# design 1

**Design 1: congestion heat map**

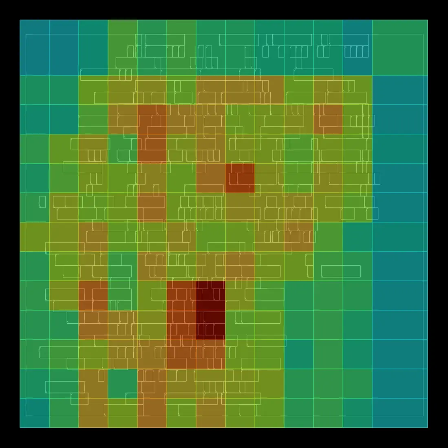

==> src/rtl/bytecode_pkg.sv <==
// Shared encoding for the bytecode writer and the core's decoder: opcode bytes,
// instruction kinds, instruction lengths and the writer FSM state type.
package bytecode_pkg;

  localparam logic [7:0] OPC_ALU2 = 8'h02;
  localparam logic [7:0] OPC_ALU1 = 8'h01;
  localparam logic [7:0] OPC_HALT = 8'hFF;

  typedef enum logic [1:0] {
    KIND_ALU2    = 2'd0,
    KIND_ALU1    = 2'd1,
    KIND_HALT    = 2'd2,
    KIND_ILLEGAL = 2'd3
  } kind_e;

  localparam logic [2:0] LEN_ALU2 = 3'd4;
  localparam logic [2:0] LEN_ALU1 = 3'd3;
  localparam logic [2:0] LEN_HALT = 3'd1;

  typedef enum logic [2:0] {
    StIdle,
    StB0,
    StB1,
    StB2,
    StB3,
    StHalted,
    StError
  } state_e;

  // Illegal kinds report zero length; they are rejected before length matters.
  function automatic logic [2:0] instr_len(kind_e kind);
    case (kind)
      KIND_ALU2: instr_len = LEN_ALU2;
      KIND_ALU1: instr_len = LEN_ALU1;
      KIND_HALT: instr_len = LEN_HALT;
      default:   instr_len = 3'd0;
    endcase
  endfunction

endpackage

==> src/rtl/bytecode_writer.sv <==
// Serialises ALU2/ALU1/HALT instructions into program memory, one byte per cycle.
// Optional running XOR checksum output enabled by BYTECODE_WRITER_CHECKSUM_EN.
module bytecode_writer
  import bytecode_pkg::*;
#(
  parameter int unsigned DEPTH  = 1024,
  parameter int unsigned ADDR_W = 10
) (
  input  logic              clk,
  input  logic              rst,
  input  logic              clear,
  input  logic              instr_valid,
  output logic              instr_ready,
  input  logic [1:0]        instr_kind,
  input  logic [5:0]        instr_op,
  input  logic [7:0]        instr_a,
  input  logic [7:0]        instr_b,
  output logic              mem_we,
  output logic [ADDR_W-1:0] mem_addr,
  output logic [7:0]        mem_wdata,
  output logic [ADDR_W:0]   wr_ptr,
  output logic              done,
  output logic              err
`ifdef BYTECODE_WRITER_CHECKSUM_EN
  ,
  output logic [7:0]        checksum
`endif
);

  localparam logic [ADDR_W+1:0] DepthW = (ADDR_W + 2)'(DEPTH);

  state_e            state_q, state_d;
  kind_e             kind_q, kind_d, kind_in;
  logic [5:0]        op_q, op_d;
  logic [7:0]        a_q, a_d, b_q, b_d;
  logic [ADDR_W:0]   wr_ptr_q, wr_ptr_d;
  logic              we_q, we_d;
  logic [ADDR_W-1:0] addr_q, addr_d;
  logic [7:0]        wdata_q, wdata_d, byte_sel;
  logic              ready_q, ready_d;
  logic              done_q, done_d;
  logic              err_q, err_d;
  logic              accept;
  logic [ADDR_W+1:0] end_ptr;

  assign kind_in = kind_e'(instr_kind);
  // ready_q is only ever high in IDLE, so it doubles as the state qualifier.
  assign accept  = instr_valid & ready_q & ~clear;
  assign end_ptr = {1'b0, wr_ptr_q} + {{(ADDR_W - 1){1'b0}}, instr_len(kind_in)};

  always_comb begin
    state_d  = state_q;
    kind_d   = kind_q;
    op_d     = op_q;
    a_d      = a_q;
    b_d      = b_q;
    wr_ptr_d = wr_ptr_q + {{ADDR_W{1'b0}}, we_q};
    done_d   = done_q;
    err_d    = err_q;
    unique case (state_q)
      StIdle: begin
        if (accept) begin
          kind_d = kind_in;
          op_d   = instr_op;
          a_d    = instr_a;
          b_d    = instr_b;
          if (kind_in == KIND_ILLEGAL || end_ptr > DepthW) begin
            state_d = StError;
            err_d   = 1'b1;
          end else begin
            state_d = StB0;
          end
        end
      end
      StB0: begin
        if (kind_q == KIND_HALT) begin
          state_d = StHalted;
          done_d  = 1'b1;
        end else begin
          state_d = StB1;
        end
      end
      StB1:     state_d = StB2;
      StB2:     state_d = (kind_q == KIND_ALU2) ? StB3 : StIdle;
      StB3:     state_d = StIdle;
      StHalted: state_d = StHalted;
      StError:  state_d = StError;
      default:  state_d = StIdle;
    endcase
    if (clear) begin
      state_d  = StIdle;
      wr_ptr_d = '0;
      done_d   = 1'b0;
      err_d    = 1'b0;
    end
  end

  // Byte for the state being entered, so the write appears in that state's cycle.
  always_comb begin
    byte_sel = wdata_q;
    unique case (state_d)
      StB0: begin
        case (kind_d)
          KIND_ALU2: byte_sel = OPC_ALU2;
          KIND_ALU1: byte_sel = OPC_ALU1;
          default:   byte_sel = OPC_HALT;
        endcase
      end
      StB1:    byte_sel = {2'b00, op_d};
      StB2:    byte_sel = a_d;
      StB3:    byte_sel = b_d;
      default: byte_sel = wdata_q;
    endcase
  end

  always_comb begin
    we_d    = (state_d == StB0) || (state_d == StB1) || (state_d == StB2) || (state_d == StB3);
    ready_d = (state_d == StIdle);
    addr_d  = addr_q;
    wdata_d = wdata_q;
    if (we_d) begin
      addr_d  = wr_ptr_d[ADDR_W-1:0];
      wdata_d = byte_sel;
    end
  end

  always_ff @(posedge clk or posedge rst) begin
    if (rst) begin
      state_q  <= StIdle;
      kind_q   <= KIND_ALU2;
      op_q     <= '0;
      a_q      <= '0;
      b_q      <= '0;
      wr_ptr_q <= '0;
      we_q     <= 1'b0;
      addr_q   <= '0;
      wdata_q  <= '0;
      ready_q  <= 1'b0;
      done_q   <= 1'b0;
      err_q    <= 1'b0;
    end else begin
      state_q  <= state_d;
      kind_q   <= kind_d;
      op_q     <= op_d;
      a_q      <= a_d;
      b_q      <= b_d;
      wr_ptr_q <= wr_ptr_d;
      we_q     <= we_d;
      addr_q   <= addr_d;
      wdata_q  <= wdata_d;
      ready_q  <= ready_d;
      done_q   <= done_d;
      err_q    <= err_d;
    end
  end

  assign instr_ready = ready_q;
  assign mem_we      = we_q;
  assign mem_addr    = addr_q;
  assign mem_wdata   = wdata_q;
  assign wr_ptr      = wr_ptr_q;
  assign done        = done_q;
  assign err         = err_q;

`ifdef BYTECODE_WRITER_CHECKSUM_EN
  logic [7:0] chk_q;

  always_ff @(posedge clk or posedge rst) begin
    if (rst) begin
      chk_q <= '0;
    end else if (clear) begin
      chk_q <= '0;
    end else if (we_q) begin
      chk_q <= chk_q ^ wdata_q;
    end
  end

  assign checksum = chk_q;
`endif

endmodule

==> config.mk <==
export PLATFORM = sky130hd
export DESIGN_NAME = bytecode_writer
export DESIGN_NICKNAME = d
export VERILOG_FILES = /design/src/rtl/bytecode_pkg.sv /design/src/rtl/bytecode_writer.sv
export SDC_FILE = /design/constraint.sdc
export NUM_CORES = 1
export LEC_CHECK = 0
export CORE_UTILIZATION = 35
export CTS_BUF_LIST = sky130_fd_sc_hd__clkbuf_8 sky130_fd_sc_hd__clkbuf_16
export CTS_CLUSTER_SIZE = 14
export DETAILED_ROUTE_END_ITERATION = 6
export DONT_BUFFER_PORTS = 1
export PLACE_DENSITY = 0.59
export SETUP_SLACK_MARGIN = 0.1
export SKIP_LAST_GASP = 1
export SYNTH_ARGS = -nofsm -noshare
export SYNTH_HDL_FRONTEND = slang
export SYNTH_SLANG_ARGS = --single-unit
==> constraint.sdc <==
create_clock -name clk -period 7.1 [get_ports clk]
set_clock_uncertainty 0.1 [all_clocks]
set_input_delay 1.775 -clock clk [delete_from_list [all_inputs] [get_ports clk]]
set_output_delay 1.775 -clock clk [all_outputs]
set_load 0.01 [all_outputs]
# design 2

### config.mk
export PLATFORM = sky130hd
export DESIGN_NAME = pwm_multi_channel
export DESIGN_NICKNAME = d
export VERILOG_FILES = /design/src/rtl/pwm_pkg.sv /design/src/rtl/pwm_timebase.sv /design/src/rtl/pwm_multi_channel.sv
export SDC_FILE = /design/constraint.sdc
export NUM_CORES = 1
export LEC_CHECK = 0
export ABC_CLOCK_PERIOD_IN_PS = 4600
export CORE_MARGIN = 10
export CORE_UTILIZATION = 55
export DETAILED_ROUTE_END_ITERATION = 12
export PLACE_DENSITY = 0.82
export SETUP_SLACK_MARGIN = 0.02
export SYNTH_ARGS = -nofsm -noshare
export SYNTH_HDL_FRONTEND = slang
export SYNTH_SLANG_ARGS = --single-unit
### constraint.sdc
create_clock -name clk -period 4.6 [get_ports clk]
set_input_delay 0.69 -clock clk [delete_from_list [all_inputs] [get_ports clk]]
set_output_delay 0.69 -clock clk [all_outputs]
set_load 0.005 [all_outputs]
### src/rtl/pwm_pkg.sv
// Shared constants and helpers for the multi-channel PWM generator.
package pwm_pkg;

    localparam logic MODE_EDGE   = 1'b0;
    localparam logic MODE_CENTER = 1'b1;

    typedef enum logic {
        DIR_UP   = 1'b0,
        DIR_DOWN = 1'b1
    } dir_e;

    // Channel-select width; a single channel still gets a 1-bit select.
    function automatic int unsigned sel_width(input int unsigned n);
        return (n > 1) ? $clog2(n) : 1;
    endfunction

endpackage

### src/rtl/pwm_timebase.sv
// Shared PWM timebase: up or up/down counter, period boundary detect and
// commit of the shadowed period/mode into the active registers.
module pwm_timebase
    import pwm_pkg::*;
#(
    parameter int unsigned WIDTH = 32
) (
    input  logic             clk,
    input  logic             rst_n,
    input  logic             enable,
    input  logic [WIDTH-1:0] pend_period,
    input  logic             pend_mode,
    output logic [WIDTH-1:0] counter,
    output logic [WIDTH-1:0] period_act,
    output logic             boundary_c,
    output logic             commit_c
);

    dir_e             dir, dir_nxt;
    logic             mode_act, mode_nxt;
    logic [WIDTH-1:0] counter_nxt, period_nxt, last_c;

    // Top count value; guarded so an empty period never underflows.
    assign last_c = (period_act != '0) ? (period_act - WIDTH'(1)) : '0;

    always_comb begin
        boundary_c = 1'b0;
        if (period_act == '0) begin
            boundary_c = 1'b1;
        end else if (mode_act == MODE_CENTER) begin
            boundary_c = (dir == DIR_DOWN) && (counter == '0);
        end else begin
            boundary_c = (counter == last_c);
        end
    end

    assign commit_c = boundary_c || !enable;

    // Every period (and every disabled cycle) restarts from the valley going up.
    always_comb begin
        counter_nxt = counter;
        dir_nxt     = dir;
        period_nxt  = period_act;
        mode_nxt    = mode_act;
        if (commit_c) begin
            period_nxt = pend_period;
            mode_nxt   = pend_mode;
        end
        if (!enable || boundary_c) begin
            counter_nxt = '0;
            dir_nxt     = DIR_UP;
        end else if (mode_act == MODE_EDGE) begin
            counter_nxt = counter + WIDTH'(1);
        end else if (dir == DIR_UP) begin
            if (counter == last_c) begin
                dir_nxt = DIR_DOWN;
            end else begin
                counter_nxt = counter + WIDTH'(1);
            end
        end else begin
            counter_nxt = counter - WIDTH'(1);
        end
    end

    always_ff @(posedge clk or negedge rst_n) begin
        if (!rst_n) begin
            counter    <= '0;
            dir        <= DIR_UP;
            period_act <= '0;
            mode_act   <= MODE_EDGE;
        end else begin
            counter    <= counter_nxt;
            dir        <= dir_nxt;
            period_act <= period_nxt;
            mode_act   <= mode_nxt;
        end
    end

endmodule

### src/rtl/pwm_multi_channel.sv
// Multi-channel PWM generator on one shared timebase with double-buffered
// period/duty registers committed at period boundaries.
module pwm_multi_channel
    import pwm_pkg::*;
#(
    parameter  int unsigned WIDTH    = 32,
    parameter  int unsigned CHANNELS = 4,
    localparam int unsigned SEL_W    = sel_width(CHANNELS)
) (
    input  logic                clk,
    input  logic                rst_n,
    input  logic                enable,
    input  logic                center_mode,
    input  logic [WIDTH-1:0]    period,
    input  logic                period_wr,
    input  logic                duty_wr,
    input  logic [SEL_W-1:0]    duty_sel,
    input  logic [WIDTH-1:0]    duty,
    output logic [CHANNELS-1:0] pwm_out,
    output logic                period_start,
    output logic                update_pend
);

    logic [WIDTH-1:0]    pend_period;
    logic                pend_mode;
    logic [WIDTH-1:0]    pend_duty [CHANNELS];
    logic [WIDTH-1:0]    duty_act  [CHANNELS];
    logic [WIDTH-1:0]    counter, period_act;
    logic                boundary_c, commit_c, write_c;
    logic [CHANNELS-1:0] sel_hit_c, pwm_nxt_c;

    pwm_timebase #(
        .WIDTH (WIDTH)
    ) u_timebase (
        .clk         (clk),
        .rst_n       (rst_n),
        .enable      (enable),
        .pend_period (pend_period),
        .pend_mode   (pend_mode),
        .counter     (counter),
        .period_act  (period_act),
        .boundary_c  (boundary_c),
        .commit_c    (commit_c)
    );

    // Per-channel select decode and compare; out-of-range selects hit nothing.
    for (genvar i = 0; i < CHANNELS; i++) begin : g_ch
        assign sel_hit_c[i] = duty_wr && (duty_sel == SEL_W'(i));
        assign pwm_nxt_c[i] = enable && (period_act != '0) && (counter < duty_act[i]);
    end

    assign write_c = period_wr || (|sel_hit_c);

    always_ff @(posedge clk or negedge rst_n) begin
        if (!rst_n) begin
            pend_period <= '0;
            pend_mode   <= MODE_EDGE;
            for (int unsigned i = 0; i < CHANNELS; i++) begin
                pend_duty[i] <= '0;
            end
        end else begin
            if (period_wr) begin
                pend_period <= period;
                pend_mode   <= center_mode;
            end
            for (int unsigned i = 0; i < CHANNELS; i++) begin
                if (sel_hit_c[i]) begin
                    pend_duty[i] <= duty;
                end
            end
        end
    end

    // Active duties take the pre-write pending value on a commit cycle.
    always_ff @(posedge clk or negedge rst_n) begin
        if (!rst_n) begin
            for (int unsigned i = 0; i < CHANNELS; i++) begin
                duty_act[i] <= '0;
            end
        end else if (commit_c) begin
            for (int unsigned i = 0; i < CHANNELS; i++) begin
                duty_act[i] <= pend_duty[i];
            end
        end
    end

    always_ff @(posedge clk or negedge rst_n) begin
        if (!rst_n) begin
            pwm_out      <= '0;
            period_start <= 1'b0;
            update_pend  <= 1'b0;
        end else begin
            pwm_out      <= pwm_nxt_c;
            period_start <= enable && boundary_c;
            if (write_c) begin
                update_pend <= 1'b1;
            end else if (commit_c) begin
                update_pend <= 1'b0;
            end
        end
    end

endmodule

# design 3

<file path="config.mk">
export PLATFORM = sky130hd
export DESIGN_NAME = regfile_write_ctrl
export DESIGN_NICKNAME = d
export VERILOG_FILES = /design/src/rtl/regfile_write_ctrl.sv
export SDC_FILE = /design/constraint.sdc
export NUM_CORES = 1
export LEC_CHECK = 0
export ABC_CLOCK_PERIOD_IN_PS = 2500
export CORE_MARGIN = 10
export CORE_UTILIZATION = 46
export CTS_CLUSTER_DIAMETER = 30
export CTS_CLUSTER_SIZE = 8
export DETAILED_ROUTE_END_ITERATION = 10
export GPL_TIMING_DRIVEN = 0
export PLACE_DENSITY = 0.82
export SLEW_MARGIN = 20
export SYNTH_ARGS = -nofsm -noshare
export SYNTH_HDL_FRONTEND = slang
export SYNTH_SLANG_ARGS = --single-unit
</file>
<file path="constraint.sdc">
create_clock -name clk -period 2.5 [get_ports clk]
set_input_delay 0.25 -clock clk [delete_from_list [all_inputs] [get_ports clk]]
set_output_delay 0.25 -clock clk [all_outputs]
set_load 0.005 [all_outputs]
</file>
<file path="src/rtl/regfile_write_ctrl.sv">
// Write-side controller: formats MEM results into a small writeback FIFO, arbitrates the
// single regfile write port between that FIFO and the MDU, and bypasses pending results.
module regfile_write_ctrl #(
    parameter int DEPTH = 2
) (
    input  logic        clk,
    input  logic        rst_n,
    input  logic        mem_valid,
    output logic        mem_ready,
    input  logic        mem_regwrite,
    input  logic [4:0]  mem_rd,
    input  logic [1:0]  mem_wbsel,
    input  logic [31:0] mem_alu_result,
    input  logic [31:0] mem_load_data,
    input  logic [1:0]  mem_addr_lo,
    input  logic [1:0]  mem_ldsize,
    input  logic        mem_ldsigned,
    input  logic [31:0] mem_pc_plus4,
    input  logic        mdu_valid,
    output logic        mdu_ready,
    input  logic [4:0]  mdu_rd,
    input  logic [31:0] mdu_data,
    output logic        RegWrite,
    output logic [4:0]  WriteRegister,
    output logic [31:0] WriteData,
    input  logic [4:0]  rs1_addr,
    input  logic [4:0]  rs2_addr,
    output logic        rs1_hit,
    output logic        rs2_hit,
    output logic [31:0] rs1_data,
    output logic [31:0] rs2_data
);
    localparam int PW = (DEPTH > 1) ? $clog2(DEPTH) : 1;

    typedef struct packed {
        logic        we;
        logic [4:0]  rd;
        logic [31:0] data;
    } wb_entry_t;

    wb_entry_t       fifo_q [DEPTH];
    logic [PW-1:0]   wr_ptr_q, rd_ptr_q;
    logic [PW:0]     count_q;
    logic            last_mdu_q;

    logic            full, push, pop, gnt_mdu;
    logic [7:0]      ld_byte;
    logic [15:0]     ld_half;
    logic [31:0]     load_fmt, wb_data;
    wb_entry_t       head, new_entry;
    logic [PW-1:0]   idx;

    assign full      = (count_q == (PW+1)'(DEPTH));
    assign mem_ready = (count_q < (PW+1)'(DEPTH));
    assign push      = mem_valid & mem_ready;
    // The grant is gated by rst_n so every write-side output reads 0 while reset is held.
    assign gnt_mdu   = rst_n & mdu_valid & ~(full & last_mdu_q);
    assign mdu_ready = gnt_mdu;
    assign pop       = rst_n & ~gnt_mdu & (count_q != '0);
    assign head      = fifo_q[rd_ptr_q];

    always_comb begin
        ld_byte = mem_load_data[{mem_addr_lo, 3'b000} +: 8];
        ld_half = mem_addr_lo[1] ? mem_load_data[31:16] : mem_load_data[15:0];
        case (mem_ldsize)
            2'd0:    load_fmt = {{24{mem_ldsigned & ld_byte[7]}}, ld_byte};
            2'd1:    load_fmt = {{16{mem_ldsigned & ld_half[15]}}, ld_half};
            default: load_fmt = mem_load_data;
        endcase
        case (mem_wbsel)
            2'd1:    wb_data = load_fmt;
            2'd2:    wb_data = mem_pc_plus4;
            default: wb_data = mem_alu_result;
        endcase
        new_entry.we   = mem_regwrite & (mem_rd != 5'd0);
        new_entry.rd   = mem_rd;
        new_entry.data = wb_data;
    end

    always_ff @(posedge clk or negedge rst_n) begin
        if (!rst_n) begin
            wr_ptr_q   <= '0;
            rd_ptr_q   <= '0;
            count_q    <= '0;
            last_mdu_q <= 1'b0;
            for (int i = 0; i < DEPTH; i++) begin
                fifo_q[i] <= '0;
            end
        end else begin
            last_mdu_q <= gnt_mdu;
            if (push) begin
                fifo_q[wr_ptr_q] <= new_entry;
                wr_ptr_q         <= wr_ptr_q + PW'(1);
            end
            if (pop) begin
                rd_ptr_q <= rd_ptr_q + PW'(1);
            end
            case ({push, pop})
                2'b10:   count_q <= count_q + (PW+1)'(1);
                2'b01:   count_q <= count_q - (PW+1)'(1);
                default: count_q <= count_q;
            endcase
        end
    end

    always_comb begin
        RegWrite      = 1'b0;
        WriteRegister = 5'd0;
        WriteData     = 32'd0;
        if (gnt_mdu) begin
            RegWrite      = (mdu_rd != 5'd0);
            WriteRegister = mdu_rd;
            WriteData     = mdu_data;
        end else if (pop) begin
            RegWrite      = head.we;
            WriteRegister = head.rd;
            WriteData     = head.data;
        end
    end

    // Scan oldest to newest so later matches overwrite earlier ones; the MDU write is newest.
    always_comb begin
        rs1_hit  = 1'b0;
        rs1_data = 32'd0;
        rs2_hit  = 1'b0;
        rs2_data = 32'd0;
        idx      = '0;
        for (int i = 0; i < DEPTH; i++) begin
            idx = rd_ptr_q + PW'(i);
            if (((PW+1)'(i) < count_q) && fifo_q[idx].we) begin
                if (fifo_q[idx].rd == rs1_addr) begin
                    rs1_hit  = 1'b1;
                    rs1_data = fifo_q[idx].data;
                end
                if (fifo_q[idx].rd == rs2_addr) begin
                    rs2_hit  = 1'b1;
                    rs2_data = fifo_q[idx].data;
                end
            end
        end
        if (gnt_mdu && (mdu_rd == rs1_addr)) begin
            rs1_hit  = 1'b1;
            rs1_data = mdu_data;
        end
        if (gnt_mdu && (mdu_rd == rs2_addr)) begin
            rs2_hit  = 1'b1;
            rs2_data = mdu_data;
        end
        if (rs1_addr == 5'd0) begin
            rs1_hit  = 1'b0;
            rs1_data = 32'd0;
        end
        if (rs2_addr == 5'd0) begin
            rs2_hit  = 1'b0;
            rs2_data = 32'd0;
        end
    end
endmodule

</file>
# design 4

`config.mk`:
```
export PLATFORM = sky130hd
export DESIGN_NAME = prt_tx_drain
export DESIGN_NICKNAME = d
export VERILOG_FILES = /design/src/rtl/prt_tx_drain.sv
export SDC_FILE = /design/constraint.sdc
export NUM_CORES = 1
export LEC_CHECK = 0
export ABC_AREA = 1
export CAP_MARGIN = 30
export CORE_ASPECT_RATIO = 0.5
export CORE_MARGIN = 3
export CORE_UTILIZATION = 47
export CTS_CLUSTER_DIAMETER = 50
export DETAILED_ROUTE_END_ITERATION = 8
export GPL_ROUTABILITY_DRIVEN = 0
export PLACE_DENSITY = 0.79
export SYNTH_ARGS = -nofsm -noshare
export SYNTH_HDL_FRONTEND = slang
export SYNTH_SLANG_ARGS = --single-unit
```
`constraint.sdc`:
```
create_clock -name CLK -period 3.9 [get_ports CLK]
set_clock_uncertainty 0.2 [all_clocks]
set_input_delay 0.78 -clock CLK [delete_from_list [all_inputs] [get_ports CLK]]
set_output_delay 0.78 -clock CLK [all_outputs]
set_load 0.01 [all_outputs]
```
`src/rtl/prt_tx_drain.sv`:
```
// Read-side drain engine for the Packet Reference Table: opens a slot, streams its
// words out on a registered valid/ready stream with tx_last, then frees the slot.
module prt_tx_drain #(
  parameter int DATA_WIDTH = 8,
  parameter int SLOT_W     = 1,
  parameter int COUNT_W    = 16
) (
  input  logic                  CLK,
  input  logic                  RST_N,
  input  logic                  cmd_valid,
  output logic                  cmd_ready,
  input  logic [SLOT_W-1:0]     cmd_slot,
  input  logic                  cmd_drop,
  output logic [SLOT_W-1:0]     start_reading_prt_entry_slot,
  output logic                  EN_start_reading_prt_entry,
  input  logic                  RDY_start_reading_prt_entry,
  output logic                  EN_read_prt_entry,
  input  logic [DATA_WIDTH:0]   read_prt_entry,
  input  logic                  RDY_read_prt_entry,
  output logic [SLOT_W-1:0]     invalidate_prt_entry_slot,
  output logic                  EN_invalidate_prt_entry,
  input  logic                  RDY_invalidate_prt_entry,
  output logic [DATA_WIDTH-1:0] tx_data,
  output logic                  tx_valid,
  output logic                  tx_last,
  input  logic                  tx_ready,
  output logic                  busy,
  output logic [COUNT_W-1:0]    tx_frame_count
);

  typedef enum logic [2:0] {
    S_IDLE,
    S_START,
    S_READ,
    S_DRAIN,
    S_INVAL
  } state_t;

  state_t                state_reg;
  logic [SLOT_W-1:0]     slot_reg;
  logic [DATA_WIDTH-1:0] hold_reg;
  logic                  hold_valid_reg;
  logic [DATA_WIDTH-1:0] tx_data_reg;
  logic                  tx_valid_reg;
  logic                  tx_last_reg;
  logic [COUNT_W-1:0]    frame_count_reg;

  logic                  o_free;
  logic                  word_flag;
  logic [DATA_WIDTH-1:0] word_data;

  assign word_flag = read_prt_entry[DATA_WIDTH];
  assign word_data = read_prt_entry[DATA_WIDTH-1:0];

  // The output register can take a new word when it is empty or being consumed now.
  assign o_free = !tx_valid_reg || tx_ready;

  assign cmd_ready                    = (state_reg == S_IDLE);
  assign busy                         = (state_reg != S_IDLE);
  assign EN_start_reading_prt_entry   = (state_reg == S_START) && RDY_start_reading_prt_entry;
  assign EN_read_prt_entry            = (state_reg == S_READ) && RDY_read_prt_entry && o_free;
  assign EN_invalidate_prt_entry      = (state_reg == S_INVAL) && RDY_invalidate_prt_entry;
  assign start_reading_prt_entry_slot = slot_reg;
  assign invalidate_prt_entry_slot    = slot_reg;
  assign tx_data                      = tx_data_reg;
  assign tx_valid                     = tx_valid_reg;
  assign tx_last                      = tx_last_reg;
  assign tx_frame_count               = frame_count_reg;

  always_ff @(posedge CLK or negedge RST_N) begin
    if (!RST_N) begin
      state_reg       <= S_IDLE;
      slot_reg        <= '0;
      hold_reg        <= '0;
      hold_valid_reg  <= 1'b0;
      tx_data_reg     <= '0;
      tx_valid_reg    <= 1'b0;
      tx_last_reg     <= 1'b0;
      frame_count_reg <= '0;
    end else begin
      if (tx_valid_reg && tx_ready) begin
        tx_valid_reg <= 1'b0;
        tx_last_reg  <= 1'b0;
        if (tx_last_reg) begin
          frame_count_reg <= frame_count_reg + COUNT_W'(1);
        end
      end

      case (state_reg)
        S_IDLE: begin
          if (cmd_valid) begin
            slot_reg  <= cmd_slot;
            state_reg <= cmd_drop ? S_INVAL : S_START;
          end
        end
        S_START: begin
          if (RDY_start_reading_prt_entry) begin
            state_reg <= S_READ;
          end
        end
        S_READ: begin
          // A held word is only released once the following word reveals whether it is last.
          if (EN_read_prt_entry) begin
            if (!word_flag) begin
              if (hold_valid_reg) begin
                tx_data_reg  <= hold_reg;
                tx_valid_reg <= 1'b1;
                tx_last_reg  <= 1'b0;
              end
              hold_reg       <= word_data;
              hold_valid_reg <= 1'b1;
            end else if (hold_valid_reg) begin
              tx_data_reg    <= hold_reg;
              tx_valid_reg   <= 1'b1;
              tx_last_reg    <= 1'b1;
              hold_valid_reg <= 1'b0;
              state_reg      <= S_DRAIN;
            end else begin
              state_reg <= S_INVAL;
            end
          end
        end
        S_DRAIN: begin
          if (o_free) begin
            state_reg <= S_INVAL;
          end
        end
        S_INVAL: begin
          if (RDY_invalidate_prt_entry) begin
            state_reg <= S_IDLE;
          end
        end
        default: state_reg <= S_IDLE;
      endcase
    end
  end

endmodule
```
**Design 1: placement density heat map**

10 x 10 tiles, from white (low) to dark blue (high), 0 to 100% covered.
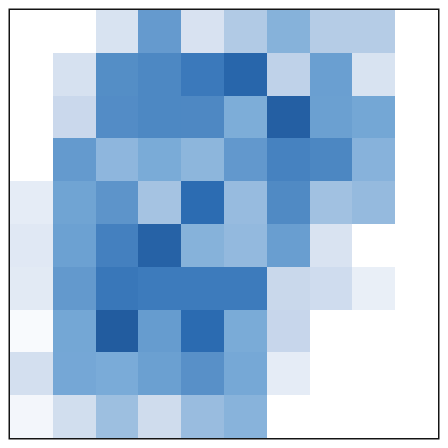
tiles over 75% full = 6.0%
mean over tiles = 35%
fullest tile = 82%
effective utilization at floorplan: 36.8%
Util after Layout: 40.0%
Floorplan Core Area: 8380 µm²

## Picture notes: 'congestion heat map' of design 1
routed length per placed instance: 16.0 µm
total global routing track utilization: 15.6%
met3 layer usage reported by global route: 5.77%
global-route met1 utilization: 20.7%

==> flow_metrics.rpt, design 1 <==
=== SYNTHESIS / PLACE & ROUTE SUMMARY ===
----------------------------------------------------
[Yosys]
  Netlist area before placement ........................ 3080 µm²
  Number of flip-flops and latches in the synthesized netlist ........................ 60
  Commonest cells in the netlist ........................ nand2_1 (72), dfrtp_1 (60), nor2_1 (26)

[Cells and area]
  Storage element area ........................ roughly 1500 µm²
  Multi-input comb cells ........................ 224
  ClkCell Share ........................ under 10%

[Worst setup path]
  Beginning of the critical path ........................ instr_kind[1]
  Slowest cell on crit path ........................ a211oi_4
  Largest driver fanout on the critical path ........................ 16
  Category of cells accounting for the largest share of critical-path delay ........................ AND-OR/OR-AND gates
  Critical path type ........................ input pin to flop

[Place]
  Post-Place Worst Slack ........................ 2.03 ns

[Pwr]
  Flip-flop and latch power ........................ about 520 µW
  Top power group ........................ sequential cells
  Overall power consumption ........................ 1190 µW

[Status]
  Run status ........................ finished clean

[Route]
  DRC violation total after the first TritonRoute iteration ........................ 85
  Routed length on met2 ........................ a little over 3000 µm

[Timing]
  Final hold violation count ........................ 0

----------------------------------------------------
[design 1: worst min path at each step]
stage	end	slack, ns	cells past startpoint
2_1_floorplan	b_q[7]$_DFF_PP0_	0.33	2
3_3_place_gp	a_q[5]$_DFF_PP0_	0.35	2
3_5_place_dp	a_q[5]$_DFF_PP0_	0.35	2
4_1_cts	a_q[5]$_DFF_PP0_	0.37	2
5_1_grt	a_q[5]$_DFF_PP0_	0.38	2
6_report	a_q[5]$_DFF_PP0_	0.37	2
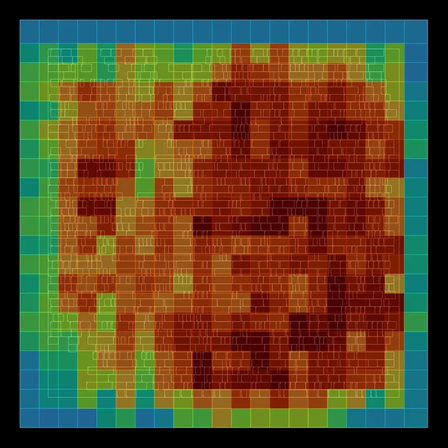
**Above:** design 3 (congestion heat map).
met2 Usage GRT: 54.0%
routed length per placed instance: 30.1 µm
Util after Layout: 79.6%
met3 layer usage reported by global route: 11.7%
global-route met1 utilization: 39.8%

**Design 3: the metal 2 layer**

The bar under the picture is 50 µm long. Cells faint in the background.
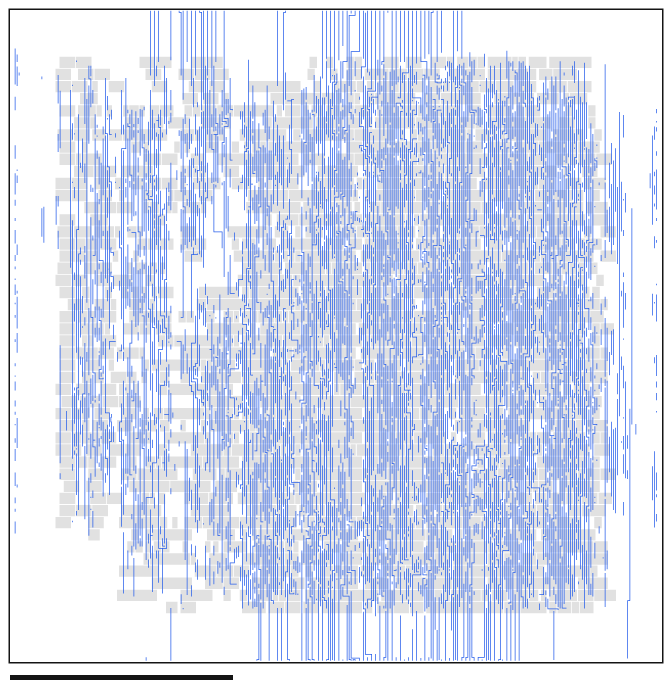
share of all routed wire = 43%
wire length on this layer = 19200 µm

==> flow_metrics.rpt, design 3 <==
=== SYNTHESIS / PLACE & ROUTE SUMMARY ===
----------------------------------------------------
[Floorplanning]
  Number of rows created at floorplan ........................ 46
  Chip footprint ........................ 21400 µm²

[Worst setup path]
  Sort of element at the start of the critical path ........................ flop
  CP dominant cell by count ........................ buf_6
  Required time of the worst setup path ........................ roughly 2.3 ns

[Status]
  Failing checks ........................ negative setup slack
  Run status ........................ finished with violations

[Timing]
  Count of endpoints failing setup in the final report ........................ 104
  Worst setup slack after layout ........................ -0.873 ns
  Max-slew headroom ........................ 40.7%
  Final hold violation count ........................ 0

[Route]
  DRC violations left ........................ 0

[Cells and area]
  Final-stage net count ........................ 1449
  Number of signal-net buffers in the layout ........................ between 400 and 500
  Combinational share of cell area ........................ between 40% and 50%
  ClkCell Share ........................ 2.01%
  Most frequently placed logic cell in the final layout ........................ clkdlybuf4s50_1
  Ant. Diodes ........................ 0

[Yosys]
  Number of flip-flops and latches in the synthesized netlist ........................ 81
  Primary flip-flop cell chosen by synthesis mapping ........................ dfrtp_1
  Synthesized chip area reported by yosys ........................ 7350 µm²
  Commonest cells in the netlist ........................ nand2_1 (134), nor2_1 (92), dfrtp_1 (81)

[Worst hold path]
  Hold Crit Class ........................ input pin to flop

[Clock tree]
  Number of clock sinks ........................ 81

[Pwr]
  Overall power consumption ........................ ~12000 µW

[Global routing]
  GR Overflow Total ........................ 0

[Flow run]
  OpenROAD warning count ........................ 31

----------------------------------------------------
## design 3: timing repair
action / in CTS / in global routing
gates resized: 558 / 274
endpoints found under the hold margin: 40 / 0
buffers inserted: 58 / 29
pin swaps: 47 / 64
setup endpoints to repair: 137 / 117
gates cloned: 7 / 5
hold buffers: 2 / 0
## design 3: cell families after synthesis
logic type	Yosys count	share of synthesized area, %
AND-OR/OR-AND	329	33.2
AND/OR/NAND/NOR	267	15.3
buffers and inverters	112	6.52
multiplexers	86	12.5
flip-flops	81	27.6
XOR/XNOR	33	3.93
adder cells (fa/ha/maj)	6	1.02
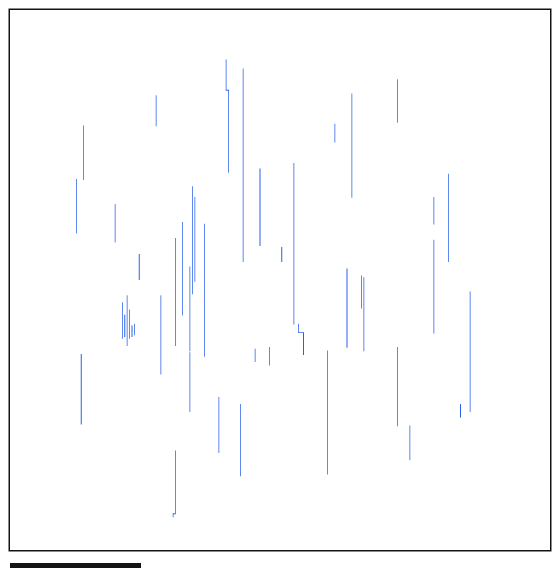
**Above:** design 2 (metal 4).
The bar under the picture is 50 µm long.
share of all routed wire = 2.3%
main direction = vertical
longest straight run = 73.4 µm
nets with wire on the layer = 30
wire length on this layer = 1110 µm

**Design 2: congestion heat map**

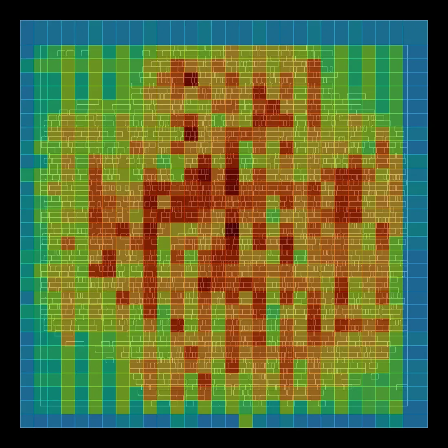
Util after Layout: 65.2%
met3 layer usage reported by global route: 3.11%
routed length per placed instance: 20.2 µm

==> flow_metrics.rpt, design 2 <==
=== SYNTHESIS / PLACE & ROUTE SUMMARY ===
----------------------------------------------------
[Global routing]
  GR Overflow Total ........................ 0

[Status]
  Run status ........................ finished clean

[Pwr]
  Power share of the sequential group ........................ between 40% and 50%
  Combinational Power Share ........................ between 10% and 20%
  Top power group ........................ sequential cells

[Cells and area]
  Inverter tally of the final layout excluding the clock network ........................ 135
  Storage element area ........................ roughly 9000 µm²

[Place]
  Final HPWL from detailed placement ........................ ~33000 µm
  Routability congestion estimate from global placement ........................ 0.986
  Post-Place Worst Slack ........................ 0.0985 ns

[Yosys]
  Total cells reported by yosys after synthesis ........................ approximately 1800
  Portion of the post-synthesis area used by sequential elements ........................ 47.7%
  Primary flip-flop cell chosen by synthesis mapping ........................ dfrtp_1

[Worst setup path]
  Largest driver fanout on the critical path ........................ 20
  Cell-by-cell trace of the critical path ........................ or4_4 > or4_4 > or4_1 > xor2_2 > o221ai_1 > or4_4 > a2111oi_4 > nand3b_1 > a21oi_4 > buf_4 > buf_12 > mux2_2

[Floorplanning]
  Height of the die ........................ a little over 200 µm

[Timing]
  Max-slew violation count ........................ 0

----------------------------------------------------
[design 2: layer usage]
layer	part of all wire, %	global-route usage, %	vias up
met5	0	0	-
met4	2.3	6.48	0
met3	5.1	3.11	102
met2	48	37.3	433
met1	44	29.6	7161
li1	-	-	6653
[design 2: cells in the mapped netlist, types with 29 or more instances]
master	instances	area [µm²]
o21ai_1	101	505
ha_1	127	1590
a21oi_1	71	355
mux2_2	195	2200
clkbuf_1	45	169
dfrtp_1	361	9030
nor2b_1	29	181
o21ai_0	78	390
nand2_1	165	619
nor3_1	34	170
inv_1	135	507
nor2_1	68	255
nand4_1	30	188
**Design 4: congestion heat map**

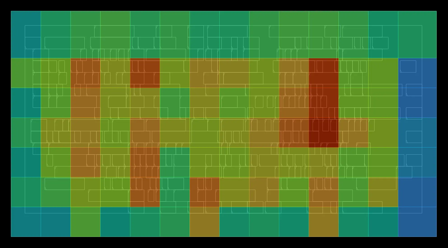
met2 Usage GRT: 33.0%
total global routing track utilization: 17.8%
routed length per placed instance: 11.8 µm

==> flow_metrics.rpt, design 4 <==
=== SYNTHESIS / PLACE & ROUTE SUMMARY ===
----------------------------------------------------
[Yosys]
  Commonest cells in the netlist ........................ nand2_1 (90), dfrtp_1 (39), inv_1 (23)
  Yosys Warn Count ........................ 0
  Total cells reported by yosys after synthesis ........................ 244
  Mean instance size in the synthesized netlist ........................ 8.26 µm²
  Synth async-reset ratio ........................ 100%
  Number of flip-flops and latches in the synthesized netlist ........................ 39
  Netlist area before placement ........................ 2010 µm²
  Mux cell area share ........................ 0%
  And+or+nand+nor area frac ........................ ~36%
  Synthesized chip area reported by yosys ........................ 2010 µm²

[Worst setup path]
  Capturing element of the worst setup path ........................ EN_read_prt_entry
  Required time of the worst setup path ........................ 2.92 ns
  Beginning of the critical path ........................ tx_ready
  Worst reg2reg path endpoint ........................ tx_frame_count[8]$_DFFE_PN0P_

[Pwr]
  Switching power ........................ 492 µW
  Overall power consumption ........................ 1360 µW
  Peak supply drop ........................ between 0.2 and 0.25 mV

[Cells and area]
  Util after Layout ........................ ~65%
  Tally of clock buffers in the finished layout ........................ 5
  Ant. Diodes ........................ 0
  Combinational share of cell area ........................ approximately a third
  Area grow syn2layout ........................ 29.8%
  Multi-input comb cells ........................ 175

[Timing]
  Highest clock rate ........................ 0.294 GHz
  Worst Hold Slack ........................ 0.272 ns
  Max-slew violation count ........................ 0

[Floorplanning]
  Floorplan Core Area ........................ 4000 µm²
  Die Span X ........................ 98.6 µm
  Effective utilization at floorplan ........................ 50.3%

[Flow run]
  OpenROAD warning count ........................ 26

[Route]
  Total vias in the final route ........................ 1705
  Final routed wirelength across all metal layers ........................ ~4100 µm
  Top layer in use ........................ met4

[Place]
  Post-Place Worst Slack ........................ 0.505 ns

[Status]
  Run status ........................ finished clean

[Clock tree]
  Post-CTS resize count ........................ 0
  Clk Latency, worst-skew pair ........................ 0.28 ns

----------------------------------------------------
-- design 4: how the worst min path moves through the flow --
stage               depth (start not counted)                      end
CTS                                         2   tx_data[0]$_DFFE_PN0P_
detailed placement                          2   tx_data[0]$_DFFE_PN0P_
floorplan                                   2  hold_reg[0]$_DFFE_PN0P_
global route                                2   tx_data[7]$_DFFE_PN0P_
finish                                      2   tx_data[0]$_DFFE_PN0P_
global placement                            2  hold_reg[3]$_DFFE_PN0P_
-- design 4: worst max-delay path: cells and delay by family --
kind                   cells  cell delay, ns
buffers and inverters      3            1.16
and+or+nand+nor            3            0.49

==> gallery <==
Signal wires on met3.
image #1
The bar under the picture is 20 µm long. Cells faint in the background.
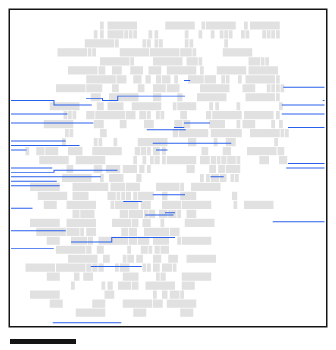
image #2
The bar under the picture is 50 µm long. Cells faint in the background.
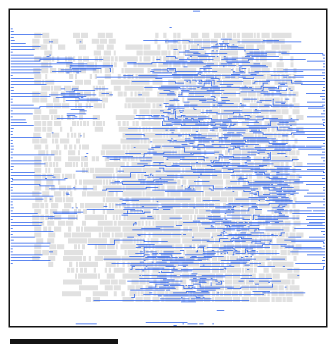
image #3
The bar under the picture is 50 µm long. Cells faint in the background.
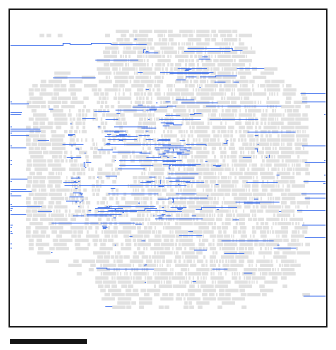
image #4
The bar under the picture is 20 µm long. Cells faint in the background.
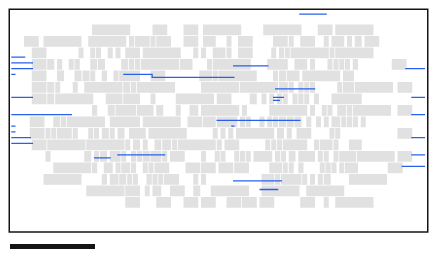
For design 1, see image #1.
For design 2, see image #3.
For design 3, see image #2.
For design 4, see image #4.
The one with the largest die is image #3.

Key to image #3:
main direction = horizontal
wire length on this layer = 2450 µm
nets with wire on the layer = 175


# design 5

File: src/rtl/fst_out_uart_if.sv
// Core output port bundle for fst_out_uart: word strobe towards the UART,
// queue status back towards the core.
interface fst_out_uart_if #(
  parameter int DEPTH = 8
);
  logic                     out_en;
  logic [15:0]              out_dat;
  logic                     full;
  logic                     overflow;
  logic [$clog2(DEPTH):0]   level;

  modport master (
    output out_en, out_dat,
    input  full, overflow, level
  );

  modport slave (
    input  out_en, out_dat,
    output full, overflow, level
  );
endinterface

File: src/rtl/fst_out_uart.sv
// Queues 16-bit core output words and sends each as two 8N1 UART frames, high byte first.
// Optional FST_OUT_UART_PARITY_EN adds an even-parity bit after the data bits.
module fst_out_uart #(
  parameter int DEPTH        = 8,
  parameter int CLKS_PER_BIT = 434
) (
  input  logic          clk,
  input  logic          reset,
  fst_out_uart_if.slave core,
  output logic          tx,
  output logic          busy
);
  localparam int AW = $clog2(DEPTH);
  localparam int CW = $clog2(CLKS_PER_BIT);

`ifdef FST_OUT_UART_PARITY_EN
  typedef enum logic [2:0] {IDLE, START, DATA, PARITY, STOP} state_t;
`else
  typedef enum logic [1:0] {IDLE, START, DATA, STOP} state_t;
`endif

  logic [15:0]   mem [DEPTH];
  logic [AW-1:0] wr_ptr;
  logic [AW-1:0] rd_ptr;
  logic [AW:0]   level;
  logic          overflow;

  state_t        state;
  logic [15:0]   hold;
  logic          hi;
  logic [2:0]    idx;
  logic [CW-1:0] cnt;

  logic          full;
  logic          pop;
  logic          push;
  logic          bit_end;
  logic [7:0]    cur_byte;

  always_comb begin
    full     = (level == (AW+1)'(DEPTH));
    pop      = (state == IDLE) && (level != '0);
    // a same-cycle pop frees a slot, so a full queue can still accept
    push     = core.out_en && (!full || pop);
    bit_end  = (cnt == CW'(CLKS_PER_BIT - 1));
    cur_byte = hi ? hold[15:8] : hold[7:0];
  end

  always_ff @(posedge clk) begin
    if (reset && push) begin
      mem[wr_ptr] <= core.out_dat;
    end
  end

  always_ff @(posedge clk) begin
    if (!reset) begin
      wr_ptr   <= '0;
      rd_ptr   <= '0;
      level    <= '0;
      overflow <= 1'b0;
    end else begin
      if (push) begin
        wr_ptr <= wr_ptr + AW'(1);
      end
      if (pop) begin
        rd_ptr <= rd_ptr + AW'(1);
      end
      if (push && !pop) begin
        level <= level + (AW+1)'(1);
      end else if (pop && !push) begin
        level <= level - (AW+1)'(1);
      end
      if (core.out_en && !push) begin
        overflow <= 1'b1;
      end
    end
  end

  // tx is loaded with the value of the state being entered, so it is
  // already correct in the first cycle of each bit
  always_ff @(posedge clk) begin
    if (!reset) begin
      state <= IDLE;
      tx    <= 1'b1;
      hold  <= '0;
      hi    <= 1'b0;
      idx   <= '0;
      cnt   <= '0;
    end else begin
      case (state)
        IDLE: begin
          tx  <= 1'b1;
          cnt <= '0;
          if (pop) begin
            hold  <= mem[rd_ptr];
            hi    <= 1'b1;
            state <= START;
            tx    <= 1'b0;
          end
        end
        START: begin
          if (bit_end) begin
            cnt   <= '0;
            idx   <= '0;
            state <= DATA;
            tx    <= cur_byte[0];
          end else begin
            cnt <= cnt + CW'(1);
          end
        end
        DATA: begin
          if (bit_end) begin
            cnt <= '0;
            if (idx == 3'd7) begin
`ifdef FST_OUT_UART_PARITY_EN
              state <= PARITY;
              tx    <= ^cur_byte;
`else
              state <= STOP;
              tx    <= 1'b1;
`endif
            end else begin
              idx <= idx + 3'd1;
              tx  <= cur_byte[idx + 3'd1];
            end
          end else begin
            cnt <= cnt + CW'(1);
          end
        end
`ifdef FST_OUT_UART_PARITY_EN
        PARITY: begin
          if (bit_end) begin
            cnt   <= '0;
            state <= STOP;
            tx    <= 1'b1;
          end else begin
            cnt <= cnt + CW'(1);
          end
        end
`endif
        STOP: begin
          if (bit_end) begin
            cnt <= '0;
            if (hi) begin
              hi    <= 1'b0;
              state <= START;
              tx    <= 1'b0;
            end else begin
              state <= IDLE;
              tx    <= 1'b1;
            end
          end else begin
            cnt <= cnt + CW'(1);
          end
        end
        default: begin
          state <= IDLE;
          tx    <= 1'b1;
        end
      endcase
    end
  end

  assign busy          = (state != IDLE) || (level != '0);
  assign core.full     = full;
  assign core.overflow = overflow;
  assign core.level    = level;
endmodule

File: src/flat_wrapper.sv
// flat-port wrapper written by rule: the top's interface ports become plain ports
module fst_out_uart_flat 
#(
  parameter int DEPTH        = 8,
  parameter int CLKS_PER_BIT = 434
)
  (clk, reset, tx, busy, core_out_en, core_out_dat, core_full, core_overflow, core_level);
  fst_out_uart_if #(.DEPTH(DEPTH)) core_i ();
  input  logic clk;
  input  logic reset;
  output logic tx;
  output logic busy;
  input wire logic [$bits(core_i.out_en)-1:0] core_out_en;
  input wire logic [$bits(core_i.out_dat)-1:0] core_out_dat;
  output wire logic [$bits(core_i.full)-1:0] core_full;
  output wire logic [$bits(core_i.overflow)-1:0] core_overflow;
  output wire logic [$bits(core_i.level)-1:0] core_level;
  assign core_i.out_en = core_out_en;
  assign core_i.out_dat = core_out_dat;
  assign core_full = core_i.full;
  assign core_overflow = core_i.overflow;
  assign core_level = core_i.level;
  fst_out_uart #(.DEPTH(DEPTH), .CLKS_PER_BIT(CLKS_PER_BIT)) u_core (.clk(clk), .reset(reset), .core(core_i), .tx(tx), .busy(busy));
endmodule
File: config.mk
export PLATFORM = sky130hd
export DESIGN_NAME = fst_out_uart_flat
export DESIGN_NICKNAME = d
export VERILOG_FILES = /design/src/rtl/fst_out_uart_if.sv /design/src/rtl/fst_out_uart.sv /design/src/flat_wrapper.sv
export SDC_FILE = /design/constraint.sdc
export NUM_CORES = 1
export LEC_CHECK = 0
export CORE_UTILIZATION = 50
export CTS_CLUSTER_SIZE = 25
export DETAILED_ROUTE_END_ITERATION = 8
export PLACE_DENSITY = 0.7
export SLEW_MARGIN = 10
export SYNTH_ARGS = -nofsm -noshare
export SYNTH_HDL_FRONTEND = slang
export SYNTH_SLANG_ARGS = --single-unit
File: constraint.sdc
create_clock -name clk -period 2.7 [get_ports clk]
set_input_delay 0.54 -clock clk [delete_from_list [all_inputs] [get_ports clk]]
set_output_delay 0.54 -clock clk [all_outputs]
set_load 0.05 [all_outputs]
# design 6

==> config.mk <==
export PLATFORM = sky130hd
export DESIGN_NAME = sequential_multiplier
export DESIGN_NICKNAME = d
export VERILOG_FILES = /design/src/rtl/mul_pkg.sv /design/src/rtl/mul_step.sv /design/src/rtl/sequential_multiplier.sv
export SDC_FILE = /design/constraint.sdc
export NUM_CORES = 1
export LEC_CHECK = 0
export CORE_ASPECT_RATIO = 1.1
export CORE_UTILIZATION = 55
export CTS_BUF_LIST = sky130_fd_sc_hd__clkbuf_4
export CTS_CLUSTER_DIAMETER = 200
export CTS_CLUSTER_SIZE = 40
export DETAILED_ROUTE_END_ITERATION = 7
export PLACE_DENSITY = 0.76
export SLEW_MARGIN = 20
export SYNTH_ARGS = -nofsm -noshare
export SYNTH_HDL_FRONTEND = slang
export SYNTH_SLANG_ARGS = --single-unit
==> constraint.sdc <==
create_clock -name clk -period 6.9 [get_ports clk]
set_clock_uncertainty 0.05 [all_clocks]
set_input_delay 2.07 -clock clk [delete_from_list [all_inputs] [get_ports clk]]
set_output_delay 2.07 -clock clk [all_outputs]
set_load 0.01 [all_outputs]
==> src/rtl/mul_pkg.sv <==
// Shared definitions for the iterative multiplier: FSM states and latency helpers.
// Latency: n/a (package only).
// Backpressure: n/a (package only).
package mul_pkg;

    typedef enum logic [1:0] {
        IDLE,
        RUN,
        FIX
    } mul_state_t;

    // Number of RUN cycles needed to retire every multiplier bit.
    function automatic int cycles(input int size, input int bits_per_cycle);
        return size / bits_per_cycle;
    endfunction

    // Edges from the start-sampling edge to done for the default 32-bit,
    // radix-2 configuration; the stall logic holds the instruction this long.
    localparam int MultiplyLatency = cycles(32, 1) + 1;

endpackage

==> src/rtl/mul_step.sv <==
// One shift-add step: acc_next = acc + (digit * mcand) << shift.
// Latency: purely combinational.
// Backpressure: none; the caller decides when to register the result.
//
// Ports:
//   acc      running accumulator (AccW bits)
//   mcand    unsigned multiplicand magnitude
//   digit    low BitsPerCycle bits of the remaining multiplier
//   shift    bit weight of this digit
//   acc_next accumulator after adding the shifted partial product
module mul_step #(
    parameter int Size         = 32,
    parameter int BitsPerCycle = 1,
    parameter int AccW         = 2 * Size + BitsPerCycle,
    parameter int ShW          = $clog2(Size)
) (
    input  logic [AccW-1:0]         acc,
    input  logic [Size-1:0]         mcand,
    input  logic [BitsPerCycle-1:0] digit,
    input  logic [ShW-1:0]          shift,
    output logic [AccW-1:0]         acc_next
);

    // Both factors are zero-extended to the product width so the multiply
    // keeps every bit of the partial product.
    logic [Size+BitsPerCycle-1:0] partial;

    assign partial  = {{BitsPerCycle{1'b0}}, mcand} * {{Size{1'b0}}, digit};
    assign acc_next = acc + ({{(AccW-Size-BitsPerCycle){1'b0}}, partial} << shift);

endmodule

==> src/rtl/sequential_multiplier.sv <==
// Iterative shift-add multiplier, signed or unsigned, full double-width product.
// Latency: Size/BitsPerCycle + 1 edges from the start-sampling edge to done.
// Backpressure: start is only honoured in IDLE; busy tells the pipeline to stall.
//
// Ports:
//   clk, reset              clock and synchronous active-high reset
//   start, signed_op, a, b  request; sampled together in IDLE
//   busy                    high in RUN and FIX
//   done                    one-cycle pulse when product_hi/product_lo update
//   product_hi, product_lo  upper and lower halves of the 2*Size product
module sequential_multiplier
    import mul_pkg::*;
#(
    parameter int Size         = 32,
    parameter int BitsPerCycle = 1
) (
    input  logic            clk,
    input  logic            reset,
    input  logic            start,
    input  logic            signed_op,
    input  logic [Size-1:0] a,
    input  logic [Size-1:0] b,
    output logic            busy,
    output logic            done,
    output logic [Size-1:0] product_lo,
    output logic [Size-1:0] product_hi
);

    // BitsPerCycle is expected to be 1, 2 or 4 and to divide Size evenly.
    localparam int Steps  = cycles(Size, BitsPerCycle);
    localparam int CountW = $clog2(Steps + 1);
    localparam int ShW    = $clog2(Size);
    // Headroom of BitsPerCycle bits so no partial sum can wrap before truncation.
    localparam int AccW   = 2 * Size + BitsPerCycle;

    mul_state_t        state, state_next;
    logic [Size-1:0]   mcand;
    logic [Size-1:0]   mplier;
    logic              neg;
    logic [AccW-1:0]   acc;
    logic [AccW-1:0]   acc_next;
    logic [CountW-1:0] count;
    logic [ShW-1:0]    shift;

    logic [Size-1:0]   a_mag;
    logic [Size-1:0]   b_mag;
    logic [AccW-1:0]   acc_fixed;
    logic [AccW-1:0]   acc_fixed_unused;

    // Magnitudes are Size-bit unsigned, so the most negative value maps to
    // 2^(Size-1) without overflow.
    assign a_mag = (signed_op && a[Size-1]) ? -a : a;
    assign b_mag = (signed_op && b[Size-1]) ? -b : b;

    // Sign restore; bits above 2*Size are discarded (result is modulo 2^(2*Size)).
    assign acc_fixed        = neg ? -acc : acc;
    assign acc_fixed_unused = acc_fixed;

    mul_step #(
        .Size         (Size),
        .BitsPerCycle (BitsPerCycle),
        .AccW         (AccW),
        .ShW          (ShW)
    ) u_step (
        .acc      (acc),
        .mcand    (mcand),
        .digit    (mplier[BitsPerCycle-1:0]),
        .shift    (shift),
        .acc_next (acc_next)
    );

    always_ff @(posedge clk) begin
        if (reset) begin
            state <= IDLE;
        end else begin
            state <= state_next;
        end
    end

    always_comb begin
        state_next = state;
        case (state)
            IDLE: if (start) state_next = RUN;
            RUN:  if (count == CountW'(1)) state_next = FIX;
            FIX:  state_next = IDLE;
            default: state_next = IDLE;
        endcase
    end

    assign busy = (state == RUN) || (state == FIX);

    always_ff @(posedge clk) begin
        if (reset) begin
            mcand      <= '0;
            mplier     <= '0;
            neg        <= 1'b0;
            acc        <= '0;
            count      <= '0;
            shift      <= '0;
            done       <= 1'b0;
            product_lo <= '0;
            product_hi <= '0;
        end else begin
            done <= 1'b0;
            case (state)
                IDLE: begin
                    if (start) begin
                        mcand  <= a_mag;
                        mplier <= b_mag;
                        neg    <= signed_op & (a[Size-1] ^ b[Size-1]);
                        acc    <= '0;
                        shift  <= '0;
                        count  <= CountW'(Steps);
                    end
                end
                RUN: begin
                    acc    <= acc_next;
                    mplier <= mplier >> BitsPerCycle;
                    shift  <= shift + ShW'(BitsPerCycle);
                    count  <= count - CountW'(1);
                end
                FIX: begin
                    product_hi <= acc_fixed[2*Size-1:Size];
                    product_lo <= acc_fixed[Size-1:0];
                    done       <= 1'b1;
                end
                default: ;
            endcase
        end
    end

endmodule

# design 7

`config.mk`:
```
export PLATFORM = sky130hd
export DESIGN_NAME = ws2812_ctrl
export DESIGN_NICKNAME = d
export VERILOG_FILES = /design/src/rtl/ws2812_ctrl.sv
export SDC_FILE = /design/constraint.sdc
export NUM_CORES = 1
export LEC_CHECK = 0
export ABC_AREA = 1
export CORE_ASPECT_RATIO = 0.7
export CORE_MARGIN = 2
export CORE_UTILIZATION = 40
export DETAILED_ROUTE_END_ITERATION = 10
export HOLD_SLACK_MARGIN = 0.15
export MAX_ROUTING_LAYER = met4
export PLACE_DENSITY_LB_ADDON = 0.1
export RECOVER_POWER = 50
export SYNTH_ARGS = -nofsm -noshare
export SYNTH_HDL_FRONTEND = slang
export SYNTH_SLANG_ARGS = --single-unit
```
`constraint.sdc`:
```
create_clock -name sys_clk -period 5.6 [get_ports sys_clk]
set_clock_uncertainty 0.2 [all_clocks]
set_input_delay 1.12 -clock sys_clk [delete_from_list [all_inputs] [get_ports sys_clk]]
set_output_delay 1.12 -clock sys_clk [all_outputs]
set_load 0.005 [all_outputs]
```
`src/rtl/ws2812_ctrl.sv`:
```
// WS2812 serial LED driver: fetches one GRB word per LED from an external select
// stage, serialises it MSB first with fixed-period bit cells, then issues the latch gap.
module ws2812_ctrl #(
  parameter int T_BIT   = 63,
  parameter int T0H     = 20,
  parameter int T1H     = 40,
  parameter int T_RST   = 15000,
  parameter int LED_NUM = 64
) (
  input  logic        sys_clk,
  input  logic        sys_rst,
  input  logic        ws2812_start,
  input  logic [23:0] cfg_data,
  output logic        cfg_start,
  output logic        dout,
  output logic        busy,
  output logic        frame_done
);

  localparam int BCW = (T_BIT > 1) ? $clog2(T_BIT) : 1;
  localparam int BW1 = BCW + 1;
  localparam int LCW = (LED_NUM > 1) ? $clog2(LED_NUM) : 1;
  localparam int RCW = $clog2(T_RST + 1);

  localparam logic [BCW-1:0] BIT_LAST = BCW'(T_BIT - 1);
  localparam logic [LCW-1:0] LED_LAST = LCW'(LED_NUM - 1);
  localparam logic [RCW-1:0] RST_LAST = RCW'(T_RST);
  localparam logic [RCW-1:0] RST_PRE  = RCW'(T_RST - 1);
  localparam logic [BW1-1:0] TH0      = BW1'(T0H);
  localparam logic [BW1-1:0] TH1      = BW1'(T1H);

  typedef enum logic [2:0] {S_IDLE, S_LOAD, S_SEND, S_NEXT, S_RST} state_t;

  state_t         r_state;
  logic [23:0]    r_shift;
  logic [BCW-1:0] r_bit_cyc;
  logic [4:0]     r_bit_idx;
  logic [LCW-1:0] r_led_cnt;
  logic [RCW-1:0] r_rst_cnt;
  logic           r_pend;
  logic           r_dout;
  logic           r_cfg_start;
  logic           r_frame_done;

  logic [BW1-1:0] w_cyc_nxt;
  logic [BW1-1:0] w_th_cur;
  logic [BW1-1:0] w_th_nxt;
  logic [BW1-1:0] w_th_load;
  logic           w_bit_end;
  logic           w_last_bit;

  assign w_cyc_nxt  = {1'b0, r_bit_cyc} + BW1'(1);
  assign w_th_cur   = r_shift[23] ? TH1 : TH0;
  assign w_th_nxt   = r_shift[22] ? TH1 : TH0;
  assign w_th_load  = cfg_data[23] ? TH1 : TH0;
  assign w_bit_end  = (r_bit_cyc == BIT_LAST);
  assign w_last_bit = (r_bit_idx == 5'd23);

  // dout is computed one cycle ahead from the next (bit, bit_cyc) so the registered
  // line is high exactly while the live bit_cyc is below the bit's high threshold.
  always_ff @(posedge sys_clk) begin
    if (sys_rst) begin
      r_state      <= S_IDLE;
      r_shift      <= '0;
      r_bit_cyc    <= '0;
      r_bit_idx    <= '0;
      r_led_cnt    <= '0;
      r_rst_cnt    <= '0;
      r_pend       <= 1'b0;
      r_dout       <= 1'b0;
      r_cfg_start  <= 1'b0;
      r_frame_done <= 1'b0;
    end else begin
      r_dout       <= 1'b0;
      r_cfg_start  <= 1'b0;
      r_frame_done <= 1'b0;
      if (ws2812_start && (r_state != S_IDLE)) r_pend <= 1'b1;
      case (r_state)
        S_IDLE: begin
          if (ws2812_start || r_pend) begin
            r_state <= S_LOAD;
            r_pend  <= 1'b0;
          end
        end
        S_LOAD: begin
          r_shift   <= cfg_data;
          r_bit_idx <= '0;
          r_bit_cyc <= '0;
          r_dout    <= (w_th_load != '0);
          r_state   <= S_SEND;
        end
        S_SEND: begin
          if (w_bit_end) begin
            r_bit_cyc <= '0;
            r_shift   <= {r_shift[22:0], 1'b0};
            if (w_last_bit) begin
              r_bit_idx   <= '0;
              r_cfg_start <= 1'b1;
              r_state     <= S_NEXT;
            end else begin
              r_bit_idx <= r_bit_idx + 5'd1;
              r_dout    <= (w_th_nxt != '0);
            end
          end else begin
            r_bit_cyc <= r_bit_cyc + BCW'(1);
            r_dout    <= (w_cyc_nxt < w_th_cur);
          end
        end
        S_NEXT: begin
          if (r_led_cnt == LED_LAST) begin
            r_led_cnt <= '0;
            r_rst_cnt <= '0;
            r_state   <= S_RST;
          end else begin
            r_led_cnt <= r_led_cnt + LCW'(1);
            r_state   <= S_LOAD;
          end
        end
        S_RST: begin
          if (r_rst_cnt == RST_LAST) begin
            r_rst_cnt <= '0;
            r_state   <= S_IDLE;
          end else begin
            r_rst_cnt <= r_rst_cnt + RCW'(1);
            if (r_rst_cnt == RST_PRE) r_frame_done <= 1'b1;
          end
        end
        default: r_state <= S_IDLE;
      endcase
    end
  end

  assign dout       = r_dout;
  assign cfg_start  = r_cfg_start;
  assign frame_done = r_frame_done;
  assign busy       = (r_state != S_IDLE);

endmodule

```
# design 8

<file path="src/rtl/vga_pkg.sv">
`default_nettype none
// ============================================================================
// Module      : vga_pkg
// Description : Shared types and constants for the VGA tile renderer.
// Revision    : 1.0 - initial release
// ============================================================================
package vga_pkg;

    typedef struct packed {
        logic [3:0] r;
        logic [3:0] g;
        logic [3:0] b;
    } rgb_t;

    typedef shortint coord_t;

    localparam int          PIPE_LAT         = 4;
    localparam logic [11:0] BG_COLOR_DEFAULT = 12'h000;

    // True when a lies within +/-half of center (computed in int to avoid wrap).
    function automatic logic near_axis(input coord_t a, input coord_t center, input coord_t half);
        int d;
        d = int'(a) - int'(center);
        return (d <= int'(half)) && (d >= -int'(half));
    endfunction

    function automatic rgb_t rgb_invert(input rgb_t c);
        rgb_t o;
        o.r = 4'hF - c.r;
        o.g = 4'hF - c.g;
        o.b = 4'hF - c.b;
        return o;
    endfunction

endpackage
`default_nettype wire

</file>
<file path="src/rtl/vga_delay_line.sv">
`default_nettype none
// ============================================================================
// Module      : vga_delay_line
// Description : Resettable W-bit wide, DEPTH-deep shift register.
// Revision    : 1.0 - initial release
// ============================================================================
module vga_delay_line #(
    parameter int W     = 1,
    parameter int DEPTH = 4
) (
    input  logic         clk,
    input  logic         rst,
    input  logic [W-1:0] d,
    output logic [W-1:0] q
);

    logic [DEPTH-1:0][W-1:0] r_stage;

    generate
        if (DEPTH == 1) begin : g_single
            always_ff @(posedge clk) begin
                if (rst) r_stage <= '0;
                else     r_stage <= d;
            end
        end else begin : g_chain
            always_ff @(posedge clk) begin
                if (rst) r_stage <= '0;
                else     r_stage <= {r_stage[DEPTH-2:0], d};
            end
        end
    endgenerate

    assign q = r_stage[DEPTH-1];

endmodule
`default_nettype wire

</file>
<file path="src/rtl/vga_tile_renderer.sv">
`default_nettype none
// ============================================================================
// Module      : vga_tile_renderer
// Description : 4-stage tile-map/texture pixel pipeline feeding a 4:4:4 DAC.
//               Define VGA_CROSSHAIR_EN to overlay an inverting crosshair.
// Revision    : 1.0 - initial release
// ============================================================================
module vga_tile_renderer
    import vga_pkg::*;
#(
    parameter int          WIDTH    = 640,
    parameter int          HEIGHT   = 480,
    parameter int          TILE_W   = 16,
    parameter int          TILE_H   = 16,
    parameter int          MAP_COLS = 40,
    parameter int          MAP_ROWS = 30,
    parameter int          IDX_W    = 8,
    parameter logic [11:0] BG_COLOR = BG_COLOR_DEFAULT,
    parameter int          CH_LEN   = 8,
    localparam int         MA_W     = $clog2(MAP_COLS*MAP_ROWS),
    localparam int         TA_W     = IDX_W + $clog2(TILE_W*TILE_H)
) (
    input  logic               clk,
    input  logic               rst,
    input  logic               in_hsync,
    input  logic               in_vsync,
    input  logic signed [15:0] in_x,
    input  logic signed [15:0] in_y,
    input  logic               in_visible,
    output logic [MA_W-1:0]    map_addr,
    input  logic [IDX_W-1:0]   map_data,
    output logic [TA_W-1:0]    tex_addr,
    input  logic [11:0]        tex_data,
    output logic               out_hsync,
    output logic               out_vsync,
    output logic [3:0]         out_r,
    output logic [3:0]         out_g,
    output logic [3:0]         out_b,
    output logic               frame_start
);

    localparam int          c_TX_W     = $clog2(TILE_W);
    localparam int          c_TY_W     = $clog2(TILE_H);
    localparam logic [15:0] c_MAP_COLS = 16'(MAP_COLS);
    localparam logic [15:0] c_MAP_ROWS = 16'(MAP_ROWS);

    // ---------------- S0: tile coordinate and map address ----------------
    logic [15:0]     w_tcol;
    logic [15:0]     w_trow;
    logic            w_onmap;
    logic [MA_W-1:0] w_map_lin;
    logic            w_fs0;

    // Negative coordinates are excluded via the sign bit before the unsigned shift.
    assign w_tcol    = $unsigned(in_x) >> c_TX_W;
    assign w_trow    = $unsigned(in_y) >> c_TY_W;
    assign w_onmap   = in_visible && !in_x[15] && !in_y[15] &&
                       (w_tcol < c_MAP_COLS) && (w_trow < c_MAP_ROWS);
    assign w_map_lin = MA_W'(w_trow) * MA_W'(MAP_COLS) + MA_W'(w_tcol);
    assign w_fs0     = in_visible && (in_x == 16'sd0) && (in_y == 16'sd0);

    logic              r_s0_vis;
    logic              r_s0_onmap;
    logic [c_TX_W-1:0] r_s0_xlo;
    logic [c_TY_W-1:0] r_s0_ylo;

    always_ff @(posedge clk) begin
        if (rst) begin
            map_addr   <= '0;
            r_s0_vis   <= 1'b0;
            r_s0_onmap <= 1'b0;
            r_s0_xlo   <= '0;
            r_s0_ylo   <= '0;
        end else begin
            map_addr   <= w_onmap ? w_map_lin : '0;
            r_s0_vis   <= in_visible;
            r_s0_onmap <= w_onmap;
            r_s0_xlo   <= in_x[c_TX_W-1:0];
            r_s0_ylo   <= in_y[c_TY_W-1:0];
        end
    end

    // ---------------- S1: tile index in, texel address out ----------------
    logic r_s1_vis;
    logic r_s1_onmap;
    logic r_s1_tile0;

    always_ff @(posedge clk) begin
        if (rst) begin
            tex_addr   <= '0;
            r_s1_vis   <= 1'b0;
            r_s1_onmap <= 1'b0;
            r_s1_tile0 <= 1'b0;
        end else begin
            tex_addr   <= {map_data, r_s0_ylo, r_s0_xlo};
            r_s1_vis   <= r_s0_vis;
            r_s1_onmap <= r_s0_onmap;
            r_s1_tile0 <= (map_data == '0);
        end
    end

    // ---------------- S2: texel in, base colour resolved ----------------
    rgb_t w_s2_color;
    rgb_t r_s2_color;

    always_comb begin
        w_s2_color = '0;
        if (r_s1_vis) begin
            w_s2_color = (!r_s1_onmap || r_s1_tile0) ? rgb_t'(BG_COLOR) : rgb_t'(tex_data);
        end
    end

    always_ff @(posedge clk) begin
        if (rst) r_s2_color <= '0;
        else     r_s2_color <= w_s2_color;
    end

    // ---------------- S3: output register ----------------
    rgb_t w_s3_color;
    rgb_t r_out_rgb;

`ifdef VGA_CROSSHAIR_EN
    localparam coord_t c_CX = coord_t'(WIDTH / 2);
    localparam coord_t c_CY = coord_t'(HEIGHT / 2);
    localparam coord_t c_CH = coord_t'(CH_LEN);

    coord_t r_s0_x, r_s0_y, r_s1_x, r_s1_y, r_s2_x, r_s2_y;
    logic   r_s2_vis;
    logic   w_hit;

    always_ff @(posedge clk) begin
        if (rst) begin
            r_s0_x   <= '0;
            r_s0_y   <= '0;
            r_s1_x   <= '0;
            r_s1_y   <= '0;
            r_s2_x   <= '0;
            r_s2_y   <= '0;
            r_s2_vis <= 1'b0;
        end else begin
            r_s0_x   <= in_x;
            r_s0_y   <= in_y;
            r_s1_x   <= r_s0_x;
            r_s1_y   <= r_s0_y;
            r_s2_x   <= r_s1_x;
            r_s2_y   <= r_s1_y;
            r_s2_vis <= r_s1_vis;
        end
    end

    assign w_hit = r_s2_vis &&
                   (((r_s2_x == c_CX) && near_axis(r_s2_y, c_CY, c_CH)) ||
                    ((r_s2_y == c_CY) && near_axis(r_s2_x, c_CX, c_CH)));

    always_comb begin
        w_s3_color = r_s2_color;
        if (w_hit) w_s3_color = rgb_invert(r_s2_color);
    end
`else
    always_comb begin
        w_s3_color = r_s2_color;
    end
`endif

    always_ff @(posedge clk) begin
        if (rst) r_out_rgb <= '0;
        else     r_out_rgb <= w_s3_color;
    end

    assign out_r = r_out_rgb.r;
    assign out_g = r_out_rgb.g;
    assign out_b = r_out_rgb.b;

    // Sync and frame marker bypass the memories but share the same latency.
    vga_delay_line #(
        .W     (3),
        .DEPTH (PIPE_LAT)
    ) u_sync_dly (
        .clk (clk),
        .rst (rst),
        .d   ({in_hsync, in_vsync, w_fs0}),
        .q   ({out_hsync, out_vsync, frame_start})
    );

endmodule
`default_nettype wire

</file>
<file path="config.mk">
export PLATFORM = sky130hd
export DESIGN_NAME = vga_tile_renderer
export DESIGN_NICKNAME = d
export VERILOG_FILES = /design/src/rtl/vga_pkg.sv /design/src/rtl/vga_delay_line.sv /design/src/rtl/vga_tile_renderer.sv
export SDC_FILE = /design/constraint.sdc
export NUM_CORES = 1
export LEC_CHECK = 0
export ABC_CLOCK_PERIOD_IN_PS = 5800
export CORE_ASPECT_RATIO = 0.7
export CORE_MARGIN = 8
export CORE_UTILIZATION = 30
export CTS_CLUSTER_SIZE = 16
export DETAILED_ROUTE_END_ITERATION = 8
export HOLD_SLACK_MARGIN = 0.05
export PLACE_DENSITY_LB_ADDON = 0.3
export RECOVER_POWER = 50
export SYNTH_ARGS = -nofsm -noshare
export SYNTH_HDL_FRONTEND = slang
export SYNTH_HIERARCHICAL = 1
export SYNTH_SLANG_ARGS = --single-unit
</file>
<file path="constraint.sdc">
create_clock -name clk -period 5.8 [get_ports clk]
set_input_delay 1.16 -clock clk [delete_from_list [all_inputs] [get_ports clk]]
set_output_delay 1.16 -clock clk [all_outputs]
set_load 0.03 [all_outputs]
</file>

==> layout pictures side by side <==
Congestion heat map.
(a)
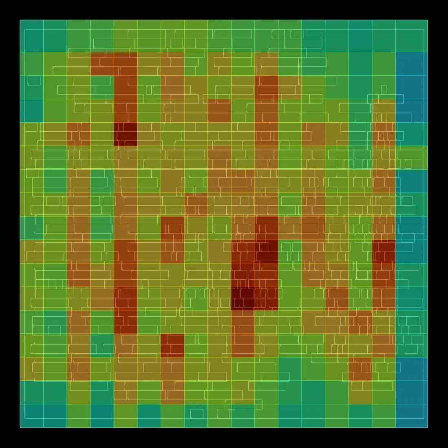
(b)
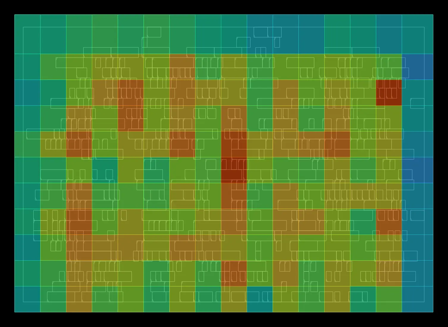
(c)
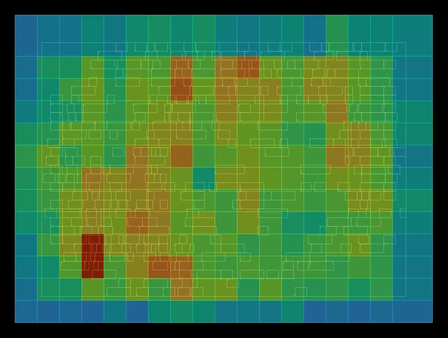
(d)
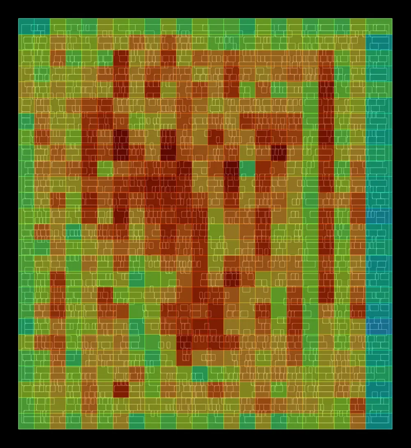
design 7 -> (b)
design 8 -> (c)
design 5 -> (a)
design 6 -> (d)

**Design 8: the metal 2 layer**

The bar under the picture is 50 µm long. Cells faint in the background.
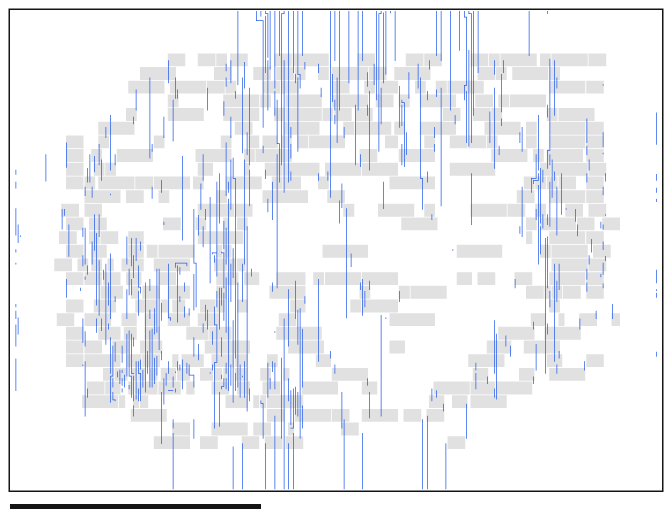
nets with wire on the layer = 339
share of all routed wire = 45%
wire length on this layer = 2790 µm

==> flow_metrics.rpt, design 8 <==
=== SYNTHESIS / PLACE & ROUTE SUMMARY ===
----------------------------------------------------
[Cells and area]
  Most area-hungry cell class in the final design ........................ flip-flops and latches
  Final design area excluding fillers ........................ 4080 µm²
  Final-stage net count ........................ 414
  Area grow syn2layout ........................ 50.4%
  Non-clock buffer contribution to total cell area ........................ 24.1%

[Worst setup path]
  Worst setup EP type ........................ flop
  Beginning of the critical path ........................ rst
  Max stage delay on crit path ........................ 1.81 ns
  Register-to-Register Setup Slack ........................ roughly 4.6 ns
  Sort of element at the start of the critical path ........................ input pin
  Slowest cell on crit path ........................ clkbuf_1

[Status]
  Failing checks ........................ max-capacitance violations, max-slew violations
  Run status ........................ finished with violations

[Pwr]
  Switching share of power ........................ 25.5%

[Global routing]
  Largest net degree at the start of global routing ........................ 55
  Global-route met1 utilization ........................ 11.1%
  Gr busiest metal ........................ met2

[Yosys]
  Distinct cells, synth ........................ 36
  Primary flip-flop cell chosen by synthesis mapping ........................ dfxtp_1
  Main kind of combinational logic by area ........................ simple AND/OR/NAND/NOR gates
  Netlist area before placement ........................ 2720 µm²
  Syn nets ........................ 313
  Aoi share ........................ 4.88%
  Count of library flops with an enable pin ........................ 0

[Flow run]
  Max-cap check violation count ........................ 1

[Clock tree]
  Number of clock sinks ........................ 76
  Total setup buffers inserted after CTS ........................ 0

[Floorplanning]
  Floorplan Core Area ........................ 8930 µm²

[Timing]
  Max-slew violation count ........................ 55
  Worst setup slack after layout ........................ 2.09 ns
  Final TNS setup ........................ 0 ns
  Share of the clock period used by the worst path after layout ........................ 64.0%

[Route]
  Final routed wirelength across all metal layers ........................ 6130 µm
  Post-route met1 wirelength ........................ roughly 2700 µm
  Remaining antenna violation count after routing ........................ 0
  DRC violation total after the first TritonRoute iteration ........................ 52

[Worst hold path]
  Depth of the worst hold-timing path ........................ 1

----------------------------------------------------
## design 8: power groups by stage
stage               registers (µW)  logic [µW]  clock network, µW
CTS                            534         161                552
global route                   535         176                574
global placement               546         158                  0
detailed placement             546         160                  0
finish                         534         161                536
floorplan                      557        79.8                  0
## design 8: sequential cells by signal (all words and copies together) (netlist names), 4 cells and up
name and flops:
r_s0_xlo 4, out_b 4, out_g 4, r_s2_color 12, map_addr 11, tex_addr 16, u_sync_dly/r_stage 9, r_s0_ylo 4
out_r 4
**Design 6: the metal 2 layer**

The bar under the picture is 50 µm long. Cells faint in the background.
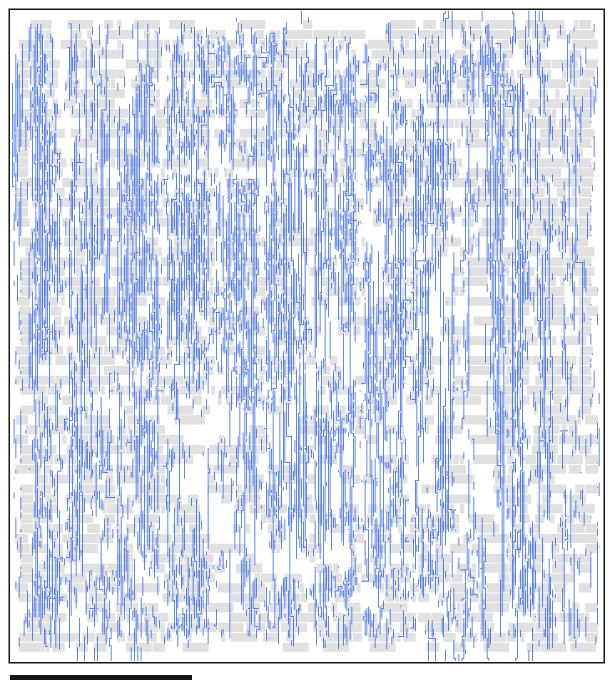
wire length on this layer = 21.2 mm
share of all routed wire = 45%
nets with wire on the layer = 1777
main direction = vertical
final routed wirelength across all metal layers: 47200 µm
met2 Usage GRT: 51.1%
total vias in the final route: 15400

==> flow_metrics.rpt, design 6 <==
=== SYNTHESIS / PLACE & ROUTE SUMMARY ===
----------------------------------------------------
[Status]
  Run status ........................ finished clean

[Worst hold path]
  End point of the most critical hold path ........................ neg$_SDFFE_PP0P_

[Pwr]
  Peak supply drop ........................ 0.141 mV
  Combinational Power Share ........................ 23.9%

[Flow run]
  Max-cap check violation count ........................ 0

[Place]
  Number of port buffers ........................ approximately 130
  Number of placed cells counting well taps ........................ 2450

[Cells and area]
  Number of signal-net buffers in the layout ........................ 154
  Most area-hungry cell class in the final design ........................ multi-input combinational cells
  Util after Layout ........................ 62.0%
  Storage element area ........................ between 4000 and 5000 µm²

[Clock tree]
  Number of clock buffers inserted by TritonCTS ........................ 9
  Total setup buffers inserted after CTS ........................ 0
  CTS Root Cell ........................ clkbuf_4

[Worst setup path]
  Reg-to-Reg Start ........................ shift[1]$_SDFFE_PP0P_
  Largest driver fanout on the critical path ........................ 18
  Sort of element at the start of the critical path ........................ flop
  CP dominant cell by count ........................ o21ai_0

[Global routing]
  GR Overflow Total ........................ 0
  Wire length of the first global-routing pass ........................ 75100 µm

[Floorplanning]
  Height of the die ........................ 179 µm

[Route]
  DRC violations left ........................ 0

[Timing]
  Worst setup slack after layout ........................ 1.24 ns

[Yosys]
  Most common cell in the synthesized netlist ........................ nor2_1
  Adder Share, Synth ........................ 6.64%

----------------------------------------------------
## design 6: routing by layer
layer | share of wire, % | routed length [µm] | vias to the layer above
li1 | - | - | 7603
met1 | 45 | 21000 | 7139
met2 | 45 | 21200 | 553
met3 | 6.4 | 3040 | 109
met4 | 4.1 | 1950 | 0
met5 | 0 | 0 | -
## design 6: power by group through the flow
stage / clock, µW / combinational [µW] / sequential [µW]
after detailed placement: 0 / 544 / 1340
after global placement: 0 / 532 / 1340
after floorplan: 0 / 388 / 1310
after global routing: 502 / 611 / 1330
after CTS: 457 / 546 / 1320
final: 442 / 555 / 1320
**Design 7: the metal 2 layer**

The bar under the picture is 20 µm long. Cells faint in the background.
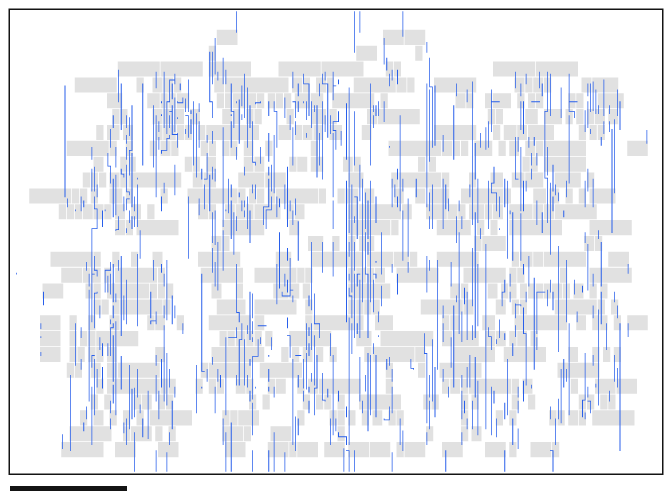
main direction = vertical
longest straight run = 31.6 µm
wire length on this layer = 2950 µm
share of all routed wire = 42%
nets with wire on the layer = 388
total vias in the final route: 3002
met2 Usage GRT: 26.2%
final routed wirelength across all metal layers: 7110 µm

==> flow_metrics.rpt, design 7 <==
=== SYNTHESIS / PLACE & ROUTE SUMMARY ===
----------------------------------------------------
[Status]
  Run status ........................ finished clean

[Yosys]
  Synth async-reset ratio ........................ 0%
  Parity-gate share of the synthesized area counting xor and xnor cells ........................ 1.08%
  Area leader, netlist ........................ dfxtp_1
  Count of library flops with an enable pin ........................ 0
  Mean instance size in the synthesized netlist ........................ 6.67 µm²

[Flow run]
  Max-cap check violation count ........................ 0

[Cells and area]
  Sequential portion of the cell area ........................ approximately 32%
  ClkCell Share ........................ around 7.6%
  Number of flip-flops in the largest register ........................ 24
  Registers with the highest flip-flop counts ........................ r_shift x24, r_rst_cnt x14

[Route]
  Detailed-router iteration count before antenna repair ........................ 4
  Routed length per placed instance ........................ 11.5 µm
  DRC violation total after the first TritonRoute iteration ........................ roughly 230
  Post-route met1 wirelength ........................ between 3000 and 4000 µm

[Pwr]
  Total power divided by cell area ........................ between 300 and 400 nW/µm²
  Logic power comb ........................ ~360 µW
  Flip-flop and latch power ........................ 567 µW
  Switching power ........................ 480 µW

[Clock tree]
  Clock tree buffer depth ........................ 2

[Floorplanning]
  Die Span X ........................ 112 µm
  Total number of tap cells ........................ 101

[Worst setup path]
  Slowest cell on crit path ........................ clkbuf_1
  Cell-by-cell trace of the critical path ........................ dlygate4sd3_1 > clkbuf_1 > inv_1 > o31ai_1 > nor3b_1
  Critical path buffers and inverters ........................ 3

[Global routing]
  Gr busiest metal ........................ met2
  Largest net degree at the start of global routing ........................ 35

[Timing]
  Final TNS setup ........................ 0 ns

[Worst hold path]
  Hold Crit Class ........................ flop to flop

----------------------------------------------------
[design 7: path summary, 6_finish.rpt]
check / startpoint / to / slack (ns) / cells after the start
setup / recovery: sys_rst / r_led_cnt[5]$_SDFFE_PP0N_ / 1.68 / 5
hold / removal: r_shift[0]$_SDFFE_PP0P_ / r_shift[0]$_SDFFE_PP0P_ / 0.28 / 2
setup reg to reg: r_state[1]$_SDFFE_PP0P_ / r_bit_cyc[0]$_SDFFE_PP0P_ / 3.53 / 8
hold reg to reg: r_shift[0]$_SDFFE_PP0P_ / r_shift[0]$_SDFFE_PP0P_ / 0.28 / 2
**Design 5: signal wires on met3**

The bar under the picture is 20 µm long. Cells faint in the background.
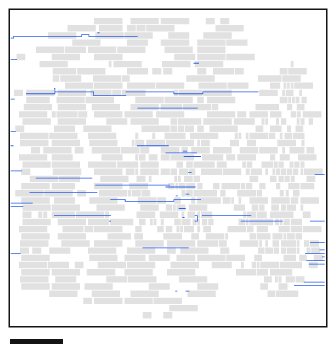
nets with wire on the layer = 32
longest straight run = 28.1 µm
main direction = horizontal
wire length on this layer = 482 µm
share of all routed wire = 3.8%

**Design 5: metal 4**

The bar under the picture is 20 µm long.
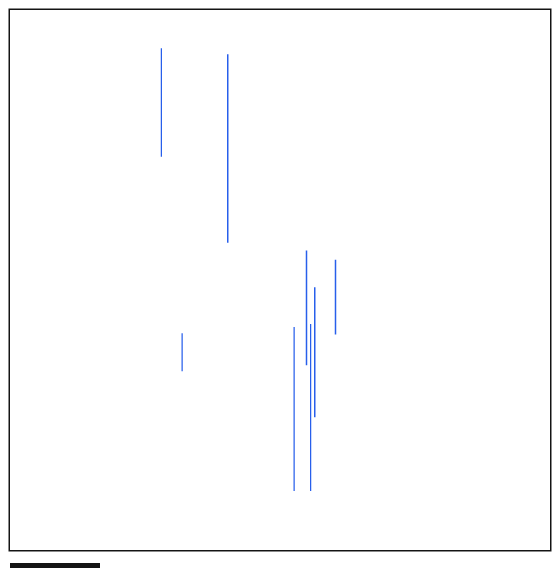
main direction = vertical
nets with wire on the layer = 6
wire length on this layer = 216 µm
share of all routed wire = 1.7%
longest straight run = 41.5 µm
total vias in the final route: 3680
final routed wirelength across all metal layers: 12600 µm

==> flow_metrics.rpt, design 5 <==
=== SYNTHESIS / PLACE & ROUTE SUMMARY ===
----------------------------------------------------
[Timing]
  Final hold violation count ........................ 0

[Place]
  Placed inst area ........................ 7550 µm²

[Clock tree]
  Clock tree buffer depth ........................ 2
  Number of clock buffers inserted by TritonCTS ........................ 17

[Floorplanning]
  Total number of tap cells ........................ around 180
  Number of rows created at floorplan ........................ ~42
  Height of the die ........................ 120 µm

[Yosys]
  And+or+nand+nor area frac ........................ 6.44%
  Primary flip-flop cell chosen by synthesis mapping ........................ edfxtp_1
  Mean instance size in the synthesized netlist ........................ 16.6 µm²
  Portion of the post-synthesis area used by sequential elements ........................ around 68%
  Most common cell in the synthesized netlist ........................ edfxtp_1

[Status]
  Run status ........................ finished clean

[Worst hold path]
  Worst min-delay path startpoint ........................ u_core.cnt[0]$_SDFF_PP0_

[Cells and area]
  Final-stage net count ........................ 502
  Commonest cells after routing, fill and taps aside ........................ edfxtp_1 (128), dfxtp_1 (38), mux4_2 (35), nor2_1 (28)
  Multi-input comb cells ........................ 218

[Global routing]
  Met3 layer usage reported by global route ........................ 5.18%
  Total global routing track utilization ........................ 19.2%

[Worst setup path]
  Sort of element at the start of the critical path ........................ flop
  Worst setup EP type ........................ flop
  Count of cells along the worst register-to-register path ........................ 11

[Pwr]
  Total power divided by cell area ........................ about 900 nW/µm²

[Flow run]
  Max-cap check violation count ........................ 0

[Route]
  DRC violations left ........................ 0

----------------------------------------------------
==> design 5: what timing repair did <==
item	CTS	global route
pin swaps	0	3
buffers inserted	0	1
resized	3	5
hold endpoints to repair	0	0
setup endpoints to repair	3	1
==> design 5: power groups by stage <==
stage | clock network (µW) | logic [µW] | registers [µW]
floorplan | 0 | 1450 | 3270
global placement | 0 | 1900 | 3240
detailed placement | 0 | 1950 | 3250
CTS | 2260 | 1950 | 3190
global route | 2370 | 2120 | 3220
finish | 2220 | 1940 | 3190

# design 9

**Design 9: the metal 2 layer**

The bar under the picture is 50 µm long. Cells faint in the background.
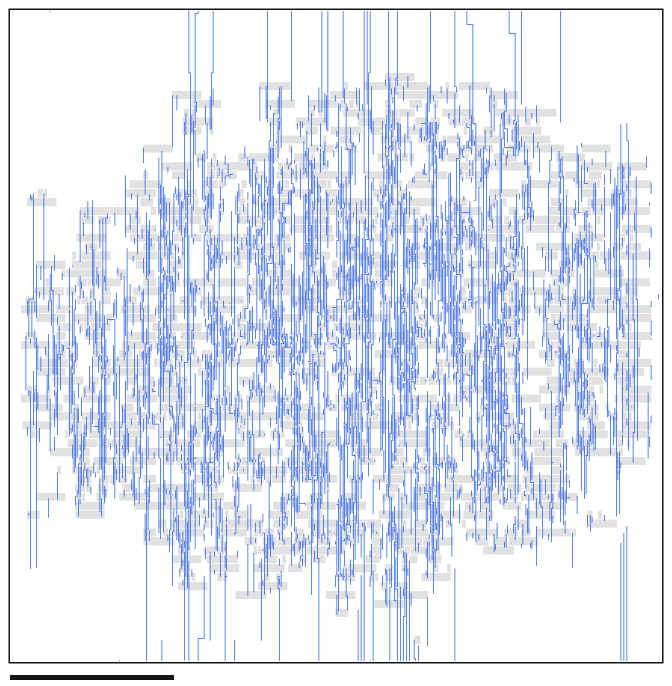

**src/rtl/clint.sv**
```systemverilog
// Core-local interruptor: MSIP, 64-bit mtime with prescaler, mtimecmp and a
// single-outstanding valid/ready register port with a registered response.
module clint #(
    parameter logic [15:0] PRESCALE_RST = 16'd0,
    parameter logic [63:0] MTIMECMP_RST = 64'hFFFF_FFFF_FFFF_FFFF
) (
    input  logic        clk,
    input  logic        reset,
    input  logic        valid_in,
    output logic        ready_out,
    input  logic        wena,
    input  logic [4:0]  addr,
    input  logic [31:0] wdata,
    output logic        valid_out,
    input  logic        ready_in,
    output logic [31:0] rdata,
    output logic        err,
    output logic        irq_timer,
    output logic        irq_software
);

    localparam logic [2:0] AddrMsip     = 3'd0;
    localparam logic [2:0] AddrCmpLo    = 3'd1;
    localparam logic [2:0] AddrCmpHi    = 3'd2;
    localparam logic [2:0] AddrTimeLo   = 3'd3;
    localparam logic [2:0] AddrTimeHi   = 3'd4;
    localparam logic [2:0] AddrPrescale = 3'd5;

    logic        msip_q;
    logic [63:0] mtimecmp_q, mtimecmp_d;
    logic [63:0] mtime_q, mtime_d;
    logic [31:0] shadow_q, shadow_d;
    logic [15:0] prescale_q, prescale_d;
    logic [15:0] pcnt_q, pcnt_d;
    logic        irq_timer_q;
    logic        valid_q, valid_d;
    logic [31:0] rdata_q, rdata_d;
    logic        err_q, err_d;

    logic        accept;
    logic [2:0]  word;
    logic        mapped;
    logic        tick;
    logic [31:0] read_val;
    logic        we_msip, we_cmp_lo, we_cmp_hi, we_time_lo, we_time_hi, we_prescale;
    logic        rd_time_lo;
    logic        unused_addr;

    assign unused_addr = ^addr[1:0];

    assign ready_out = !valid_q || ready_in;
    assign accept    = valid_in && ready_out;
    assign word      = addr[4:2];
    assign mapped    = (word <= AddrPrescale);

    assign we_msip     = accept && wena && (word == AddrMsip);
    assign we_cmp_lo   = accept && wena && (word == AddrCmpLo);
    assign we_cmp_hi   = accept && wena && (word == AddrCmpHi);
    assign we_time_lo  = accept && wena && (word == AddrTimeLo);
    assign we_time_hi  = accept && wena && (word == AddrTimeHi);
    assign we_prescale = accept && wena && (word == AddrPrescale);
    assign rd_time_lo  = accept && !wena && (word == AddrTimeLo);

    always_comb begin
        read_val = 32'd0;
        case (word)
            AddrMsip:     read_val = {31'd0, msip_q};
            AddrCmpLo:    read_val = mtimecmp_q[31:0];
            AddrCmpHi:    read_val = mtimecmp_q[63:32];
            AddrTimeLo:   read_val = mtime_q[31:0];
            AddrTimeHi:   read_val = shadow_q;
            AddrPrescale: read_val = {16'd0, prescale_q};
            default:      read_val = 32'd0;
        endcase
    end

    assign tick = (pcnt_q == prescale_q);

    always_comb begin
        prescale_d = prescale_q;
        pcnt_d     = tick ? 16'd0 : pcnt_q + 16'd1;
        if (we_prescale) begin
            prescale_d = wdata[15:0];
            pcnt_d     = 16'd0;
        end
    end

    // A write to either half suppresses that edge's tick entirely.
    always_comb begin
        mtime_d = mtime_q + {63'd0, tick};
        if (we_time_lo) begin
            mtime_d = {mtime_q[63:32], wdata};
        end else if (we_time_hi) begin
            mtime_d = {wdata, mtime_q[31:0]};
        end
    end

    always_comb begin
        mtimecmp_d = mtimecmp_q;
        if (we_cmp_lo) begin
            mtimecmp_d[31:0] = wdata;
        end
        if (we_cmp_hi) begin
            mtimecmp_d[63:32] = wdata;
        end
    end

    assign shadow_d = rd_time_lo ? mtime_q[63:32] : shadow_q;

    always_comb begin
        valid_d = valid_q;
        rdata_d = rdata_q;
        err_d   = err_q;
        if (accept) begin
            valid_d = 1'b1;
            rdata_d = (wena || !mapped) ? 32'd0 : read_val;
            err_d   = !mapped;
        end else if (ready_in) begin
            valid_d = 1'b0;
        end
    end

    always_ff @(posedge clk or posedge reset) begin
        if (reset) begin
            msip_q      <= 1'b0;
            mtimecmp_q  <= MTIMECMP_RST;
            mtime_q     <= 64'd0;
            shadow_q    <= 32'd0;
            prescale_q  <= PRESCALE_RST;
            pcnt_q      <= 16'd0;
            irq_timer_q <= 1'b0;
            valid_q     <= 1'b0;
            rdata_q     <= 32'd0;
            err_q       <= 1'b0;
        end else begin
            if (we_msip) begin
                msip_q <= wdata[0];
            end
            mtimecmp_q  <= mtimecmp_d;
            mtime_q     <= mtime_d;
            shadow_q    <= shadow_d;
            prescale_q  <= prescale_d;
            pcnt_q      <= pcnt_d;
            irq_timer_q <= (mtime_q >= mtimecmp_q);
            valid_q     <= valid_d;
            rdata_q     <= rdata_d;
            err_q       <= err_d;
        end
    end

    assign valid_out    = valid_q;
    assign rdata        = rdata_q;
    assign err          = err_q;
    assign irq_timer    = irq_timer_q;
    assign irq_software = msip_q;

endmodule

```
**config.mk**
```make
export PLATFORM = sky130hd
export DESIGN_NAME = clint
export DESIGN_NICKNAME = d
export VERILOG_FILES = /design/src/rtl/clint.sv
export SDC_FILE = /design/constraint.sdc
export NUM_CORES = 1
export LEC_CHECK = 0
export CAP_MARGIN = 20
export CORE_MARGIN = 3
export CORE_UTILIZATION = 35
export DETAILED_ROUTE_END_ITERATION = 7
export DONT_BUFFER_PORTS = 1
export PLACE_DENSITY = 0.58
export REMOVE_ABC_BUFFERS = 1
export SLEW_MARGIN = 20
export SYNTH_ARGS = -nofsm -noshare
export SYNTH_HDL_FRONTEND = slang
export SYNTH_SLANG_ARGS = --single-unit
```
**constraint.sdc**
```tcl
create_clock -name clk -period 9.1 [get_ports clk]
set_input_delay 0.91 -clock clk [delete_from_list [all_inputs] [get_ports clk]]
set_output_delay 0.91 -clock clk [all_outputs]
set_load 0.02 [all_outputs]
```
# design 10

### config.mk
export PLATFORM = sky130hd
export DESIGN_NAME = regfile_master
export DESIGN_NICKNAME = d
export VERILOG_FILES = /design/src/rtl/regfile_master.sv
export SDC_FILE = /design/constraint.sdc
export NUM_CORES = 1
export LEC_CHECK = 0
export ABC_AREA = 1
export CAP_MARGIN = 20
export CORE_MARGIN = 2
export CORE_UTILIZATION = 50
export CTS_CLUSTER_DIAMETER = 50
export CTS_CLUSTER_SIZE = 8
export DETAILED_ROUTE_END_ITERATION = 8
export DONT_BUFFER_PORTS = 1
export MAX_ROUTING_LAYER = met4
export PLACE_DENSITY = 0.7
export SLEW_MARGIN = 25
export SYNTH_ARGS = -nofsm -noshare
export SYNTH_HDL_FRONTEND = slang
export SYNTH_SLANG_ARGS = --single-unit
### constraint.sdc
create_clock -name clk -period 2.8 [get_ports clk]
set_input_delay 0.56 -clock clk [delete_from_list [all_inputs] [get_ports clk]]
set_output_delay 0.56 -clock clk [all_outputs]
set_load 0.01 [all_outputs]
### src/rtl/regfile_master.sv
// regfile_master: command FSM that reads, writes, swaps and range-clears an external register file
module regfile_master #(
  parameter int DATA_W = 32,
  parameter int ADDR_W = 5
) (
  input  logic              clk,
  input  logic              reset,
  input  logic              cmd_valid,
  output logic              cmd_ready,
  input  logic [1:0]        cmd_op,
  input  logic [ADDR_W-1:0] cmd_ra,
  input  logic [ADDR_W-1:0] cmd_rb,
  input  logic [DATA_W-1:0] cmd_wdata,
  output logic              rsp_valid,
  input  logic              rsp_ready,
  output logic [DATA_W-1:0] rsp_data1,
  output logic [DATA_W-1:0] rsp_data2,
  output logic              rsp_err,
  output logic [ADDR_W-1:0] readReg1,
  output logic [ADDR_W-1:0] readReg2,
  output logic [ADDR_W-1:0] writeReg,
  output logic [DATA_W-1:0] writeData,
  output logic              RegWrite,
  input  logic [DATA_W-1:0] data1,
  input  logic [DATA_W-1:0] data2
);
  typedef enum logic [2:0] {IDLE, RD, WR, SW_RD, SW_W1, SW_W2, CLR, RESP} state_t;
  state_t state;
  logic [ADDR_W-1:0] ra, rb, cnt;
  // command sequencer; every output is registered and the CLEAR error flag is decided at accept
  always_ff @(posedge clk) begin
    if (reset) begin
      state <= IDLE;
      cmd_ready <= 1'b1;
      rsp_valid <= 1'b0;
      rsp_err <= 1'b0;
      rsp_data1 <= '0;
      rsp_data2 <= '0;
      readReg1 <= '0;
      readReg2 <= '0;
      writeReg <= '0;
      writeData <= '0;
      RegWrite <= 1'b0;
      ra <= '0;
      rb <= '0;
      cnt <= '0;
    end else begin
      case (state)
        IDLE: if (cmd_valid) begin
          ra <= cmd_ra;
          rb <= cmd_rb;
          cmd_ready <= 1'b0;
          rsp_err <= 1'b0;
          case (cmd_op)
            2'b00: begin
              readReg1 <= cmd_ra;
              readReg2 <= cmd_rb;
              state <= RD;
            end
            2'b01: begin
              writeReg <= cmd_ra;
              writeData <= cmd_wdata;
              RegWrite <= 1'b1;
              state <= WR;
            end
            2'b10: begin
              readReg1 <= cmd_ra;
              readReg2 <= cmd_rb;
              state <= SW_RD;
            end
            default: begin
              cnt <= cmd_ra;
              writeReg <= cmd_ra;
              writeData <= '0;
              RegWrite <= (cmd_ra <= cmd_rb);
              rsp_err <= (cmd_ra > cmd_rb);
              state <= CLR;
            end
          endcase
        end
        RD: begin
          rsp_data1 <= data1;
          rsp_data2 <= data2;
          rsp_valid <= 1'b1;
          state <= RESP;
        end
        WR: begin
          RegWrite <= 1'b0;
          rsp_data1 <= writeData;
          rsp_data2 <= '0;
          rsp_valid <= 1'b1;
          state <= RESP;
        end
        SW_RD: begin
          rsp_data1 <= data1;
          rsp_data2 <= data2;
          writeReg <= ra;
          writeData <= data2;
          RegWrite <= 1'b1;
          state <= SW_W1;
        end
        SW_W1: begin
          writeReg <= rb;
          writeData <= rsp_data1;
          state <= SW_W2;
        end
        SW_W2: begin
          RegWrite <= 1'b0;
          rsp_valid <= 1'b1;
          state <= RESP;
        end
        CLR: if (rsp_err || cnt == rb) begin
          RegWrite <= 1'b0;
          rsp_data1 <= rsp_err ? '0 : DATA_W'(rb) - DATA_W'(ra) + DATA_W'(1);
          rsp_data2 <= '0;
          rsp_valid <= 1'b1;
          state <= RESP;
        end else begin
          cnt <= cnt + 1'b1;
          writeReg <= cnt + 1'b1;
        end
        RESP: if (rsp_ready) begin
          rsp_valid <= 1'b0;
          cmd_ready <= 1'b1;
          state <= IDLE;
        end
      endcase
    end
  end
endmodule
# design 11

`src/rtl/awg_pkg.sv`:
```
// Types and constants shared by the UART transmitter and receiver.
package awg_pkg;

  localparam int UART_DATA_BITS       = 8;
  localparam int DEFAULT_CLKS_PER_BIT = 434;

  typedef enum logic [1:0] {
    IDLE,
    START,
    DATA,
    STOP
  } uart_tx_state_t;

endpackage

```
`src/rtl/byte_fifo.sv`:
```
// Power-of-two circular byte buffer; show-ahead read of the head entry.
module byte_fifo #(
  parameter int WIDTH = 8,
  parameter int DEPTH = 4
) (
  input  logic                     clk,
  input  logic                     rst_n,
  input  logic                     push,
  input  logic [WIDTH-1:0]         wr_data,
  input  logic                     pop,
  output logic [WIDTH-1:0]         rd_data,
  output logic                     full,
  output logic                     empty,
  output logic [$clog2(DEPTH):0]   count
);

  localparam int PTR_W = $clog2(DEPTH);
  localparam int CNT_W = PTR_W + 1;

  logic [WIDTH-1:0] mem [DEPTH];
  logic [PTR_W-1:0] wr_ptr;
  logic [PTR_W-1:0] rd_ptr;
  logic             do_push;
  logic             do_pop;

  // A full buffer refuses writes even when a read frees a slot this cycle.
  assign do_push = push && !full;
  assign do_pop  = pop && !empty;
  assign full    = (count == CNT_W'(DEPTH));
  assign empty   = (count == '0);
  assign rd_data = mem[rd_ptr];

  always_ff @(posedge clk) begin
    if (do_push) mem[wr_ptr] <= wr_data;
  end

  always_ff @(posedge clk or negedge rst_n) begin
    if (!rst_n) begin
      wr_ptr <= '0;
      rd_ptr <= '0;
      count  <= '0;
    end else begin
      if (do_push) wr_ptr <= wr_ptr + PTR_W'(1);
      if (do_pop)  rd_ptr <= rd_ptr + PTR_W'(1);
      case ({do_push, do_pop})
        2'b10:   count <= count + CNT_W'(1);
        2'b01:   count <= count - CNT_W'(1);
        default: count <= count;
      endcase
    end
  end

endmodule

```
`src/rtl/uart_transmitter.sv`:
```
// Buffered 8N1 UART transmitter: byte FIFO feeding a bit-serial framer.
module uart_transmitter
  import awg_pkg::*;
#(
  parameter int CLKS_PER_BIT = DEFAULT_CLKS_PER_BIT,
  parameter int FIFO_DEPTH   = 4
) (
  input  logic                          clk,
  input  logic                          rst_n,
  input  logic [7:0]                    tx_data,
  input  logic                          tx_valid,
  output logic                          tx_ready,
  output logic                          uart_tx,
  output logic                          busy,
  output logic [$clog2(FIFO_DEPTH):0]   fifo_count
);

  localparam int CNT_W = (CLKS_PER_BIT > 1) ? $clog2(CLKS_PER_BIT) : 1;

  uart_tx_state_t            state;
  logic [CNT_W-1:0]          baud_cnt;
  logic [2:0]                bit_idx;
  logic [UART_DATA_BITS-1:0] shift_reg;
  logic [UART_DATA_BITS-1:0] fifo_rd_data;
  logic                      fifo_full;
  logic                      fifo_empty;
  logic                      fifo_push;
  logic                      fifo_pop;
  logic                      last_baud;

  assign tx_ready  = !fifo_full;
  assign fifo_push = tx_valid && tx_ready;
  assign last_baud = (baud_cnt == CNT_W'(CLKS_PER_BIT - 1));
  // Head is taken when leaving IDLE or at the final STOP cycle, giving gap-free frames.
  assign fifo_pop  = !fifo_empty && ((state == IDLE) || (state == STOP && last_baud));
  assign busy      = (state != IDLE) || (fifo_count != '0);

  byte_fifo #(
    .WIDTH (UART_DATA_BITS),
    .DEPTH (FIFO_DEPTH)
  ) u_fifo (
    .clk     (clk),
    .rst_n   (rst_n),
    .push    (fifo_push),
    .wr_data (tx_data),
    .pop     (fifo_pop),
    .rd_data (fifo_rd_data),
    .full    (fifo_full),
    .empty   (fifo_empty),
    .count   (fifo_count)
  );

  // Shift register holds payload only, so it carries no reset.
  always_ff @(posedge clk) begin
    if (fifo_pop) begin
      shift_reg <= fifo_rd_data;
    end else if (state == DATA && last_baud && bit_idx != 3'(UART_DATA_BITS - 1)) begin
      shift_reg <= shift_reg >> 1;
    end
  end

  always_ff @(posedge clk or negedge rst_n) begin
    if (!rst_n) begin
      state    <= IDLE;
      uart_tx  <= 1'b1;
      baud_cnt <= '0;
      bit_idx  <= '0;
    end else begin
      case (state)
        IDLE: begin
          baud_cnt <= '0;
          bit_idx  <= '0;
          if (!fifo_empty) begin
            state   <= START;
            uart_tx <= 1'b0;
          end else begin
            uart_tx <= 1'b1;
          end
        end
        START: begin
          if (last_baud) begin
            state    <= DATA;
            baud_cnt <= '0;
            bit_idx  <= '0;
            uart_tx  <= shift_reg[0];
          end else begin
            baud_cnt <= baud_cnt + CNT_W'(1);
          end
        end
        DATA: begin
          if (last_baud) begin
            baud_cnt <= '0;
            if (bit_idx == 3'(UART_DATA_BITS - 1)) begin
              state   <= STOP;
              uart_tx <= 1'b1;
            end else begin
              bit_idx <= bit_idx + 3'd1;
              uart_tx <= shift_reg[1];
            end
          end else begin
            baud_cnt <= baud_cnt + CNT_W'(1);
          end
        end
        STOP: begin
          if (last_baud) begin
            baud_cnt <= '0;
            bit_idx  <= '0;
            if (!fifo_empty) begin
              state   <= START;
              uart_tx <= 1'b0;
            end else begin
              state   <= IDLE;
              uart_tx <= 1'b1;
            end
          end else begin
            baud_cnt <= baud_cnt + CNT_W'(1);
          end
        end
        default: begin
          state   <= IDLE;
          uart_tx <= 1'b1;
        end
      endcase
    end
  end

endmodule

```
`config.mk`:
```
export PLATFORM = sky130hd
export DESIGN_NAME = uart_transmitter
export DESIGN_NICKNAME = d
export VERILOG_FILES = /design/src/rtl/awg_pkg.sv /design/src/rtl/byte_fifo.sv /design/src/rtl/uart_transmitter.sv
export SDC_FILE = /design/constraint.sdc
export NUM_CORES = 1
export LEC_CHECK = 0
export CAP_MARGIN = 20
export CORE_MARGIN = 2
export CORE_UTILIZATION = 29
export DETAILED_ROUTE_END_ITERATION = 16
export GPL_TIMING_DRIVEN = 0
export MAX_ROUTING_LAYER = met4
export PLACE_DENSITY = 0.52
export SYNTH_ARGS = -nofsm -noshare
export SYNTH_HDL_FRONTEND = slang
export SYNTH_SLANG_ARGS = --single-unit
```
`constraint.sdc`:
```
create_clock -name clk -period 4.2 [get_ports clk]
set_input_delay 0.42 -clock clk [delete_from_list [all_inputs] [get_ports clk]]
set_output_delay 0.42 -clock clk [all_outputs]
set_load 0.05 [all_outputs]
```
**Design 9: the metal 1 layer**

The bar under the picture is 50 µm long.
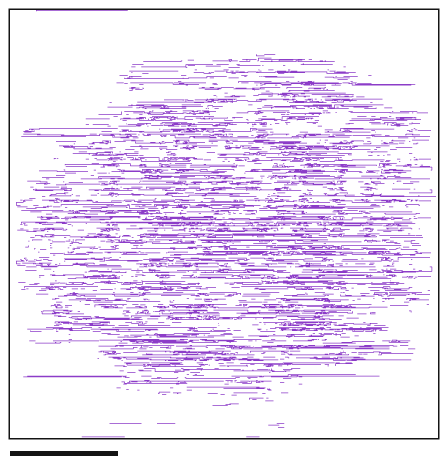
main direction = horizontal
share of all routed wire = 44%
nets with wire on the layer = 1309
wire length on this layer = 17600 µm

About 'the metal 2 layer' of design 9:
nets with wire on the layer = 1131
longest straight run = 94.3 µm
main direction = vertical

==> flow_metrics.rpt, design 9 <==
=== SYNTHESIS / PLACE & ROUTE SUMMARY ===
----------------------------------------------------
[Status]
  Run status ........................ finished clean

[Timing]
  Worst Hold Slack ........................ 0.273 ns
  Slew of the pin with the lowest slew margin ........................ 1.00 ns
  Period minus WS final ........................ 4.60 ns

[Pwr]
  Top power group ........................ sequential cells
  Total power divided by cell area ........................ 252 nW/µm²

[Worst setup path]
  Largest driver fanout on the critical path ........................ 9
  Critical path buffers and inverters ........................ 0
  Reg-to-Reg Start ........................ pcnt_q[2]$_DFF_PP0_

[Yosys]
  Portion of the post-synthesis area used by sequential elements ........................ 44.6%
  Mean instance size in the synthesized netlist ........................ 9.95 µm²

[Clock tree]
  Total setup buffers inserted after CTS ........................ 0
  Clock tree buffer depth ........................ 3
  CTS hold repair buffers ........................ 0
  Clock-pin slew on the worst setup and hold paths ........................ 0.07 ns

[Cells and area]
  Most frequently placed logic cell in the final layout ........................ dfrtp_1
  Registers with the highest flip-flop counts ........................ mtime_q x64, mtimecmp_q x64
  Area occupied by multi-input gates ........................ roughly 6700 µm²
  Ant. Diodes ........................ 0
  Tally of clock buffers in the finished layout ........................ about 41
  Number of signal-net buffers in the layout ........................ 19
  Final-stage net count ........................ 1386

[Worst hold path]
  Hold Crit Class ........................ input pin to asynchronous set/reset pin

[Floorplanning]
  Effective utilization at floorplan ........................ approximately 36%
  Number of rows created at floorplan ........................ 69

----------------------------------------------------
==> design 9: metrics by stage <==
stage | cells | setup slack [ns]
finish | 1758 | 4.50
global route | 1758 | 4.27
CTS | 1758 | 4.45
detailed placement | 1710 | 4.46
global placement | 1710 | 4.50
floorplan | 1230 | 2.05
==> design 9: metal layers <==
metal	global-route usage, %	wire length (µm)	part of all wire [%]	vias up
li1	-	-	-	4763
met1	27.2	17600	44	5222
met2	33.6	18800	48	298
met3	3.13	2030	5.1	68
met4	5.36	1070	2.7	0
met5	0	0	0	-
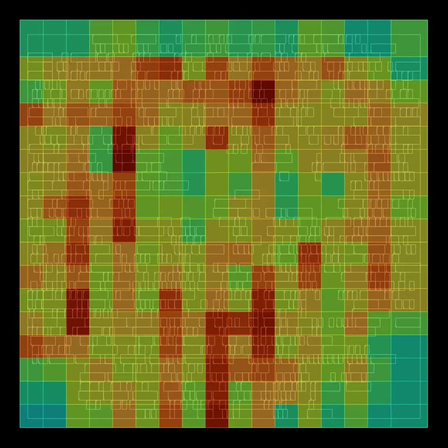
**Above:** design 10 (congestion heat map).
routed length per placed instance: 18.0 µm
Util after Layout: 56.8%
met3 layer usage reported by global route: 9.30%

**Design 10: the metal 1 layer**

The bar under the picture is 20 µm long.
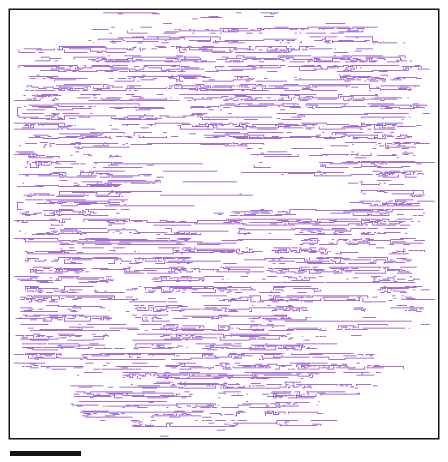
share of all routed wire = 42%
main direction = horizontal
longest straight run = 41.4 µm
nets with wire on the layer = 1052
wire length on this layer = 9050 µm

==> flow_metrics.rpt, design 10 <==
=== SYNTHESIS / PLACE & ROUTE SUMMARY ===
----------------------------------------------------
[Worst setup path]
  Beginning of the critical path ........................ rb[0]$_SDFFE_PP0P_
  Worst setup EP type ........................ flop
  Category of cells accounting for the largest share of critical-path delay ........................ adder cells
  Data arrival at the endpoint of the critical path ........................ between 2 and 3 ns
  Count of cells along the worst register-to-register path ........................ 11
  Critical path buffers and inverters ........................ 3
  Capturing element of the worst setup path ........................ rsp_data1[15]$_SDFFE_PP0P_
  Slowest cell on crit path ........................ fa_1
  Sort of element at the start of the critical path ........................ flop

[Yosys]
  Synthesized chip area reported by yosys ........................ 6880 µm²
  Mean instance size in the synthesized netlist ........................ 6.71 µm²
  Most common cell in the synthesized netlist ........................ nand2_1
  Area fraction of the dominant cell type after synthesis ........................ 38.7%
  Parity-gate share of the synthesized area counting xor and xnor cells ........................ 0.255%
  Netlist area before placement ........................ around 6900 µm²
  Number of instances in the synthesized netlist ........................ 1026
  Mux cell area share ........................ 0%

[Place]
  Post-Place Worst Slack ........................ 0.529 ns
  Placed inst area ........................ 6970 µm²

[Route]
  Remaining antenna violation count after routing ........................ 0
  Final routed wirelength across all metal layers ........................ 21300 µm

[Global routing]
  Number of antenna violations at the first check in global routing ........................ 0
  Global-route met1 utilization ........................ 38.0%
  Gr busiest metal ........................ met2
  GR Overflow Total ........................ 0

[Clock tree]
  TritonCTS clock tree ........................ yes
  Clk Latency, worst-skew pair ........................ 0.43 ns
  Clock-pin slew on the worst setup and hold paths ........................ 0.06 ns

[Status]
  Run status ........................ finished clean

[Cells and area]
  Storage element area ........................ 2660 µm²
  Inverter tally of the final layout excluding the clock network ........................ around 130
  Final design area excluding fillers ........................ 7580 µm²
  Most frequently placed logic cell in the final layout ........................ nand2_1
  Number of signal-net buffers in the layout ........................ 17

[Timing]
  Worst Hold Slack ........................ ~0.2 ns

[Pwr]
  Proportion of power drawn by the clock network ........................ 22.3%
  Overall power consumption ........................ 10400 µW
  Switching share of power ........................ 46.3%
  Total power divided by cell area ........................ 1380 nW/µm²

[Flow run]
  Max-cap check violation count ........................ 0
  OpenROAD warning count ........................ 26

[Floorplanning]
  Floorplan Core Area ........................ 13300 µm²
  Number of rows created at floorplan ........................ 42
  Height of the die ........................ ~120 µm

----------------------------------------------------
design 10: flip-flops by register name (all words and copies together) (netlist names), 3 cells and up:
signal / flops
writeData: 32
readReg2: 5
rsp_data1: 32
rb: 5
state: 3
writeReg: 5
cnt: 5
ra: 5
rsp_data2: 32
readReg1: 5
design 10: power groups by stage:
stage / Combinational (µW) / Clock (µW) / Sequential [µW]
global placement: 4470 / 0 / 3570
finish: 4580 / 2330 / 3540
global route: 5210 / 2430 / 3630
floorplan: 3640 / 0 / 3320
detailed placement: 4510 / 0 / 3570
CTS: 4530 / 2340 / 3540
**Design 11: the metal 1 layer**

The bar under the picture is 20 µm long.
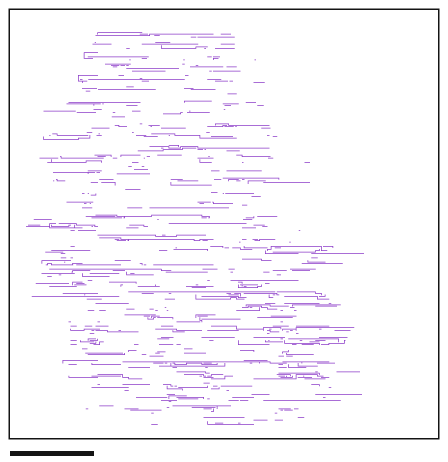
longest straight run = 35.2 µm
wire length on this layer = 2190 µm
nets with wire on the layer = 208
share of all routed wire = 47%
main direction = horizontal
final routed wirelength across all metal layers: 4670 µm
global-route met1 utilization: 13.1%
total vias in the final route: 1490

**Design 11: the metal 2 layer**

The bar under the picture is 20 µm long. Cells faint in the background.
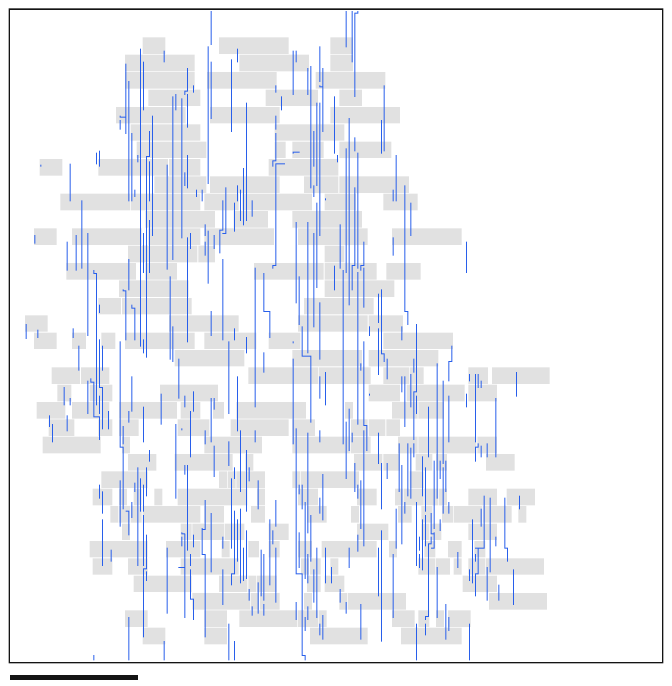
main direction = vertical
longest straight run = 46.6 µm
wire length on this layer = 2220 µm
met2 Usage GRT: 15.4%

==> flow_metrics.rpt, design 11 <==
=== SYNTHESIS / PLACE & ROUTE SUMMARY ===
----------------------------------------------------
[Place]
  Number of placed cells counting well taps ........................ 326

[Route]
  Vias per cell ........................ about 4.3
  Post-route met1 wirelength ........................ 2190 µm

[Yosys]
  Mux cell area share ........................ about 11%
  Primary flip-flop cell chosen by synthesis mapping ........................ edfxtp_1
  Area fraction of the dominant cell type after synthesis ........................ 43.0%
  Number of flip-flops and latches in the synthesized netlist ........................ about 62

[Cells and area]
  Commonest cells after routing, fill and taps aside ........................ edfxtp_1 (40), dfrtp_1 (21), clkdlybuf4s50_1 (16), ha_1 (14), nor2_1 (11)
  Area grow syn2layout ........................ 20.0%
  Layout filler cell count ........................ 937
  Finished Layout Cells ........................ 343
  Final-stage net count ........................ 235
  Most frequently placed logic cell in the final layout ........................ edfxtp_1

[Worst setup path]
  Critical path type ........................ flop to output port
  Worst setup EP type ........................ output port
  Beginning of the critical path ........................ u_fifo.count[2]$_DFFE_PN0P_
  Capturing element of the worst setup path ........................ busy
  Reg-to-Reg Start ........................ baud_cnt[3]$_DFF_PN0_
  Register-to-Register Setup Slack ........................ 1.68 ns

[Pwr]
  Power share of the sequential group ........................ just under 40%
  Combinational Power Share ........................ 37.1%
  Clock group power ........................ slightly below 600 µW
  Flip-flop and latch power ........................ roughly 960 µW
  Switching power ........................ 823 µW

[Floorplanning]
  Number of rows created at floorplan ........................ 35
  Die Span X ........................ 102 µm
  Floorplan Core Area ........................ between 9000 and 10000 µm²

[Timing]
  Share of the clock period used by the worst path after layout ........................ a little under two thirds
  Max-slew headroom ........................ between 40% and 50%
  Worst setup slack after layout ........................ 1.53 ns

[Clock tree]
  Number of clock sinks ........................ about 62
  TritonCTS clock tree ........................ yes
  Clock-pin slew on the worst setup and hold paths ........................ 0.07 ns

[Status]
  Run status ........................ finished clean

[Flow run]
  OpenROAD warning count ........................ 34

[Global routing]
  Number of global-route vias before repair ........................ 1564

----------------------------------------------------
design 11: area by class of cell:
class                      count  area share, %
multi-input combinational    105           29.2
inverter                      10           1.12
buffer                         4          0.709
sequential                    62           52.3
clock buffer                   9           3.69
timing repair buffer          17           5.22
tap                          129           4.81
clock inverter                 7           2.95
design 11: critical path, stage by stage (launching register included):
cell and delay (ns):
dfrtp_1 0.42, nor3_1 0.64, nand2_1 0.12, clkdlybuf4s50_1 0.72
design 11: routing by layer:
layer	up-vias	track usage, %
met4	0	5.54
met1	748	13.1
met3	10	3.63
li1	716	-
met2	16	15.4
met5	-	-

==> gallery <==
Signal wires on met3.
panel A
The bar under the picture is 50 µm long. Cells faint in the background.
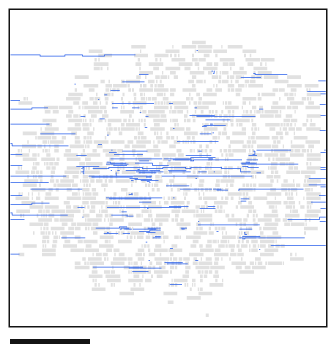
panel B
The bar under the picture is 20 µm long. Cells faint in the background.
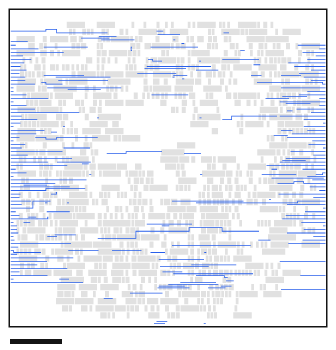
panel C
The bar under the picture is 20 µm long. Cells faint in the background.
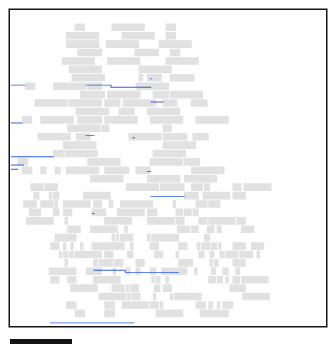
panel A: design 9
panel B: design 10
panel C: design 11
- largest die: panel A
- smallest die: panel C

Key to panel B:
nets with wire on the layer = 178
main direction = horizontal
longest straight run = 38.9 µm


# design 12

**Design 12: the metal 2 layer**

The bar under the picture is 20 µm long. Cells faint in the background.
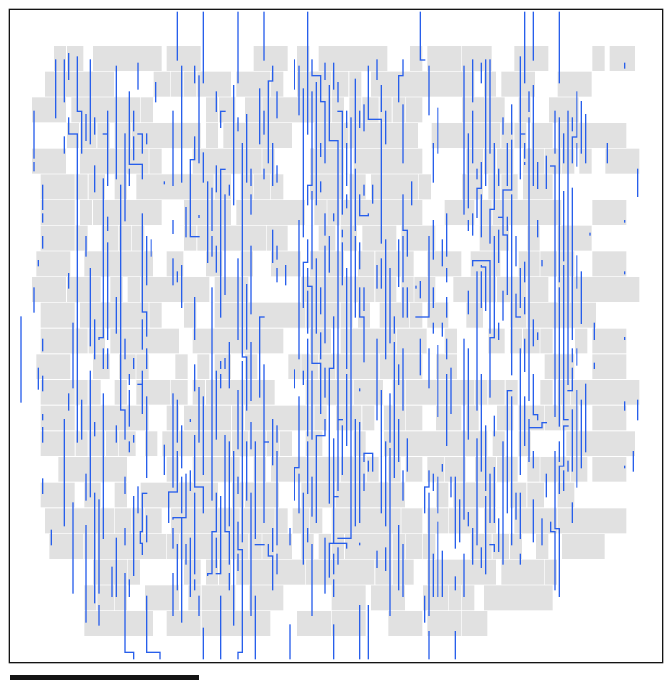

===== src/rtl/cycle_count_reporter.sv =====
// Snapshots the cycle count on request and streams it as 8 uppercase hex ASCII
// digits plus LINE_END. Define CYCLE_REPORT_PREFIX_EN to prepend "CYC=".
module cycle_count_reporter #(
    parameter logic [7:0] LINE_END = 8'h0A
) (
    input  logic        clk,
    input  logic        rst,
    input  logic        report,
    input  logic [31:0] count,
    output logic [7:0]  txData,
    output logic        txValid,
    input  logic        txReady,
    output logic        busy,
    output logic        overrun
);
    localparam int unsigned CNT_W  = 32;
    localparam int unsigned IDX_W  = 3;
    localparam int unsigned BYTE_W = 8;

`ifdef CYCLE_REPORT_PREFIX_EN
    localparam int unsigned PIDX_W = 2;
    typedef enum logic [1:0] { IDLE, PREFIX, HEX, TERM } state_t;
`else
    typedef enum logic [1:0] { IDLE, HEX, TERM } state_t;
`endif

    state_t             state_q, state_d;
    logic [CNT_W-1:0]   snap_q, snap_d;
    logic [IDX_W-1:0]   idx_q, idx_d, idx_dec;
    logic [BYTE_W-1:0]  data_d;
    logic               valid_d, busy_d, overrun_d;
    logic               xfer;
`ifdef CYCLE_REPORT_PREFIX_EN
    logic [PIDX_W-1:0]  pidx_q, pidx_d, pidx_inc;
`endif

    function automatic logic [BYTE_W-1:0] hex_ascii(input logic [3:0] n);
        if (n < 4'd10) return 8'h30 + 8'(n);
        else           return 8'h37 + 8'(n);
    endfunction

`ifdef CYCLE_REPORT_PREFIX_EN
    // "CYC=" sent ahead of the digits
    function automatic logic [BYTE_W-1:0] prefix_byte(input logic [1:0] p);
        case (p)
            2'd0:    return 8'h43;
            2'd1:    return 8'h59;
            2'd2:    return 8'h43;
            default: return 8'h3D;
        endcase
    endfunction
`endif

    always_ff @(posedge clk) begin
        if (rst) begin
            state_q <= IDLE;
            snap_q  <= '0;
            idx_q   <= '0;
            txData  <= 8'h00;
            txValid <= 1'b0;
            busy    <= 1'b0;
            overrun <= 1'b0;
`ifdef CYCLE_REPORT_PREFIX_EN
            pidx_q  <= '0;
`endif
        end else begin
            state_q <= state_d;
            snap_q  <= snap_d;
            idx_q   <= idx_d;
            txData  <= data_d;
            txValid <= valid_d;
            busy    <= busy_d;
            overrun <= overrun_d;
`ifdef CYCLE_REPORT_PREFIX_EN
            pidx_q  <= pidx_d;
`endif
        end
    end

    // Next-state and next-output values; every output is loaded from here.
    always_comb begin
        state_d   = state_q;
        snap_d    = snap_q;
        idx_d     = idx_q;
        data_d    = txData;
        valid_d   = txValid;
        busy_d    = busy;
        overrun_d = overrun;
        xfer      = txValid && txReady;
        idx_dec   = IDX_W'(idx_q - 3'd1);
`ifdef CYCLE_REPORT_PREFIX_EN
        pidx_d    = pidx_q;
        pidx_inc  = PIDX_W'(pidx_q + 2'd1);
`endif

        if (report && busy) overrun_d = 1'b1;

        case (state_q)
            IDLE: begin
                if (report) begin
                    snap_d  = count;
                    busy_d  = 1'b1;
                    valid_d = 1'b1;
                    idx_d   = 3'd7;
`ifdef CYCLE_REPORT_PREFIX_EN
                    state_d = PREFIX;
                    pidx_d  = 2'd0;
                    data_d  = prefix_byte(2'd0);
`else
                    state_d = HEX;
                    data_d  = hex_ascii(count[31:28]);
`endif
                end
            end
`ifdef CYCLE_REPORT_PREFIX_EN
            PREFIX: begin
                if (xfer) begin
                    if (pidx_q == 2'd3) begin
                        state_d = HEX;
                        data_d  = hex_ascii(snap_q[31:28]);
                    end else begin
                        pidx_d  = pidx_inc;
                        data_d  = prefix_byte(pidx_inc);
                    end
                end
            end
`endif
            HEX: begin
                if (xfer) begin
                    if (idx_q == 3'd0) begin
                        state_d = TERM;
                        data_d  = LINE_END;
                    end else begin
                        idx_d   = idx_dec;
                        data_d  = hex_ascii(snap_q[{idx_dec, 2'b00} +: 4]);
                    end
                end
            end
            TERM: begin
                if (xfer) begin
                    state_d = IDLE;
                    valid_d = 1'b0;
                    busy_d  = 1'b0;
                    data_d  = 8'h00;
                end
            end
            default: state_d = IDLE;
        endcase
    end

endmodule


===== config.mk =====
export PLATFORM = sky130hd
export DESIGN_NAME = cycle_count_reporter
export DESIGN_NICKNAME = d
export VERILOG_FILES = /design/src/rtl/cycle_count_reporter.sv
export SDC_FILE = /design/constraint.sdc
export NUM_CORES = 1
export LEC_CHECK = 0
export CAP_MARGIN = 10
export CORE_MARGIN = 2
export CORE_UTILIZATION = 55
export DETAILED_ROUTE_END_ITERATION = 16
export GPL_ROUTABILITY_DRIVEN = 0
export GPL_TIMING_DRIVEN = 0
export PLACE_DENSITY_LB_ADDON = 0.1
export SLEW_MARGIN = 20
export SYNTH_ARGS = -nofsm -noshare
export SYNTH_HDL_FRONTEND = slang
export SYNTH_SLANG_ARGS = --single-unit

===== constraint.sdc =====
create_clock -name clk -period 4.55 [get_ports clk]
set_clock_uncertainty 0.1 [all_clocks]
set_input_delay 0.6825 -clock clk [delete_from_list [all_inputs] [get_ports clk]]
set_output_delay 0.6825 -clock clk [all_outputs]
set_load 0.01 [all_outputs]

# design 13

--- src/rtl/adder_pkg.sv ---
// Shared constants and helpers for the sliced pipelined adder.
package adder_pkg;

   localparam logic MODE_ADD = 1'b0;
   localparam logic MODE_SUB = 1'b1;

   function automatic int slice_width(input int bus_width, input int stages);
      return bus_width / stages;
   endfunction

endpackage

--- src/rtl/add_slice.sv ---
// W-bit combinational adder slice; exposes carry into the MSB for overflow detection.
module add_slice #(
   parameter int W = 8
) (
   input  logic [W-1:0] a,
   input  logic [W-1:0] b,
   input  logic         cin,
   output logic [W-1:0] sum,
   output logic         cout,
   output logic         msb_cin
);

   logic [W:0] full;

   assign full    = {1'b0, a} + {1'b0, b} + {{W{1'b0}}, cin};
   assign sum     = full[W-1:0];
   assign cout    = full[W];
   // The carry into the top bit is recovered from the sum bit and its operands.
   assign msb_cin = a[W-1] ^ b[W-1] ^ sum[W-1];

endmodule

--- src/rtl/pipelined_adder.sv ---
// Add/subtract pipeline: one W-bit slice per stage, operands skewed in, results deskewed out.
module pipelined_adder
   import adder_pkg::*;
#(
   parameter int BUS_WIDTH = 32,
   parameter int STAGES    = 4
) (
   input  logic                 clk,
   input  logic                 rst_n,
   input  logic                 in_valid,
   output logic                 in_ready,
   input  logic [BUS_WIDTH-1:0] a,
   input  logic [BUS_WIDTH-1:0] b,
   input  logic                 sub,
   output logic                 out_valid,
   input  logic                 out_ready,
   output logic [BUS_WIDTH-1:0] sum,
   output logic                 carry,
   output logic                 overflow,
   output logic                 zero
);

   localparam int W = slice_width(BUS_WIDTH, STAGES);

   // Handshake: a transfer happens on a rising edge where valid and ready are both 1.
   // The whole pipe advances together unless a finished result is waiting unclaimed.
   logic advance;

   assign in_ready = !(out_valid && !out_ready);
   assign advance  = in_ready;

   for (genvar k = 0; k < STAGES; k++) begin : g_stage
      localparam int OPW = (STAGES - k) * W;
      localparam int RW  = (k + 1) * W;

      logic [OPW-1:0] a_src;
      logic [OPW-1:0] b_src;
      logic           c_src;
      logic           v_src;
      logic [W-1:0]   s;
      logic           co;
      logic           cm;
      logic [RW-1:0]  r_next;
      logic [RW-1:0]  r_q;
      logic           valid_q;
      logic           carry_q;

      if (k == 0) begin : g_in
         assign a_src  = a;
         assign b_src  = (sub == MODE_SUB) ? ~b : b;
         assign c_src  = sub;
         assign v_src  = in_valid;
         assign r_next = s;
      end else begin : g_chain
         assign a_src  = g_stage[k-1].g_skew.a_q;
         assign b_src  = g_stage[k-1].g_skew.b_q;
         assign c_src  = g_stage[k-1].carry_q;
         assign v_src  = g_stage[k-1].valid_q;
         assign r_next = {s, g_stage[k-1].r_q};
      end

      add_slice #(
         .W(W)
      ) u_slice (
         .a       (a_src[W-1:0]),
         .b       (b_src[W-1:0]),
         .cin     (c_src),
         .sum     (s),
         .cout    (co),
         .msb_cin (cm)
      );

      always_ff @(posedge clk or negedge rst_n) begin
         if (!rst_n) begin
            valid_q <= 1'b0;
            carry_q <= 1'b0;
            r_q     <= '0;
         end else if (advance) begin
            valid_q <= v_src;
            carry_q <= co;
            r_q     <= r_next;
         end
      end

      // Operand slices not yet consumed travel alongside the partial result.
      if (k < STAGES - 1) begin : g_skew
         logic [OPW-W-1:0] a_q;
         logic [OPW-W-1:0] b_q;

         always_ff @(posedge clk or negedge rst_n) begin
            if (!rst_n) begin
               a_q <= '0;
               b_q <= '0;
            end else if (advance) begin
               a_q <= a_src[OPW-1:W];
               b_q <= b_src[OPW-1:W];
            end
         end
      end else begin : g_flags
         logic ovf_q;
         logic zero_q;

         always_ff @(posedge clk or negedge rst_n) begin
            if (!rst_n) begin
               ovf_q  <= 1'b0;
               zero_q <= 1'b0;
            end else if (advance) begin
               ovf_q  <= co ^ cm;
               zero_q <= ~|r_next;
            end
         end
      end
   end

   assign out_valid = g_stage[STAGES-1].valid_q;
   assign sum       = g_stage[STAGES-1].r_q;
   assign carry     = g_stage[STAGES-1].carry_q;
   assign overflow  = g_stage[STAGES-1].g_flags.ovf_q;
   assign zero      = g_stage[STAGES-1].g_flags.zero_q;

endmodule

--- config.mk ---
export PLATFORM = sky130hd
export DESIGN_NAME = pipelined_adder
export DESIGN_NICKNAME = d
export VERILOG_FILES = /design/src/rtl/adder_pkg.sv /design/src/rtl/add_slice.sv /design/src/rtl/pipelined_adder.sv
export SDC_FILE = /design/constraint.sdc
export NUM_CORES = 1
export LEC_CHECK = 0
export CAP_MARGIN = 20
export CORE_MARGIN = 8
export CORE_UTILIZATION = 60
export DETAILED_ROUTE_END_ITERATION = 6
export GPL_TIMING_DRIVEN = 0
export PLACE_DENSITY = 0.9
export REMOVE_ABC_BUFFERS = 1
export SLEW_MARGIN = 5
export SYNTH_ARGS = -nofsm -noshare
export SYNTH_HDL_FRONTEND = slang
export SYNTH_SLANG_ARGS = --single-unit
--- constraint.sdc ---
create_clock -name clk -period 3.8 [get_ports clk]
set_input_delay 0.57 -clock clk [delete_from_list [all_inputs] [get_ports clk]]
set_output_delay 0.57 -clock clk [all_outputs]
set_load 0.02 [all_outputs]
# design 14

## src/rtl/muldiv_pkg.sv

```systemverilog
// Shared definitions for the HI/LO multiply/divide sequencer.
package muldiv_pkg;

    typedef enum logic [1:0] {
        IDLE,
        MUL,
        DIV,
        FIX
    } state_t;

    localparam int          DIV_ITERS = 32;
    localparam int          CNT_W     = 5;
    localparam logic [31:0] DIV0_QUOT = 32'hFFFF_FFFF;

endpackage

```

## src/rtl/muldiv_ctrl_div_iter.sv

```systemverilog
// One restoring-division step: shift the next dividend bit into the partial
// remainder and subtract the divisor if it fits.
module div_iter (
    input  logic [31:0] rem_in,
    input  logic [31:0] quot_in,
    input  logic [31:0] divisor,
    output logic [31:0] rem_out,
    output logic [31:0] quot_out
);

    logic [32:0] trial;
    logic [32:0] diff;

    // rem_in < divisor always holds, so a set borrow bit means "does not fit".
    always_comb begin
        trial = {rem_in, quot_in[31]};
        diff  = trial - {1'b0, divisor};
        if (!diff[32]) begin
            rem_out  = diff[31:0];
            quot_out = {quot_in[30:0], 1'b1};
        end else begin
            rem_out  = trial[31:0];
            quot_out = {quot_in[30:0], 1'b0};
        end
    end

endmodule

```

## src/rtl/muldiv_ctrl.sv

```systemverilog
// HI/LO owner: fixed-latency multiply, 32-step restoring divide, mthi/mtlo/mfhi/mflo,
// and the stall that holds ID while a HI/LO access would collide with a running op.
module muldiv_ctrl
    import muldiv_pkg::*;
#(
    parameter int MUL_LAT = 3
) (
    input  logic        clk,
    input  logic        rst,
    input  logic        en,
    input  logic        mult,
    input  logic        multu,
    input  logic        div,
    input  logic        divu,
    input  logic        mthi,
    input  logic        mtlo,
    input  logic        mfhi,
    input  logic        mflo,
    input  logic [31:0] a,
    input  logic [31:0] b,
    output logic [31:0] rdata,
    output logic [31:0] hi,
    output logic [31:0] lo,
    output logic        busy,
    output logic        stall
);

    state_t             state, state_nx;
    logic [CNT_W-1:0]   cnt, cnt_nx;
    logic [31:0]        op_a, op_a_nx;
    logic [31:0]        op_b, op_b_nx;
    logic [31:0]        rem, rem_nx;
    logic [31:0]        hi_nx, lo_nx;
    logic               busy_nx;
    logic               mul_signed, mul_signed_nx;
    logic               qneg, qneg_nx;
    logic               rneg, rneg_nx;
    logic               touch, accept;
    logic [31:0]        step_rem, step_quot;
    logic [63:0]        mul_x, mul_y, product;

    assign touch  = mult | multu | div | divu | mthi | mtlo | mfhi | mflo;
    assign stall  = busy & touch;
    assign accept = en & touch & ~stall;
    assign rdata  = mfhi ? hi : (mflo ? lo : 32'h0);

    // During DIV, op_a doubles as the quotient shift register and op_b as the divisor.
    div_iter u_div_iter (
        .rem_in   (rem),
        .quot_in  (op_a),
        .divisor  (op_b),
        .rem_out  (step_rem),
        .quot_out (step_quot)
    );

    assign mul_x   = mul_signed ? {{32{op_a[31]}}, op_a} : {32'h0, op_a};
    assign mul_y   = mul_signed ? {{32{op_b[31]}}, op_b} : {32'h0, op_b};
    assign product = mul_x * mul_y;

    always_comb begin
        state_nx      = state;
        cnt_nx        = cnt;
        op_a_nx       = op_a;
        op_b_nx       = op_b;
        rem_nx        = rem;
        hi_nx         = hi;
        lo_nx         = lo;
        busy_nx       = busy;
        mul_signed_nx = mul_signed;
        qneg_nx       = qneg;
        rneg_nx       = rneg;

        case (state)
            IDLE: begin
                if (accept) begin
                    if (mthi) hi_nx = a;
                    if (mtlo) lo_nx = a;
                    if (mult | multu) begin
                        state_nx      = MUL;
                        op_a_nx       = a;
                        op_b_nx       = b;
                        mul_signed_nx = mult;
                        busy_nx       = 1'b1;
                        cnt_nx        = CNT_W'(MUL_LAT - 1);
                    end
                    if (div | divu) begin
                        busy_nx = 1'b1;
                        if (b == 32'h0) begin
                            state_nx = FIX;
                            op_a_nx  = DIV0_QUOT;
                            rem_nx   = a;
                            qneg_nx  = 1'b0;
                            rneg_nx  = 1'b0;
                        end else begin
                            // Magnitudes go through the unsigned datapath; 2^31 stays representable.
                            state_nx = DIV;
                            op_a_nx  = (div & a[31]) ? -a : a;
                            op_b_nx  = (div & b[31]) ? -b : b;
                            rem_nx   = 32'h0;
                            qneg_nx  = div & (a[31] ^ b[31]);
                            rneg_nx  = div & a[31];
                            cnt_nx   = CNT_W'(DIV_ITERS - 1);
                        end
                    end
                end
            end
            MUL: begin
                if (cnt == '0) begin
                    {hi_nx, lo_nx} = product;
                    busy_nx        = 1'b0;
                    state_nx       = IDLE;
                end else begin
                    cnt_nx = cnt - 1'b1;
                end
            end
            DIV: begin
                rem_nx  = step_rem;
                op_a_nx = step_quot;
                if (cnt == '0) state_nx = FIX;
                else           cnt_nx   = cnt - 1'b1;
            end
            FIX: begin
                lo_nx    = qneg ? -op_a : op_a;
                hi_nx    = rneg ? -rem : rem;
                busy_nx  = 1'b0;
                state_nx = IDLE;
            end
            default: state_nx = IDLE;
        endcase
    end

    always_ff @(posedge clk or negedge rst) begin
        if (!rst) begin
            state      <= IDLE;
            cnt        <= '0;
            op_a       <= 32'h0;
            op_b       <= 32'h0;
            rem        <= 32'h0;
            hi         <= 32'h0;
            lo         <= 32'h0;
            busy       <= 1'b0;
            mul_signed <= 1'b0;
            qneg       <= 1'b0;
            rneg       <= 1'b0;
        end else begin
            state      <= state_nx;
            cnt        <= cnt_nx;
            op_a       <= op_a_nx;
            op_b       <= op_b_nx;
            rem        <= rem_nx;
            hi         <= hi_nx;
            lo         <= lo_nx;
            busy       <= busy_nx;
            mul_signed <= mul_signed_nx;
            qneg       <= qneg_nx;
            rneg       <= rneg_nx;
        end
    end

endmodule

```

## config.mk

```make
export PLATFORM = sky130hd
export DESIGN_NAME = muldiv_ctrl
export DESIGN_NICKNAME = d
export VERILOG_FILES = /design/src/rtl/muldiv_pkg.sv /design/src/rtl/muldiv_ctrl_div_iter.sv /design/src/rtl/muldiv_ctrl.sv
export SDC_FILE = /design/constraint.sdc
export NUM_CORES = 2
export LEC_CHECK = 0
export ABC_AREA = 1
export CAP_MARGIN = 20
export CORE_ASPECT_RATIO = 1.2
export CORE_UTILIZATION = 40
export CTS_CLUSTER_DIAMETER = 50
export DETAILED_ROUTE_END_ITERATION = 8
export PLACE_DENSITY = 0.66
export SYNTH_ARGS = -nofsm -noshare
export SYNTH_HDL_FRONTEND = slang
export SYNTH_SLANG_ARGS = --single-unit
```

## constraint.sdc

```tcl
create_clock -name clk -period 11.3 [get_ports clk]
set_input_delay 2.825 -clock clk [delete_from_list [all_inputs] [get_ports clk]]
set_output_delay 2.825 -clock clk [all_outputs]
set_load 0.1 [all_outputs]
```

# design 15

**config.mk**
```make
export PLATFORM = sky130hd
export DESIGN_NAME = mem_access_unit_flat
export DESIGN_NICKNAME = d
export VERILOG_FILES = /design/src/rtl/mem_access_unit_pkg.sv /design/src/rtl/mem_access_unit_if.sv /design/src/rtl/mem_access_unit_lane_align.sv /design/src/rtl/mem_access_unit.sv /design/src/flat_wrapper.sv
export SDC_FILE = /design/constraint.sdc
export NUM_CORES = 1
export LEC_CHECK = 0
export ABC_AREA = 1
export CORE_ASPECT_RATIO = 1.4
export CORE_MARGIN = 4
export CORE_UTILIZATION = 45
export DETAILED_ROUTE_END_ITERATION = 6
export MAX_ROUTING_LAYER = met4
export PLACE_DENSITY = 0.81
export RECOVER_POWER = 100
export SYNTH_ARGS = -nofsm -noshare
export SYNTH_HDL_FRONTEND = slang
export SYNTH_SLANG_ARGS = --single-unit
```
**constraint.sdc**
```tcl
create_clock -name clk -period 2 [get_ports clk]
set_input_delay 0.5 -clock clk [delete_from_list [all_inputs] [get_ports clk]]
set_output_delay 0.5 -clock clk [all_outputs]
set_load 0.03 [all_outputs]
```
**src/rtl/mem_access_unit_pkg.sv**
```systemverilog
// rtl/mem_access_unit_pkg.sv - access codes, FSM states and decode helpers for mem_access_unit
package mem_access_unit_pkg;

    localparam logic [3:0] MEM_LW  = 4'b0000;
    localparam logic [3:0] MEM_LH  = 4'b0001;
    localparam logic [3:0] MEM_LB  = 4'b0010;
    localparam logic [3:0] MEM_LHU = 4'b0011;
    localparam logic [3:0] MEM_LBU = 4'b0100;
    localparam logic [3:0] MEM_SW  = 4'b1000;
    localparam logic [3:0] MEM_SH  = 4'b1001;
    localparam logic [3:0] MEM_SB  = 4'b1010;

    localparam logic [3:0] STRB_NONE = 4'b0000;
    localparam logic [3:0] STRB_WORD = 4'b1111;
    localparam logic [3:0] STRB_HALF = 4'b0011;
    localparam logic [3:0] STRB_BYTE = 4'b0001;

    typedef enum logic [1:0] {
        ST_IDLE = 2'd0,
        ST_REQ  = 2'd1,
        ST_WAIT = 2'd2,
        ST_DONE = 2'd3
    } mau_state_e;

    typedef enum logic [1:0] {
        SZ_BYTE = 2'd0,
        SZ_HALF = 2'd1,
        SZ_WORD = 2'd2,
        SZ_NONE = 2'd3
    } mem_size_e;

    function automatic mem_size_e code_size(input logic [3:0] code);
        case (code)
            MEM_LW, MEM_SW:          return SZ_WORD;
            MEM_LH, MEM_LHU, MEM_SH: return SZ_HALF;
            MEM_LB, MEM_LBU, MEM_SB: return SZ_BYTE;
            default:                 return SZ_NONE;
        endcase
    endfunction

    function automatic logic code_legal(input logic [3:0] code);
        return code_size(code) != SZ_NONE;
    endfunction

    function automatic logic code_store(input logic [3:0] code);
        return (code == MEM_SW) || (code == MEM_SH) || (code == MEM_SB);
    endfunction

    function automatic logic misaligned(input logic [3:0] code, input logic [1:0] lo);
        case (code_size(code))
            SZ_WORD: return lo != 2'b00;
            SZ_HALF: return lo[0];
            default: return 1'b0;
        endcase
    endfunction

    // Drops the low address bits that a word/half access cannot use.
    function automatic logic [1:0] natural_lo(input logic [3:0] code, input logic [1:0] lo);
        case (code_size(code))
            SZ_WORD: return 2'b00;
            SZ_HALF: return {lo[1], 1'b0};
            default: return lo;
        endcase
    endfunction

endpackage

```
**src/rtl/mem_access_unit_if.sv**
```systemverilog
// rtl/mem_access_unit_if.sv - CPU-side and data-memory-side bus interfaces of mem_access_unit
interface mem_cpu_if #(parameter int ADDR_W = 32);
    logic              cpu_req_valid;
    logic              cpu_req_ready;
    logic [3:0]        cpu_mem_rw;
    logic [ADDR_W-1:0] cpu_addr;
    logic [31:0]       cpu_wdata;
    logic              cpu_resp_valid;
    logic [31:0]       cpu_rdata;
    logic              cpu_err;

    modport master (output cpu_req_valid, cpu_mem_rw, cpu_addr, cpu_wdata,
                    input  cpu_req_ready, cpu_resp_valid, cpu_rdata, cpu_err);
    modport slave  (input  cpu_req_valid, cpu_mem_rw, cpu_addr, cpu_wdata,
                    output cpu_req_ready, cpu_resp_valid, cpu_rdata, cpu_err);
endinterface

interface mem_dmem_if #(parameter int ADDR_W = 32);
    logic              dmem_req_valid;
    logic              dmem_req_ready;
    logic [ADDR_W-1:0] dmem_addr;
    logic              dmem_we;
    logic [3:0]        dmem_wstrb;
    logic [31:0]       dmem_wdata;
    logic              dmem_resp_valid;
    logic [31:0]       dmem_rdata;

    modport master (output dmem_req_valid, dmem_addr, dmem_we, dmem_wstrb, dmem_wdata,
                    input  dmem_req_ready, dmem_resp_valid, dmem_rdata);
    modport slave  (input  dmem_req_valid, dmem_addr, dmem_we, dmem_wstrb, dmem_wdata,
                    output dmem_req_ready, dmem_resp_valid, dmem_rdata);
endinterface

```
**src/rtl/mem_access_unit_lane_align.sv**
```systemverilog
// rtl/mem_access_unit_lane_align.sv - combinational store lane replication/strobes and load shift/extend
module mem_lane_align
    import mem_access_unit_pkg::*;
(
    input  logic [3:0]  code,
    input  logic [1:0]  addr_lo,
    input  logic [31:0] wdata,
    input  logic [31:0] rdata,
    output logic [3:0]  wstrb,
    output logic [31:0] wdata_rep,
    output logic [31:0] rdata_ext
);

    logic [31:0] lane;

    always_comb begin
        lane      = rdata >> {addr_lo, 3'b000};
        wstrb     = STRB_NONE;
        wdata_rep = wdata;
        rdata_ext = lane;
        case (code)
            MEM_SW:  wstrb = STRB_WORD;
            MEM_SH: begin
                wstrb     = STRB_HALF << {addr_lo[1], 1'b0};
                wdata_rep = {2{wdata[15:0]}};
            end
            MEM_SB: begin
                wstrb     = STRB_BYTE << addr_lo;
                wdata_rep = {4{wdata[7:0]}};
            end
            MEM_LB:  rdata_ext = {{24{lane[7]}}, lane[7:0]};
            MEM_LBU: rdata_ext = {24'd0, lane[7:0]};
            MEM_LH:  rdata_ext = {{16{lane[15]}}, lane[15:0]};
            MEM_LHU: rdata_ext = {16'd0, lane[15:0]};
            default: rdata_ext = lane;
        endcase
    end

endmodule

```
**src/rtl/mem_access_unit.sv**
```systemverilog
// rtl/mem_access_unit.sv - CPU load/store unit; MEM_ACCESS_MISALIGN_TRAP_EN traps misaligned accesses
module mem_access_unit
    import mem_access_unit_pkg::*;
#(
    parameter int ADDR_W = 32
)
(
    input  logic        clk,
    input  logic        resetn,
    mem_cpu_if.slave    cpu,
    mem_dmem_if.master  dmem
);

    mau_state_e        state_q, state_d;
    logic [3:0]        code_q;
    logic [1:0]        lo_q;
    logic [ADDR_W-1:0] addr_q;
    logic              we_q;
    logic [3:0]        wstrb_q;
    logic [31:0]       wdata_q;
    logic [31:0]       rdata_q;
    logic              err_q;

    logic              accept;
    logic              req_err;
    logic [1:0]        eff_lo;
    logic [3:0]        sel_code;
    logic [1:0]        sel_lo;
    logic [3:0]        wstrb_c;
    logic [31:0]       wdata_c;
    logic [31:0]       rdata_c;

    assign accept = cpu.cpu_req_valid && (state_q == ST_IDLE);

`ifdef MEM_ACCESS_MISALIGN_TRAP_EN
    assign req_err = !code_legal(cpu.cpu_mem_rw) || misaligned(cpu.cpu_mem_rw, cpu.cpu_addr[1:0]);
    assign eff_lo  = cpu.cpu_addr[1:0];
`else
    assign req_err = !code_legal(cpu.cpu_mem_rw);
    assign eff_lo  = natural_lo(cpu.cpu_mem_rw, cpu.cpu_addr[1:0]);
`endif

    // The aligner serves the incoming store in IDLE and the captured load afterwards.
    assign sel_code = (state_q == ST_IDLE) ? cpu.cpu_mem_rw : code_q;
    assign sel_lo   = (state_q == ST_IDLE) ? eff_lo : lo_q;

    mem_lane_align u_align (
        .code      (sel_code),
        .addr_lo   (sel_lo),
        .wdata     (cpu.cpu_wdata),
        .rdata     (dmem.dmem_rdata),
        .wstrb     (wstrb_c),
        .wdata_rep (wdata_c),
        .rdata_ext (rdata_c)
    );

    always_ff @(posedge clk or negedge resetn) begin
        if (!resetn) state_q <= ST_IDLE;
        else         state_q <= state_d;
    end

    always_comb begin
        state_d = state_q;
        case (state_q)
            ST_IDLE: if (accept) state_d = req_err ? ST_DONE : ST_REQ;
            ST_REQ:  if (dmem.dmem_req_ready) state_d = code_store(code_q) ? ST_DONE : ST_WAIT;
            ST_WAIT: if (dmem.dmem_resp_valid) state_d = ST_DONE;
            ST_DONE: state_d = ST_IDLE;
            default: state_d = ST_IDLE;
        endcase
    end

    always_ff @(posedge clk or negedge resetn) begin
        if (!resetn) begin
            code_q  <= MEM_LW;
            lo_q    <= '0;
            addr_q  <= '0;
            we_q    <= 1'b0;
            wstrb_q <= STRB_NONE;
            wdata_q <= '0;
            rdata_q <= '0;
            err_q   <= 1'b0;
        end else begin
            if (accept) begin
                code_q  <= cpu.cpu_mem_rw;
                lo_q    <= eff_lo;
                rdata_q <= '0;
                err_q   <= req_err;
                if (!req_err) begin
                    addr_q  <= {cpu.cpu_addr[ADDR_W-1:2], 2'b00};
                    we_q    <= code_store(cpu.cpu_mem_rw);
                    wstrb_q <= wstrb_c;
                    wdata_q <= wdata_c;
                end
            end
            if ((state_q == ST_WAIT) && dmem.dmem_resp_valid) begin
                rdata_q <= rdata_c;
            end
        end
    end

    assign cpu.cpu_req_ready   = (state_q == ST_IDLE);
    assign cpu.cpu_resp_valid  = (state_q == ST_DONE);
    assign cpu.cpu_rdata       = rdata_q;
    assign cpu.cpu_err         = err_q;
    assign dmem.dmem_req_valid = (state_q == ST_REQ);
    assign dmem.dmem_addr      = addr_q;
    assign dmem.dmem_we        = we_q;
    assign dmem.dmem_wstrb     = wstrb_q;
    assign dmem.dmem_wdata     = wdata_q;

endmodule

```
**src/flat_wrapper.sv**
```systemverilog
// flat-port wrapper written by rule: the top's interface ports become plain ports
module mem_access_unit_flat import mem_access_unit_pkg::*;
#(
    parameter int ADDR_W = 32
)
  (clk, resetn, cpu_cpu_req_valid, cpu_cpu_mem_rw, cpu_cpu_addr, cpu_cpu_wdata, cpu_cpu_req_ready, cpu_cpu_resp_valid, cpu_cpu_rdata, cpu_cpu_err, dmem_dmem_req_valid, dmem_dmem_addr, dmem_dmem_we, dmem_dmem_wstrb, dmem_dmem_wdata, dmem_dmem_req_ready, dmem_dmem_resp_valid, dmem_dmem_rdata);
  mem_cpu_if #(.ADDR_W(ADDR_W)) cpu_i ();
  mem_dmem_if #(.ADDR_W(ADDR_W)) dmem_i ();
  input  logic clk;
  input  logic resetn;
  input wire logic [$bits(cpu_i.cpu_req_valid)-1:0] cpu_cpu_req_valid;
  input wire logic [$bits(cpu_i.cpu_mem_rw)-1:0] cpu_cpu_mem_rw;
  input wire logic [$bits(cpu_i.cpu_addr)-1:0] cpu_cpu_addr;
  input wire logic [$bits(cpu_i.cpu_wdata)-1:0] cpu_cpu_wdata;
  output wire logic [$bits(cpu_i.cpu_req_ready)-1:0] cpu_cpu_req_ready;
  output wire logic [$bits(cpu_i.cpu_resp_valid)-1:0] cpu_cpu_resp_valid;
  output wire logic [$bits(cpu_i.cpu_rdata)-1:0] cpu_cpu_rdata;
  output wire logic [$bits(cpu_i.cpu_err)-1:0] cpu_cpu_err;
  output wire logic [$bits(dmem_i.dmem_req_valid)-1:0] dmem_dmem_req_valid;
  output wire logic [$bits(dmem_i.dmem_addr)-1:0] dmem_dmem_addr;
  output wire logic [$bits(dmem_i.dmem_we)-1:0] dmem_dmem_we;
  output wire logic [$bits(dmem_i.dmem_wstrb)-1:0] dmem_dmem_wstrb;
  output wire logic [$bits(dmem_i.dmem_wdata)-1:0] dmem_dmem_wdata;
  input wire logic [$bits(dmem_i.dmem_req_ready)-1:0] dmem_dmem_req_ready;
  input wire logic [$bits(dmem_i.dmem_resp_valid)-1:0] dmem_dmem_resp_valid;
  input wire logic [$bits(dmem_i.dmem_rdata)-1:0] dmem_dmem_rdata;
  assign cpu_i.cpu_req_valid = cpu_cpu_req_valid;
  assign cpu_i.cpu_mem_rw = cpu_cpu_mem_rw;
  assign cpu_i.cpu_addr = cpu_cpu_addr;
  assign cpu_i.cpu_wdata = cpu_cpu_wdata;
  assign cpu_cpu_req_ready = cpu_i.cpu_req_ready;
  assign cpu_cpu_resp_valid = cpu_i.cpu_resp_valid;
  assign cpu_cpu_rdata = cpu_i.cpu_rdata;
  assign cpu_cpu_err = cpu_i.cpu_err;
  assign dmem_dmem_req_valid = dmem_i.dmem_req_valid;
  assign dmem_dmem_addr = dmem_i.dmem_addr;
  assign dmem_dmem_we = dmem_i.dmem_we;
  assign dmem_dmem_wstrb = dmem_i.dmem_wstrb;
  assign dmem_dmem_wdata = dmem_i.dmem_wdata;
  assign dmem_i.dmem_req_ready = dmem_dmem_req_ready;
  assign dmem_i.dmem_resp_valid = dmem_dmem_resp_valid;
  assign dmem_i.dmem_rdata = dmem_dmem_rdata;
  mem_access_unit #(.ADDR_W(ADDR_W)) u_core (.clk(clk), .resetn(resetn), .cpu(cpu_i), .dmem(dmem_i));
endmodule
```
**Design 14: the metal 2 layer**

The bar under the picture is 100 µm long. Cells faint in the background.
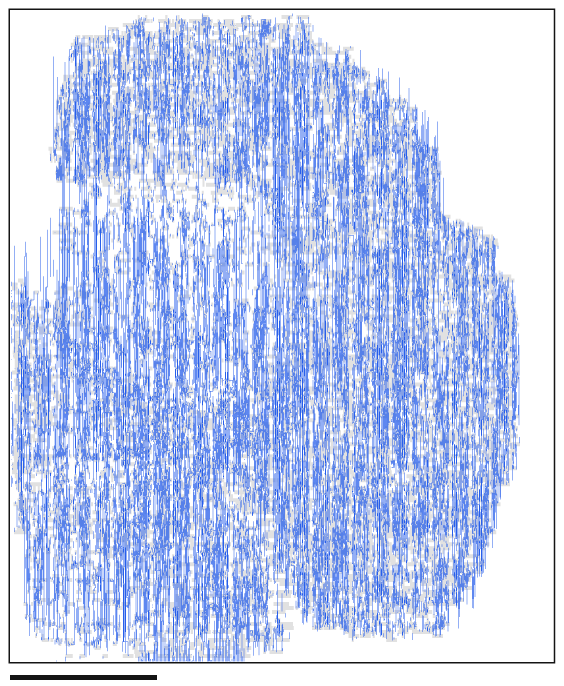
share of all routed wire = 46%
longest straight run = 187 µm
nets with wire on the layer = 8608
main direction = vertical
wire length on this layer = 122 mm
final routed wirelength across all metal layers: 267000 µm
total vias in the final route: 57300
met2 Usage GRT: 53.3%

==> flow_metrics.rpt, design 14 <==
=== SYNTHESIS / PLACE & ROUTE SUMMARY ===
----------------------------------------------------
[Floorplanning]
  Die Span X ........................ about 370 µm
  Number of rows created at floorplan ........................ around 160

[Route]
  Vias per cell ........................ between 5 and 6
  Detailed-router iteration count before antenna repair ........................ 7
  Routed length per placed instance ........................ 25.0 µm

[Yosys]
  Total cells reported by yosys after synthesis ........................ 8604
  Number of instances in the synthesized netlist ........................ about 8600
  Distinct cells, synth ........................ 60
  Synth async-reset ratio ........................ 100%
  Primary flip-flop cell chosen by synthesis mapping ........................ dfrtp_1
  Yosys Warn Count ........................ 0

[Global routing]
  Total global routing track utilization ........................ approximately a third

[Cells and area]
  Storage element area ........................ 4290 µm²
  Number of signal-net buffers in the layout ........................ 302
  Ant. Diodes ........................ 7
  Tally of clock buffers in the finished layout ........................ 18
  Non-clock buffer contribution to total cell area ........................ ~4%
  Layout cell share with drive strength beyond 1 ........................ 3.08%
  Most area-hungry cell class in the final design ........................ multi-input combinational cells
  ClkCell Share ........................ 0.872%

[Timing]
  Highest clock rate ........................ 0.0974 GHz

[Place]
  Number of placed cells counting well taps ........................ about 11000
  Routability congestion estimate from global placement ........................ roughly 1.1
  Number of port buffers ........................ ~170

[Worst setup path]
  Slowest cell on crit path ........................ fa_1
  Worst reg2reg path endpoint ........................ hi[31]$_DFFE_PN0P_

[Clock tree]
  H-tree lvl count ........................ 4

[Status]
  Run status ........................ finished clean

----------------------------------------------------
==> design 14: Yosys cell counts (17+ instances only) <==
library cell     n  area (µm²)
nand3_1        273        1370
a21oi_1        316        1580
o21ai_1         25         125
ha_1           352        4400
clkbuf_1       269        1010
buf_1           57         214
or2_2           20         125
nor2_1         493        1850
a31oi_1         32         200
o21ai_0        325        1630
fa_1          1420       28400
nand3b_1        17         128
nor3_1          66         330
xnor2_1         26         228
dfrtp_1        171        4280
o22ai_1         20         125
inv_1         2564        9620
o211ai_1        39         293
xor2_1          71         622
buf_2           30         150
nand4_1         41         257
nand2_1       1795        6740
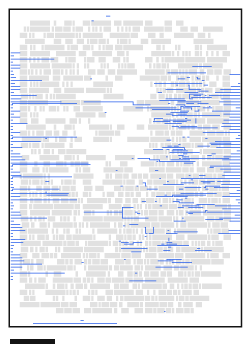
**Above:** design 15 (signal wires on met3).
The bar under the picture is 20 µm long. Cells faint in the background.
nets with wire on the layer = 223
main direction = horizontal
longest straight run = 37.0 µm
wire length on this layer = 1760 µm

==> flow_metrics.rpt, design 15 <==
=== SYNTHESIS / PLACE & ROUTE SUMMARY ===
----------------------------------------------------
[Yosys]
  Total cells reported by yosys after synthesis ........................ ~750
  And+or+nand+nor area frac ........................ approximately a third
  Number of instances in the synthesized netlist ........................ 753
  Mux cell area share ........................ 0%
  Mean instance size in the synthesized netlist ........................ 7.49 µm²
  Top cells by area, synth ........................ dfrtp_1 (48%), nand2_1 (22%), o21ai_0 (3.9%)
  Area fraction of the dominant cell type after synthesis ........................ between 40 and 50%
  Netlist area before placement ........................ ~5600 µm²
  Number of flip-flops and latches in the synthesized netlist ........................ 108

[Global routing]
  Wire length of the first global-routing pass ........................ 31000 µm
  GR Overflow Total ........................ 0

[Floorplanning]
  Effective utilization at floorplan ........................ 45.8%
  Number of rows created at floorplan ........................ 48
  Chip footprint ........................ between 10000 and 15000 µm²
  Die Span X ........................ 103 µm

[Route]
  Final routed wirelength across all metal layers ........................ approximately 21000 µm
  Detailed-router iteration count before antenna repair ........................ 7
  Top layer in use ........................ met4

[Worst setup path]
  Total number of cells along the worst setup path ........................ 17
  Register-to-Register Setup Slack ........................ -0.12 ns
  Critical path type ........................ input pin to flop
  Required time of the worst setup path ........................ between 2 and 2.5 ns

[Timing]
  Highest clock rate ........................ around 0.43 GHz
  Count of endpoints failing setup in the final report ........................ 36
  Max-slew violation count ........................ 91
  Worst setup slack after layout ........................ -0.299 ns
  Max-slew headroom ........................ -0.605%
  Share of the clock period used by the worst path after layout ........................ 115%
  Worst Hold Slack ........................ between 0.4 and 0.5 ns

[Cells and area]
  Finished Layout Cells ........................ 1169
  Layout cell share with drive strength beyond 1 ........................ 23.3%

[Clock tree]
  Total setup buffers inserted after CTS ........................ 12
  CTS hold repair buffers ........................ 0

[Status]
  Failing checks ........................ max-slew violations, negative setup slack
  Run status ........................ finished with violations

[Place]
  Number of placed cells counting well taps ........................ 1127

----------------------------------------------------
-- design 15: area by class of cell --
cell class                 instances  area [µm²]  area share (%)
clock buffer                       9         225            2.39
clock inverter                     7        85.1           0.904
inverter                          33         166            1.77
multi-input combinational        574        3100            32.9
sequential                       108        2700            28.7
tap                              150         188            1.99
timing repair buffer             288        2950            31.3
-- design 15: synth_stat cells, drive strengths merged --
cell type and number:
o22ai 1, nor3 2, clkinv 1, o31ai 2
clkbuf 15, dfrtp 108, xnor2 1, buf 25
inv 32, nand3b 2, nand3 35, o21ai 61
ha 9, a21oi 43, nand2 352, conb 1
a31oi 1, nor2 61, a22oi 1
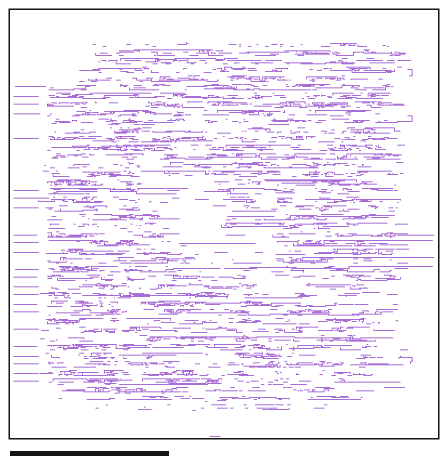
**Above:** design 13 (the metal 1 layer).
The bar under the picture is 50 µm long.
share of all routed wire = 42%
nets with wire on the layer = 1008
total vias in the final route: 6336
global-route met1 utilization: 24.1%

**Design 13: metal 4**

The bar under the picture is 50 µm long.
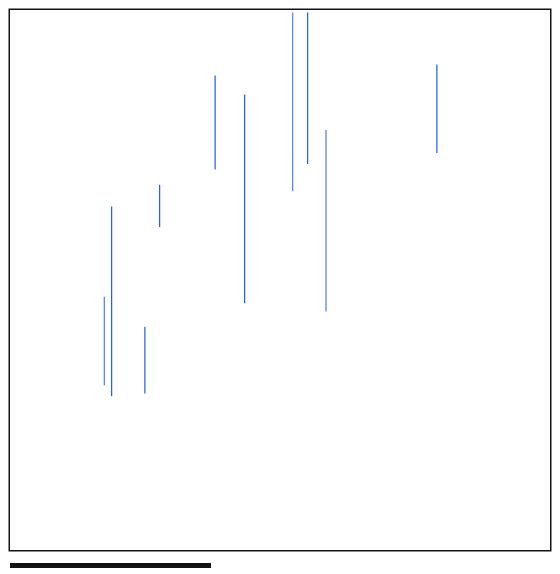
longest straight run = 51.7 µm
main direction = vertical
wire length on this layer = 318 µm
final routed wirelength across all metal layers: 17100 µm

==> flow_metrics.rpt, design 13 <==
=== SYNTHESIS / PLACE & ROUTE SUMMARY ===
----------------------------------------------------
[Yosys]
  Distinct cells, synth ........................ 38
  Portion of the post-synthesis area used by sequential elements ........................ 55.3%
  Netlist area before placement ........................ 8410 µm²
  Adder Share, Synth ........................ 5.83%
  Total cells reported by yosys after synthesis ........................ 927
  Aoi share ........................ between 8 and 9%
  Area leader, netlist ........................ dfrtp_1
  Synth async-reset ratio ........................ 100%
  Number of flip-flops and latches in the synthesized netlist ........................ 186

[Clock tree]
  CTS hold repair buffers ........................ 0
  Clk Latency, worst-skew pair ........................ about 0.42 ns

[Worst setup path]
  Reg-to-Reg Start ........................ g_stage[2].carry_q$_DFFE_PN0N_
  Register-to-Register Setup Slack ........................ 1.01 ns
  Total number of cells along the worst setup path ........................ 7
  Critical path buffers and inverters ........................ 6

[Status]
  Run status ........................ finished clean

[Floorplanning]
  Effective utilization at floorplan ........................ 61.1%

[Timing]
  Share of the clock period used by the worst path after layout ........................ between 90% and 100%
  Worst Hold Slack ........................ 0.0881 ns

[Cells and area]
  Sequential portion of the cell area ........................ 45.0%
  Finished Layout Cells ........................ 1207
  Number of signal-net buffers in the layout ........................ 113
  Tally of clock buffers in the finished layout ........................ 25
  Multi-input comb cells ........................ 678

[Route]
  Routed length on met2 ........................ 8790 µm
  Detailed-router iteration count before antenna repair ........................ 5

[Flow run]
  OpenROAD warning count ........................ 27

----------------------------------------------------
design 13: placed cells by master, fill, tap and decap left out, types with 13 or more instances in the layout:
| master | netlist | routed |
|---|---|---|
| dfrtp_1 | 186 | 186 |
| xnor2_1 | 33 | 33 |
| xor2_1 | 13 | 13 |
| clkdlybuf4s50_1 | 0 | 103 |
| a21oi_1 | 18 | 18 |
| inv_1 | 17 | 17 |
| nor2_1 | 24 | 24 |
| clkbuf_16 | 0 | 17 |
| ha_1 | 28 | 28 |
| o21ai_0 | 47 | 47 |
| nand2_1 | 424 | 424 |
**Design 12: signal wires on met3**

The bar under the picture is 20 µm long. Cells faint in the background.
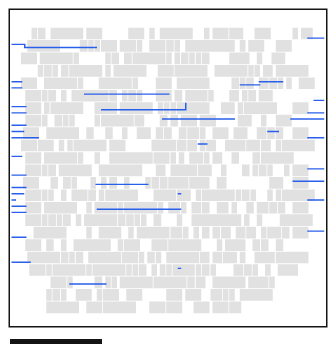
longest straight run = 18.4 µm
main direction = horizontal
share of all routed wire = 3.9%
wire length on this layer = 206 µm

About 'the metal 2 layer' of design 12:
wire length on this layer = 2670 µm
main direction = vertical
longest straight run = 44.5 µm
nets with wire on the layer = 323
share of all routed wire = 50%

==> flow_metrics.rpt, design 12 <==
=== SYNTHESIS / PLACE & ROUTE SUMMARY ===
----------------------------------------------------
[Place]
  Number of port buffers ........................ 45
  Post-Place Worst Slack ........................ 0.952 ns

[Timing]
  Worst setup slack after layout ........................ 0.942 ns
  Max-slew violation count ........................ 0

[Clock tree]
  TritonCTS clock tree ........................ yes
  H-tree lvl count ........................ 2
  Total setup buffers inserted after CTS ........................ 0

[Route]
  Remaining antenna violation count after routing ........................ 0
  Post-route met1 wirelength ........................ 2410 µm

[Yosys]
  Top cells by area, synth ........................ dfxtp_1 (40%), nand2_1 (12%), a21oi_1 (9.9%)
  Parity-gate share of the synthesized area counting xor and xnor cells ........................ 1.83%
  Commonest cells in the netlist ........................ nand2_1 (74), a21oi_1 (46), dfxtp_1 (46)
  Distinct cells, synth ........................ 41
  Total cells reported by yosys after synthesis ........................ 294
  Mux cell area share ........................ 8.71%

[Worst setup path]
  Critical path type ........................ flop to flop
  Reg-to-Reg Start ........................ idx_q[0]$_SDFFE_PP0P_
  Slowest cell on crit path ........................ ha_1
  Capturing element of the worst setup path ........................ txData[1]$_SDFFE_PP0P_

[Cells and area]
  Ant. Diodes ........................ 0
  Commonest cells after routing, fill and taps aside ........................ nand2_1 (74), a21oi_1 (46), dfxtp_1 (46), clkdlybuf4s50_1 (45), nor2_1 (21)
  Combinational share of cell area ........................ 43.8%
  ClkCell Share ........................ 4.78%
  Util after Layout ........................ 74.0%
  Sequential portion of the cell area ........................ 30.9%

[Floorplanning]
  Die Span X ........................ 69.1 µm
  Number of I/O pins ........................ 47

[Global routing]
  Gr busiest metal ........................ met2
  Number of global-route vias before repair ........................ 2063

[Worst hold path]
  Worst min-delay path startpoint ........................ snap_q[6]$_SDFFE_PP0P_

[Status]
  Run status ........................ finished clean

----------------------------------------------------

==> notes/layouts.md <==
Pictures saved along the way, in no particular order.

Congestion heat map.
shot_01.png
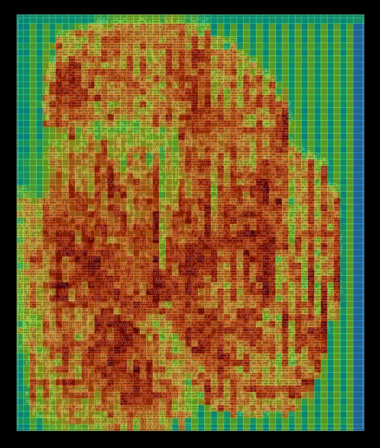
shot_02.png
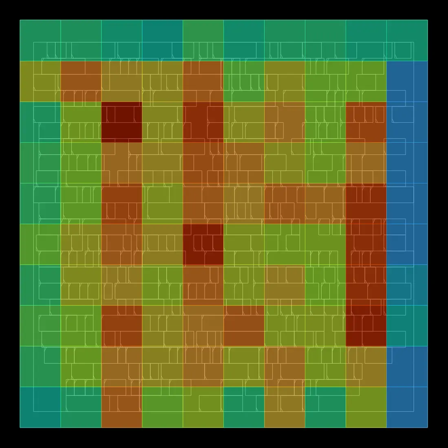
shot_03.png
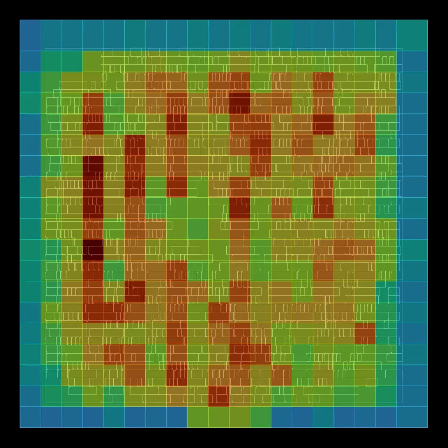
shot_04.png
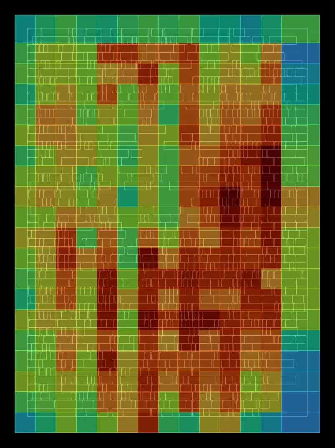
- shot_01.png = design 14
- shot_02.png = design 12
- shot_03.png = design 13
- shot_04.png = design 15
Of these, lowest utilization: shot_01.png
Of these, lowest track usage: shot_03.png


# design 16

**Design 16: the metal 2 layer**

The bar under the picture is 100 µm long. Cells faint in the background.
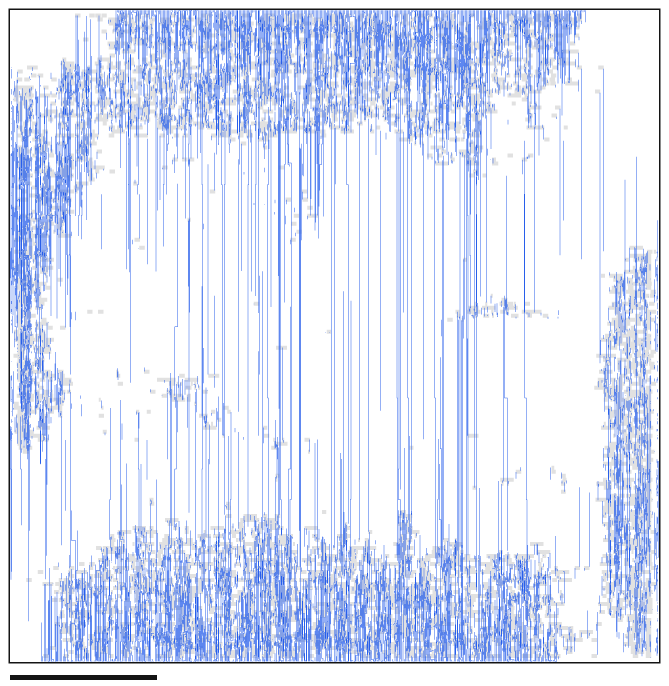

**src/rtl/scrambler_seq_ctrl.sv**
```systemverilog
// Sequencer for the 7-step scrambler core: owns the 64-bit output LFSR state and the
// 411-bit P7 state, loads seeds, registers each beat behind a valid/ready handshake.
module scrambler_seq_ctrl #(
    parameter int unsigned RESEED_INTERVAL = 1024,
    parameter int unsigned CNT_W           = 16
) (
    input  logic             clk,
    input  logic             rst,
    input  logic             seed_valid,
    input  logic [63:0]      seed_p17,
    input  logic [410:0]     seed_p7,
    output logic             seed_ready,
    output logic             seed_req,
    output logic             seed_err,
    input  logic             in_valid,
    input  logic [6:0]       in_bits,
    output logic             in_ready,
    output logic             out_valid,
    output logic [63:0]      out_data,
    input  logic             out_ready,
    output logic [63:0]      core_load,
    output logic [410:0]     core_load_p7,
    output logic [6:0]       core_serial,
    input  logic [63:0]      core_out,
    output logic [CNT_W-1:0] beat_cnt
);

    localparam int unsigned P17_W = 64;
    localparam int unsigned P7_W  = 411;
    localparam int unsigned STEPS = 7;

    // Feedback taps of the P7 polynomial (bit k receives p7[k-1] ^ msb)
    localparam logic [P7_W-1:0] TAP_MASK = (P7_W'(1) << 31)  | (P7_W'(1) << 60)  |
                                           (P7_W'(1) << 190) | (P7_W'(1) << 195) |
                                           (P7_W'(1) << 245);

    typedef enum logic [1:0] {
        IDLE   = 2'd0,
        RUN    = 2'd1,
        RESEED = 2'd2
    } state_t;

    state_t             state;
    state_t             next_state;
    logic [P17_W-1:0]   p17;
    logic [P7_W-1:0]    p7;
    logic [P7_W-1:0]    p7_adv;
    logic [CNT_W-1:0]   cnt_inc;
    logic               seed_ok;
    logic               seed_zero;
    logic               beat_acc;
    logic               interval_hit;

    function automatic logic [P7_W-1:0] p7_step(input logic [P7_W-1:0] p, input logic d);
        logic m;
        m = p[P7_W-1];
        return {p[P7_W-2:0], m ^ d} ^ (TAP_MASK & {P7_W{m}});
    endfunction

    // Local 7-step P7 advance, identical to what the core consumes
    always_comb begin
        p7_adv = p7;
        for (int i = 0; i < int'(STEPS); i++) begin
            p7_adv = p7_step(p7_adv, in_bits[i]);
        end
    end

    assign seed_ok      = seed_valid && (seed_p7 != '0);
    assign seed_zero    = seed_valid && (seed_p7 == '0);
    assign beat_acc     = in_valid && in_ready;
    assign cnt_inc      = (beat_cnt == '1) ? beat_cnt : CNT_W'(beat_cnt + 1'b1);
    assign interval_hit = (RESEED_INTERVAL != 0) && (cnt_inc == CNT_W'(RESEED_INTERVAL));

    assign seed_ready   = 1'b1;
    assign core_load    = p17;
    assign core_load_p7 = p7;
    assign core_serial  = in_bits;

    always_ff @(posedge clk or posedge rst) begin
        if (rst) begin
            state <= IDLE;
        end else begin
            state <= next_state;
        end
    end

    always_comb begin
        next_state = state;
        case (state)
            IDLE:    if (seed_ok) next_state = RUN;
            RUN:     if (beat_acc && interval_hit) next_state = RESEED;
            RESEED:  if (seed_ok) next_state = RUN;
            default: next_state = IDLE;
        endcase
    end

    // A seed in the same cycle always wins over a beat
    always_comb begin
        seed_req = 1'b1;
        in_ready = 1'b0;
        if (state == RUN) begin
            seed_req = 1'b0;
            in_ready = !seed_valid && (!out_valid || out_ready);
        end
    end

    always_ff @(posedge clk or posedge rst) begin
        if (rst) begin
            p17       <= '0;
            p7        <= '0;
            beat_cnt  <= '0;
            out_valid <= 1'b0;
            out_data  <= '0;
            seed_err  <= 1'b0;
        end else begin
            if (seed_zero) begin
                seed_err <= 1'b1;
            end
            if (seed_ok) begin
                p17      <= seed_p17;
                p7       <= seed_p7;
                beat_cnt <= '0;
            end else if (beat_acc) begin
                p17      <= core_out;
                p7       <= p7_adv;
                beat_cnt <= cnt_inc;
            end
            if (beat_acc) begin
                out_valid <= 1'b1;
                out_data  <= core_out;
            end else if (out_ready) begin
                out_valid <= 1'b0;
            end
        end
    end

endmodule

```
**config.mk**
```make
export PLATFORM = sky130hd
export DESIGN_NAME = scrambler_seq_ctrl
export DESIGN_NICKNAME = d
export VERILOG_FILES = /design/src/rtl/scrambler_seq_ctrl.sv
export SDC_FILE = /design/constraint.sdc
export NUM_CORES = 1
export LEC_CHECK = 0
export CAP_MARGIN = 20
export CORE_AREA = 2 2 439 441
export CTS_BUF_LIST = sky130_fd_sc_hd__clkbuf_4
export CTS_CLUSTER_DIAMETER = 200
export DETAILED_ROUTE_END_ITERATION = 8
export DIE_AREA = 0 0 441 443
export SLEW_MARGIN = 20
export SYNTH_ARGS = -nofsm -noshare
export SYNTH_HDL_FRONTEND = slang
export SYNTH_SLANG_ARGS = --single-unit
```
**constraint.sdc**
```tcl
create_clock -name clk -period 45.8 [get_ports clk]
set_input_delay 11.45 -clock clk [delete_from_list [all_inputs] [get_ports clk]]
set_output_delay 11.45 -clock clk [all_outputs]
set_load 0.01 [all_outputs]
```
# design 17

<file path="config.mk">
export PLATFORM = sky130hd
export DESIGN_NAME = memwb_pipe_reg
export DESIGN_NICKNAME = d
export VERILOG_FILES = /design/src/rtl/memwb_pipe_reg.sv
export SDC_FILE = /design/constraint.sdc
export NUM_CORES = 1
export LEC_CHECK = 0
export CAP_MARGIN = 20
export CORE_UTILIZATION = 39
export DETAILED_ROUTE_END_ITERATION = 16
export PLACE_DENSITY = 0.68
export SLEW_MARGIN = 25
export SYNTH_ARGS = -nofsm -noshare
export SYNTH_HDL_FRONTEND = slang
export SYNTH_SLANG_ARGS = --single-unit
</file>
<file path="constraint.sdc">
create_clock -name clk -period 2.75 [get_ports clk]
set_input_delay 0.825 -clock clk [delete_from_list [all_inputs] [get_ports clk]]
set_output_delay 0.825 -clock clk [all_outputs]
set_load 0.05 [all_outputs]
</file>
<file path="src/rtl/memwb_pipe_reg.sv">
// memwb_pipe_reg: MEM/WB pipeline stage with a 2-entry skid buffer,
// load-size extraction/extension and a handshake-qualified writeback port.
//
// Parameters:
//   DATA_W  datapath width (32 or 64)
//   RA_W    register address width
//
// Ports:
//   clk, reset         clock, synchronous active-high reset
//   flush              drop held entries and the same-cycle input
//   in_valid/in_ready  upstream handshake (in_ready depends on state only)
//   in_read_data       raw load data aligned to bit 0
//   in_alu_result      ALU result
//   in_rd              destination register
//   in_memtoreg        pick load data for writeback
//   in_regwrite        register write enable
//   in_ld_size         0 byte, 1 half, 2 word, 3 double
//   in_ld_unsigned     zero-extend instead of sign-extend
//   out_valid/out_ready downstream handshake for the head entry
//   out_*              head entry fields (hold last value when not valid)
//   wb_we/wb_rd/wb_data register-file write port, also seen by forwarding
//   occupancy          number of held entries (0..2)
module memwb_pipe_reg #(
    parameter int DATA_W = 64,
    parameter int RA_W   = 5
) (
    input  logic              clk,
    input  logic              reset,
    input  logic              flush,
    input  logic              in_valid,
    output logic              in_ready,
    input  logic [DATA_W-1:0] in_read_data,
    input  logic [DATA_W-1:0] in_alu_result,
    input  logic [RA_W-1:0]   in_rd,
    input  logic              in_memtoreg,
    input  logic              in_regwrite,
    input  logic [1:0]        in_ld_size,
    input  logic              in_ld_unsigned,
    output logic              out_valid,
    input  logic              out_ready,
    output logic [DATA_W-1:0] out_readdata,
    output logic [DATA_W-1:0] out_alu_result,
    output logic [RA_W-1:0]   out_rd,
    output logic              out_memtoreg,
    output logic              out_regwrite,
    output logic              wb_we,
    output logic [RA_W-1:0]   wb_rd,
    output logic [DATA_W-1:0] wb_data,
    output logic [1:0]        occupancy
);

    generate
        if (DATA_W != 32 && DATA_W != 64) begin : g_bad_width
            $error("memwb_pipe_reg: DATA_W must be 32 or 64");
        end
    endgenerate

    // State value doubles as the occupancy count.
    typedef enum logic [1:0] {
        EMPTY = 2'd0,
        ONE   = 2'd1,
        TWO   = 2'd2
    } state_t;

    typedef struct packed {
        logic [DATA_W-1:0] readdata;
        logic [DATA_W-1:0] alu;
        logic [RA_W-1:0]   rd;
        logic              memtoreg;
        logic              regwrite;
    } entry_t;

    state_t state;
    state_t state_nxt;

    entry_t head;
    entry_t skid;
    entry_t cap;

    logic accept;
    logic drain;
    logic load_head;
    logic load_skid;
    logic shift;

    // Keep the low bits selected by size; fill the rest with the
    // sign bit or zeros. With DATA_W=32 the word/double masks are
    // all ones, so those sizes pass the data through unchanged.
    function automatic logic [DATA_W-1:0] extract(
        input logic [DATA_W-1:0] d,
        input logic [1:0]        size,
        input logic              uns
    );
        logic [DATA_W-1:0] mask;
        logic              sign;
        mask = '1;
        sign = 1'b0;
        case (size)
            2'd0: begin
                mask = {DATA_W{1'b1}} >> (DATA_W - 8);
                sign = d[7];
            end
            2'd1: begin
                mask = {DATA_W{1'b1}} >> (DATA_W - 16);
                sign = d[15];
            end
            2'd2: begin
                mask = {DATA_W{1'b1}} >> (DATA_W - 32);
                sign = d[31];
            end
            default: begin
                mask = '1;
                sign = d[DATA_W-1];
            end
        endcase
        return (d & mask) | ((!uns && sign) ? ~mask : '0);
    endfunction

    always_comb begin
        cap          = '0;
        cap.readdata = extract(in_read_data, in_ld_size, in_ld_unsigned);
        cap.alu      = in_alu_result;
        cap.rd       = in_rd;
        cap.memtoreg = in_memtoreg;
        cap.regwrite = in_regwrite && (in_rd != '0);
    end

    assign accept = in_valid && in_ready && !flush;
    assign drain  = out_valid && out_ready;

    // State register
    always_ff @(posedge clk) begin
        if (reset) begin
            state <= EMPTY;
        end else begin
            state <= state_nxt;
        end
    end

    // Next-state logic
    always_comb begin
        state_nxt = state;
        unique case (state)
            EMPTY: begin
                if (accept) state_nxt = ONE;
            end
            ONE: begin
                if (accept && !drain) begin
                    state_nxt = TWO;
                end else if (!accept && drain) begin
                    state_nxt = EMPTY;
                end
            end
            TWO: begin
                if (drain) state_nxt = ONE;
            end
            default: state_nxt = EMPTY;
        endcase
        if (flush) state_nxt = EMPTY;
    end

    // Output / control decode; everything here depends on state only,
    // except the load strobes, so in_ready never sees out_ready.
    always_comb begin
        in_ready  = (state != TWO);
        out_valid = (state != EMPTY);
        occupancy = state;
        load_head = 1'b0;
        load_skid = 1'b0;
        shift     = 1'b0;
        unique case (state)
            EMPTY: load_head = accept;
            ONE: begin
                load_head = accept && drain;
                load_skid = accept && !drain;
            end
            TWO: shift = drain && !flush;
            default: ;
        endcase
    end

    // Payload storage
    always_ff @(posedge clk) begin
        if (reset) begin
            head <= '0;
            skid <= '0;
        end else begin
            if (load_head) begin
                head <= cap;
            end else if (shift) begin
                head <= skid;
            end
            if (load_skid) begin
                skid <= cap;
            end else if (shift) begin
                skid <= '0;
            end
        end
    end

    assign out_readdata   = head.readdata;
    assign out_alu_result = head.alu;
    assign out_rd         = head.rd;
    assign out_memtoreg   = head.memtoreg;
    assign out_regwrite   = head.regwrite;

    assign wb_we   = out_valid && out_ready && out_regwrite;
    assign wb_rd   = out_rd;
    assign wb_data = out_memtoreg ? out_readdata : out_alu_result;

endmodule

</file>
**Design 17: congestion heat map**

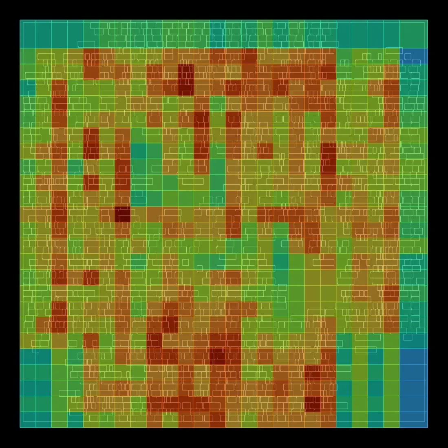
met2 Usage GRT: 42.8%
total global routing track utilization: 25.7%
Util after Layout: 56.5%
gr busiest metal: met2

**Design 17: metal 4**

The bar under the picture is 50 µm long.
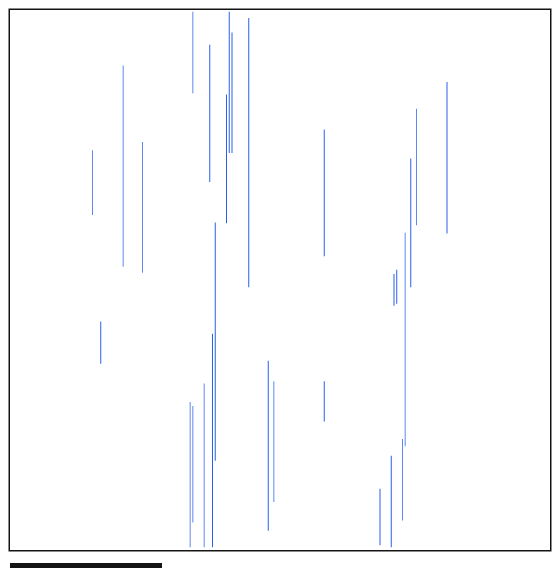
longest straight run = 88.4 µm
share of all routed wire = 2.8%
main direction = vertical
wire length on this layer = 1160 µm

==> flow_metrics.rpt, design 17 <==
=== SYNTHESIS / PLACE & ROUTE SUMMARY ===
----------------------------------------------------
[Yosys]
  Adder Share, Synth ........................ 0.104%
  Synthesized chip area reported by yosys ........................ 12100 µm²
  Syn nets ........................ 1512
  Mean instance size in the synthesized netlist ........................ slightly below 9 µm²
  Total cells reported by yosys after synthesis ........................ between 1000 and 1500

[Floorplanning]
  Chip footprint ........................ approximately 32000 µm²
  Height of the die ........................ ~180 µm
  Number of rows created at floorplan ........................ 64
  Total number of tap cells ........................ 396

[Global routing]
  Met3 layer usage reported by global route ........................ 4.41%
  GR Overflow Total ........................ 0
  Number of antenna violations at the first check in global routing ........................ 3

[Worst hold path]
  Worst min-delay path startpoint ........................ skid[0]$_SDFFE_PP0P_
  Depth of the worst hold-timing path ........................ 1
  End point of the most critical hold path ........................ skid[0]$_SDFFE_PP0P_

[Status]
  Run status ........................ finished clean

[Worst setup path]
  Required time of the worst setup path ........................ 1.93 ns
  Category of cells accounting for the largest share of critical-path delay ........................ buffers and inverters
  Cell-by-cell trace of the critical path ........................ clkdlybuf4s50_1

[Timing]
  Max-slew violation count ........................ 0

[Cells and area]
  Area occupied by multi-input gates ........................ 6000 µm²
  Final-stage net count ........................ roughly 1800

[Clock tree]
  Clock tree buffer depth ........................ 3

----------------------------------------------------
design 17: report_power, final:
part / switching (µW) / leakage [µW] / internal, µW / total [µW]
Combinational: 1240 / 0.00359 / 770 / 2010
Clock: 1610 / 0.000475 / 2310 / 3920
Sequential: 124 / 0.00221 / 4070 / 4200
Total: 2970 / 0.00628 / 7150 / 10100
design 17: routing by layer:
layer  routed length [µm]  vias to the layer above
met3                 3020                       66
met5                    0                        -
met4                 1160                        0
li1                     -                     5634
met1                17800                     5835
met2                20200                      506
**Design 16: congestion heat map**

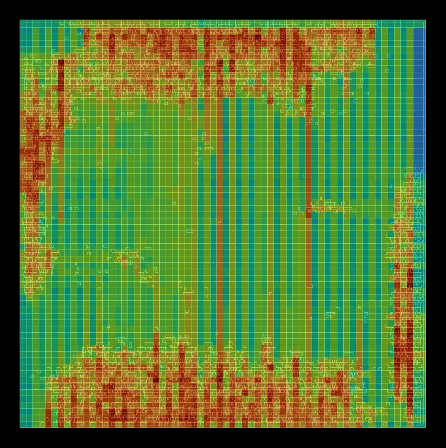
Util after Layout: 23.0%
met2 Usage GRT: 29.0%
total global routing track utilization: 17.1%
global-route met1 utilization: 19.1%
routed length per placed instance: 25.3 µm

Notes on 'the metal 2 layer' of design 16 above:
wire length on this layer = 85.4 mm
longest straight run = 320 µm
share of all routed wire = 49%
total vias in the final route: 27700
final routed wirelength across all metal layers: 173000 µm

==> flow_metrics.rpt, design 16 <==
=== SYNTHESIS / PLACE & ROUTE SUMMARY ===
----------------------------------------------------
[Yosys]
  Mux cell area share ........................ a little under a fifth
  Primary flip-flop cell chosen by synthesis mapping ........................ dfrtp_1
  Total cells reported by yosys after synthesis ........................ between 3000 and 4000
  Area fraction of the dominant cell type after synthesis ........................ 49.9%

[Timing]
  Max-slew headroom ........................ 22.1%
  Worst setup slack after layout ........................ 21.17 ns
  Share of the clock period used by the worst path after layout ........................ 53.8%
  Period minus WS final ........................ 24.63 ns

[Worst setup path]
  Required time of the worst setup path ........................ 34.35 ns
  Total number of cells along the worst setup path ........................ 4
  Beginning of the critical path ........................ seed_valid
  Category of cells accounting for the largest share of critical-path delay ........................ buffers and inverters
  Worst reg2reg path endpoint ........................ core_load_p7[62]$_DFFE_PP0P_
  Reg-to-Reg Start ........................ state[0]$_DFFE_PP0P_
  Critical path type ........................ input pin to output port

[Global routing]
  Number of global-route vias before repair ........................ roughly 27000
  Gr busiest metal ........................ met2

[Cells and area]
  Ant. Diodes ........................ 32
  Inverter tally of the final layout excluding the clock network ........................ 7
  Area occupied by multi-input gates ........................ 13200 µm²
  Commonest cells after routing, fill and taps aside ........................ nand2_1 (1487), clkdlybuf4s50_1 (1116), dfrtp_1 (557), mux2_2 (475), clkbuf_4 (235)
  Layout filler cell count ........................ ~21000
  Combinational share of cell area ........................ between 20% and 30%
  Number of signal-net buffers in the layout ........................ 1155
  Final-stage net count ........................ 4731
  Storage element area ........................ 14000 µm²

[Status]
  Run status ........................ finished clean

[Pwr]
  Power share of the sequential group ........................ 40.0%
  Total power divided by cell area ........................ ~35 nW/µm²
  Switching share of power ........................ 34.0%
  Switching power ........................ 529 µW

[Floorplanning]
  Floorplan Core Area ........................ ~190000 µm²
  Total number of tap cells ........................ 2526

[Place]
  Post-Place Worst Slack ........................ between 20 and 25 ns
  Placed inst area ........................ 41800 µm²
  Final HPWL from detailed placement ........................ 139000 µm

[Worst hold path]
  End point of the most critical hold path ........................ out_data[7]$_DFFE_PP0P_

[Clock tree]
  Number of clock buffers inserted by TritonCTS ........................ 170
  Post-CTS resize count ........................ 0

[Route]
  Top layer in use ........................ met5
  Detailed-router iteration count before antenna repair ........................ 5

[Flow run]
  Max-cap check violation count ........................ 0

----------------------------------------------------
## design 16: metrics by stage
stage / instances / util [%] / hold WS (ns)
after CTS: 6817 / 23.0 / 0.476
after detailed placement: 6533 / 21.9 / 0.461
after floorplan: 3041 / - / 0.458
after global routing: 6843 / 23.0 / 0.496
final: 6849 / 23.0 / 0.470
after global placement: 6533 / 21.9 / 0.456
## design 16: power groups by stage
stage	Clock (µW)	Sequential, µW	Combinational, µW
after floorplan	0	633	147
after global placement	0	629	435
after detailed placement	0	632	438
after CTS	522	623	439
after global routing	549	629	463
final	501	622	433

==> notes/layouts.md <==
Pictures saved along the way, in no particular order.

The metal 1 layer.
picture 1
The bar under the picture is 50 µm long.
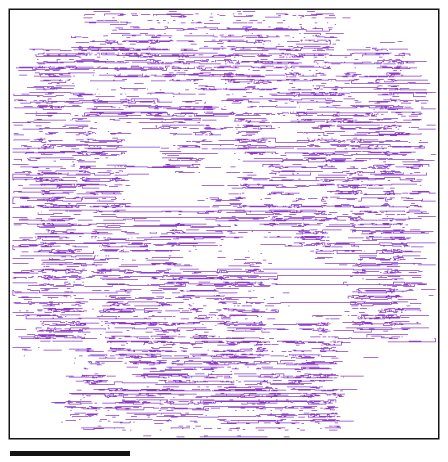
picture 2
The bar under the picture is 100 µm long.
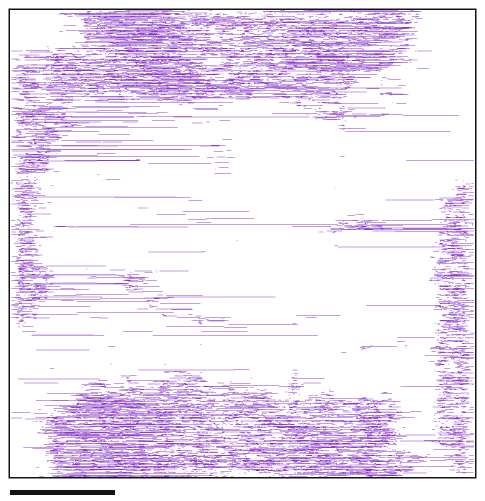
Design 16 is picture 2.
Design 17 is picture 1.
The one with the largest die is picture 2.

Key to picture 1:
wire length on this layer = 17800 µm
longest straight run = 59.8 µm
nets with wire on the layer = 1617
share of all routed wire = 42%


# design 18

**Design 18: metal 4**

The bar under the picture is 50 µm long.
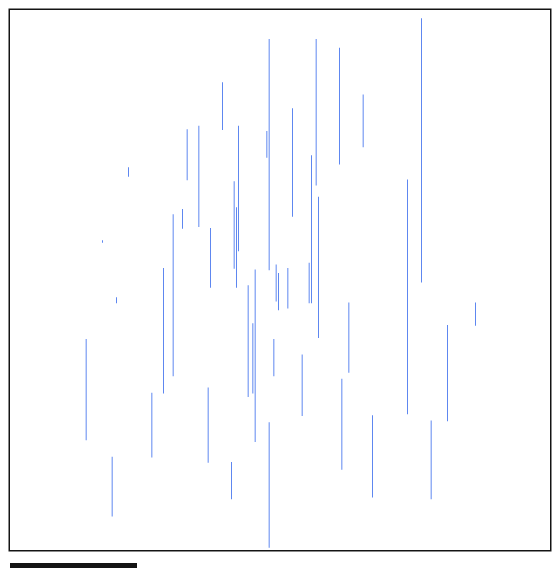

$ cat src/rtl/stage_frame_fifo_pkg.sv
// Shared types and defaults for the stage frame FIFO.
//   float_24_8           : packed word carried by the FIFO (24-bit mantissa, 8-bit exponent)
//   STAGE_FRAME_LEN_DEF  : default words per frame
//   STAGE_FIFO_DEPTH_DEF : default FIFO depth
//   STAGE_AF_LEVEL_DEF   : default almost-full threshold
//   cnt_w()              : width needed to hold the values 0..n
package stage_frame_fifo_pkg;

  typedef struct packed {
    logic [23:0] mant;
    logic [7:0]  expo;
  } float_24_8;

  localparam int STAGE_FRAME_LEN_DEF  = 12;
  localparam int STAGE_FIFO_DEPTH_DEF = 16;
  localparam int STAGE_AF_LEVEL_DEF   = 12;

  function automatic int cnt_w(input int n);
    return (n < 1) ? 1 : $clog2(n + 1);
  endfunction

endpackage

$ cat src/rtl/stage_frame_fifo_ram.sv
// Storage array for the stage frame FIFO.
//   clk     : write clock
//   wr_en   : write strobe
//   wr_addr : write index
//   wr_data : word written, {fst, data}
//   rd_addr : read index
//   rd_data : word at rd_addr, combinational (lets the head fall through)
// The array carries no reset; the controller masks the read data while empty.
module stage_frame_fifo_ram #(
  parameter int WIDTH = 33,
  parameter int DEPTH = 16,
  parameter int AW    = $clog2(DEPTH)
) (
  input  logic             clk,
  input  logic             wr_en,
  input  logic [AW-1:0]    wr_addr,
  input  logic [WIDTH-1:0] wr_data,
  input  logic [AW-1:0]    rd_addr,
  output logic [WIDTH-1:0] rd_data
);

  logic [WIDTH-1:0] mem [DEPTH];

  always_ff @(posedge clk) begin
    if (wr_en) mem[wr_addr] <= wr_data;
  end

  assign rd_data = mem[rd_addr];

endmodule

$ cat src/rtl/stage_frame_fifo.sv
// Framed stream FIFO between a network stage controller and its consumer.
// First-word fall-through, registered in_rdy/level/almost_full, an input
// frame checker with a sticky error flag, and a completed-frame counter.
//   clk, reset            : clock, async active-low reset
//   flush                 : sync clear of contents, checker state and error
//   in_data/in_fst/in_vld : write side, in_rdy = FIFO can accept
//   out_data/out_fst/out_vld : head word, out_rdy = consumer accepts
//   almost_full           : level >= AF_LEVEL
//   level                 : stored word count
//   frame_err             : sticky framing violation
//   frames_done           : completed frames popped (wraps, survives flush)
module stage_frame_fifo
  import stage_frame_fifo_pkg::*;
#(
  parameter int WIDTH     = $bits(float_24_8),
  parameter int DEPTH     = STAGE_FIFO_DEPTH_DEF,
  parameter int FRAME_LEN = STAGE_FRAME_LEN_DEF,
  parameter int AF_LEVEL  = STAGE_AF_LEVEL_DEF
) (
  input  logic                     clk,
  input  logic                     reset,
  input  logic                     flush,
  input  logic [WIDTH-1:0]         in_data,
  input  logic                     in_fst,
  input  logic                     in_vld,
  output logic                     in_rdy,
  output logic [WIDTH-1:0]         out_data,
  output logic                     out_fst,
  output logic                     out_vld,
  input  logic                     out_rdy,
  output logic                     almost_full,
  output logic [$clog2(DEPTH):0]   level,
  output logic                     frame_err,
  output logic [15:0]              frames_done
);

  localparam int AW = $clog2(DEPTH);
  localparam int LW = AW + 1;
  localparam int CW = cnt_w(FRAME_LEN);

  localparam logic [LW-1:0] DEPTH_L = LW'(DEPTH);
  localparam logic [LW-1:0] AF_L    = LW'(AF_LEVEL);
  localparam logic [CW-1:0] FLEN    = CW'(FRAME_LEN);
  localparam logic [CW-1:0] FLAST   = CW'(FRAME_LEN - 1);
  // a lone fst word already completes a frame when FRAME_LEN is 1
  localparam logic [CW-1:0] IRESYNC = (FRAME_LEN == 1) ? '0 : CW'(1);

  logic [AW-1:0]  wr_ptr, rd_ptr;
  logic [LW-1:0]  level_nxt;
  logic [WIDTH:0] rd_word;
  logic           push, pop;

  logic [CW-1:0]  icnt, icnt_nxt;
  logic [CW-1:0]  ocnt, ocnt_inc;
  logic           err_set, frame_pop;

  // flush wins over both handshakes so nothing moves on a flush edge
  assign push = in_vld & in_rdy & ~flush;
  assign pop  = out_vld & out_rdy & ~flush;

  stage_frame_fifo_ram #(
    .WIDTH (WIDTH + 1),
    .DEPTH (DEPTH),
    .AW    (AW)
  ) u_ram (
    .clk     (clk),
    .wr_en   (push),
    .wr_addr (wr_ptr),
    .wr_data ({in_fst, in_data}),
    .rd_addr (rd_ptr),
    .rd_data (rd_word)
  );

  // head is driven to zero while empty, since the array has no reset
  assign out_data = out_vld ? rd_word[WIDTH-1:0] : '0;
  assign out_fst  = out_vld & rd_word[WIDTH];

  always_comb begin
    level_nxt = level;
    if (flush)             level_nxt = '0;
    else if (push && !pop) level_nxt = level + LW'(1);
    else if (!push && pop) level_nxt = level - LW'(1);
  end

  // handshake flags are registered from the next level, so in_rdy never
  // depends combinationally on out_rdy and a full FIFO refuses a push even
  // when the head is popped in the same cycle
  always_ff @(posedge clk or negedge reset) begin
    if (!reset) begin
      wr_ptr      <= '0;
      rd_ptr      <= '0;
      level       <= '0;
      in_rdy      <= 1'b0;
      out_vld     <= 1'b0;
      almost_full <= 1'b0;
    end else begin
      level       <= level_nxt;
      in_rdy      <= (level_nxt != DEPTH_L);
      out_vld     <= (level_nxt != '0);
      almost_full <= (level_nxt >= AF_L);
      if (flush) begin
        wr_ptr <= '0;
        rd_ptr <= '0;
      end else begin
        if (push) wr_ptr <= wr_ptr + AW'(1);
        if (pop)  rd_ptr <= rd_ptr + AW'(1);
      end
    end
  end

  // input frame checker: fst must land exactly on word 0 of each frame;
  // any fst resyncs the position so one bad frame does not poison the rest
  always_comb begin
    icnt_nxt = icnt;
    err_set  = 1'b0;
    if (push) begin
      if (in_fst) begin
        err_set  = (icnt != '0);
        icnt_nxt = IRESYNC;
      end else begin
        err_set  = (icnt == '0);
        icnt_nxt = (icnt == FLAST) ? '0 : icnt + CW'(1);
      end
    end
  end

  // output side: count popped words, fst restarts the count
  assign ocnt_inc  = out_fst ? CW'(1) : ocnt + CW'(1);
  assign frame_pop = pop & (ocnt_inc == FLEN);

  always_ff @(posedge clk or negedge reset) begin
    if (!reset) begin
      icnt        <= '0;
      ocnt        <= '0;
      frame_err   <= 1'b0;
      frames_done <= '0;
    end else if (flush) begin
      icnt      <= '0;
      ocnt      <= '0;
      frame_err <= 1'b0;
    end else begin
      icnt <= icnt_nxt;
      if (err_set) frame_err <= 1'b1;
      if (pop)     ocnt <= frame_pop ? '0 : ocnt_inc;
      if (frame_pop) frames_done <= frames_done + 16'd1;
    end
  end

endmodule
$ cat config.mk
export PLATFORM = sky130hd
export DESIGN_NAME = stage_frame_fifo
export DESIGN_NICKNAME = d
export VERILOG_FILES = /design/src/rtl/stage_frame_fifo_pkg.sv /design/src/rtl/stage_frame_fifo_ram.sv /design/src/rtl/stage_frame_fifo.sv
export SDC_FILE = /design/constraint.sdc
export NUM_CORES = 1
export LEC_CHECK = 0
export CAP_MARGIN = 20
export CORE_MARGIN = 4
export CORE_UTILIZATION = 54
export DETAILED_ROUTE_END_ITERATION = 6
export GPL_ROUTABILITY_DRIVEN = 0
export GPL_TIMING_DRIVEN = 0
export PLACE_DENSITY = 0.75
export SLEW_MARGIN = 15
export SYNTH_ARGS = -nofsm -noshare
export SYNTH_HDL_FRONTEND = slang
export SYNTH_SLANG_ARGS = --single-unit
$ cat constraint.sdc
create_clock -name clk -period 3.1 [get_ports clk]
set_clock_uncertainty 0.05 [all_clocks]
set_input_delay 0.31 -clock clk [delete_from_list [all_inputs] [get_ports clk]]
set_output_delay 0.31 -clock clk [all_outputs]
set_load 0.03 [all_outputs]
# design 19

--- config.mk ---
export PLATFORM = sky130hd
export DESIGN_NAME = counter_updown_param_flat
export DESIGN_NICKNAME = d
export VERILOG_FILES = /design/src/rtl/counter_updown_param_if.sv /design/src/rtl/counter_updown_param.sv /design/src/flat_wrapper.sv
export SDC_FILE = /design/constraint.sdc
export NUM_CORES = 1
export LEC_CHECK = 0
export CORE_MARGIN = 3
export CORE_UTILIZATION = 45
export DETAILED_ROUTE_END_ITERATION = 16
export GPL_ROUTABILITY_DRIVEN = 0
export PLACE_DENSITY = 0.8
export SYNTH_ARGS = -nofsm -noshare
export SYNTH_HDL_FRONTEND = slang
export SYNTH_SLANG_ARGS = --single-unit
--- constraint.sdc ---
create_clock -name clk -period 3.7 [get_ports clk]
set_clock_uncertainty 0.15 [all_clocks]
set_input_delay 0.555 -clock clk [delete_from_list [all_inputs] [get_ports clk]]
set_output_delay 0.555 -clock clk [all_outputs]
set_load 0.02 [all_outputs]
--- src/rtl/counter_updown_param_if.sv ---
// Control and status bundle for counter_updown_param.
// The master drives the count controls; the slave (the counter) returns count and flags.
interface counter_updown_param_if #(
  parameter int WIDTH  = 8,
  parameter int STEP_W = 4
);
  logic              clr;
  logic              load;
  logic [WIDTH-1:0]  load_val;
  logic              inc;
  logic              dec;
  logic [STEP_W-1:0] step;
  logic [WIDTH-1:0]  limit;
  logic              flags_clr;

  logic [WIDTH-1:0]  cnt;
  logic              zero;
  logic              at_max;
  logic              ovf;
  logic              unf;
  logic              ovf_sticky;
  logic              unf_sticky;

  modport master (
    output clr, load, load_val, inc, dec, step, limit, flags_clr,
    input  cnt, zero, at_max, ovf, unf, ovf_sticky, unf_sticky
  );

  modport slave (
    input  clr, load, load_val, inc, dec, step, limit, flags_clr,
    output cnt, zero, at_max, ovf, unf, ovf_sticky, unf_sticky
  );
endinterface

--- src/rtl/counter_updown_param.sv ---
// Parametrised up/down counter with programmable limit, wrap or saturate behaviour,
// overflow/underflow pulses and sticky flags.
module counter_updown_param #(
  parameter int WIDTH  = 8,
  parameter int STEP_W = 4,
  parameter int SAT    = 0
) (
  input  logic                  clk,
  input  logic                  rst_n,
  counter_updown_param_if.slave bus
);

  localparam int SW = WIDTH + 2;

  logic [WIDTH-1:0] cnt_reg, cnt_next;
  logic             ovf_reg, ovf_next;
  logic             unf_reg, unf_next;
  logic             ovf_sticky_reg, ovf_sticky_next;
  logic             unf_sticky_reg, unf_sticky_next;

  logic [WIDTH-1:0] step_w;
  logic [SW-1:0]    cnt_x, step_x, limit_x, sum_x;
  logic             up, down, over;
  logic [WIDTH-1:0] load_clip, wrap_up, wrap_dn;

  assign step_w  = WIDTH'(bus.step);
  assign cnt_x   = SW'(cnt_reg);
  assign step_x  = SW'(bus.step);
  assign limit_x = SW'(bus.limit);
  assign sum_x   = cnt_x + step_x;

  assign over = (cnt_reg > bus.limit);
  assign up   = bus.inc & ~bus.dec & (bus.step != '0);
  assign down = bus.dec & ~bus.inc & (bus.step != '0);

  // Wrapped results only need the low WIDTH bits; modular arithmetic gives the same bits
  // as the wide form s - (limit+1) and cnt + (limit+1) - step.
  assign load_clip = (bus.load_val > bus.limit) ? bus.limit : bus.load_val;
  assign wrap_up   = cnt_reg + step_w - bus.limit - WIDTH'(1);
  assign wrap_dn   = cnt_reg + bus.limit + WIDTH'(1) - step_w;

  always_comb begin
    cnt_next = cnt_reg;
    ovf_next = 1'b0;
    unf_next = 1'b0;
    if (bus.clr) begin
      cnt_next = '0;
    end else if (bus.load) begin
      cnt_next = load_clip;
    end else if (over) begin
      cnt_next = bus.limit;
    end else if (up) begin
      if (sum_x <= limit_x) begin
        cnt_next = cnt_reg + step_w;
      end else begin
        ovf_next = 1'b1;
        cnt_next = (SAT != 0) ? bus.limit : wrap_up;
      end
    end else if (down) begin
      if (step_x <= cnt_x) begin
        cnt_next = cnt_reg - step_w;
      end else begin
        unf_next = 1'b1;
        cnt_next = (SAT != 0) ? '0 : wrap_dn;
      end
    end
  end

  // Sticky flags follow the registered pulses, so they rise one cycle after them;
  // a pulse coinciding with flags_clr keeps the flag set.
  always_comb begin
    ovf_sticky_next = ovf_reg | (ovf_sticky_reg & ~bus.flags_clr);
    unf_sticky_next = unf_reg | (unf_sticky_reg & ~bus.flags_clr);
  end

  always_ff @(posedge clk) begin
    if (!rst_n) begin
      cnt_reg        <= '0;
      ovf_reg        <= 1'b0;
      unf_reg        <= 1'b0;
      ovf_sticky_reg <= 1'b0;
      unf_sticky_reg <= 1'b0;
    end else begin
      cnt_reg        <= cnt_next;
      ovf_reg        <= ovf_next;
      unf_reg        <= unf_next;
      ovf_sticky_reg <= ovf_sticky_next;
      unf_sticky_reg <= unf_sticky_next;
    end
  end

  assign bus.cnt        = cnt_reg;
  assign bus.zero       = (cnt_reg == '0);
  assign bus.at_max     = (cnt_reg == bus.limit);
  assign bus.ovf        = ovf_reg;
  assign bus.unf        = unf_reg;
  assign bus.ovf_sticky = ovf_sticky_reg;
  assign bus.unf_sticky = unf_sticky_reg;

`ifdef ASSERTS_SV
  logic rst_seen_reg;
  logic step_bad;

  always_ff @(posedge clk) begin
    if (!rst_n) rst_seen_reg <= 1'b1;
  end

  assign step_bad = (SAT == 0) && (bus.inc || bus.dec) && (step_x > limit_x + SW'(1));

  a_cnt_known: assert property (@(posedge clk)
    (rst_seen_reg === 1'b1) |-> !$isunknown(cnt_reg));

  a_cnt_in_range: assert property (@(posedge clk) disable iff (!rst_n)
    !step_bad |=> (cnt_reg <= $past(bus.limit)));

  a_inc_dec_hold: assert property (@(posedge clk) disable iff (!rst_n)
    (bus.inc && bus.dec && !bus.clr && !bus.load && !over) |=> $stable(cnt_reg));

  a_ovf_unf_excl: assert property (@(posedge clk) disable iff (!rst_n)
    !(ovf_reg && unf_reg));

  a_step_legal: assert property (@(posedge clk) disable iff (!rst_n)
    !step_bad);
`endif

endmodule

--- src/flat_wrapper.sv ---
// flat-port wrapper written by rule: the top's interface ports become plain ports
module counter_updown_param_flat 
#(
  parameter int WIDTH  = 8,
  parameter int STEP_W = 4,
  parameter int SAT    = 0
)
  (clk, rst_n, bus_clr, bus_load, bus_load_val, bus_inc, bus_dec, bus_step, bus_limit, bus_flags_clr, bus_cnt, bus_zero, bus_at_max, bus_ovf, bus_unf, bus_ovf_sticky, bus_unf_sticky);
  counter_updown_param_if #(.WIDTH(WIDTH), .STEP_W(STEP_W)) bus_i ();
  input  logic clk;
  input  logic rst_n;
  input wire logic [$bits(bus_i.clr)-1:0] bus_clr;
  input wire logic [$bits(bus_i.load)-1:0] bus_load;
  input wire logic [$bits(bus_i.load_val)-1:0] bus_load_val;
  input wire logic [$bits(bus_i.inc)-1:0] bus_inc;
  input wire logic [$bits(bus_i.dec)-1:0] bus_dec;
  input wire logic [$bits(bus_i.step)-1:0] bus_step;
  input wire logic [$bits(bus_i.limit)-1:0] bus_limit;
  input wire logic [$bits(bus_i.flags_clr)-1:0] bus_flags_clr;
  output wire logic [$bits(bus_i.cnt)-1:0] bus_cnt;
  output wire logic [$bits(bus_i.zero)-1:0] bus_zero;
  output wire logic [$bits(bus_i.at_max)-1:0] bus_at_max;
  output wire logic [$bits(bus_i.ovf)-1:0] bus_ovf;
  output wire logic [$bits(bus_i.unf)-1:0] bus_unf;
  output wire logic [$bits(bus_i.ovf_sticky)-1:0] bus_ovf_sticky;
  output wire logic [$bits(bus_i.unf_sticky)-1:0] bus_unf_sticky;
  assign bus_i.clr = bus_clr;
  assign bus_i.load = bus_load;
  assign bus_i.load_val = bus_load_val;
  assign bus_i.inc = bus_inc;
  assign bus_i.dec = bus_dec;
  assign bus_i.step = bus_step;
  assign bus_i.limit = bus_limit;
  assign bus_i.flags_clr = bus_flags_clr;
  assign bus_cnt = bus_i.cnt;
  assign bus_zero = bus_i.zero;
  assign bus_at_max = bus_i.at_max;
  assign bus_ovf = bus_i.ovf;
  assign bus_unf = bus_i.unf;
  assign bus_ovf_sticky = bus_i.ovf_sticky;
  assign bus_unf_sticky = bus_i.unf_sticky;
  counter_updown_param #(.WIDTH(WIDTH), .STEP_W(STEP_W), .SAT(SAT)) u_core (.clk(clk), .rst_n(rst_n), .bus(bus_i));
endmodule
# design 20

`config.mk`:
```
export PLATFORM = sky130hd
export DESIGN_NAME = hann_window_ctrl_flat
export DESIGN_NICKNAME = d
export VERILOG_FILES = /design/src/rtl/hann_window_if.sv /design/src/rtl/hann_window_ctrl.sv /design/src/flat_wrapper.sv
export SDC_FILE = /design/constraint.sdc
export NUM_CORES = 1
export LEC_CHECK = 0
export ABC_AREA = 1
export CAP_MARGIN = 20
export CORE_ASPECT_RATIO = 1.25
export CORE_MARGIN = 10
export CORE_UTILIZATION = 53
export CTS_CLUSTER_SIZE = 16
export DETAILED_ROUTE_END_ITERATION = 10
export GPL_TIMING_DRIVEN = 0
export HOLD_SLACK_MARGIN = 0.06
export PLACE_DENSITY = 0.74
export RECOVER_POWER = 25
export SKIP_LAST_GASP = 1
export SLEW_MARGIN = 20
export SYNTH_ARGS = -nofsm -noshare
export SYNTH_HDL_FRONTEND = slang
export SYNTH_SLANG_ARGS = --single-unit
```
`constraint.sdc`:
```
create_clock -name clk -period 5.95 [get_ports clk]
set_input_delay 1.19 -clock clk [delete_from_list [all_inputs] [get_ports clk]]
set_output_delay 1.19 -clock clk [all_outputs]
set_load 0.01 [all_outputs]
```
`src/rtl/hann_window_if.sv`:
```
// hann_window_if: loader, sample, windowed-output and coefficient RAM signals of hann_window_ctrl
interface hann_window_if #(
   parameter int ADDR_WIDTH = 9,
   parameter int DATA_WIDTH = 16
);
   logic                  coef_load_req;
   logic                  coef_wr_valid;
   logic                  coef_wr_ready;
   logic [DATA_WIDTH-1:0] coef_wr_data;
   logic                  smp_valid;
   logic                  smp_ready;
   logic [DATA_WIDTH-1:0] smp_data;
   logic                  win_valid;
   logic [DATA_WIDTH-1:0] win_data;
   logic                  win_last;
   logic                  coef_loaded;
   logic [ADDR_WIDTH-1:0] ram_addr;
   logic [DATA_WIDTH-1:0] ram_wr_data;
   logic                  ram_wr_en;
   logic [DATA_WIDTH-1:0] ram_rd_data;
   modport slave (
      input  coef_load_req, coef_wr_valid, coef_wr_data, smp_valid, smp_data, ram_rd_data,
      output coef_wr_ready, smp_ready, win_valid, win_data, win_last, coef_loaded,
             ram_addr, ram_wr_data, ram_wr_en
   );
   modport master (
      output coef_load_req, coef_wr_valid, coef_wr_data, smp_valid, smp_data, ram_rd_data,
      input  coef_wr_ready, smp_ready, win_valid, win_data, win_last, coef_loaded,
             ram_addr, ram_wr_data, ram_wr_en
   );
endinterface

```
`src/rtl/hann_window_ctrl.sv`:
```
// hann_window_ctrl: shares the Hann coefficient RAM between the coefficient loader and the windowing path
module hann_window_ctrl #(
   parameter int ADDR_WIDTH = 9,
   parameter int DATA_WIDTH = 16
) (
   input logic          clk,
   input logic          tb_rst,
   hann_window_if.slave bus
);
   typedef enum logic [1:0] {IDLE, LOAD, RUN} state_t;
   localparam int DW = DATA_WIDTH;
   localparam logic [ADDR_WIDTH-1:0] LAST = '1;
   state_t                state;
   logic [ADDR_WIDTH-1:0] idx;
   logic [ADDR_WIDTH-1:0] addr_q;
   logic                  load_pend;
   logic                  coef_hs;
   logic                  smp_hs;
   logic                  at_last;
   logic                  vld1;
   logic                  last1;
   logic signed [DW-1:0]  smp_q;
   logic [2*DW:0]         prod;
   assign coef_hs = bus.coef_wr_valid & bus.coef_wr_ready;
   assign smp_hs  = bus.smp_valid & bus.smp_ready;
   assign at_last = idx == LAST;
   assign bus.coef_wr_ready = state == LOAD;
   // A pending reload blocks new frames from IDLE but lets the running frame finish.
   assign bus.smp_ready = bus.coef_loaded & (state != LOAD) & ~bus.coef_load_req
                        & ((state == RUN) | ~load_pend);
   assign bus.ram_addr    = (coef_hs | smp_hs) ? idx : addr_q;
   assign bus.ram_wr_en   = coef_hs;
   assign bus.ram_wr_data = coef_hs ? bus.coef_wr_data : '0;
   // Coefficient is unsigned Q0.16, so it is zero-extended into the signed product.
   assign prod = (2*DW+1)'(smp_q) * (2*DW+1)'({1'b0, bus.ram_rd_data});
   // Sequencer: frame index, load bookkeeping and the held RAM address.
   always_ff @(posedge clk or posedge tb_rst)
      if (tb_rst) begin
         state           <= IDLE;
         idx             <= '0;
         addr_q          <= '0;
         load_pend       <= 1'b0;
         bus.coef_loaded <= 1'b0;
      end else begin
         if (coef_hs || smp_hs) begin
            idx    <= idx + ADDR_WIDTH'(1);
            addr_q <= idx;
         end
         case (state)
            IDLE:
               if (bus.coef_load_req || load_pend) begin
                  state           <= LOAD;
                  idx             <= '0;
                  bus.coef_loaded <= 1'b0;
               end else if (smp_hs) state <= RUN;
            LOAD:
               if (coef_hs && at_last) begin
                  state           <= IDLE;
                  bus.coef_loaded <= 1'b1;
                  load_pend       <= 1'b0;
               end
            RUN: begin
               if (bus.coef_load_req) load_pend <= 1'b1;
               if (smp_hs && at_last) state <= IDLE;
            end
            default: state <= IDLE;
         endcase
      end
   // Two-stage window pipeline: hold the sample while the RAM reads, then register the scaled product.
   always_ff @(posedge clk or posedge tb_rst)
      if (tb_rst) begin
         smp_q         <= '0;
         vld1          <= 1'b0;
         last1         <= 1'b0;
         bus.win_valid <= 1'b0;
         bus.win_last  <= 1'b0;
         bus.win_data  <= '0;
      end else begin
         smp_q         <= smp_hs ? bus.smp_data : smp_q;
         vld1          <= smp_hs;
         last1         <= smp_hs & at_last;
         bus.win_valid <= vld1;
         bus.win_last  <= vld1 & last1;
         bus.win_data  <= vld1 ? DW'(prod >> DW) : '0;
      end
endmodule
```
`src/flat_wrapper.sv`:
```
// flat-port wrapper written by rule: the top's interface ports become plain ports
module hann_window_ctrl_flat 
#(
   parameter int ADDR_WIDTH = 9,
   parameter int DATA_WIDTH = 16
)
  (clk, tb_rst, bus_coef_load_req, bus_coef_wr_valid, bus_coef_wr_data, bus_smp_valid, bus_smp_data, bus_ram_rd_data, bus_coef_wr_ready, bus_smp_ready, bus_win_valid, bus_win_data, bus_win_last, bus_coef_loaded, bus_ram_addr, bus_ram_wr_data, bus_ram_wr_en);
  hann_window_if #(.ADDR_WIDTH(ADDR_WIDTH), .DATA_WIDTH(DATA_WIDTH)) bus_i ();
  input logic clk;
  input logic tb_rst;
  input wire logic [$bits(bus_i.coef_load_req)-1:0] bus_coef_load_req;
  input wire logic [$bits(bus_i.coef_wr_valid)-1:0] bus_coef_wr_valid;
  input wire logic [$bits(bus_i.coef_wr_data)-1:0] bus_coef_wr_data;
  input wire logic [$bits(bus_i.smp_valid)-1:0] bus_smp_valid;
  input wire logic [$bits(bus_i.smp_data)-1:0] bus_smp_data;
  input wire logic [$bits(bus_i.ram_rd_data)-1:0] bus_ram_rd_data;
  output wire logic [$bits(bus_i.coef_wr_ready)-1:0] bus_coef_wr_ready;
  output wire logic [$bits(bus_i.smp_ready)-1:0] bus_smp_ready;
  output wire logic [$bits(bus_i.win_valid)-1:0] bus_win_valid;
  output wire logic [$bits(bus_i.win_data)-1:0] bus_win_data;
  output wire logic [$bits(bus_i.win_last)-1:0] bus_win_last;
  output wire logic [$bits(bus_i.coef_loaded)-1:0] bus_coef_loaded;
  output wire logic [$bits(bus_i.ram_addr)-1:0] bus_ram_addr;
  output wire logic [$bits(bus_i.ram_wr_data)-1:0] bus_ram_wr_data;
  output wire logic [$bits(bus_i.ram_wr_en)-1:0] bus_ram_wr_en;
  assign bus_i.coef_load_req = bus_coef_load_req;
  assign bus_i.coef_wr_valid = bus_coef_wr_valid;
  assign bus_i.coef_wr_data = bus_coef_wr_data;
  assign bus_i.smp_valid = bus_smp_valid;
  assign bus_i.smp_data = bus_smp_data;
  assign bus_i.ram_rd_data = bus_ram_rd_data;
  assign bus_coef_wr_ready = bus_i.coef_wr_ready;
  assign bus_smp_ready = bus_i.smp_ready;
  assign bus_win_valid = bus_i.win_valid;
  assign bus_win_data = bus_i.win_data;
  assign bus_win_last = bus_i.win_last;
  assign bus_coef_loaded = bus_i.coef_loaded;
  assign bus_ram_addr = bus_i.ram_addr;
  assign bus_ram_wr_data = bus_i.ram_wr_data;
  assign bus_ram_wr_en = bus_i.ram_wr_en;
  hann_window_ctrl #(.ADDR_WIDTH(ADDR_WIDTH), .DATA_WIDTH(DATA_WIDTH)) u_core (.clk(clk), .tb_rst(tb_rst), .bus(bus_i));
endmodule
```
# design 21

### src/rtl/debounce_toggle_gen.sv
// Button debouncer that turns each accepted press into a single-cycle toggle pulse.
// A 2-flop synchronizer feeds a 4-state FSM that requires DEBOUNCE_CYCLES stable samples.
module debounce_toggle_gen #(
    parameter int unsigned DEBOUNCE_CYCLES  = 4,
    parameter bit          PULSE_ON_RELEASE = 1'b0
) (
    input  logic clk,
    input  logic rst_n,
    input  logic btn_in,
    input  logic en,
    output logic t_out,
    output logic btn_level,
    output logic busy
);

    localparam int unsigned CntW = (DEBOUNCE_CYCLES > 1) ? $clog2(DEBOUNCE_CYCLES) : 1;
    localparam logic [CntW-1:0] CntMax = CntW'(DEBOUNCE_CYCLES - 1);

    typedef enum logic [1:0] {
        StIdleLow,
        StWaitHigh,
        StHigh,
        StWaitLow
    } state_e;

    state_e          state_q, state_d;
    logic [CntW-1:0] cnt_q, cnt_d;
    logic            sync_q, s_q;
    logic            t_out_d, btn_level_d;

    always_ff @(posedge clk or negedge rst_n) begin
        if (!rst_n) begin
            sync_q    <= 1'b0;
            s_q       <= 1'b0;
            state_q   <= StIdleLow;
            cnt_q     <= '0;
            t_out     <= 1'b0;
            btn_level <= 1'b0;
        end else begin
            sync_q    <= btn_in;
            s_q       <= sync_q;
            state_q   <= state_d;
            cnt_q     <= cnt_d;
            t_out     <= t_out_d;
            btn_level <= btn_level_d;
        end
    end

    always_comb begin
        state_d     = state_q;
        cnt_d       = cnt_q;
        t_out_d     = 1'b0;
        btn_level_d = btn_level;
        unique case (state_q)
            StIdleLow: begin
                if (s_q) state_d = StWaitHigh;
            end
            StWaitHigh: begin
                if (!s_q) begin
                    state_d = StIdleLow;
                end else if (cnt_q == CntMax) begin
                    state_d     = StHigh;
                    btn_level_d = 1'b1;
                    t_out_d     = en;
                end else begin
                    cnt_d = cnt_q + CntW'(1);
                end
            end
            StHigh: begin
                if (!s_q) state_d = StWaitLow;
            end
            StWaitLow: begin
                if (s_q) begin
                    state_d = StHigh;
                end else if (cnt_q == CntMax) begin
                    state_d     = StIdleLow;
                    btn_level_d = 1'b0;
                    t_out_d     = en & PULSE_ON_RELEASE;
                end else begin
                    cnt_d = cnt_q + CntW'(1);
                end
            end
            default: state_d = StIdleLow;
        endcase
        // Each state entry starts a fresh stability count.
        if (state_d != state_q) cnt_d = '0;
    end

    assign busy = (state_q == StWaitHigh) || (state_q == StWaitLow);

endmodule
### config.mk
export PLATFORM = sky130hd
export DESIGN_NAME = debounce_toggle_gen
export DESIGN_NICKNAME = d
export VERILOG_FILES = /design/src/rtl/debounce_toggle_gen.sv
export SDC_FILE = /design/constraint.sdc
export NUM_CORES = 1
export LEC_CHECK = 0
export CAP_MARGIN = 0
export CORE_AREA = 2 2 39 41
export DETAILED_ROUTE_END_ITERATION = 16
export DIE_AREA = 0 0 41 43
export GPL_TIMING_DRIVEN = 1
export SLEW_MARGIN = 20
export SYNTH_ARGS = -nofsm -noshare
export SYNTH_HDL_FRONTEND = slang
export SYNTH_SLANG_ARGS = --single-unit
export TNS_END_PERCENT = 1
### constraint.sdc
create_clock -name clk -period 3.4 [get_ports clk]
set_input_delay 0.68 -clock clk [delete_from_list [all_inputs] [get_ports clk]]
set_output_delay 0.68 -clock clk [all_outputs]
set_load 0.02 [all_outputs]
**Design 20: the metal 2 layer**

The bar under the picture is 50 µm long. Cells faint in the background.
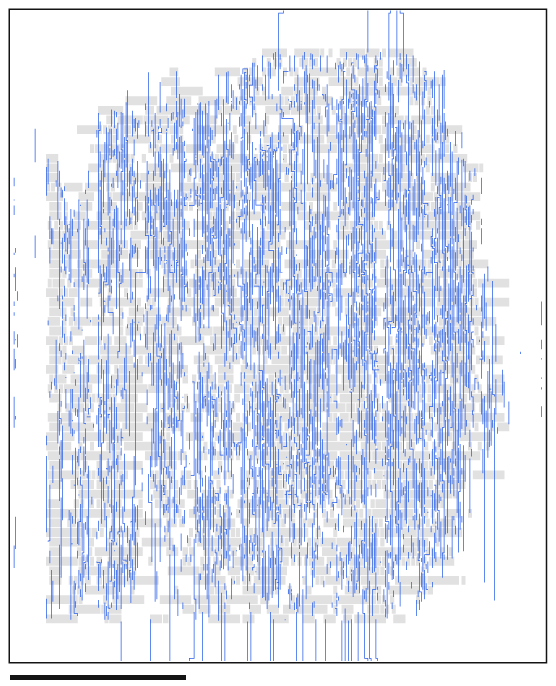
nets with wire on the layer = 1721
share of all routed wire = 50%
wire length on this layer = 16500 µm

==> flow_metrics.rpt, design 20 <==
=== SYNTHESIS / PLACE & ROUTE SUMMARY ===
----------------------------------------------------
[Yosys]
  Area leader, netlist ........................ fa_1
  Number of flip-flops and latches in the synthesized netlist ........................ 58
  Total cells reported by yosys after synthesis ........................ 1549
  Mux cell area share ........................ 0%
  Portion of the post-synthesis area used by sequential elements ........................ between 10% and 20%
  Top cells by area, synth ........................ fa_1 (34%), inv_1 (14%), nand2_1 (14%)
  Synth async-reset ratio ........................ 100%
  Netlist area before placement ........................ around 12000 µm²
  Number of instances in the synthesized netlist ........................ 1549
  Synthesized chip area reported by yosys ........................ 11500 µm²
  Main kind of combinational logic by area ........................ adder cells
  Primary flip-flop cell chosen by synthesis mapping ........................ dfrtp_1

[Global routing]
  GR Overflow Total ........................ 0
  Global-route met1 utilization ........................ 25.7%
  Met3 layer usage reported by global route ........................ 4.87%

[Cells and area]
  Storage element area ........................ 1450 µm²
  Finished Layout Cells ........................ 1955
  Util after Layout ........................ between 60% and 70%
  Final-stage net count ........................ a little over 2000

[Worst setup path]
  Worst reg2reg path endpoint ........................ u_core.bus.win_data[8]$_DFF_PP0_
  Total number of cells along the worst setup path ........................ 21
  Required time of the worst setup path ........................ 6.21 ns
  Critical path type ........................ input pin to flop
  Beginning of the critical path ........................ bus_ram_rd_data[10]

[Timing]
  Slew of the pin with the lowest slew margin ........................ 1.98 ns
  Final hold violation count ........................ 0
  Final TNS setup ........................ 0 ns
  Max-slew violation count ........................ 38
  Period minus WS final ........................ 5.92 ns

[Route]
  Detailed-router iteration count before antenna repair ........................ 6
  Post-route met1 wirelength ........................ 12200 µm
  Top layer in use ........................ met4
  DRC violations left ........................ 0
  Vias per cell ........................ 5.12
  Final routed wirelength across all metal layers ........................ 32800 µm
  Routed length per placed instance ........................ 16.8 µm

[Clock tree]
  Number of clock sinks ........................ slightly below 60

[Flow run]
  Max-cap check violation count ........................ 1

[Status]
  Failing checks ........................ max-capacitance violations, max-slew violations
  Run status ........................ finished with violations

----------------------------------------------------
==> design 20: layout make-up <==
class / count / area share (%)
buffer: 50 / 3.64
clock buffer: 10 / 1.70
clock inverter: 6 / 0.633
inverter: 436 / 11.7
multi-input combinational: 993 / 61.1
sequential: 58 / 10.3
tap: 279 / 2.49
timing repair buffer: 123 / 8.44
==> design 20: timing repair <==
action                     in CTS  in global routing
cloned                          0                  2
hold buffers                    0                  0
gates resized                 122                154
setup endpoints to repair      16                 16
pin swaps                       6                 56
buffers inserted                1                 28
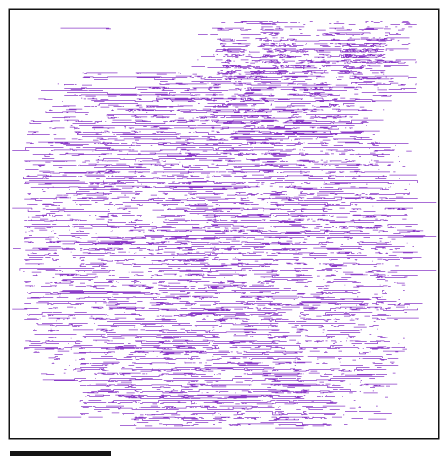
**Above:** design 18 (the metal 1 layer).
The bar under the picture is 50 µm long.
share of all routed wire = 39%
longest straight run = 70.8 µm
main direction = horizontal
wire length on this layer = 20.9 mm
nets with wire on the layer = 1232

About 'metal 4' of design 18:
main direction = vertical
nets with wire on the layer = 28
share of all routed wire = 2.8%
total vias in the final route: 11600
final routed wirelength across all metal layers: 54000 µm

==> flow_metrics.rpt, design 18 <==
=== SYNTHESIS / PLACE & ROUTE SUMMARY ===
----------------------------------------------------
[Timing]
  Worst Hold Slack ........................ 0.102 ns
  Final TNS setup ........................ -2.19 ns
  Worst setup slack after layout ........................ -0.153 ns
  Count of endpoints failing setup in the final report ........................ 32
  Period minus WS final ........................ 3.25 ns

[Cells and area]
  Number of signal-net buffers in the layout ........................ 198
  Final-stage net count ........................ 1298
  Area grow syn2layout ........................ 22.8%
  Ant. Diodes ........................ 1

[Place]
  Number of placed cells counting well taps ........................ 1702

[Clock tree]
  TritonCTS clock tree ........................ yes
  Clock tree buffer depth ........................ 3
  Clk Latency, worst-skew pair ........................ between 0.5 and 0.6 ns

[Status]
  Run status ........................ finished with violations
  Failing checks ........................ negative setup slack

[Worst setup path]
  Beginning of the critical path ........................ rd_ptr[0]$_DFFE_PN0P_
  Worst setup EP type ........................ output port

[Yosys]
  Portion of the post-synthesis area used by sequential elements ........................ approximately three quarters
  Number of flip-flops and latches in the synthesized netlist ........................ 569
  Total cells reported by yosys after synthesis ........................ 1049

----------------------------------------------------
design 18: registers in the layout, indices dropped and copies added (netlist names):
signal / cells
icnt: 4
ocnt: 4
frame_err: 1
level: 5
rd_ptr: 4
wr_ptr: 4
in_rdy: 1
frames_done: 16
u_ram.mem: 528
almost_full: 1
out_vld: 1
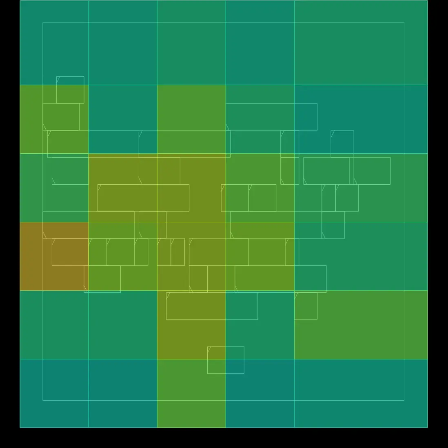
**Above:** design 21 (congestion heat map).
routed length per placed instance: 9.80 µm
met3 layer usage reported by global route: 6.28%
Util after Layout: 30.5%

**Design 21: the metal 1 layer**

The bar under the picture is 10 µm long.
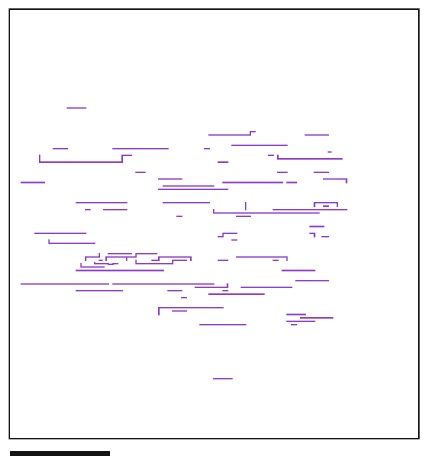
nets with wire on the layer = 36
longest straight run = 10.6 µm
total vias in the final route: 223
final routed wirelength across all metal layers: 500 µm
global-route met1 utilization: 9.27%

==> flow_metrics.rpt, design 21 <==
=== SYNTHESIS / PLACE & ROUTE SUMMARY ===
----------------------------------------------------
[Worst hold path]
  End point of the most critical hold path ........................ s_q$_DFF_PN0_
  Worst min-delay path startpoint ........................ sync_q$_DFF_PN0_

[Floorplanning]
  Number of rows created at floorplan ........................ 14

[Clock tree]
  Total setup buffers inserted after CTS ........................ 0
  CTS Root Cell ........................ clkbuf_4

[Cells and area]
  Finished Layout Cells ........................ roughly 50

[Yosys]
  Number of instances in the synthesized netlist ........................ 27
  Adder Share, Synth ........................ 3.88%

[Status]
  Run status ........................ finished clean

[Worst setup path]
  Critical path buffers and inverters ........................ 1

[Timing]
  Worst Hold Slack ........................ 0.350 ns

[Global routing]
  Met2 Usage GRT ........................ 10.0%

----------------------------------------------------
design 21: layout make-up:
class | instances | area, µm² | area share (%)
multi-input cells | 17 | 115 | 27.3
inverters | 1 | 3.75 | 0.890
well taps | 16 | 20.0 | 4.75
flip-flops and latches | 8 | 200 | 47.5
clock buffers | 3 | 22.5 | 5.34
repair buffers | 6 | 60.1 | 14.2
design 21: registers in the layout (all words and copies together) (netlist names):
register,cells
state_q,2
t_out,1
s_q,1
sync_q,1
btn_level,1
cnt_q,2
**Design 19: congestion heat map**

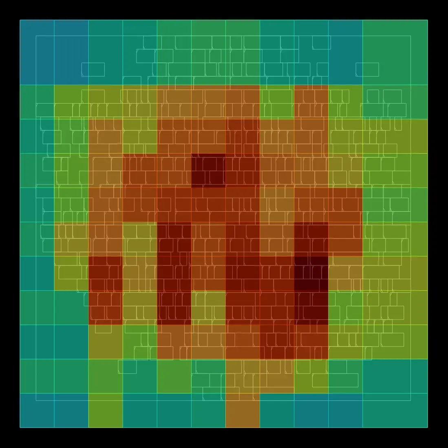
Util after Layout: 65.6%
met2 Usage GRT: 48.5%

**Design 19: metal 4**

The bar under the picture is 20 µm long.
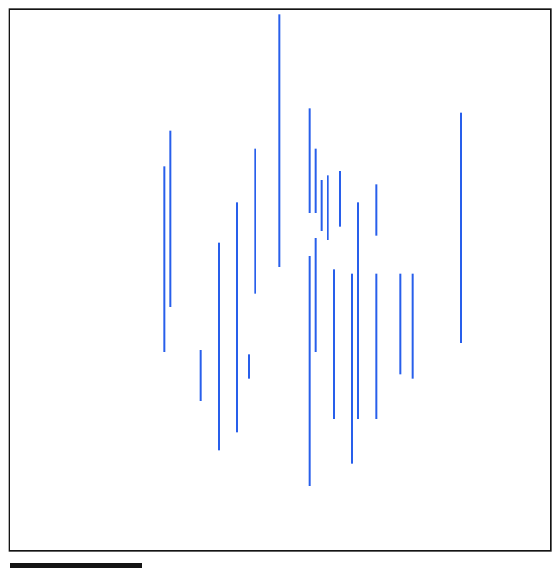
share of all routed wire = 5.2%
longest straight run = 38.1 µm
main direction = vertical
total vias in the final route: 3000
final routed wirelength across all metal layers: 9100 µm

==> flow_metrics.rpt, design 19 <==
=== SYNTHESIS / PLACE & ROUTE SUMMARY ===
----------------------------------------------------
[Global routing]
  Largest net degree at the start of global routing ........................ 18
  Met3 layer usage reported by global route ........................ 2.19%

[Cells and area]
  Number of sequential cells in the layout ........................ 12
  Number of signal-net buffers in the layout ........................ just over 90
  Finished Layout Cells ........................ approximately 500
  Inverter tally of the final layout excluding the clock network ........................ 44

[Clock tree]
  Number of clock sinks ........................ 12
  CTS hold repair buffers ........................ 0

[Yosys]
  Area leader, netlist ........................ ha_1
  Aoi share ........................ 24.8%

[Worst hold path]
  End point of the most critical hold path ........................ u_core.bus.ovf_sticky$_SDFF_PN0_

[Place]
  Number of port buffers ........................ approximately 40

[Status]
  Run status ........................ finished clean

----------------------------------------------------
## design 19: Yosys cell counts, types with 6 or more instances
library cell,number
nor2_1,20
fa_1,7
a31oi_1,9
xor2_1,7
inv_1,44
nand3_1,9
a211oi_1,6
nand2b_1,9
dfxtp_1,12
xnor2_1,16
a21o_1,8
nand2_1,12
ha_1,45
clkbuf_1,7
nor3_1,8
mux2i_1,6
nor2b_1,7
a21oi_1,25
o21ai_0,13
## design 19: timing repair
action,CTS,global route
buffers inserted,1,1
gates resized,25,12
pin swaps,7,9
endpoints found under the hold margin,0,0
setup endpoints to repair,9,6


==> screenshots <==
The metal 2 layer.
Plate I
The bar under the picture is 50 µm long. Cells faint in the background.
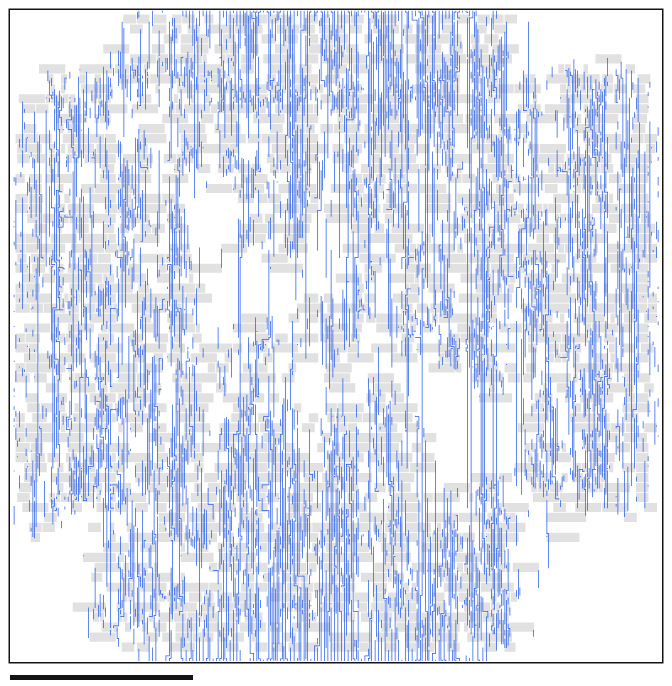
Plate II
The bar under the picture is 20 µm long. Cells faint in the background.
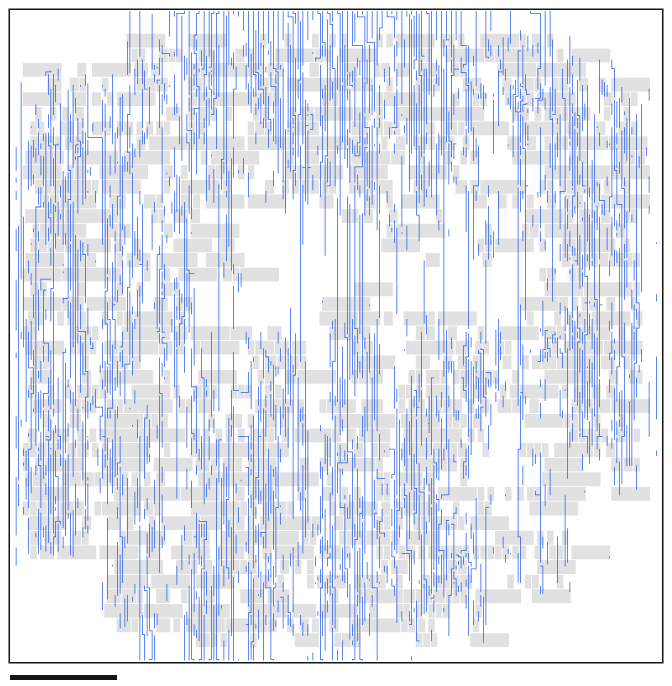
Plate III
The bar under the picture is 20 µm long. Cells faint in the background.
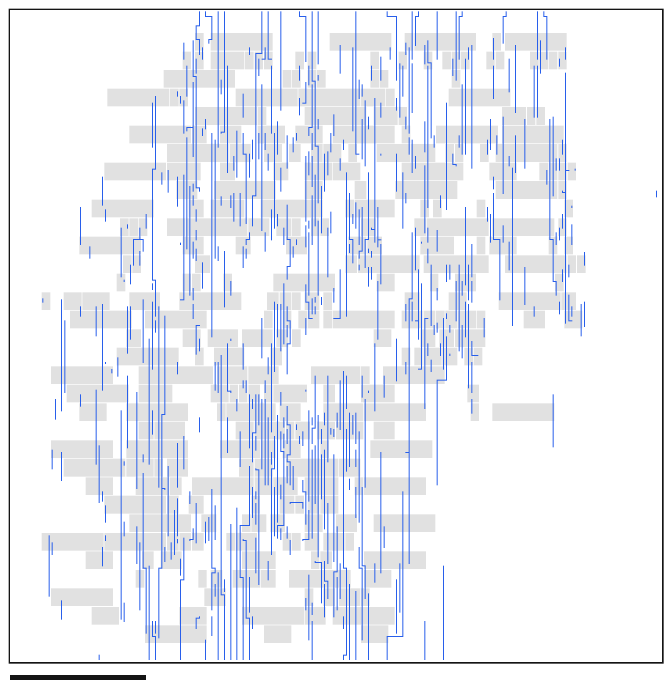
Plate IV
The bar under the picture is 20 µm long. Cells faint in the background.
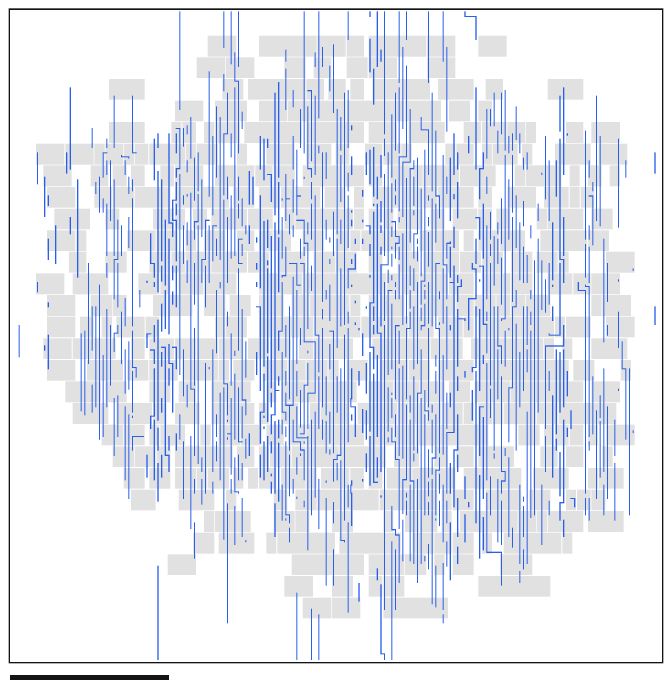
Plate V
The bar under the picture is 20 µm long. Cells faint in the background.
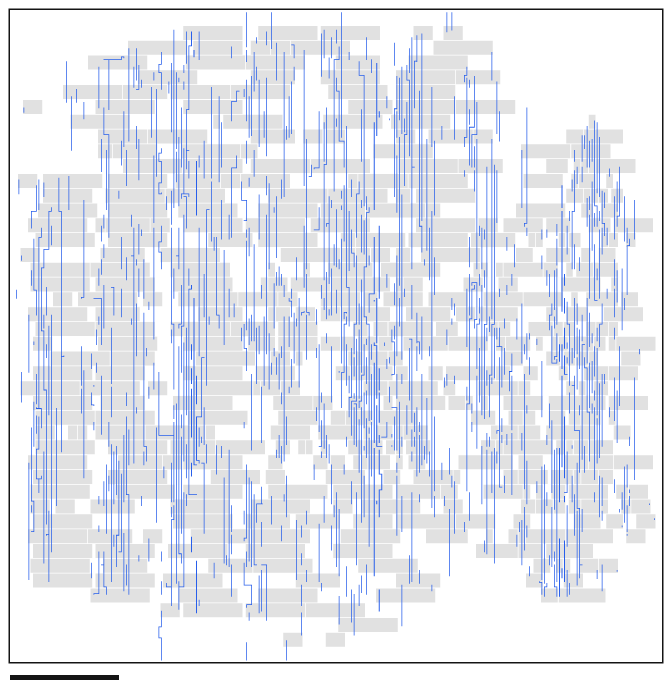
Plate VI
The bar under the picture is 50 µm long. Cells faint in the background.
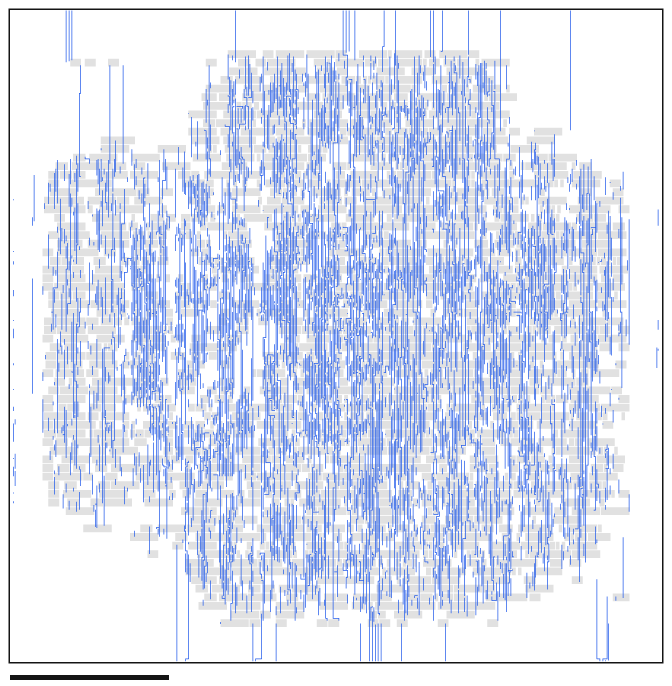
design 17 -> Plate I
design 5 -> Plate V
design 2 -> Plate VI
design 19 -> Plate IV
design 10 -> Plate II
design 1 -> Plate III


==> notes/layouts.md <==
Pictures saved along the way, in no particular order.

Signal wires on met3.
panel A
The bar under the picture is 10 µm long. Cells faint in the background.
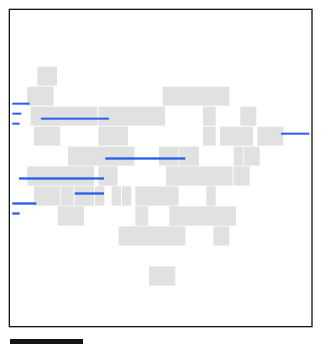
panel B
The bar under the picture is 50 µm long. Cells faint in the background.
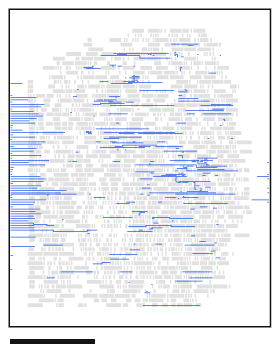
panel C
The bar under the picture is 20 µm long. Cells faint in the background.
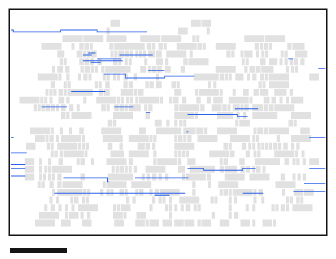
panel D
The bar under the picture is 50 µm long. Cells faint in the background.
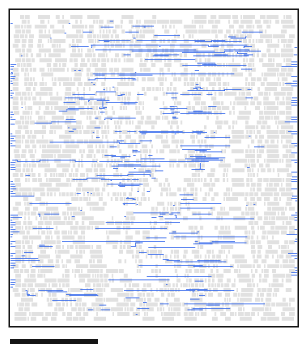
panel E
The bar under the picture is 50 µm long. Cells faint in the background.
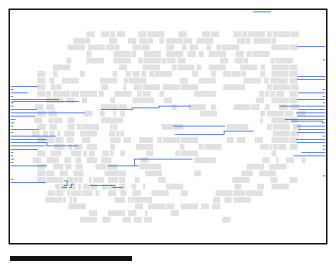
panel F
The bar under the picture is 20 µm long. Cells faint in the background.
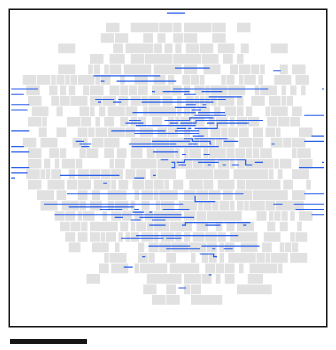
The one with the smallest die is panel A.
| from | picture |
|---|---|
| design 7 | panel C |
| design 21 | panel A |
| design 19 | panel F |
| design 20 | panel B |
| design 6 | panel D |
| design 8 | panel E |

Power figures rest on the tool's default switching activity, not on a simulated workload.
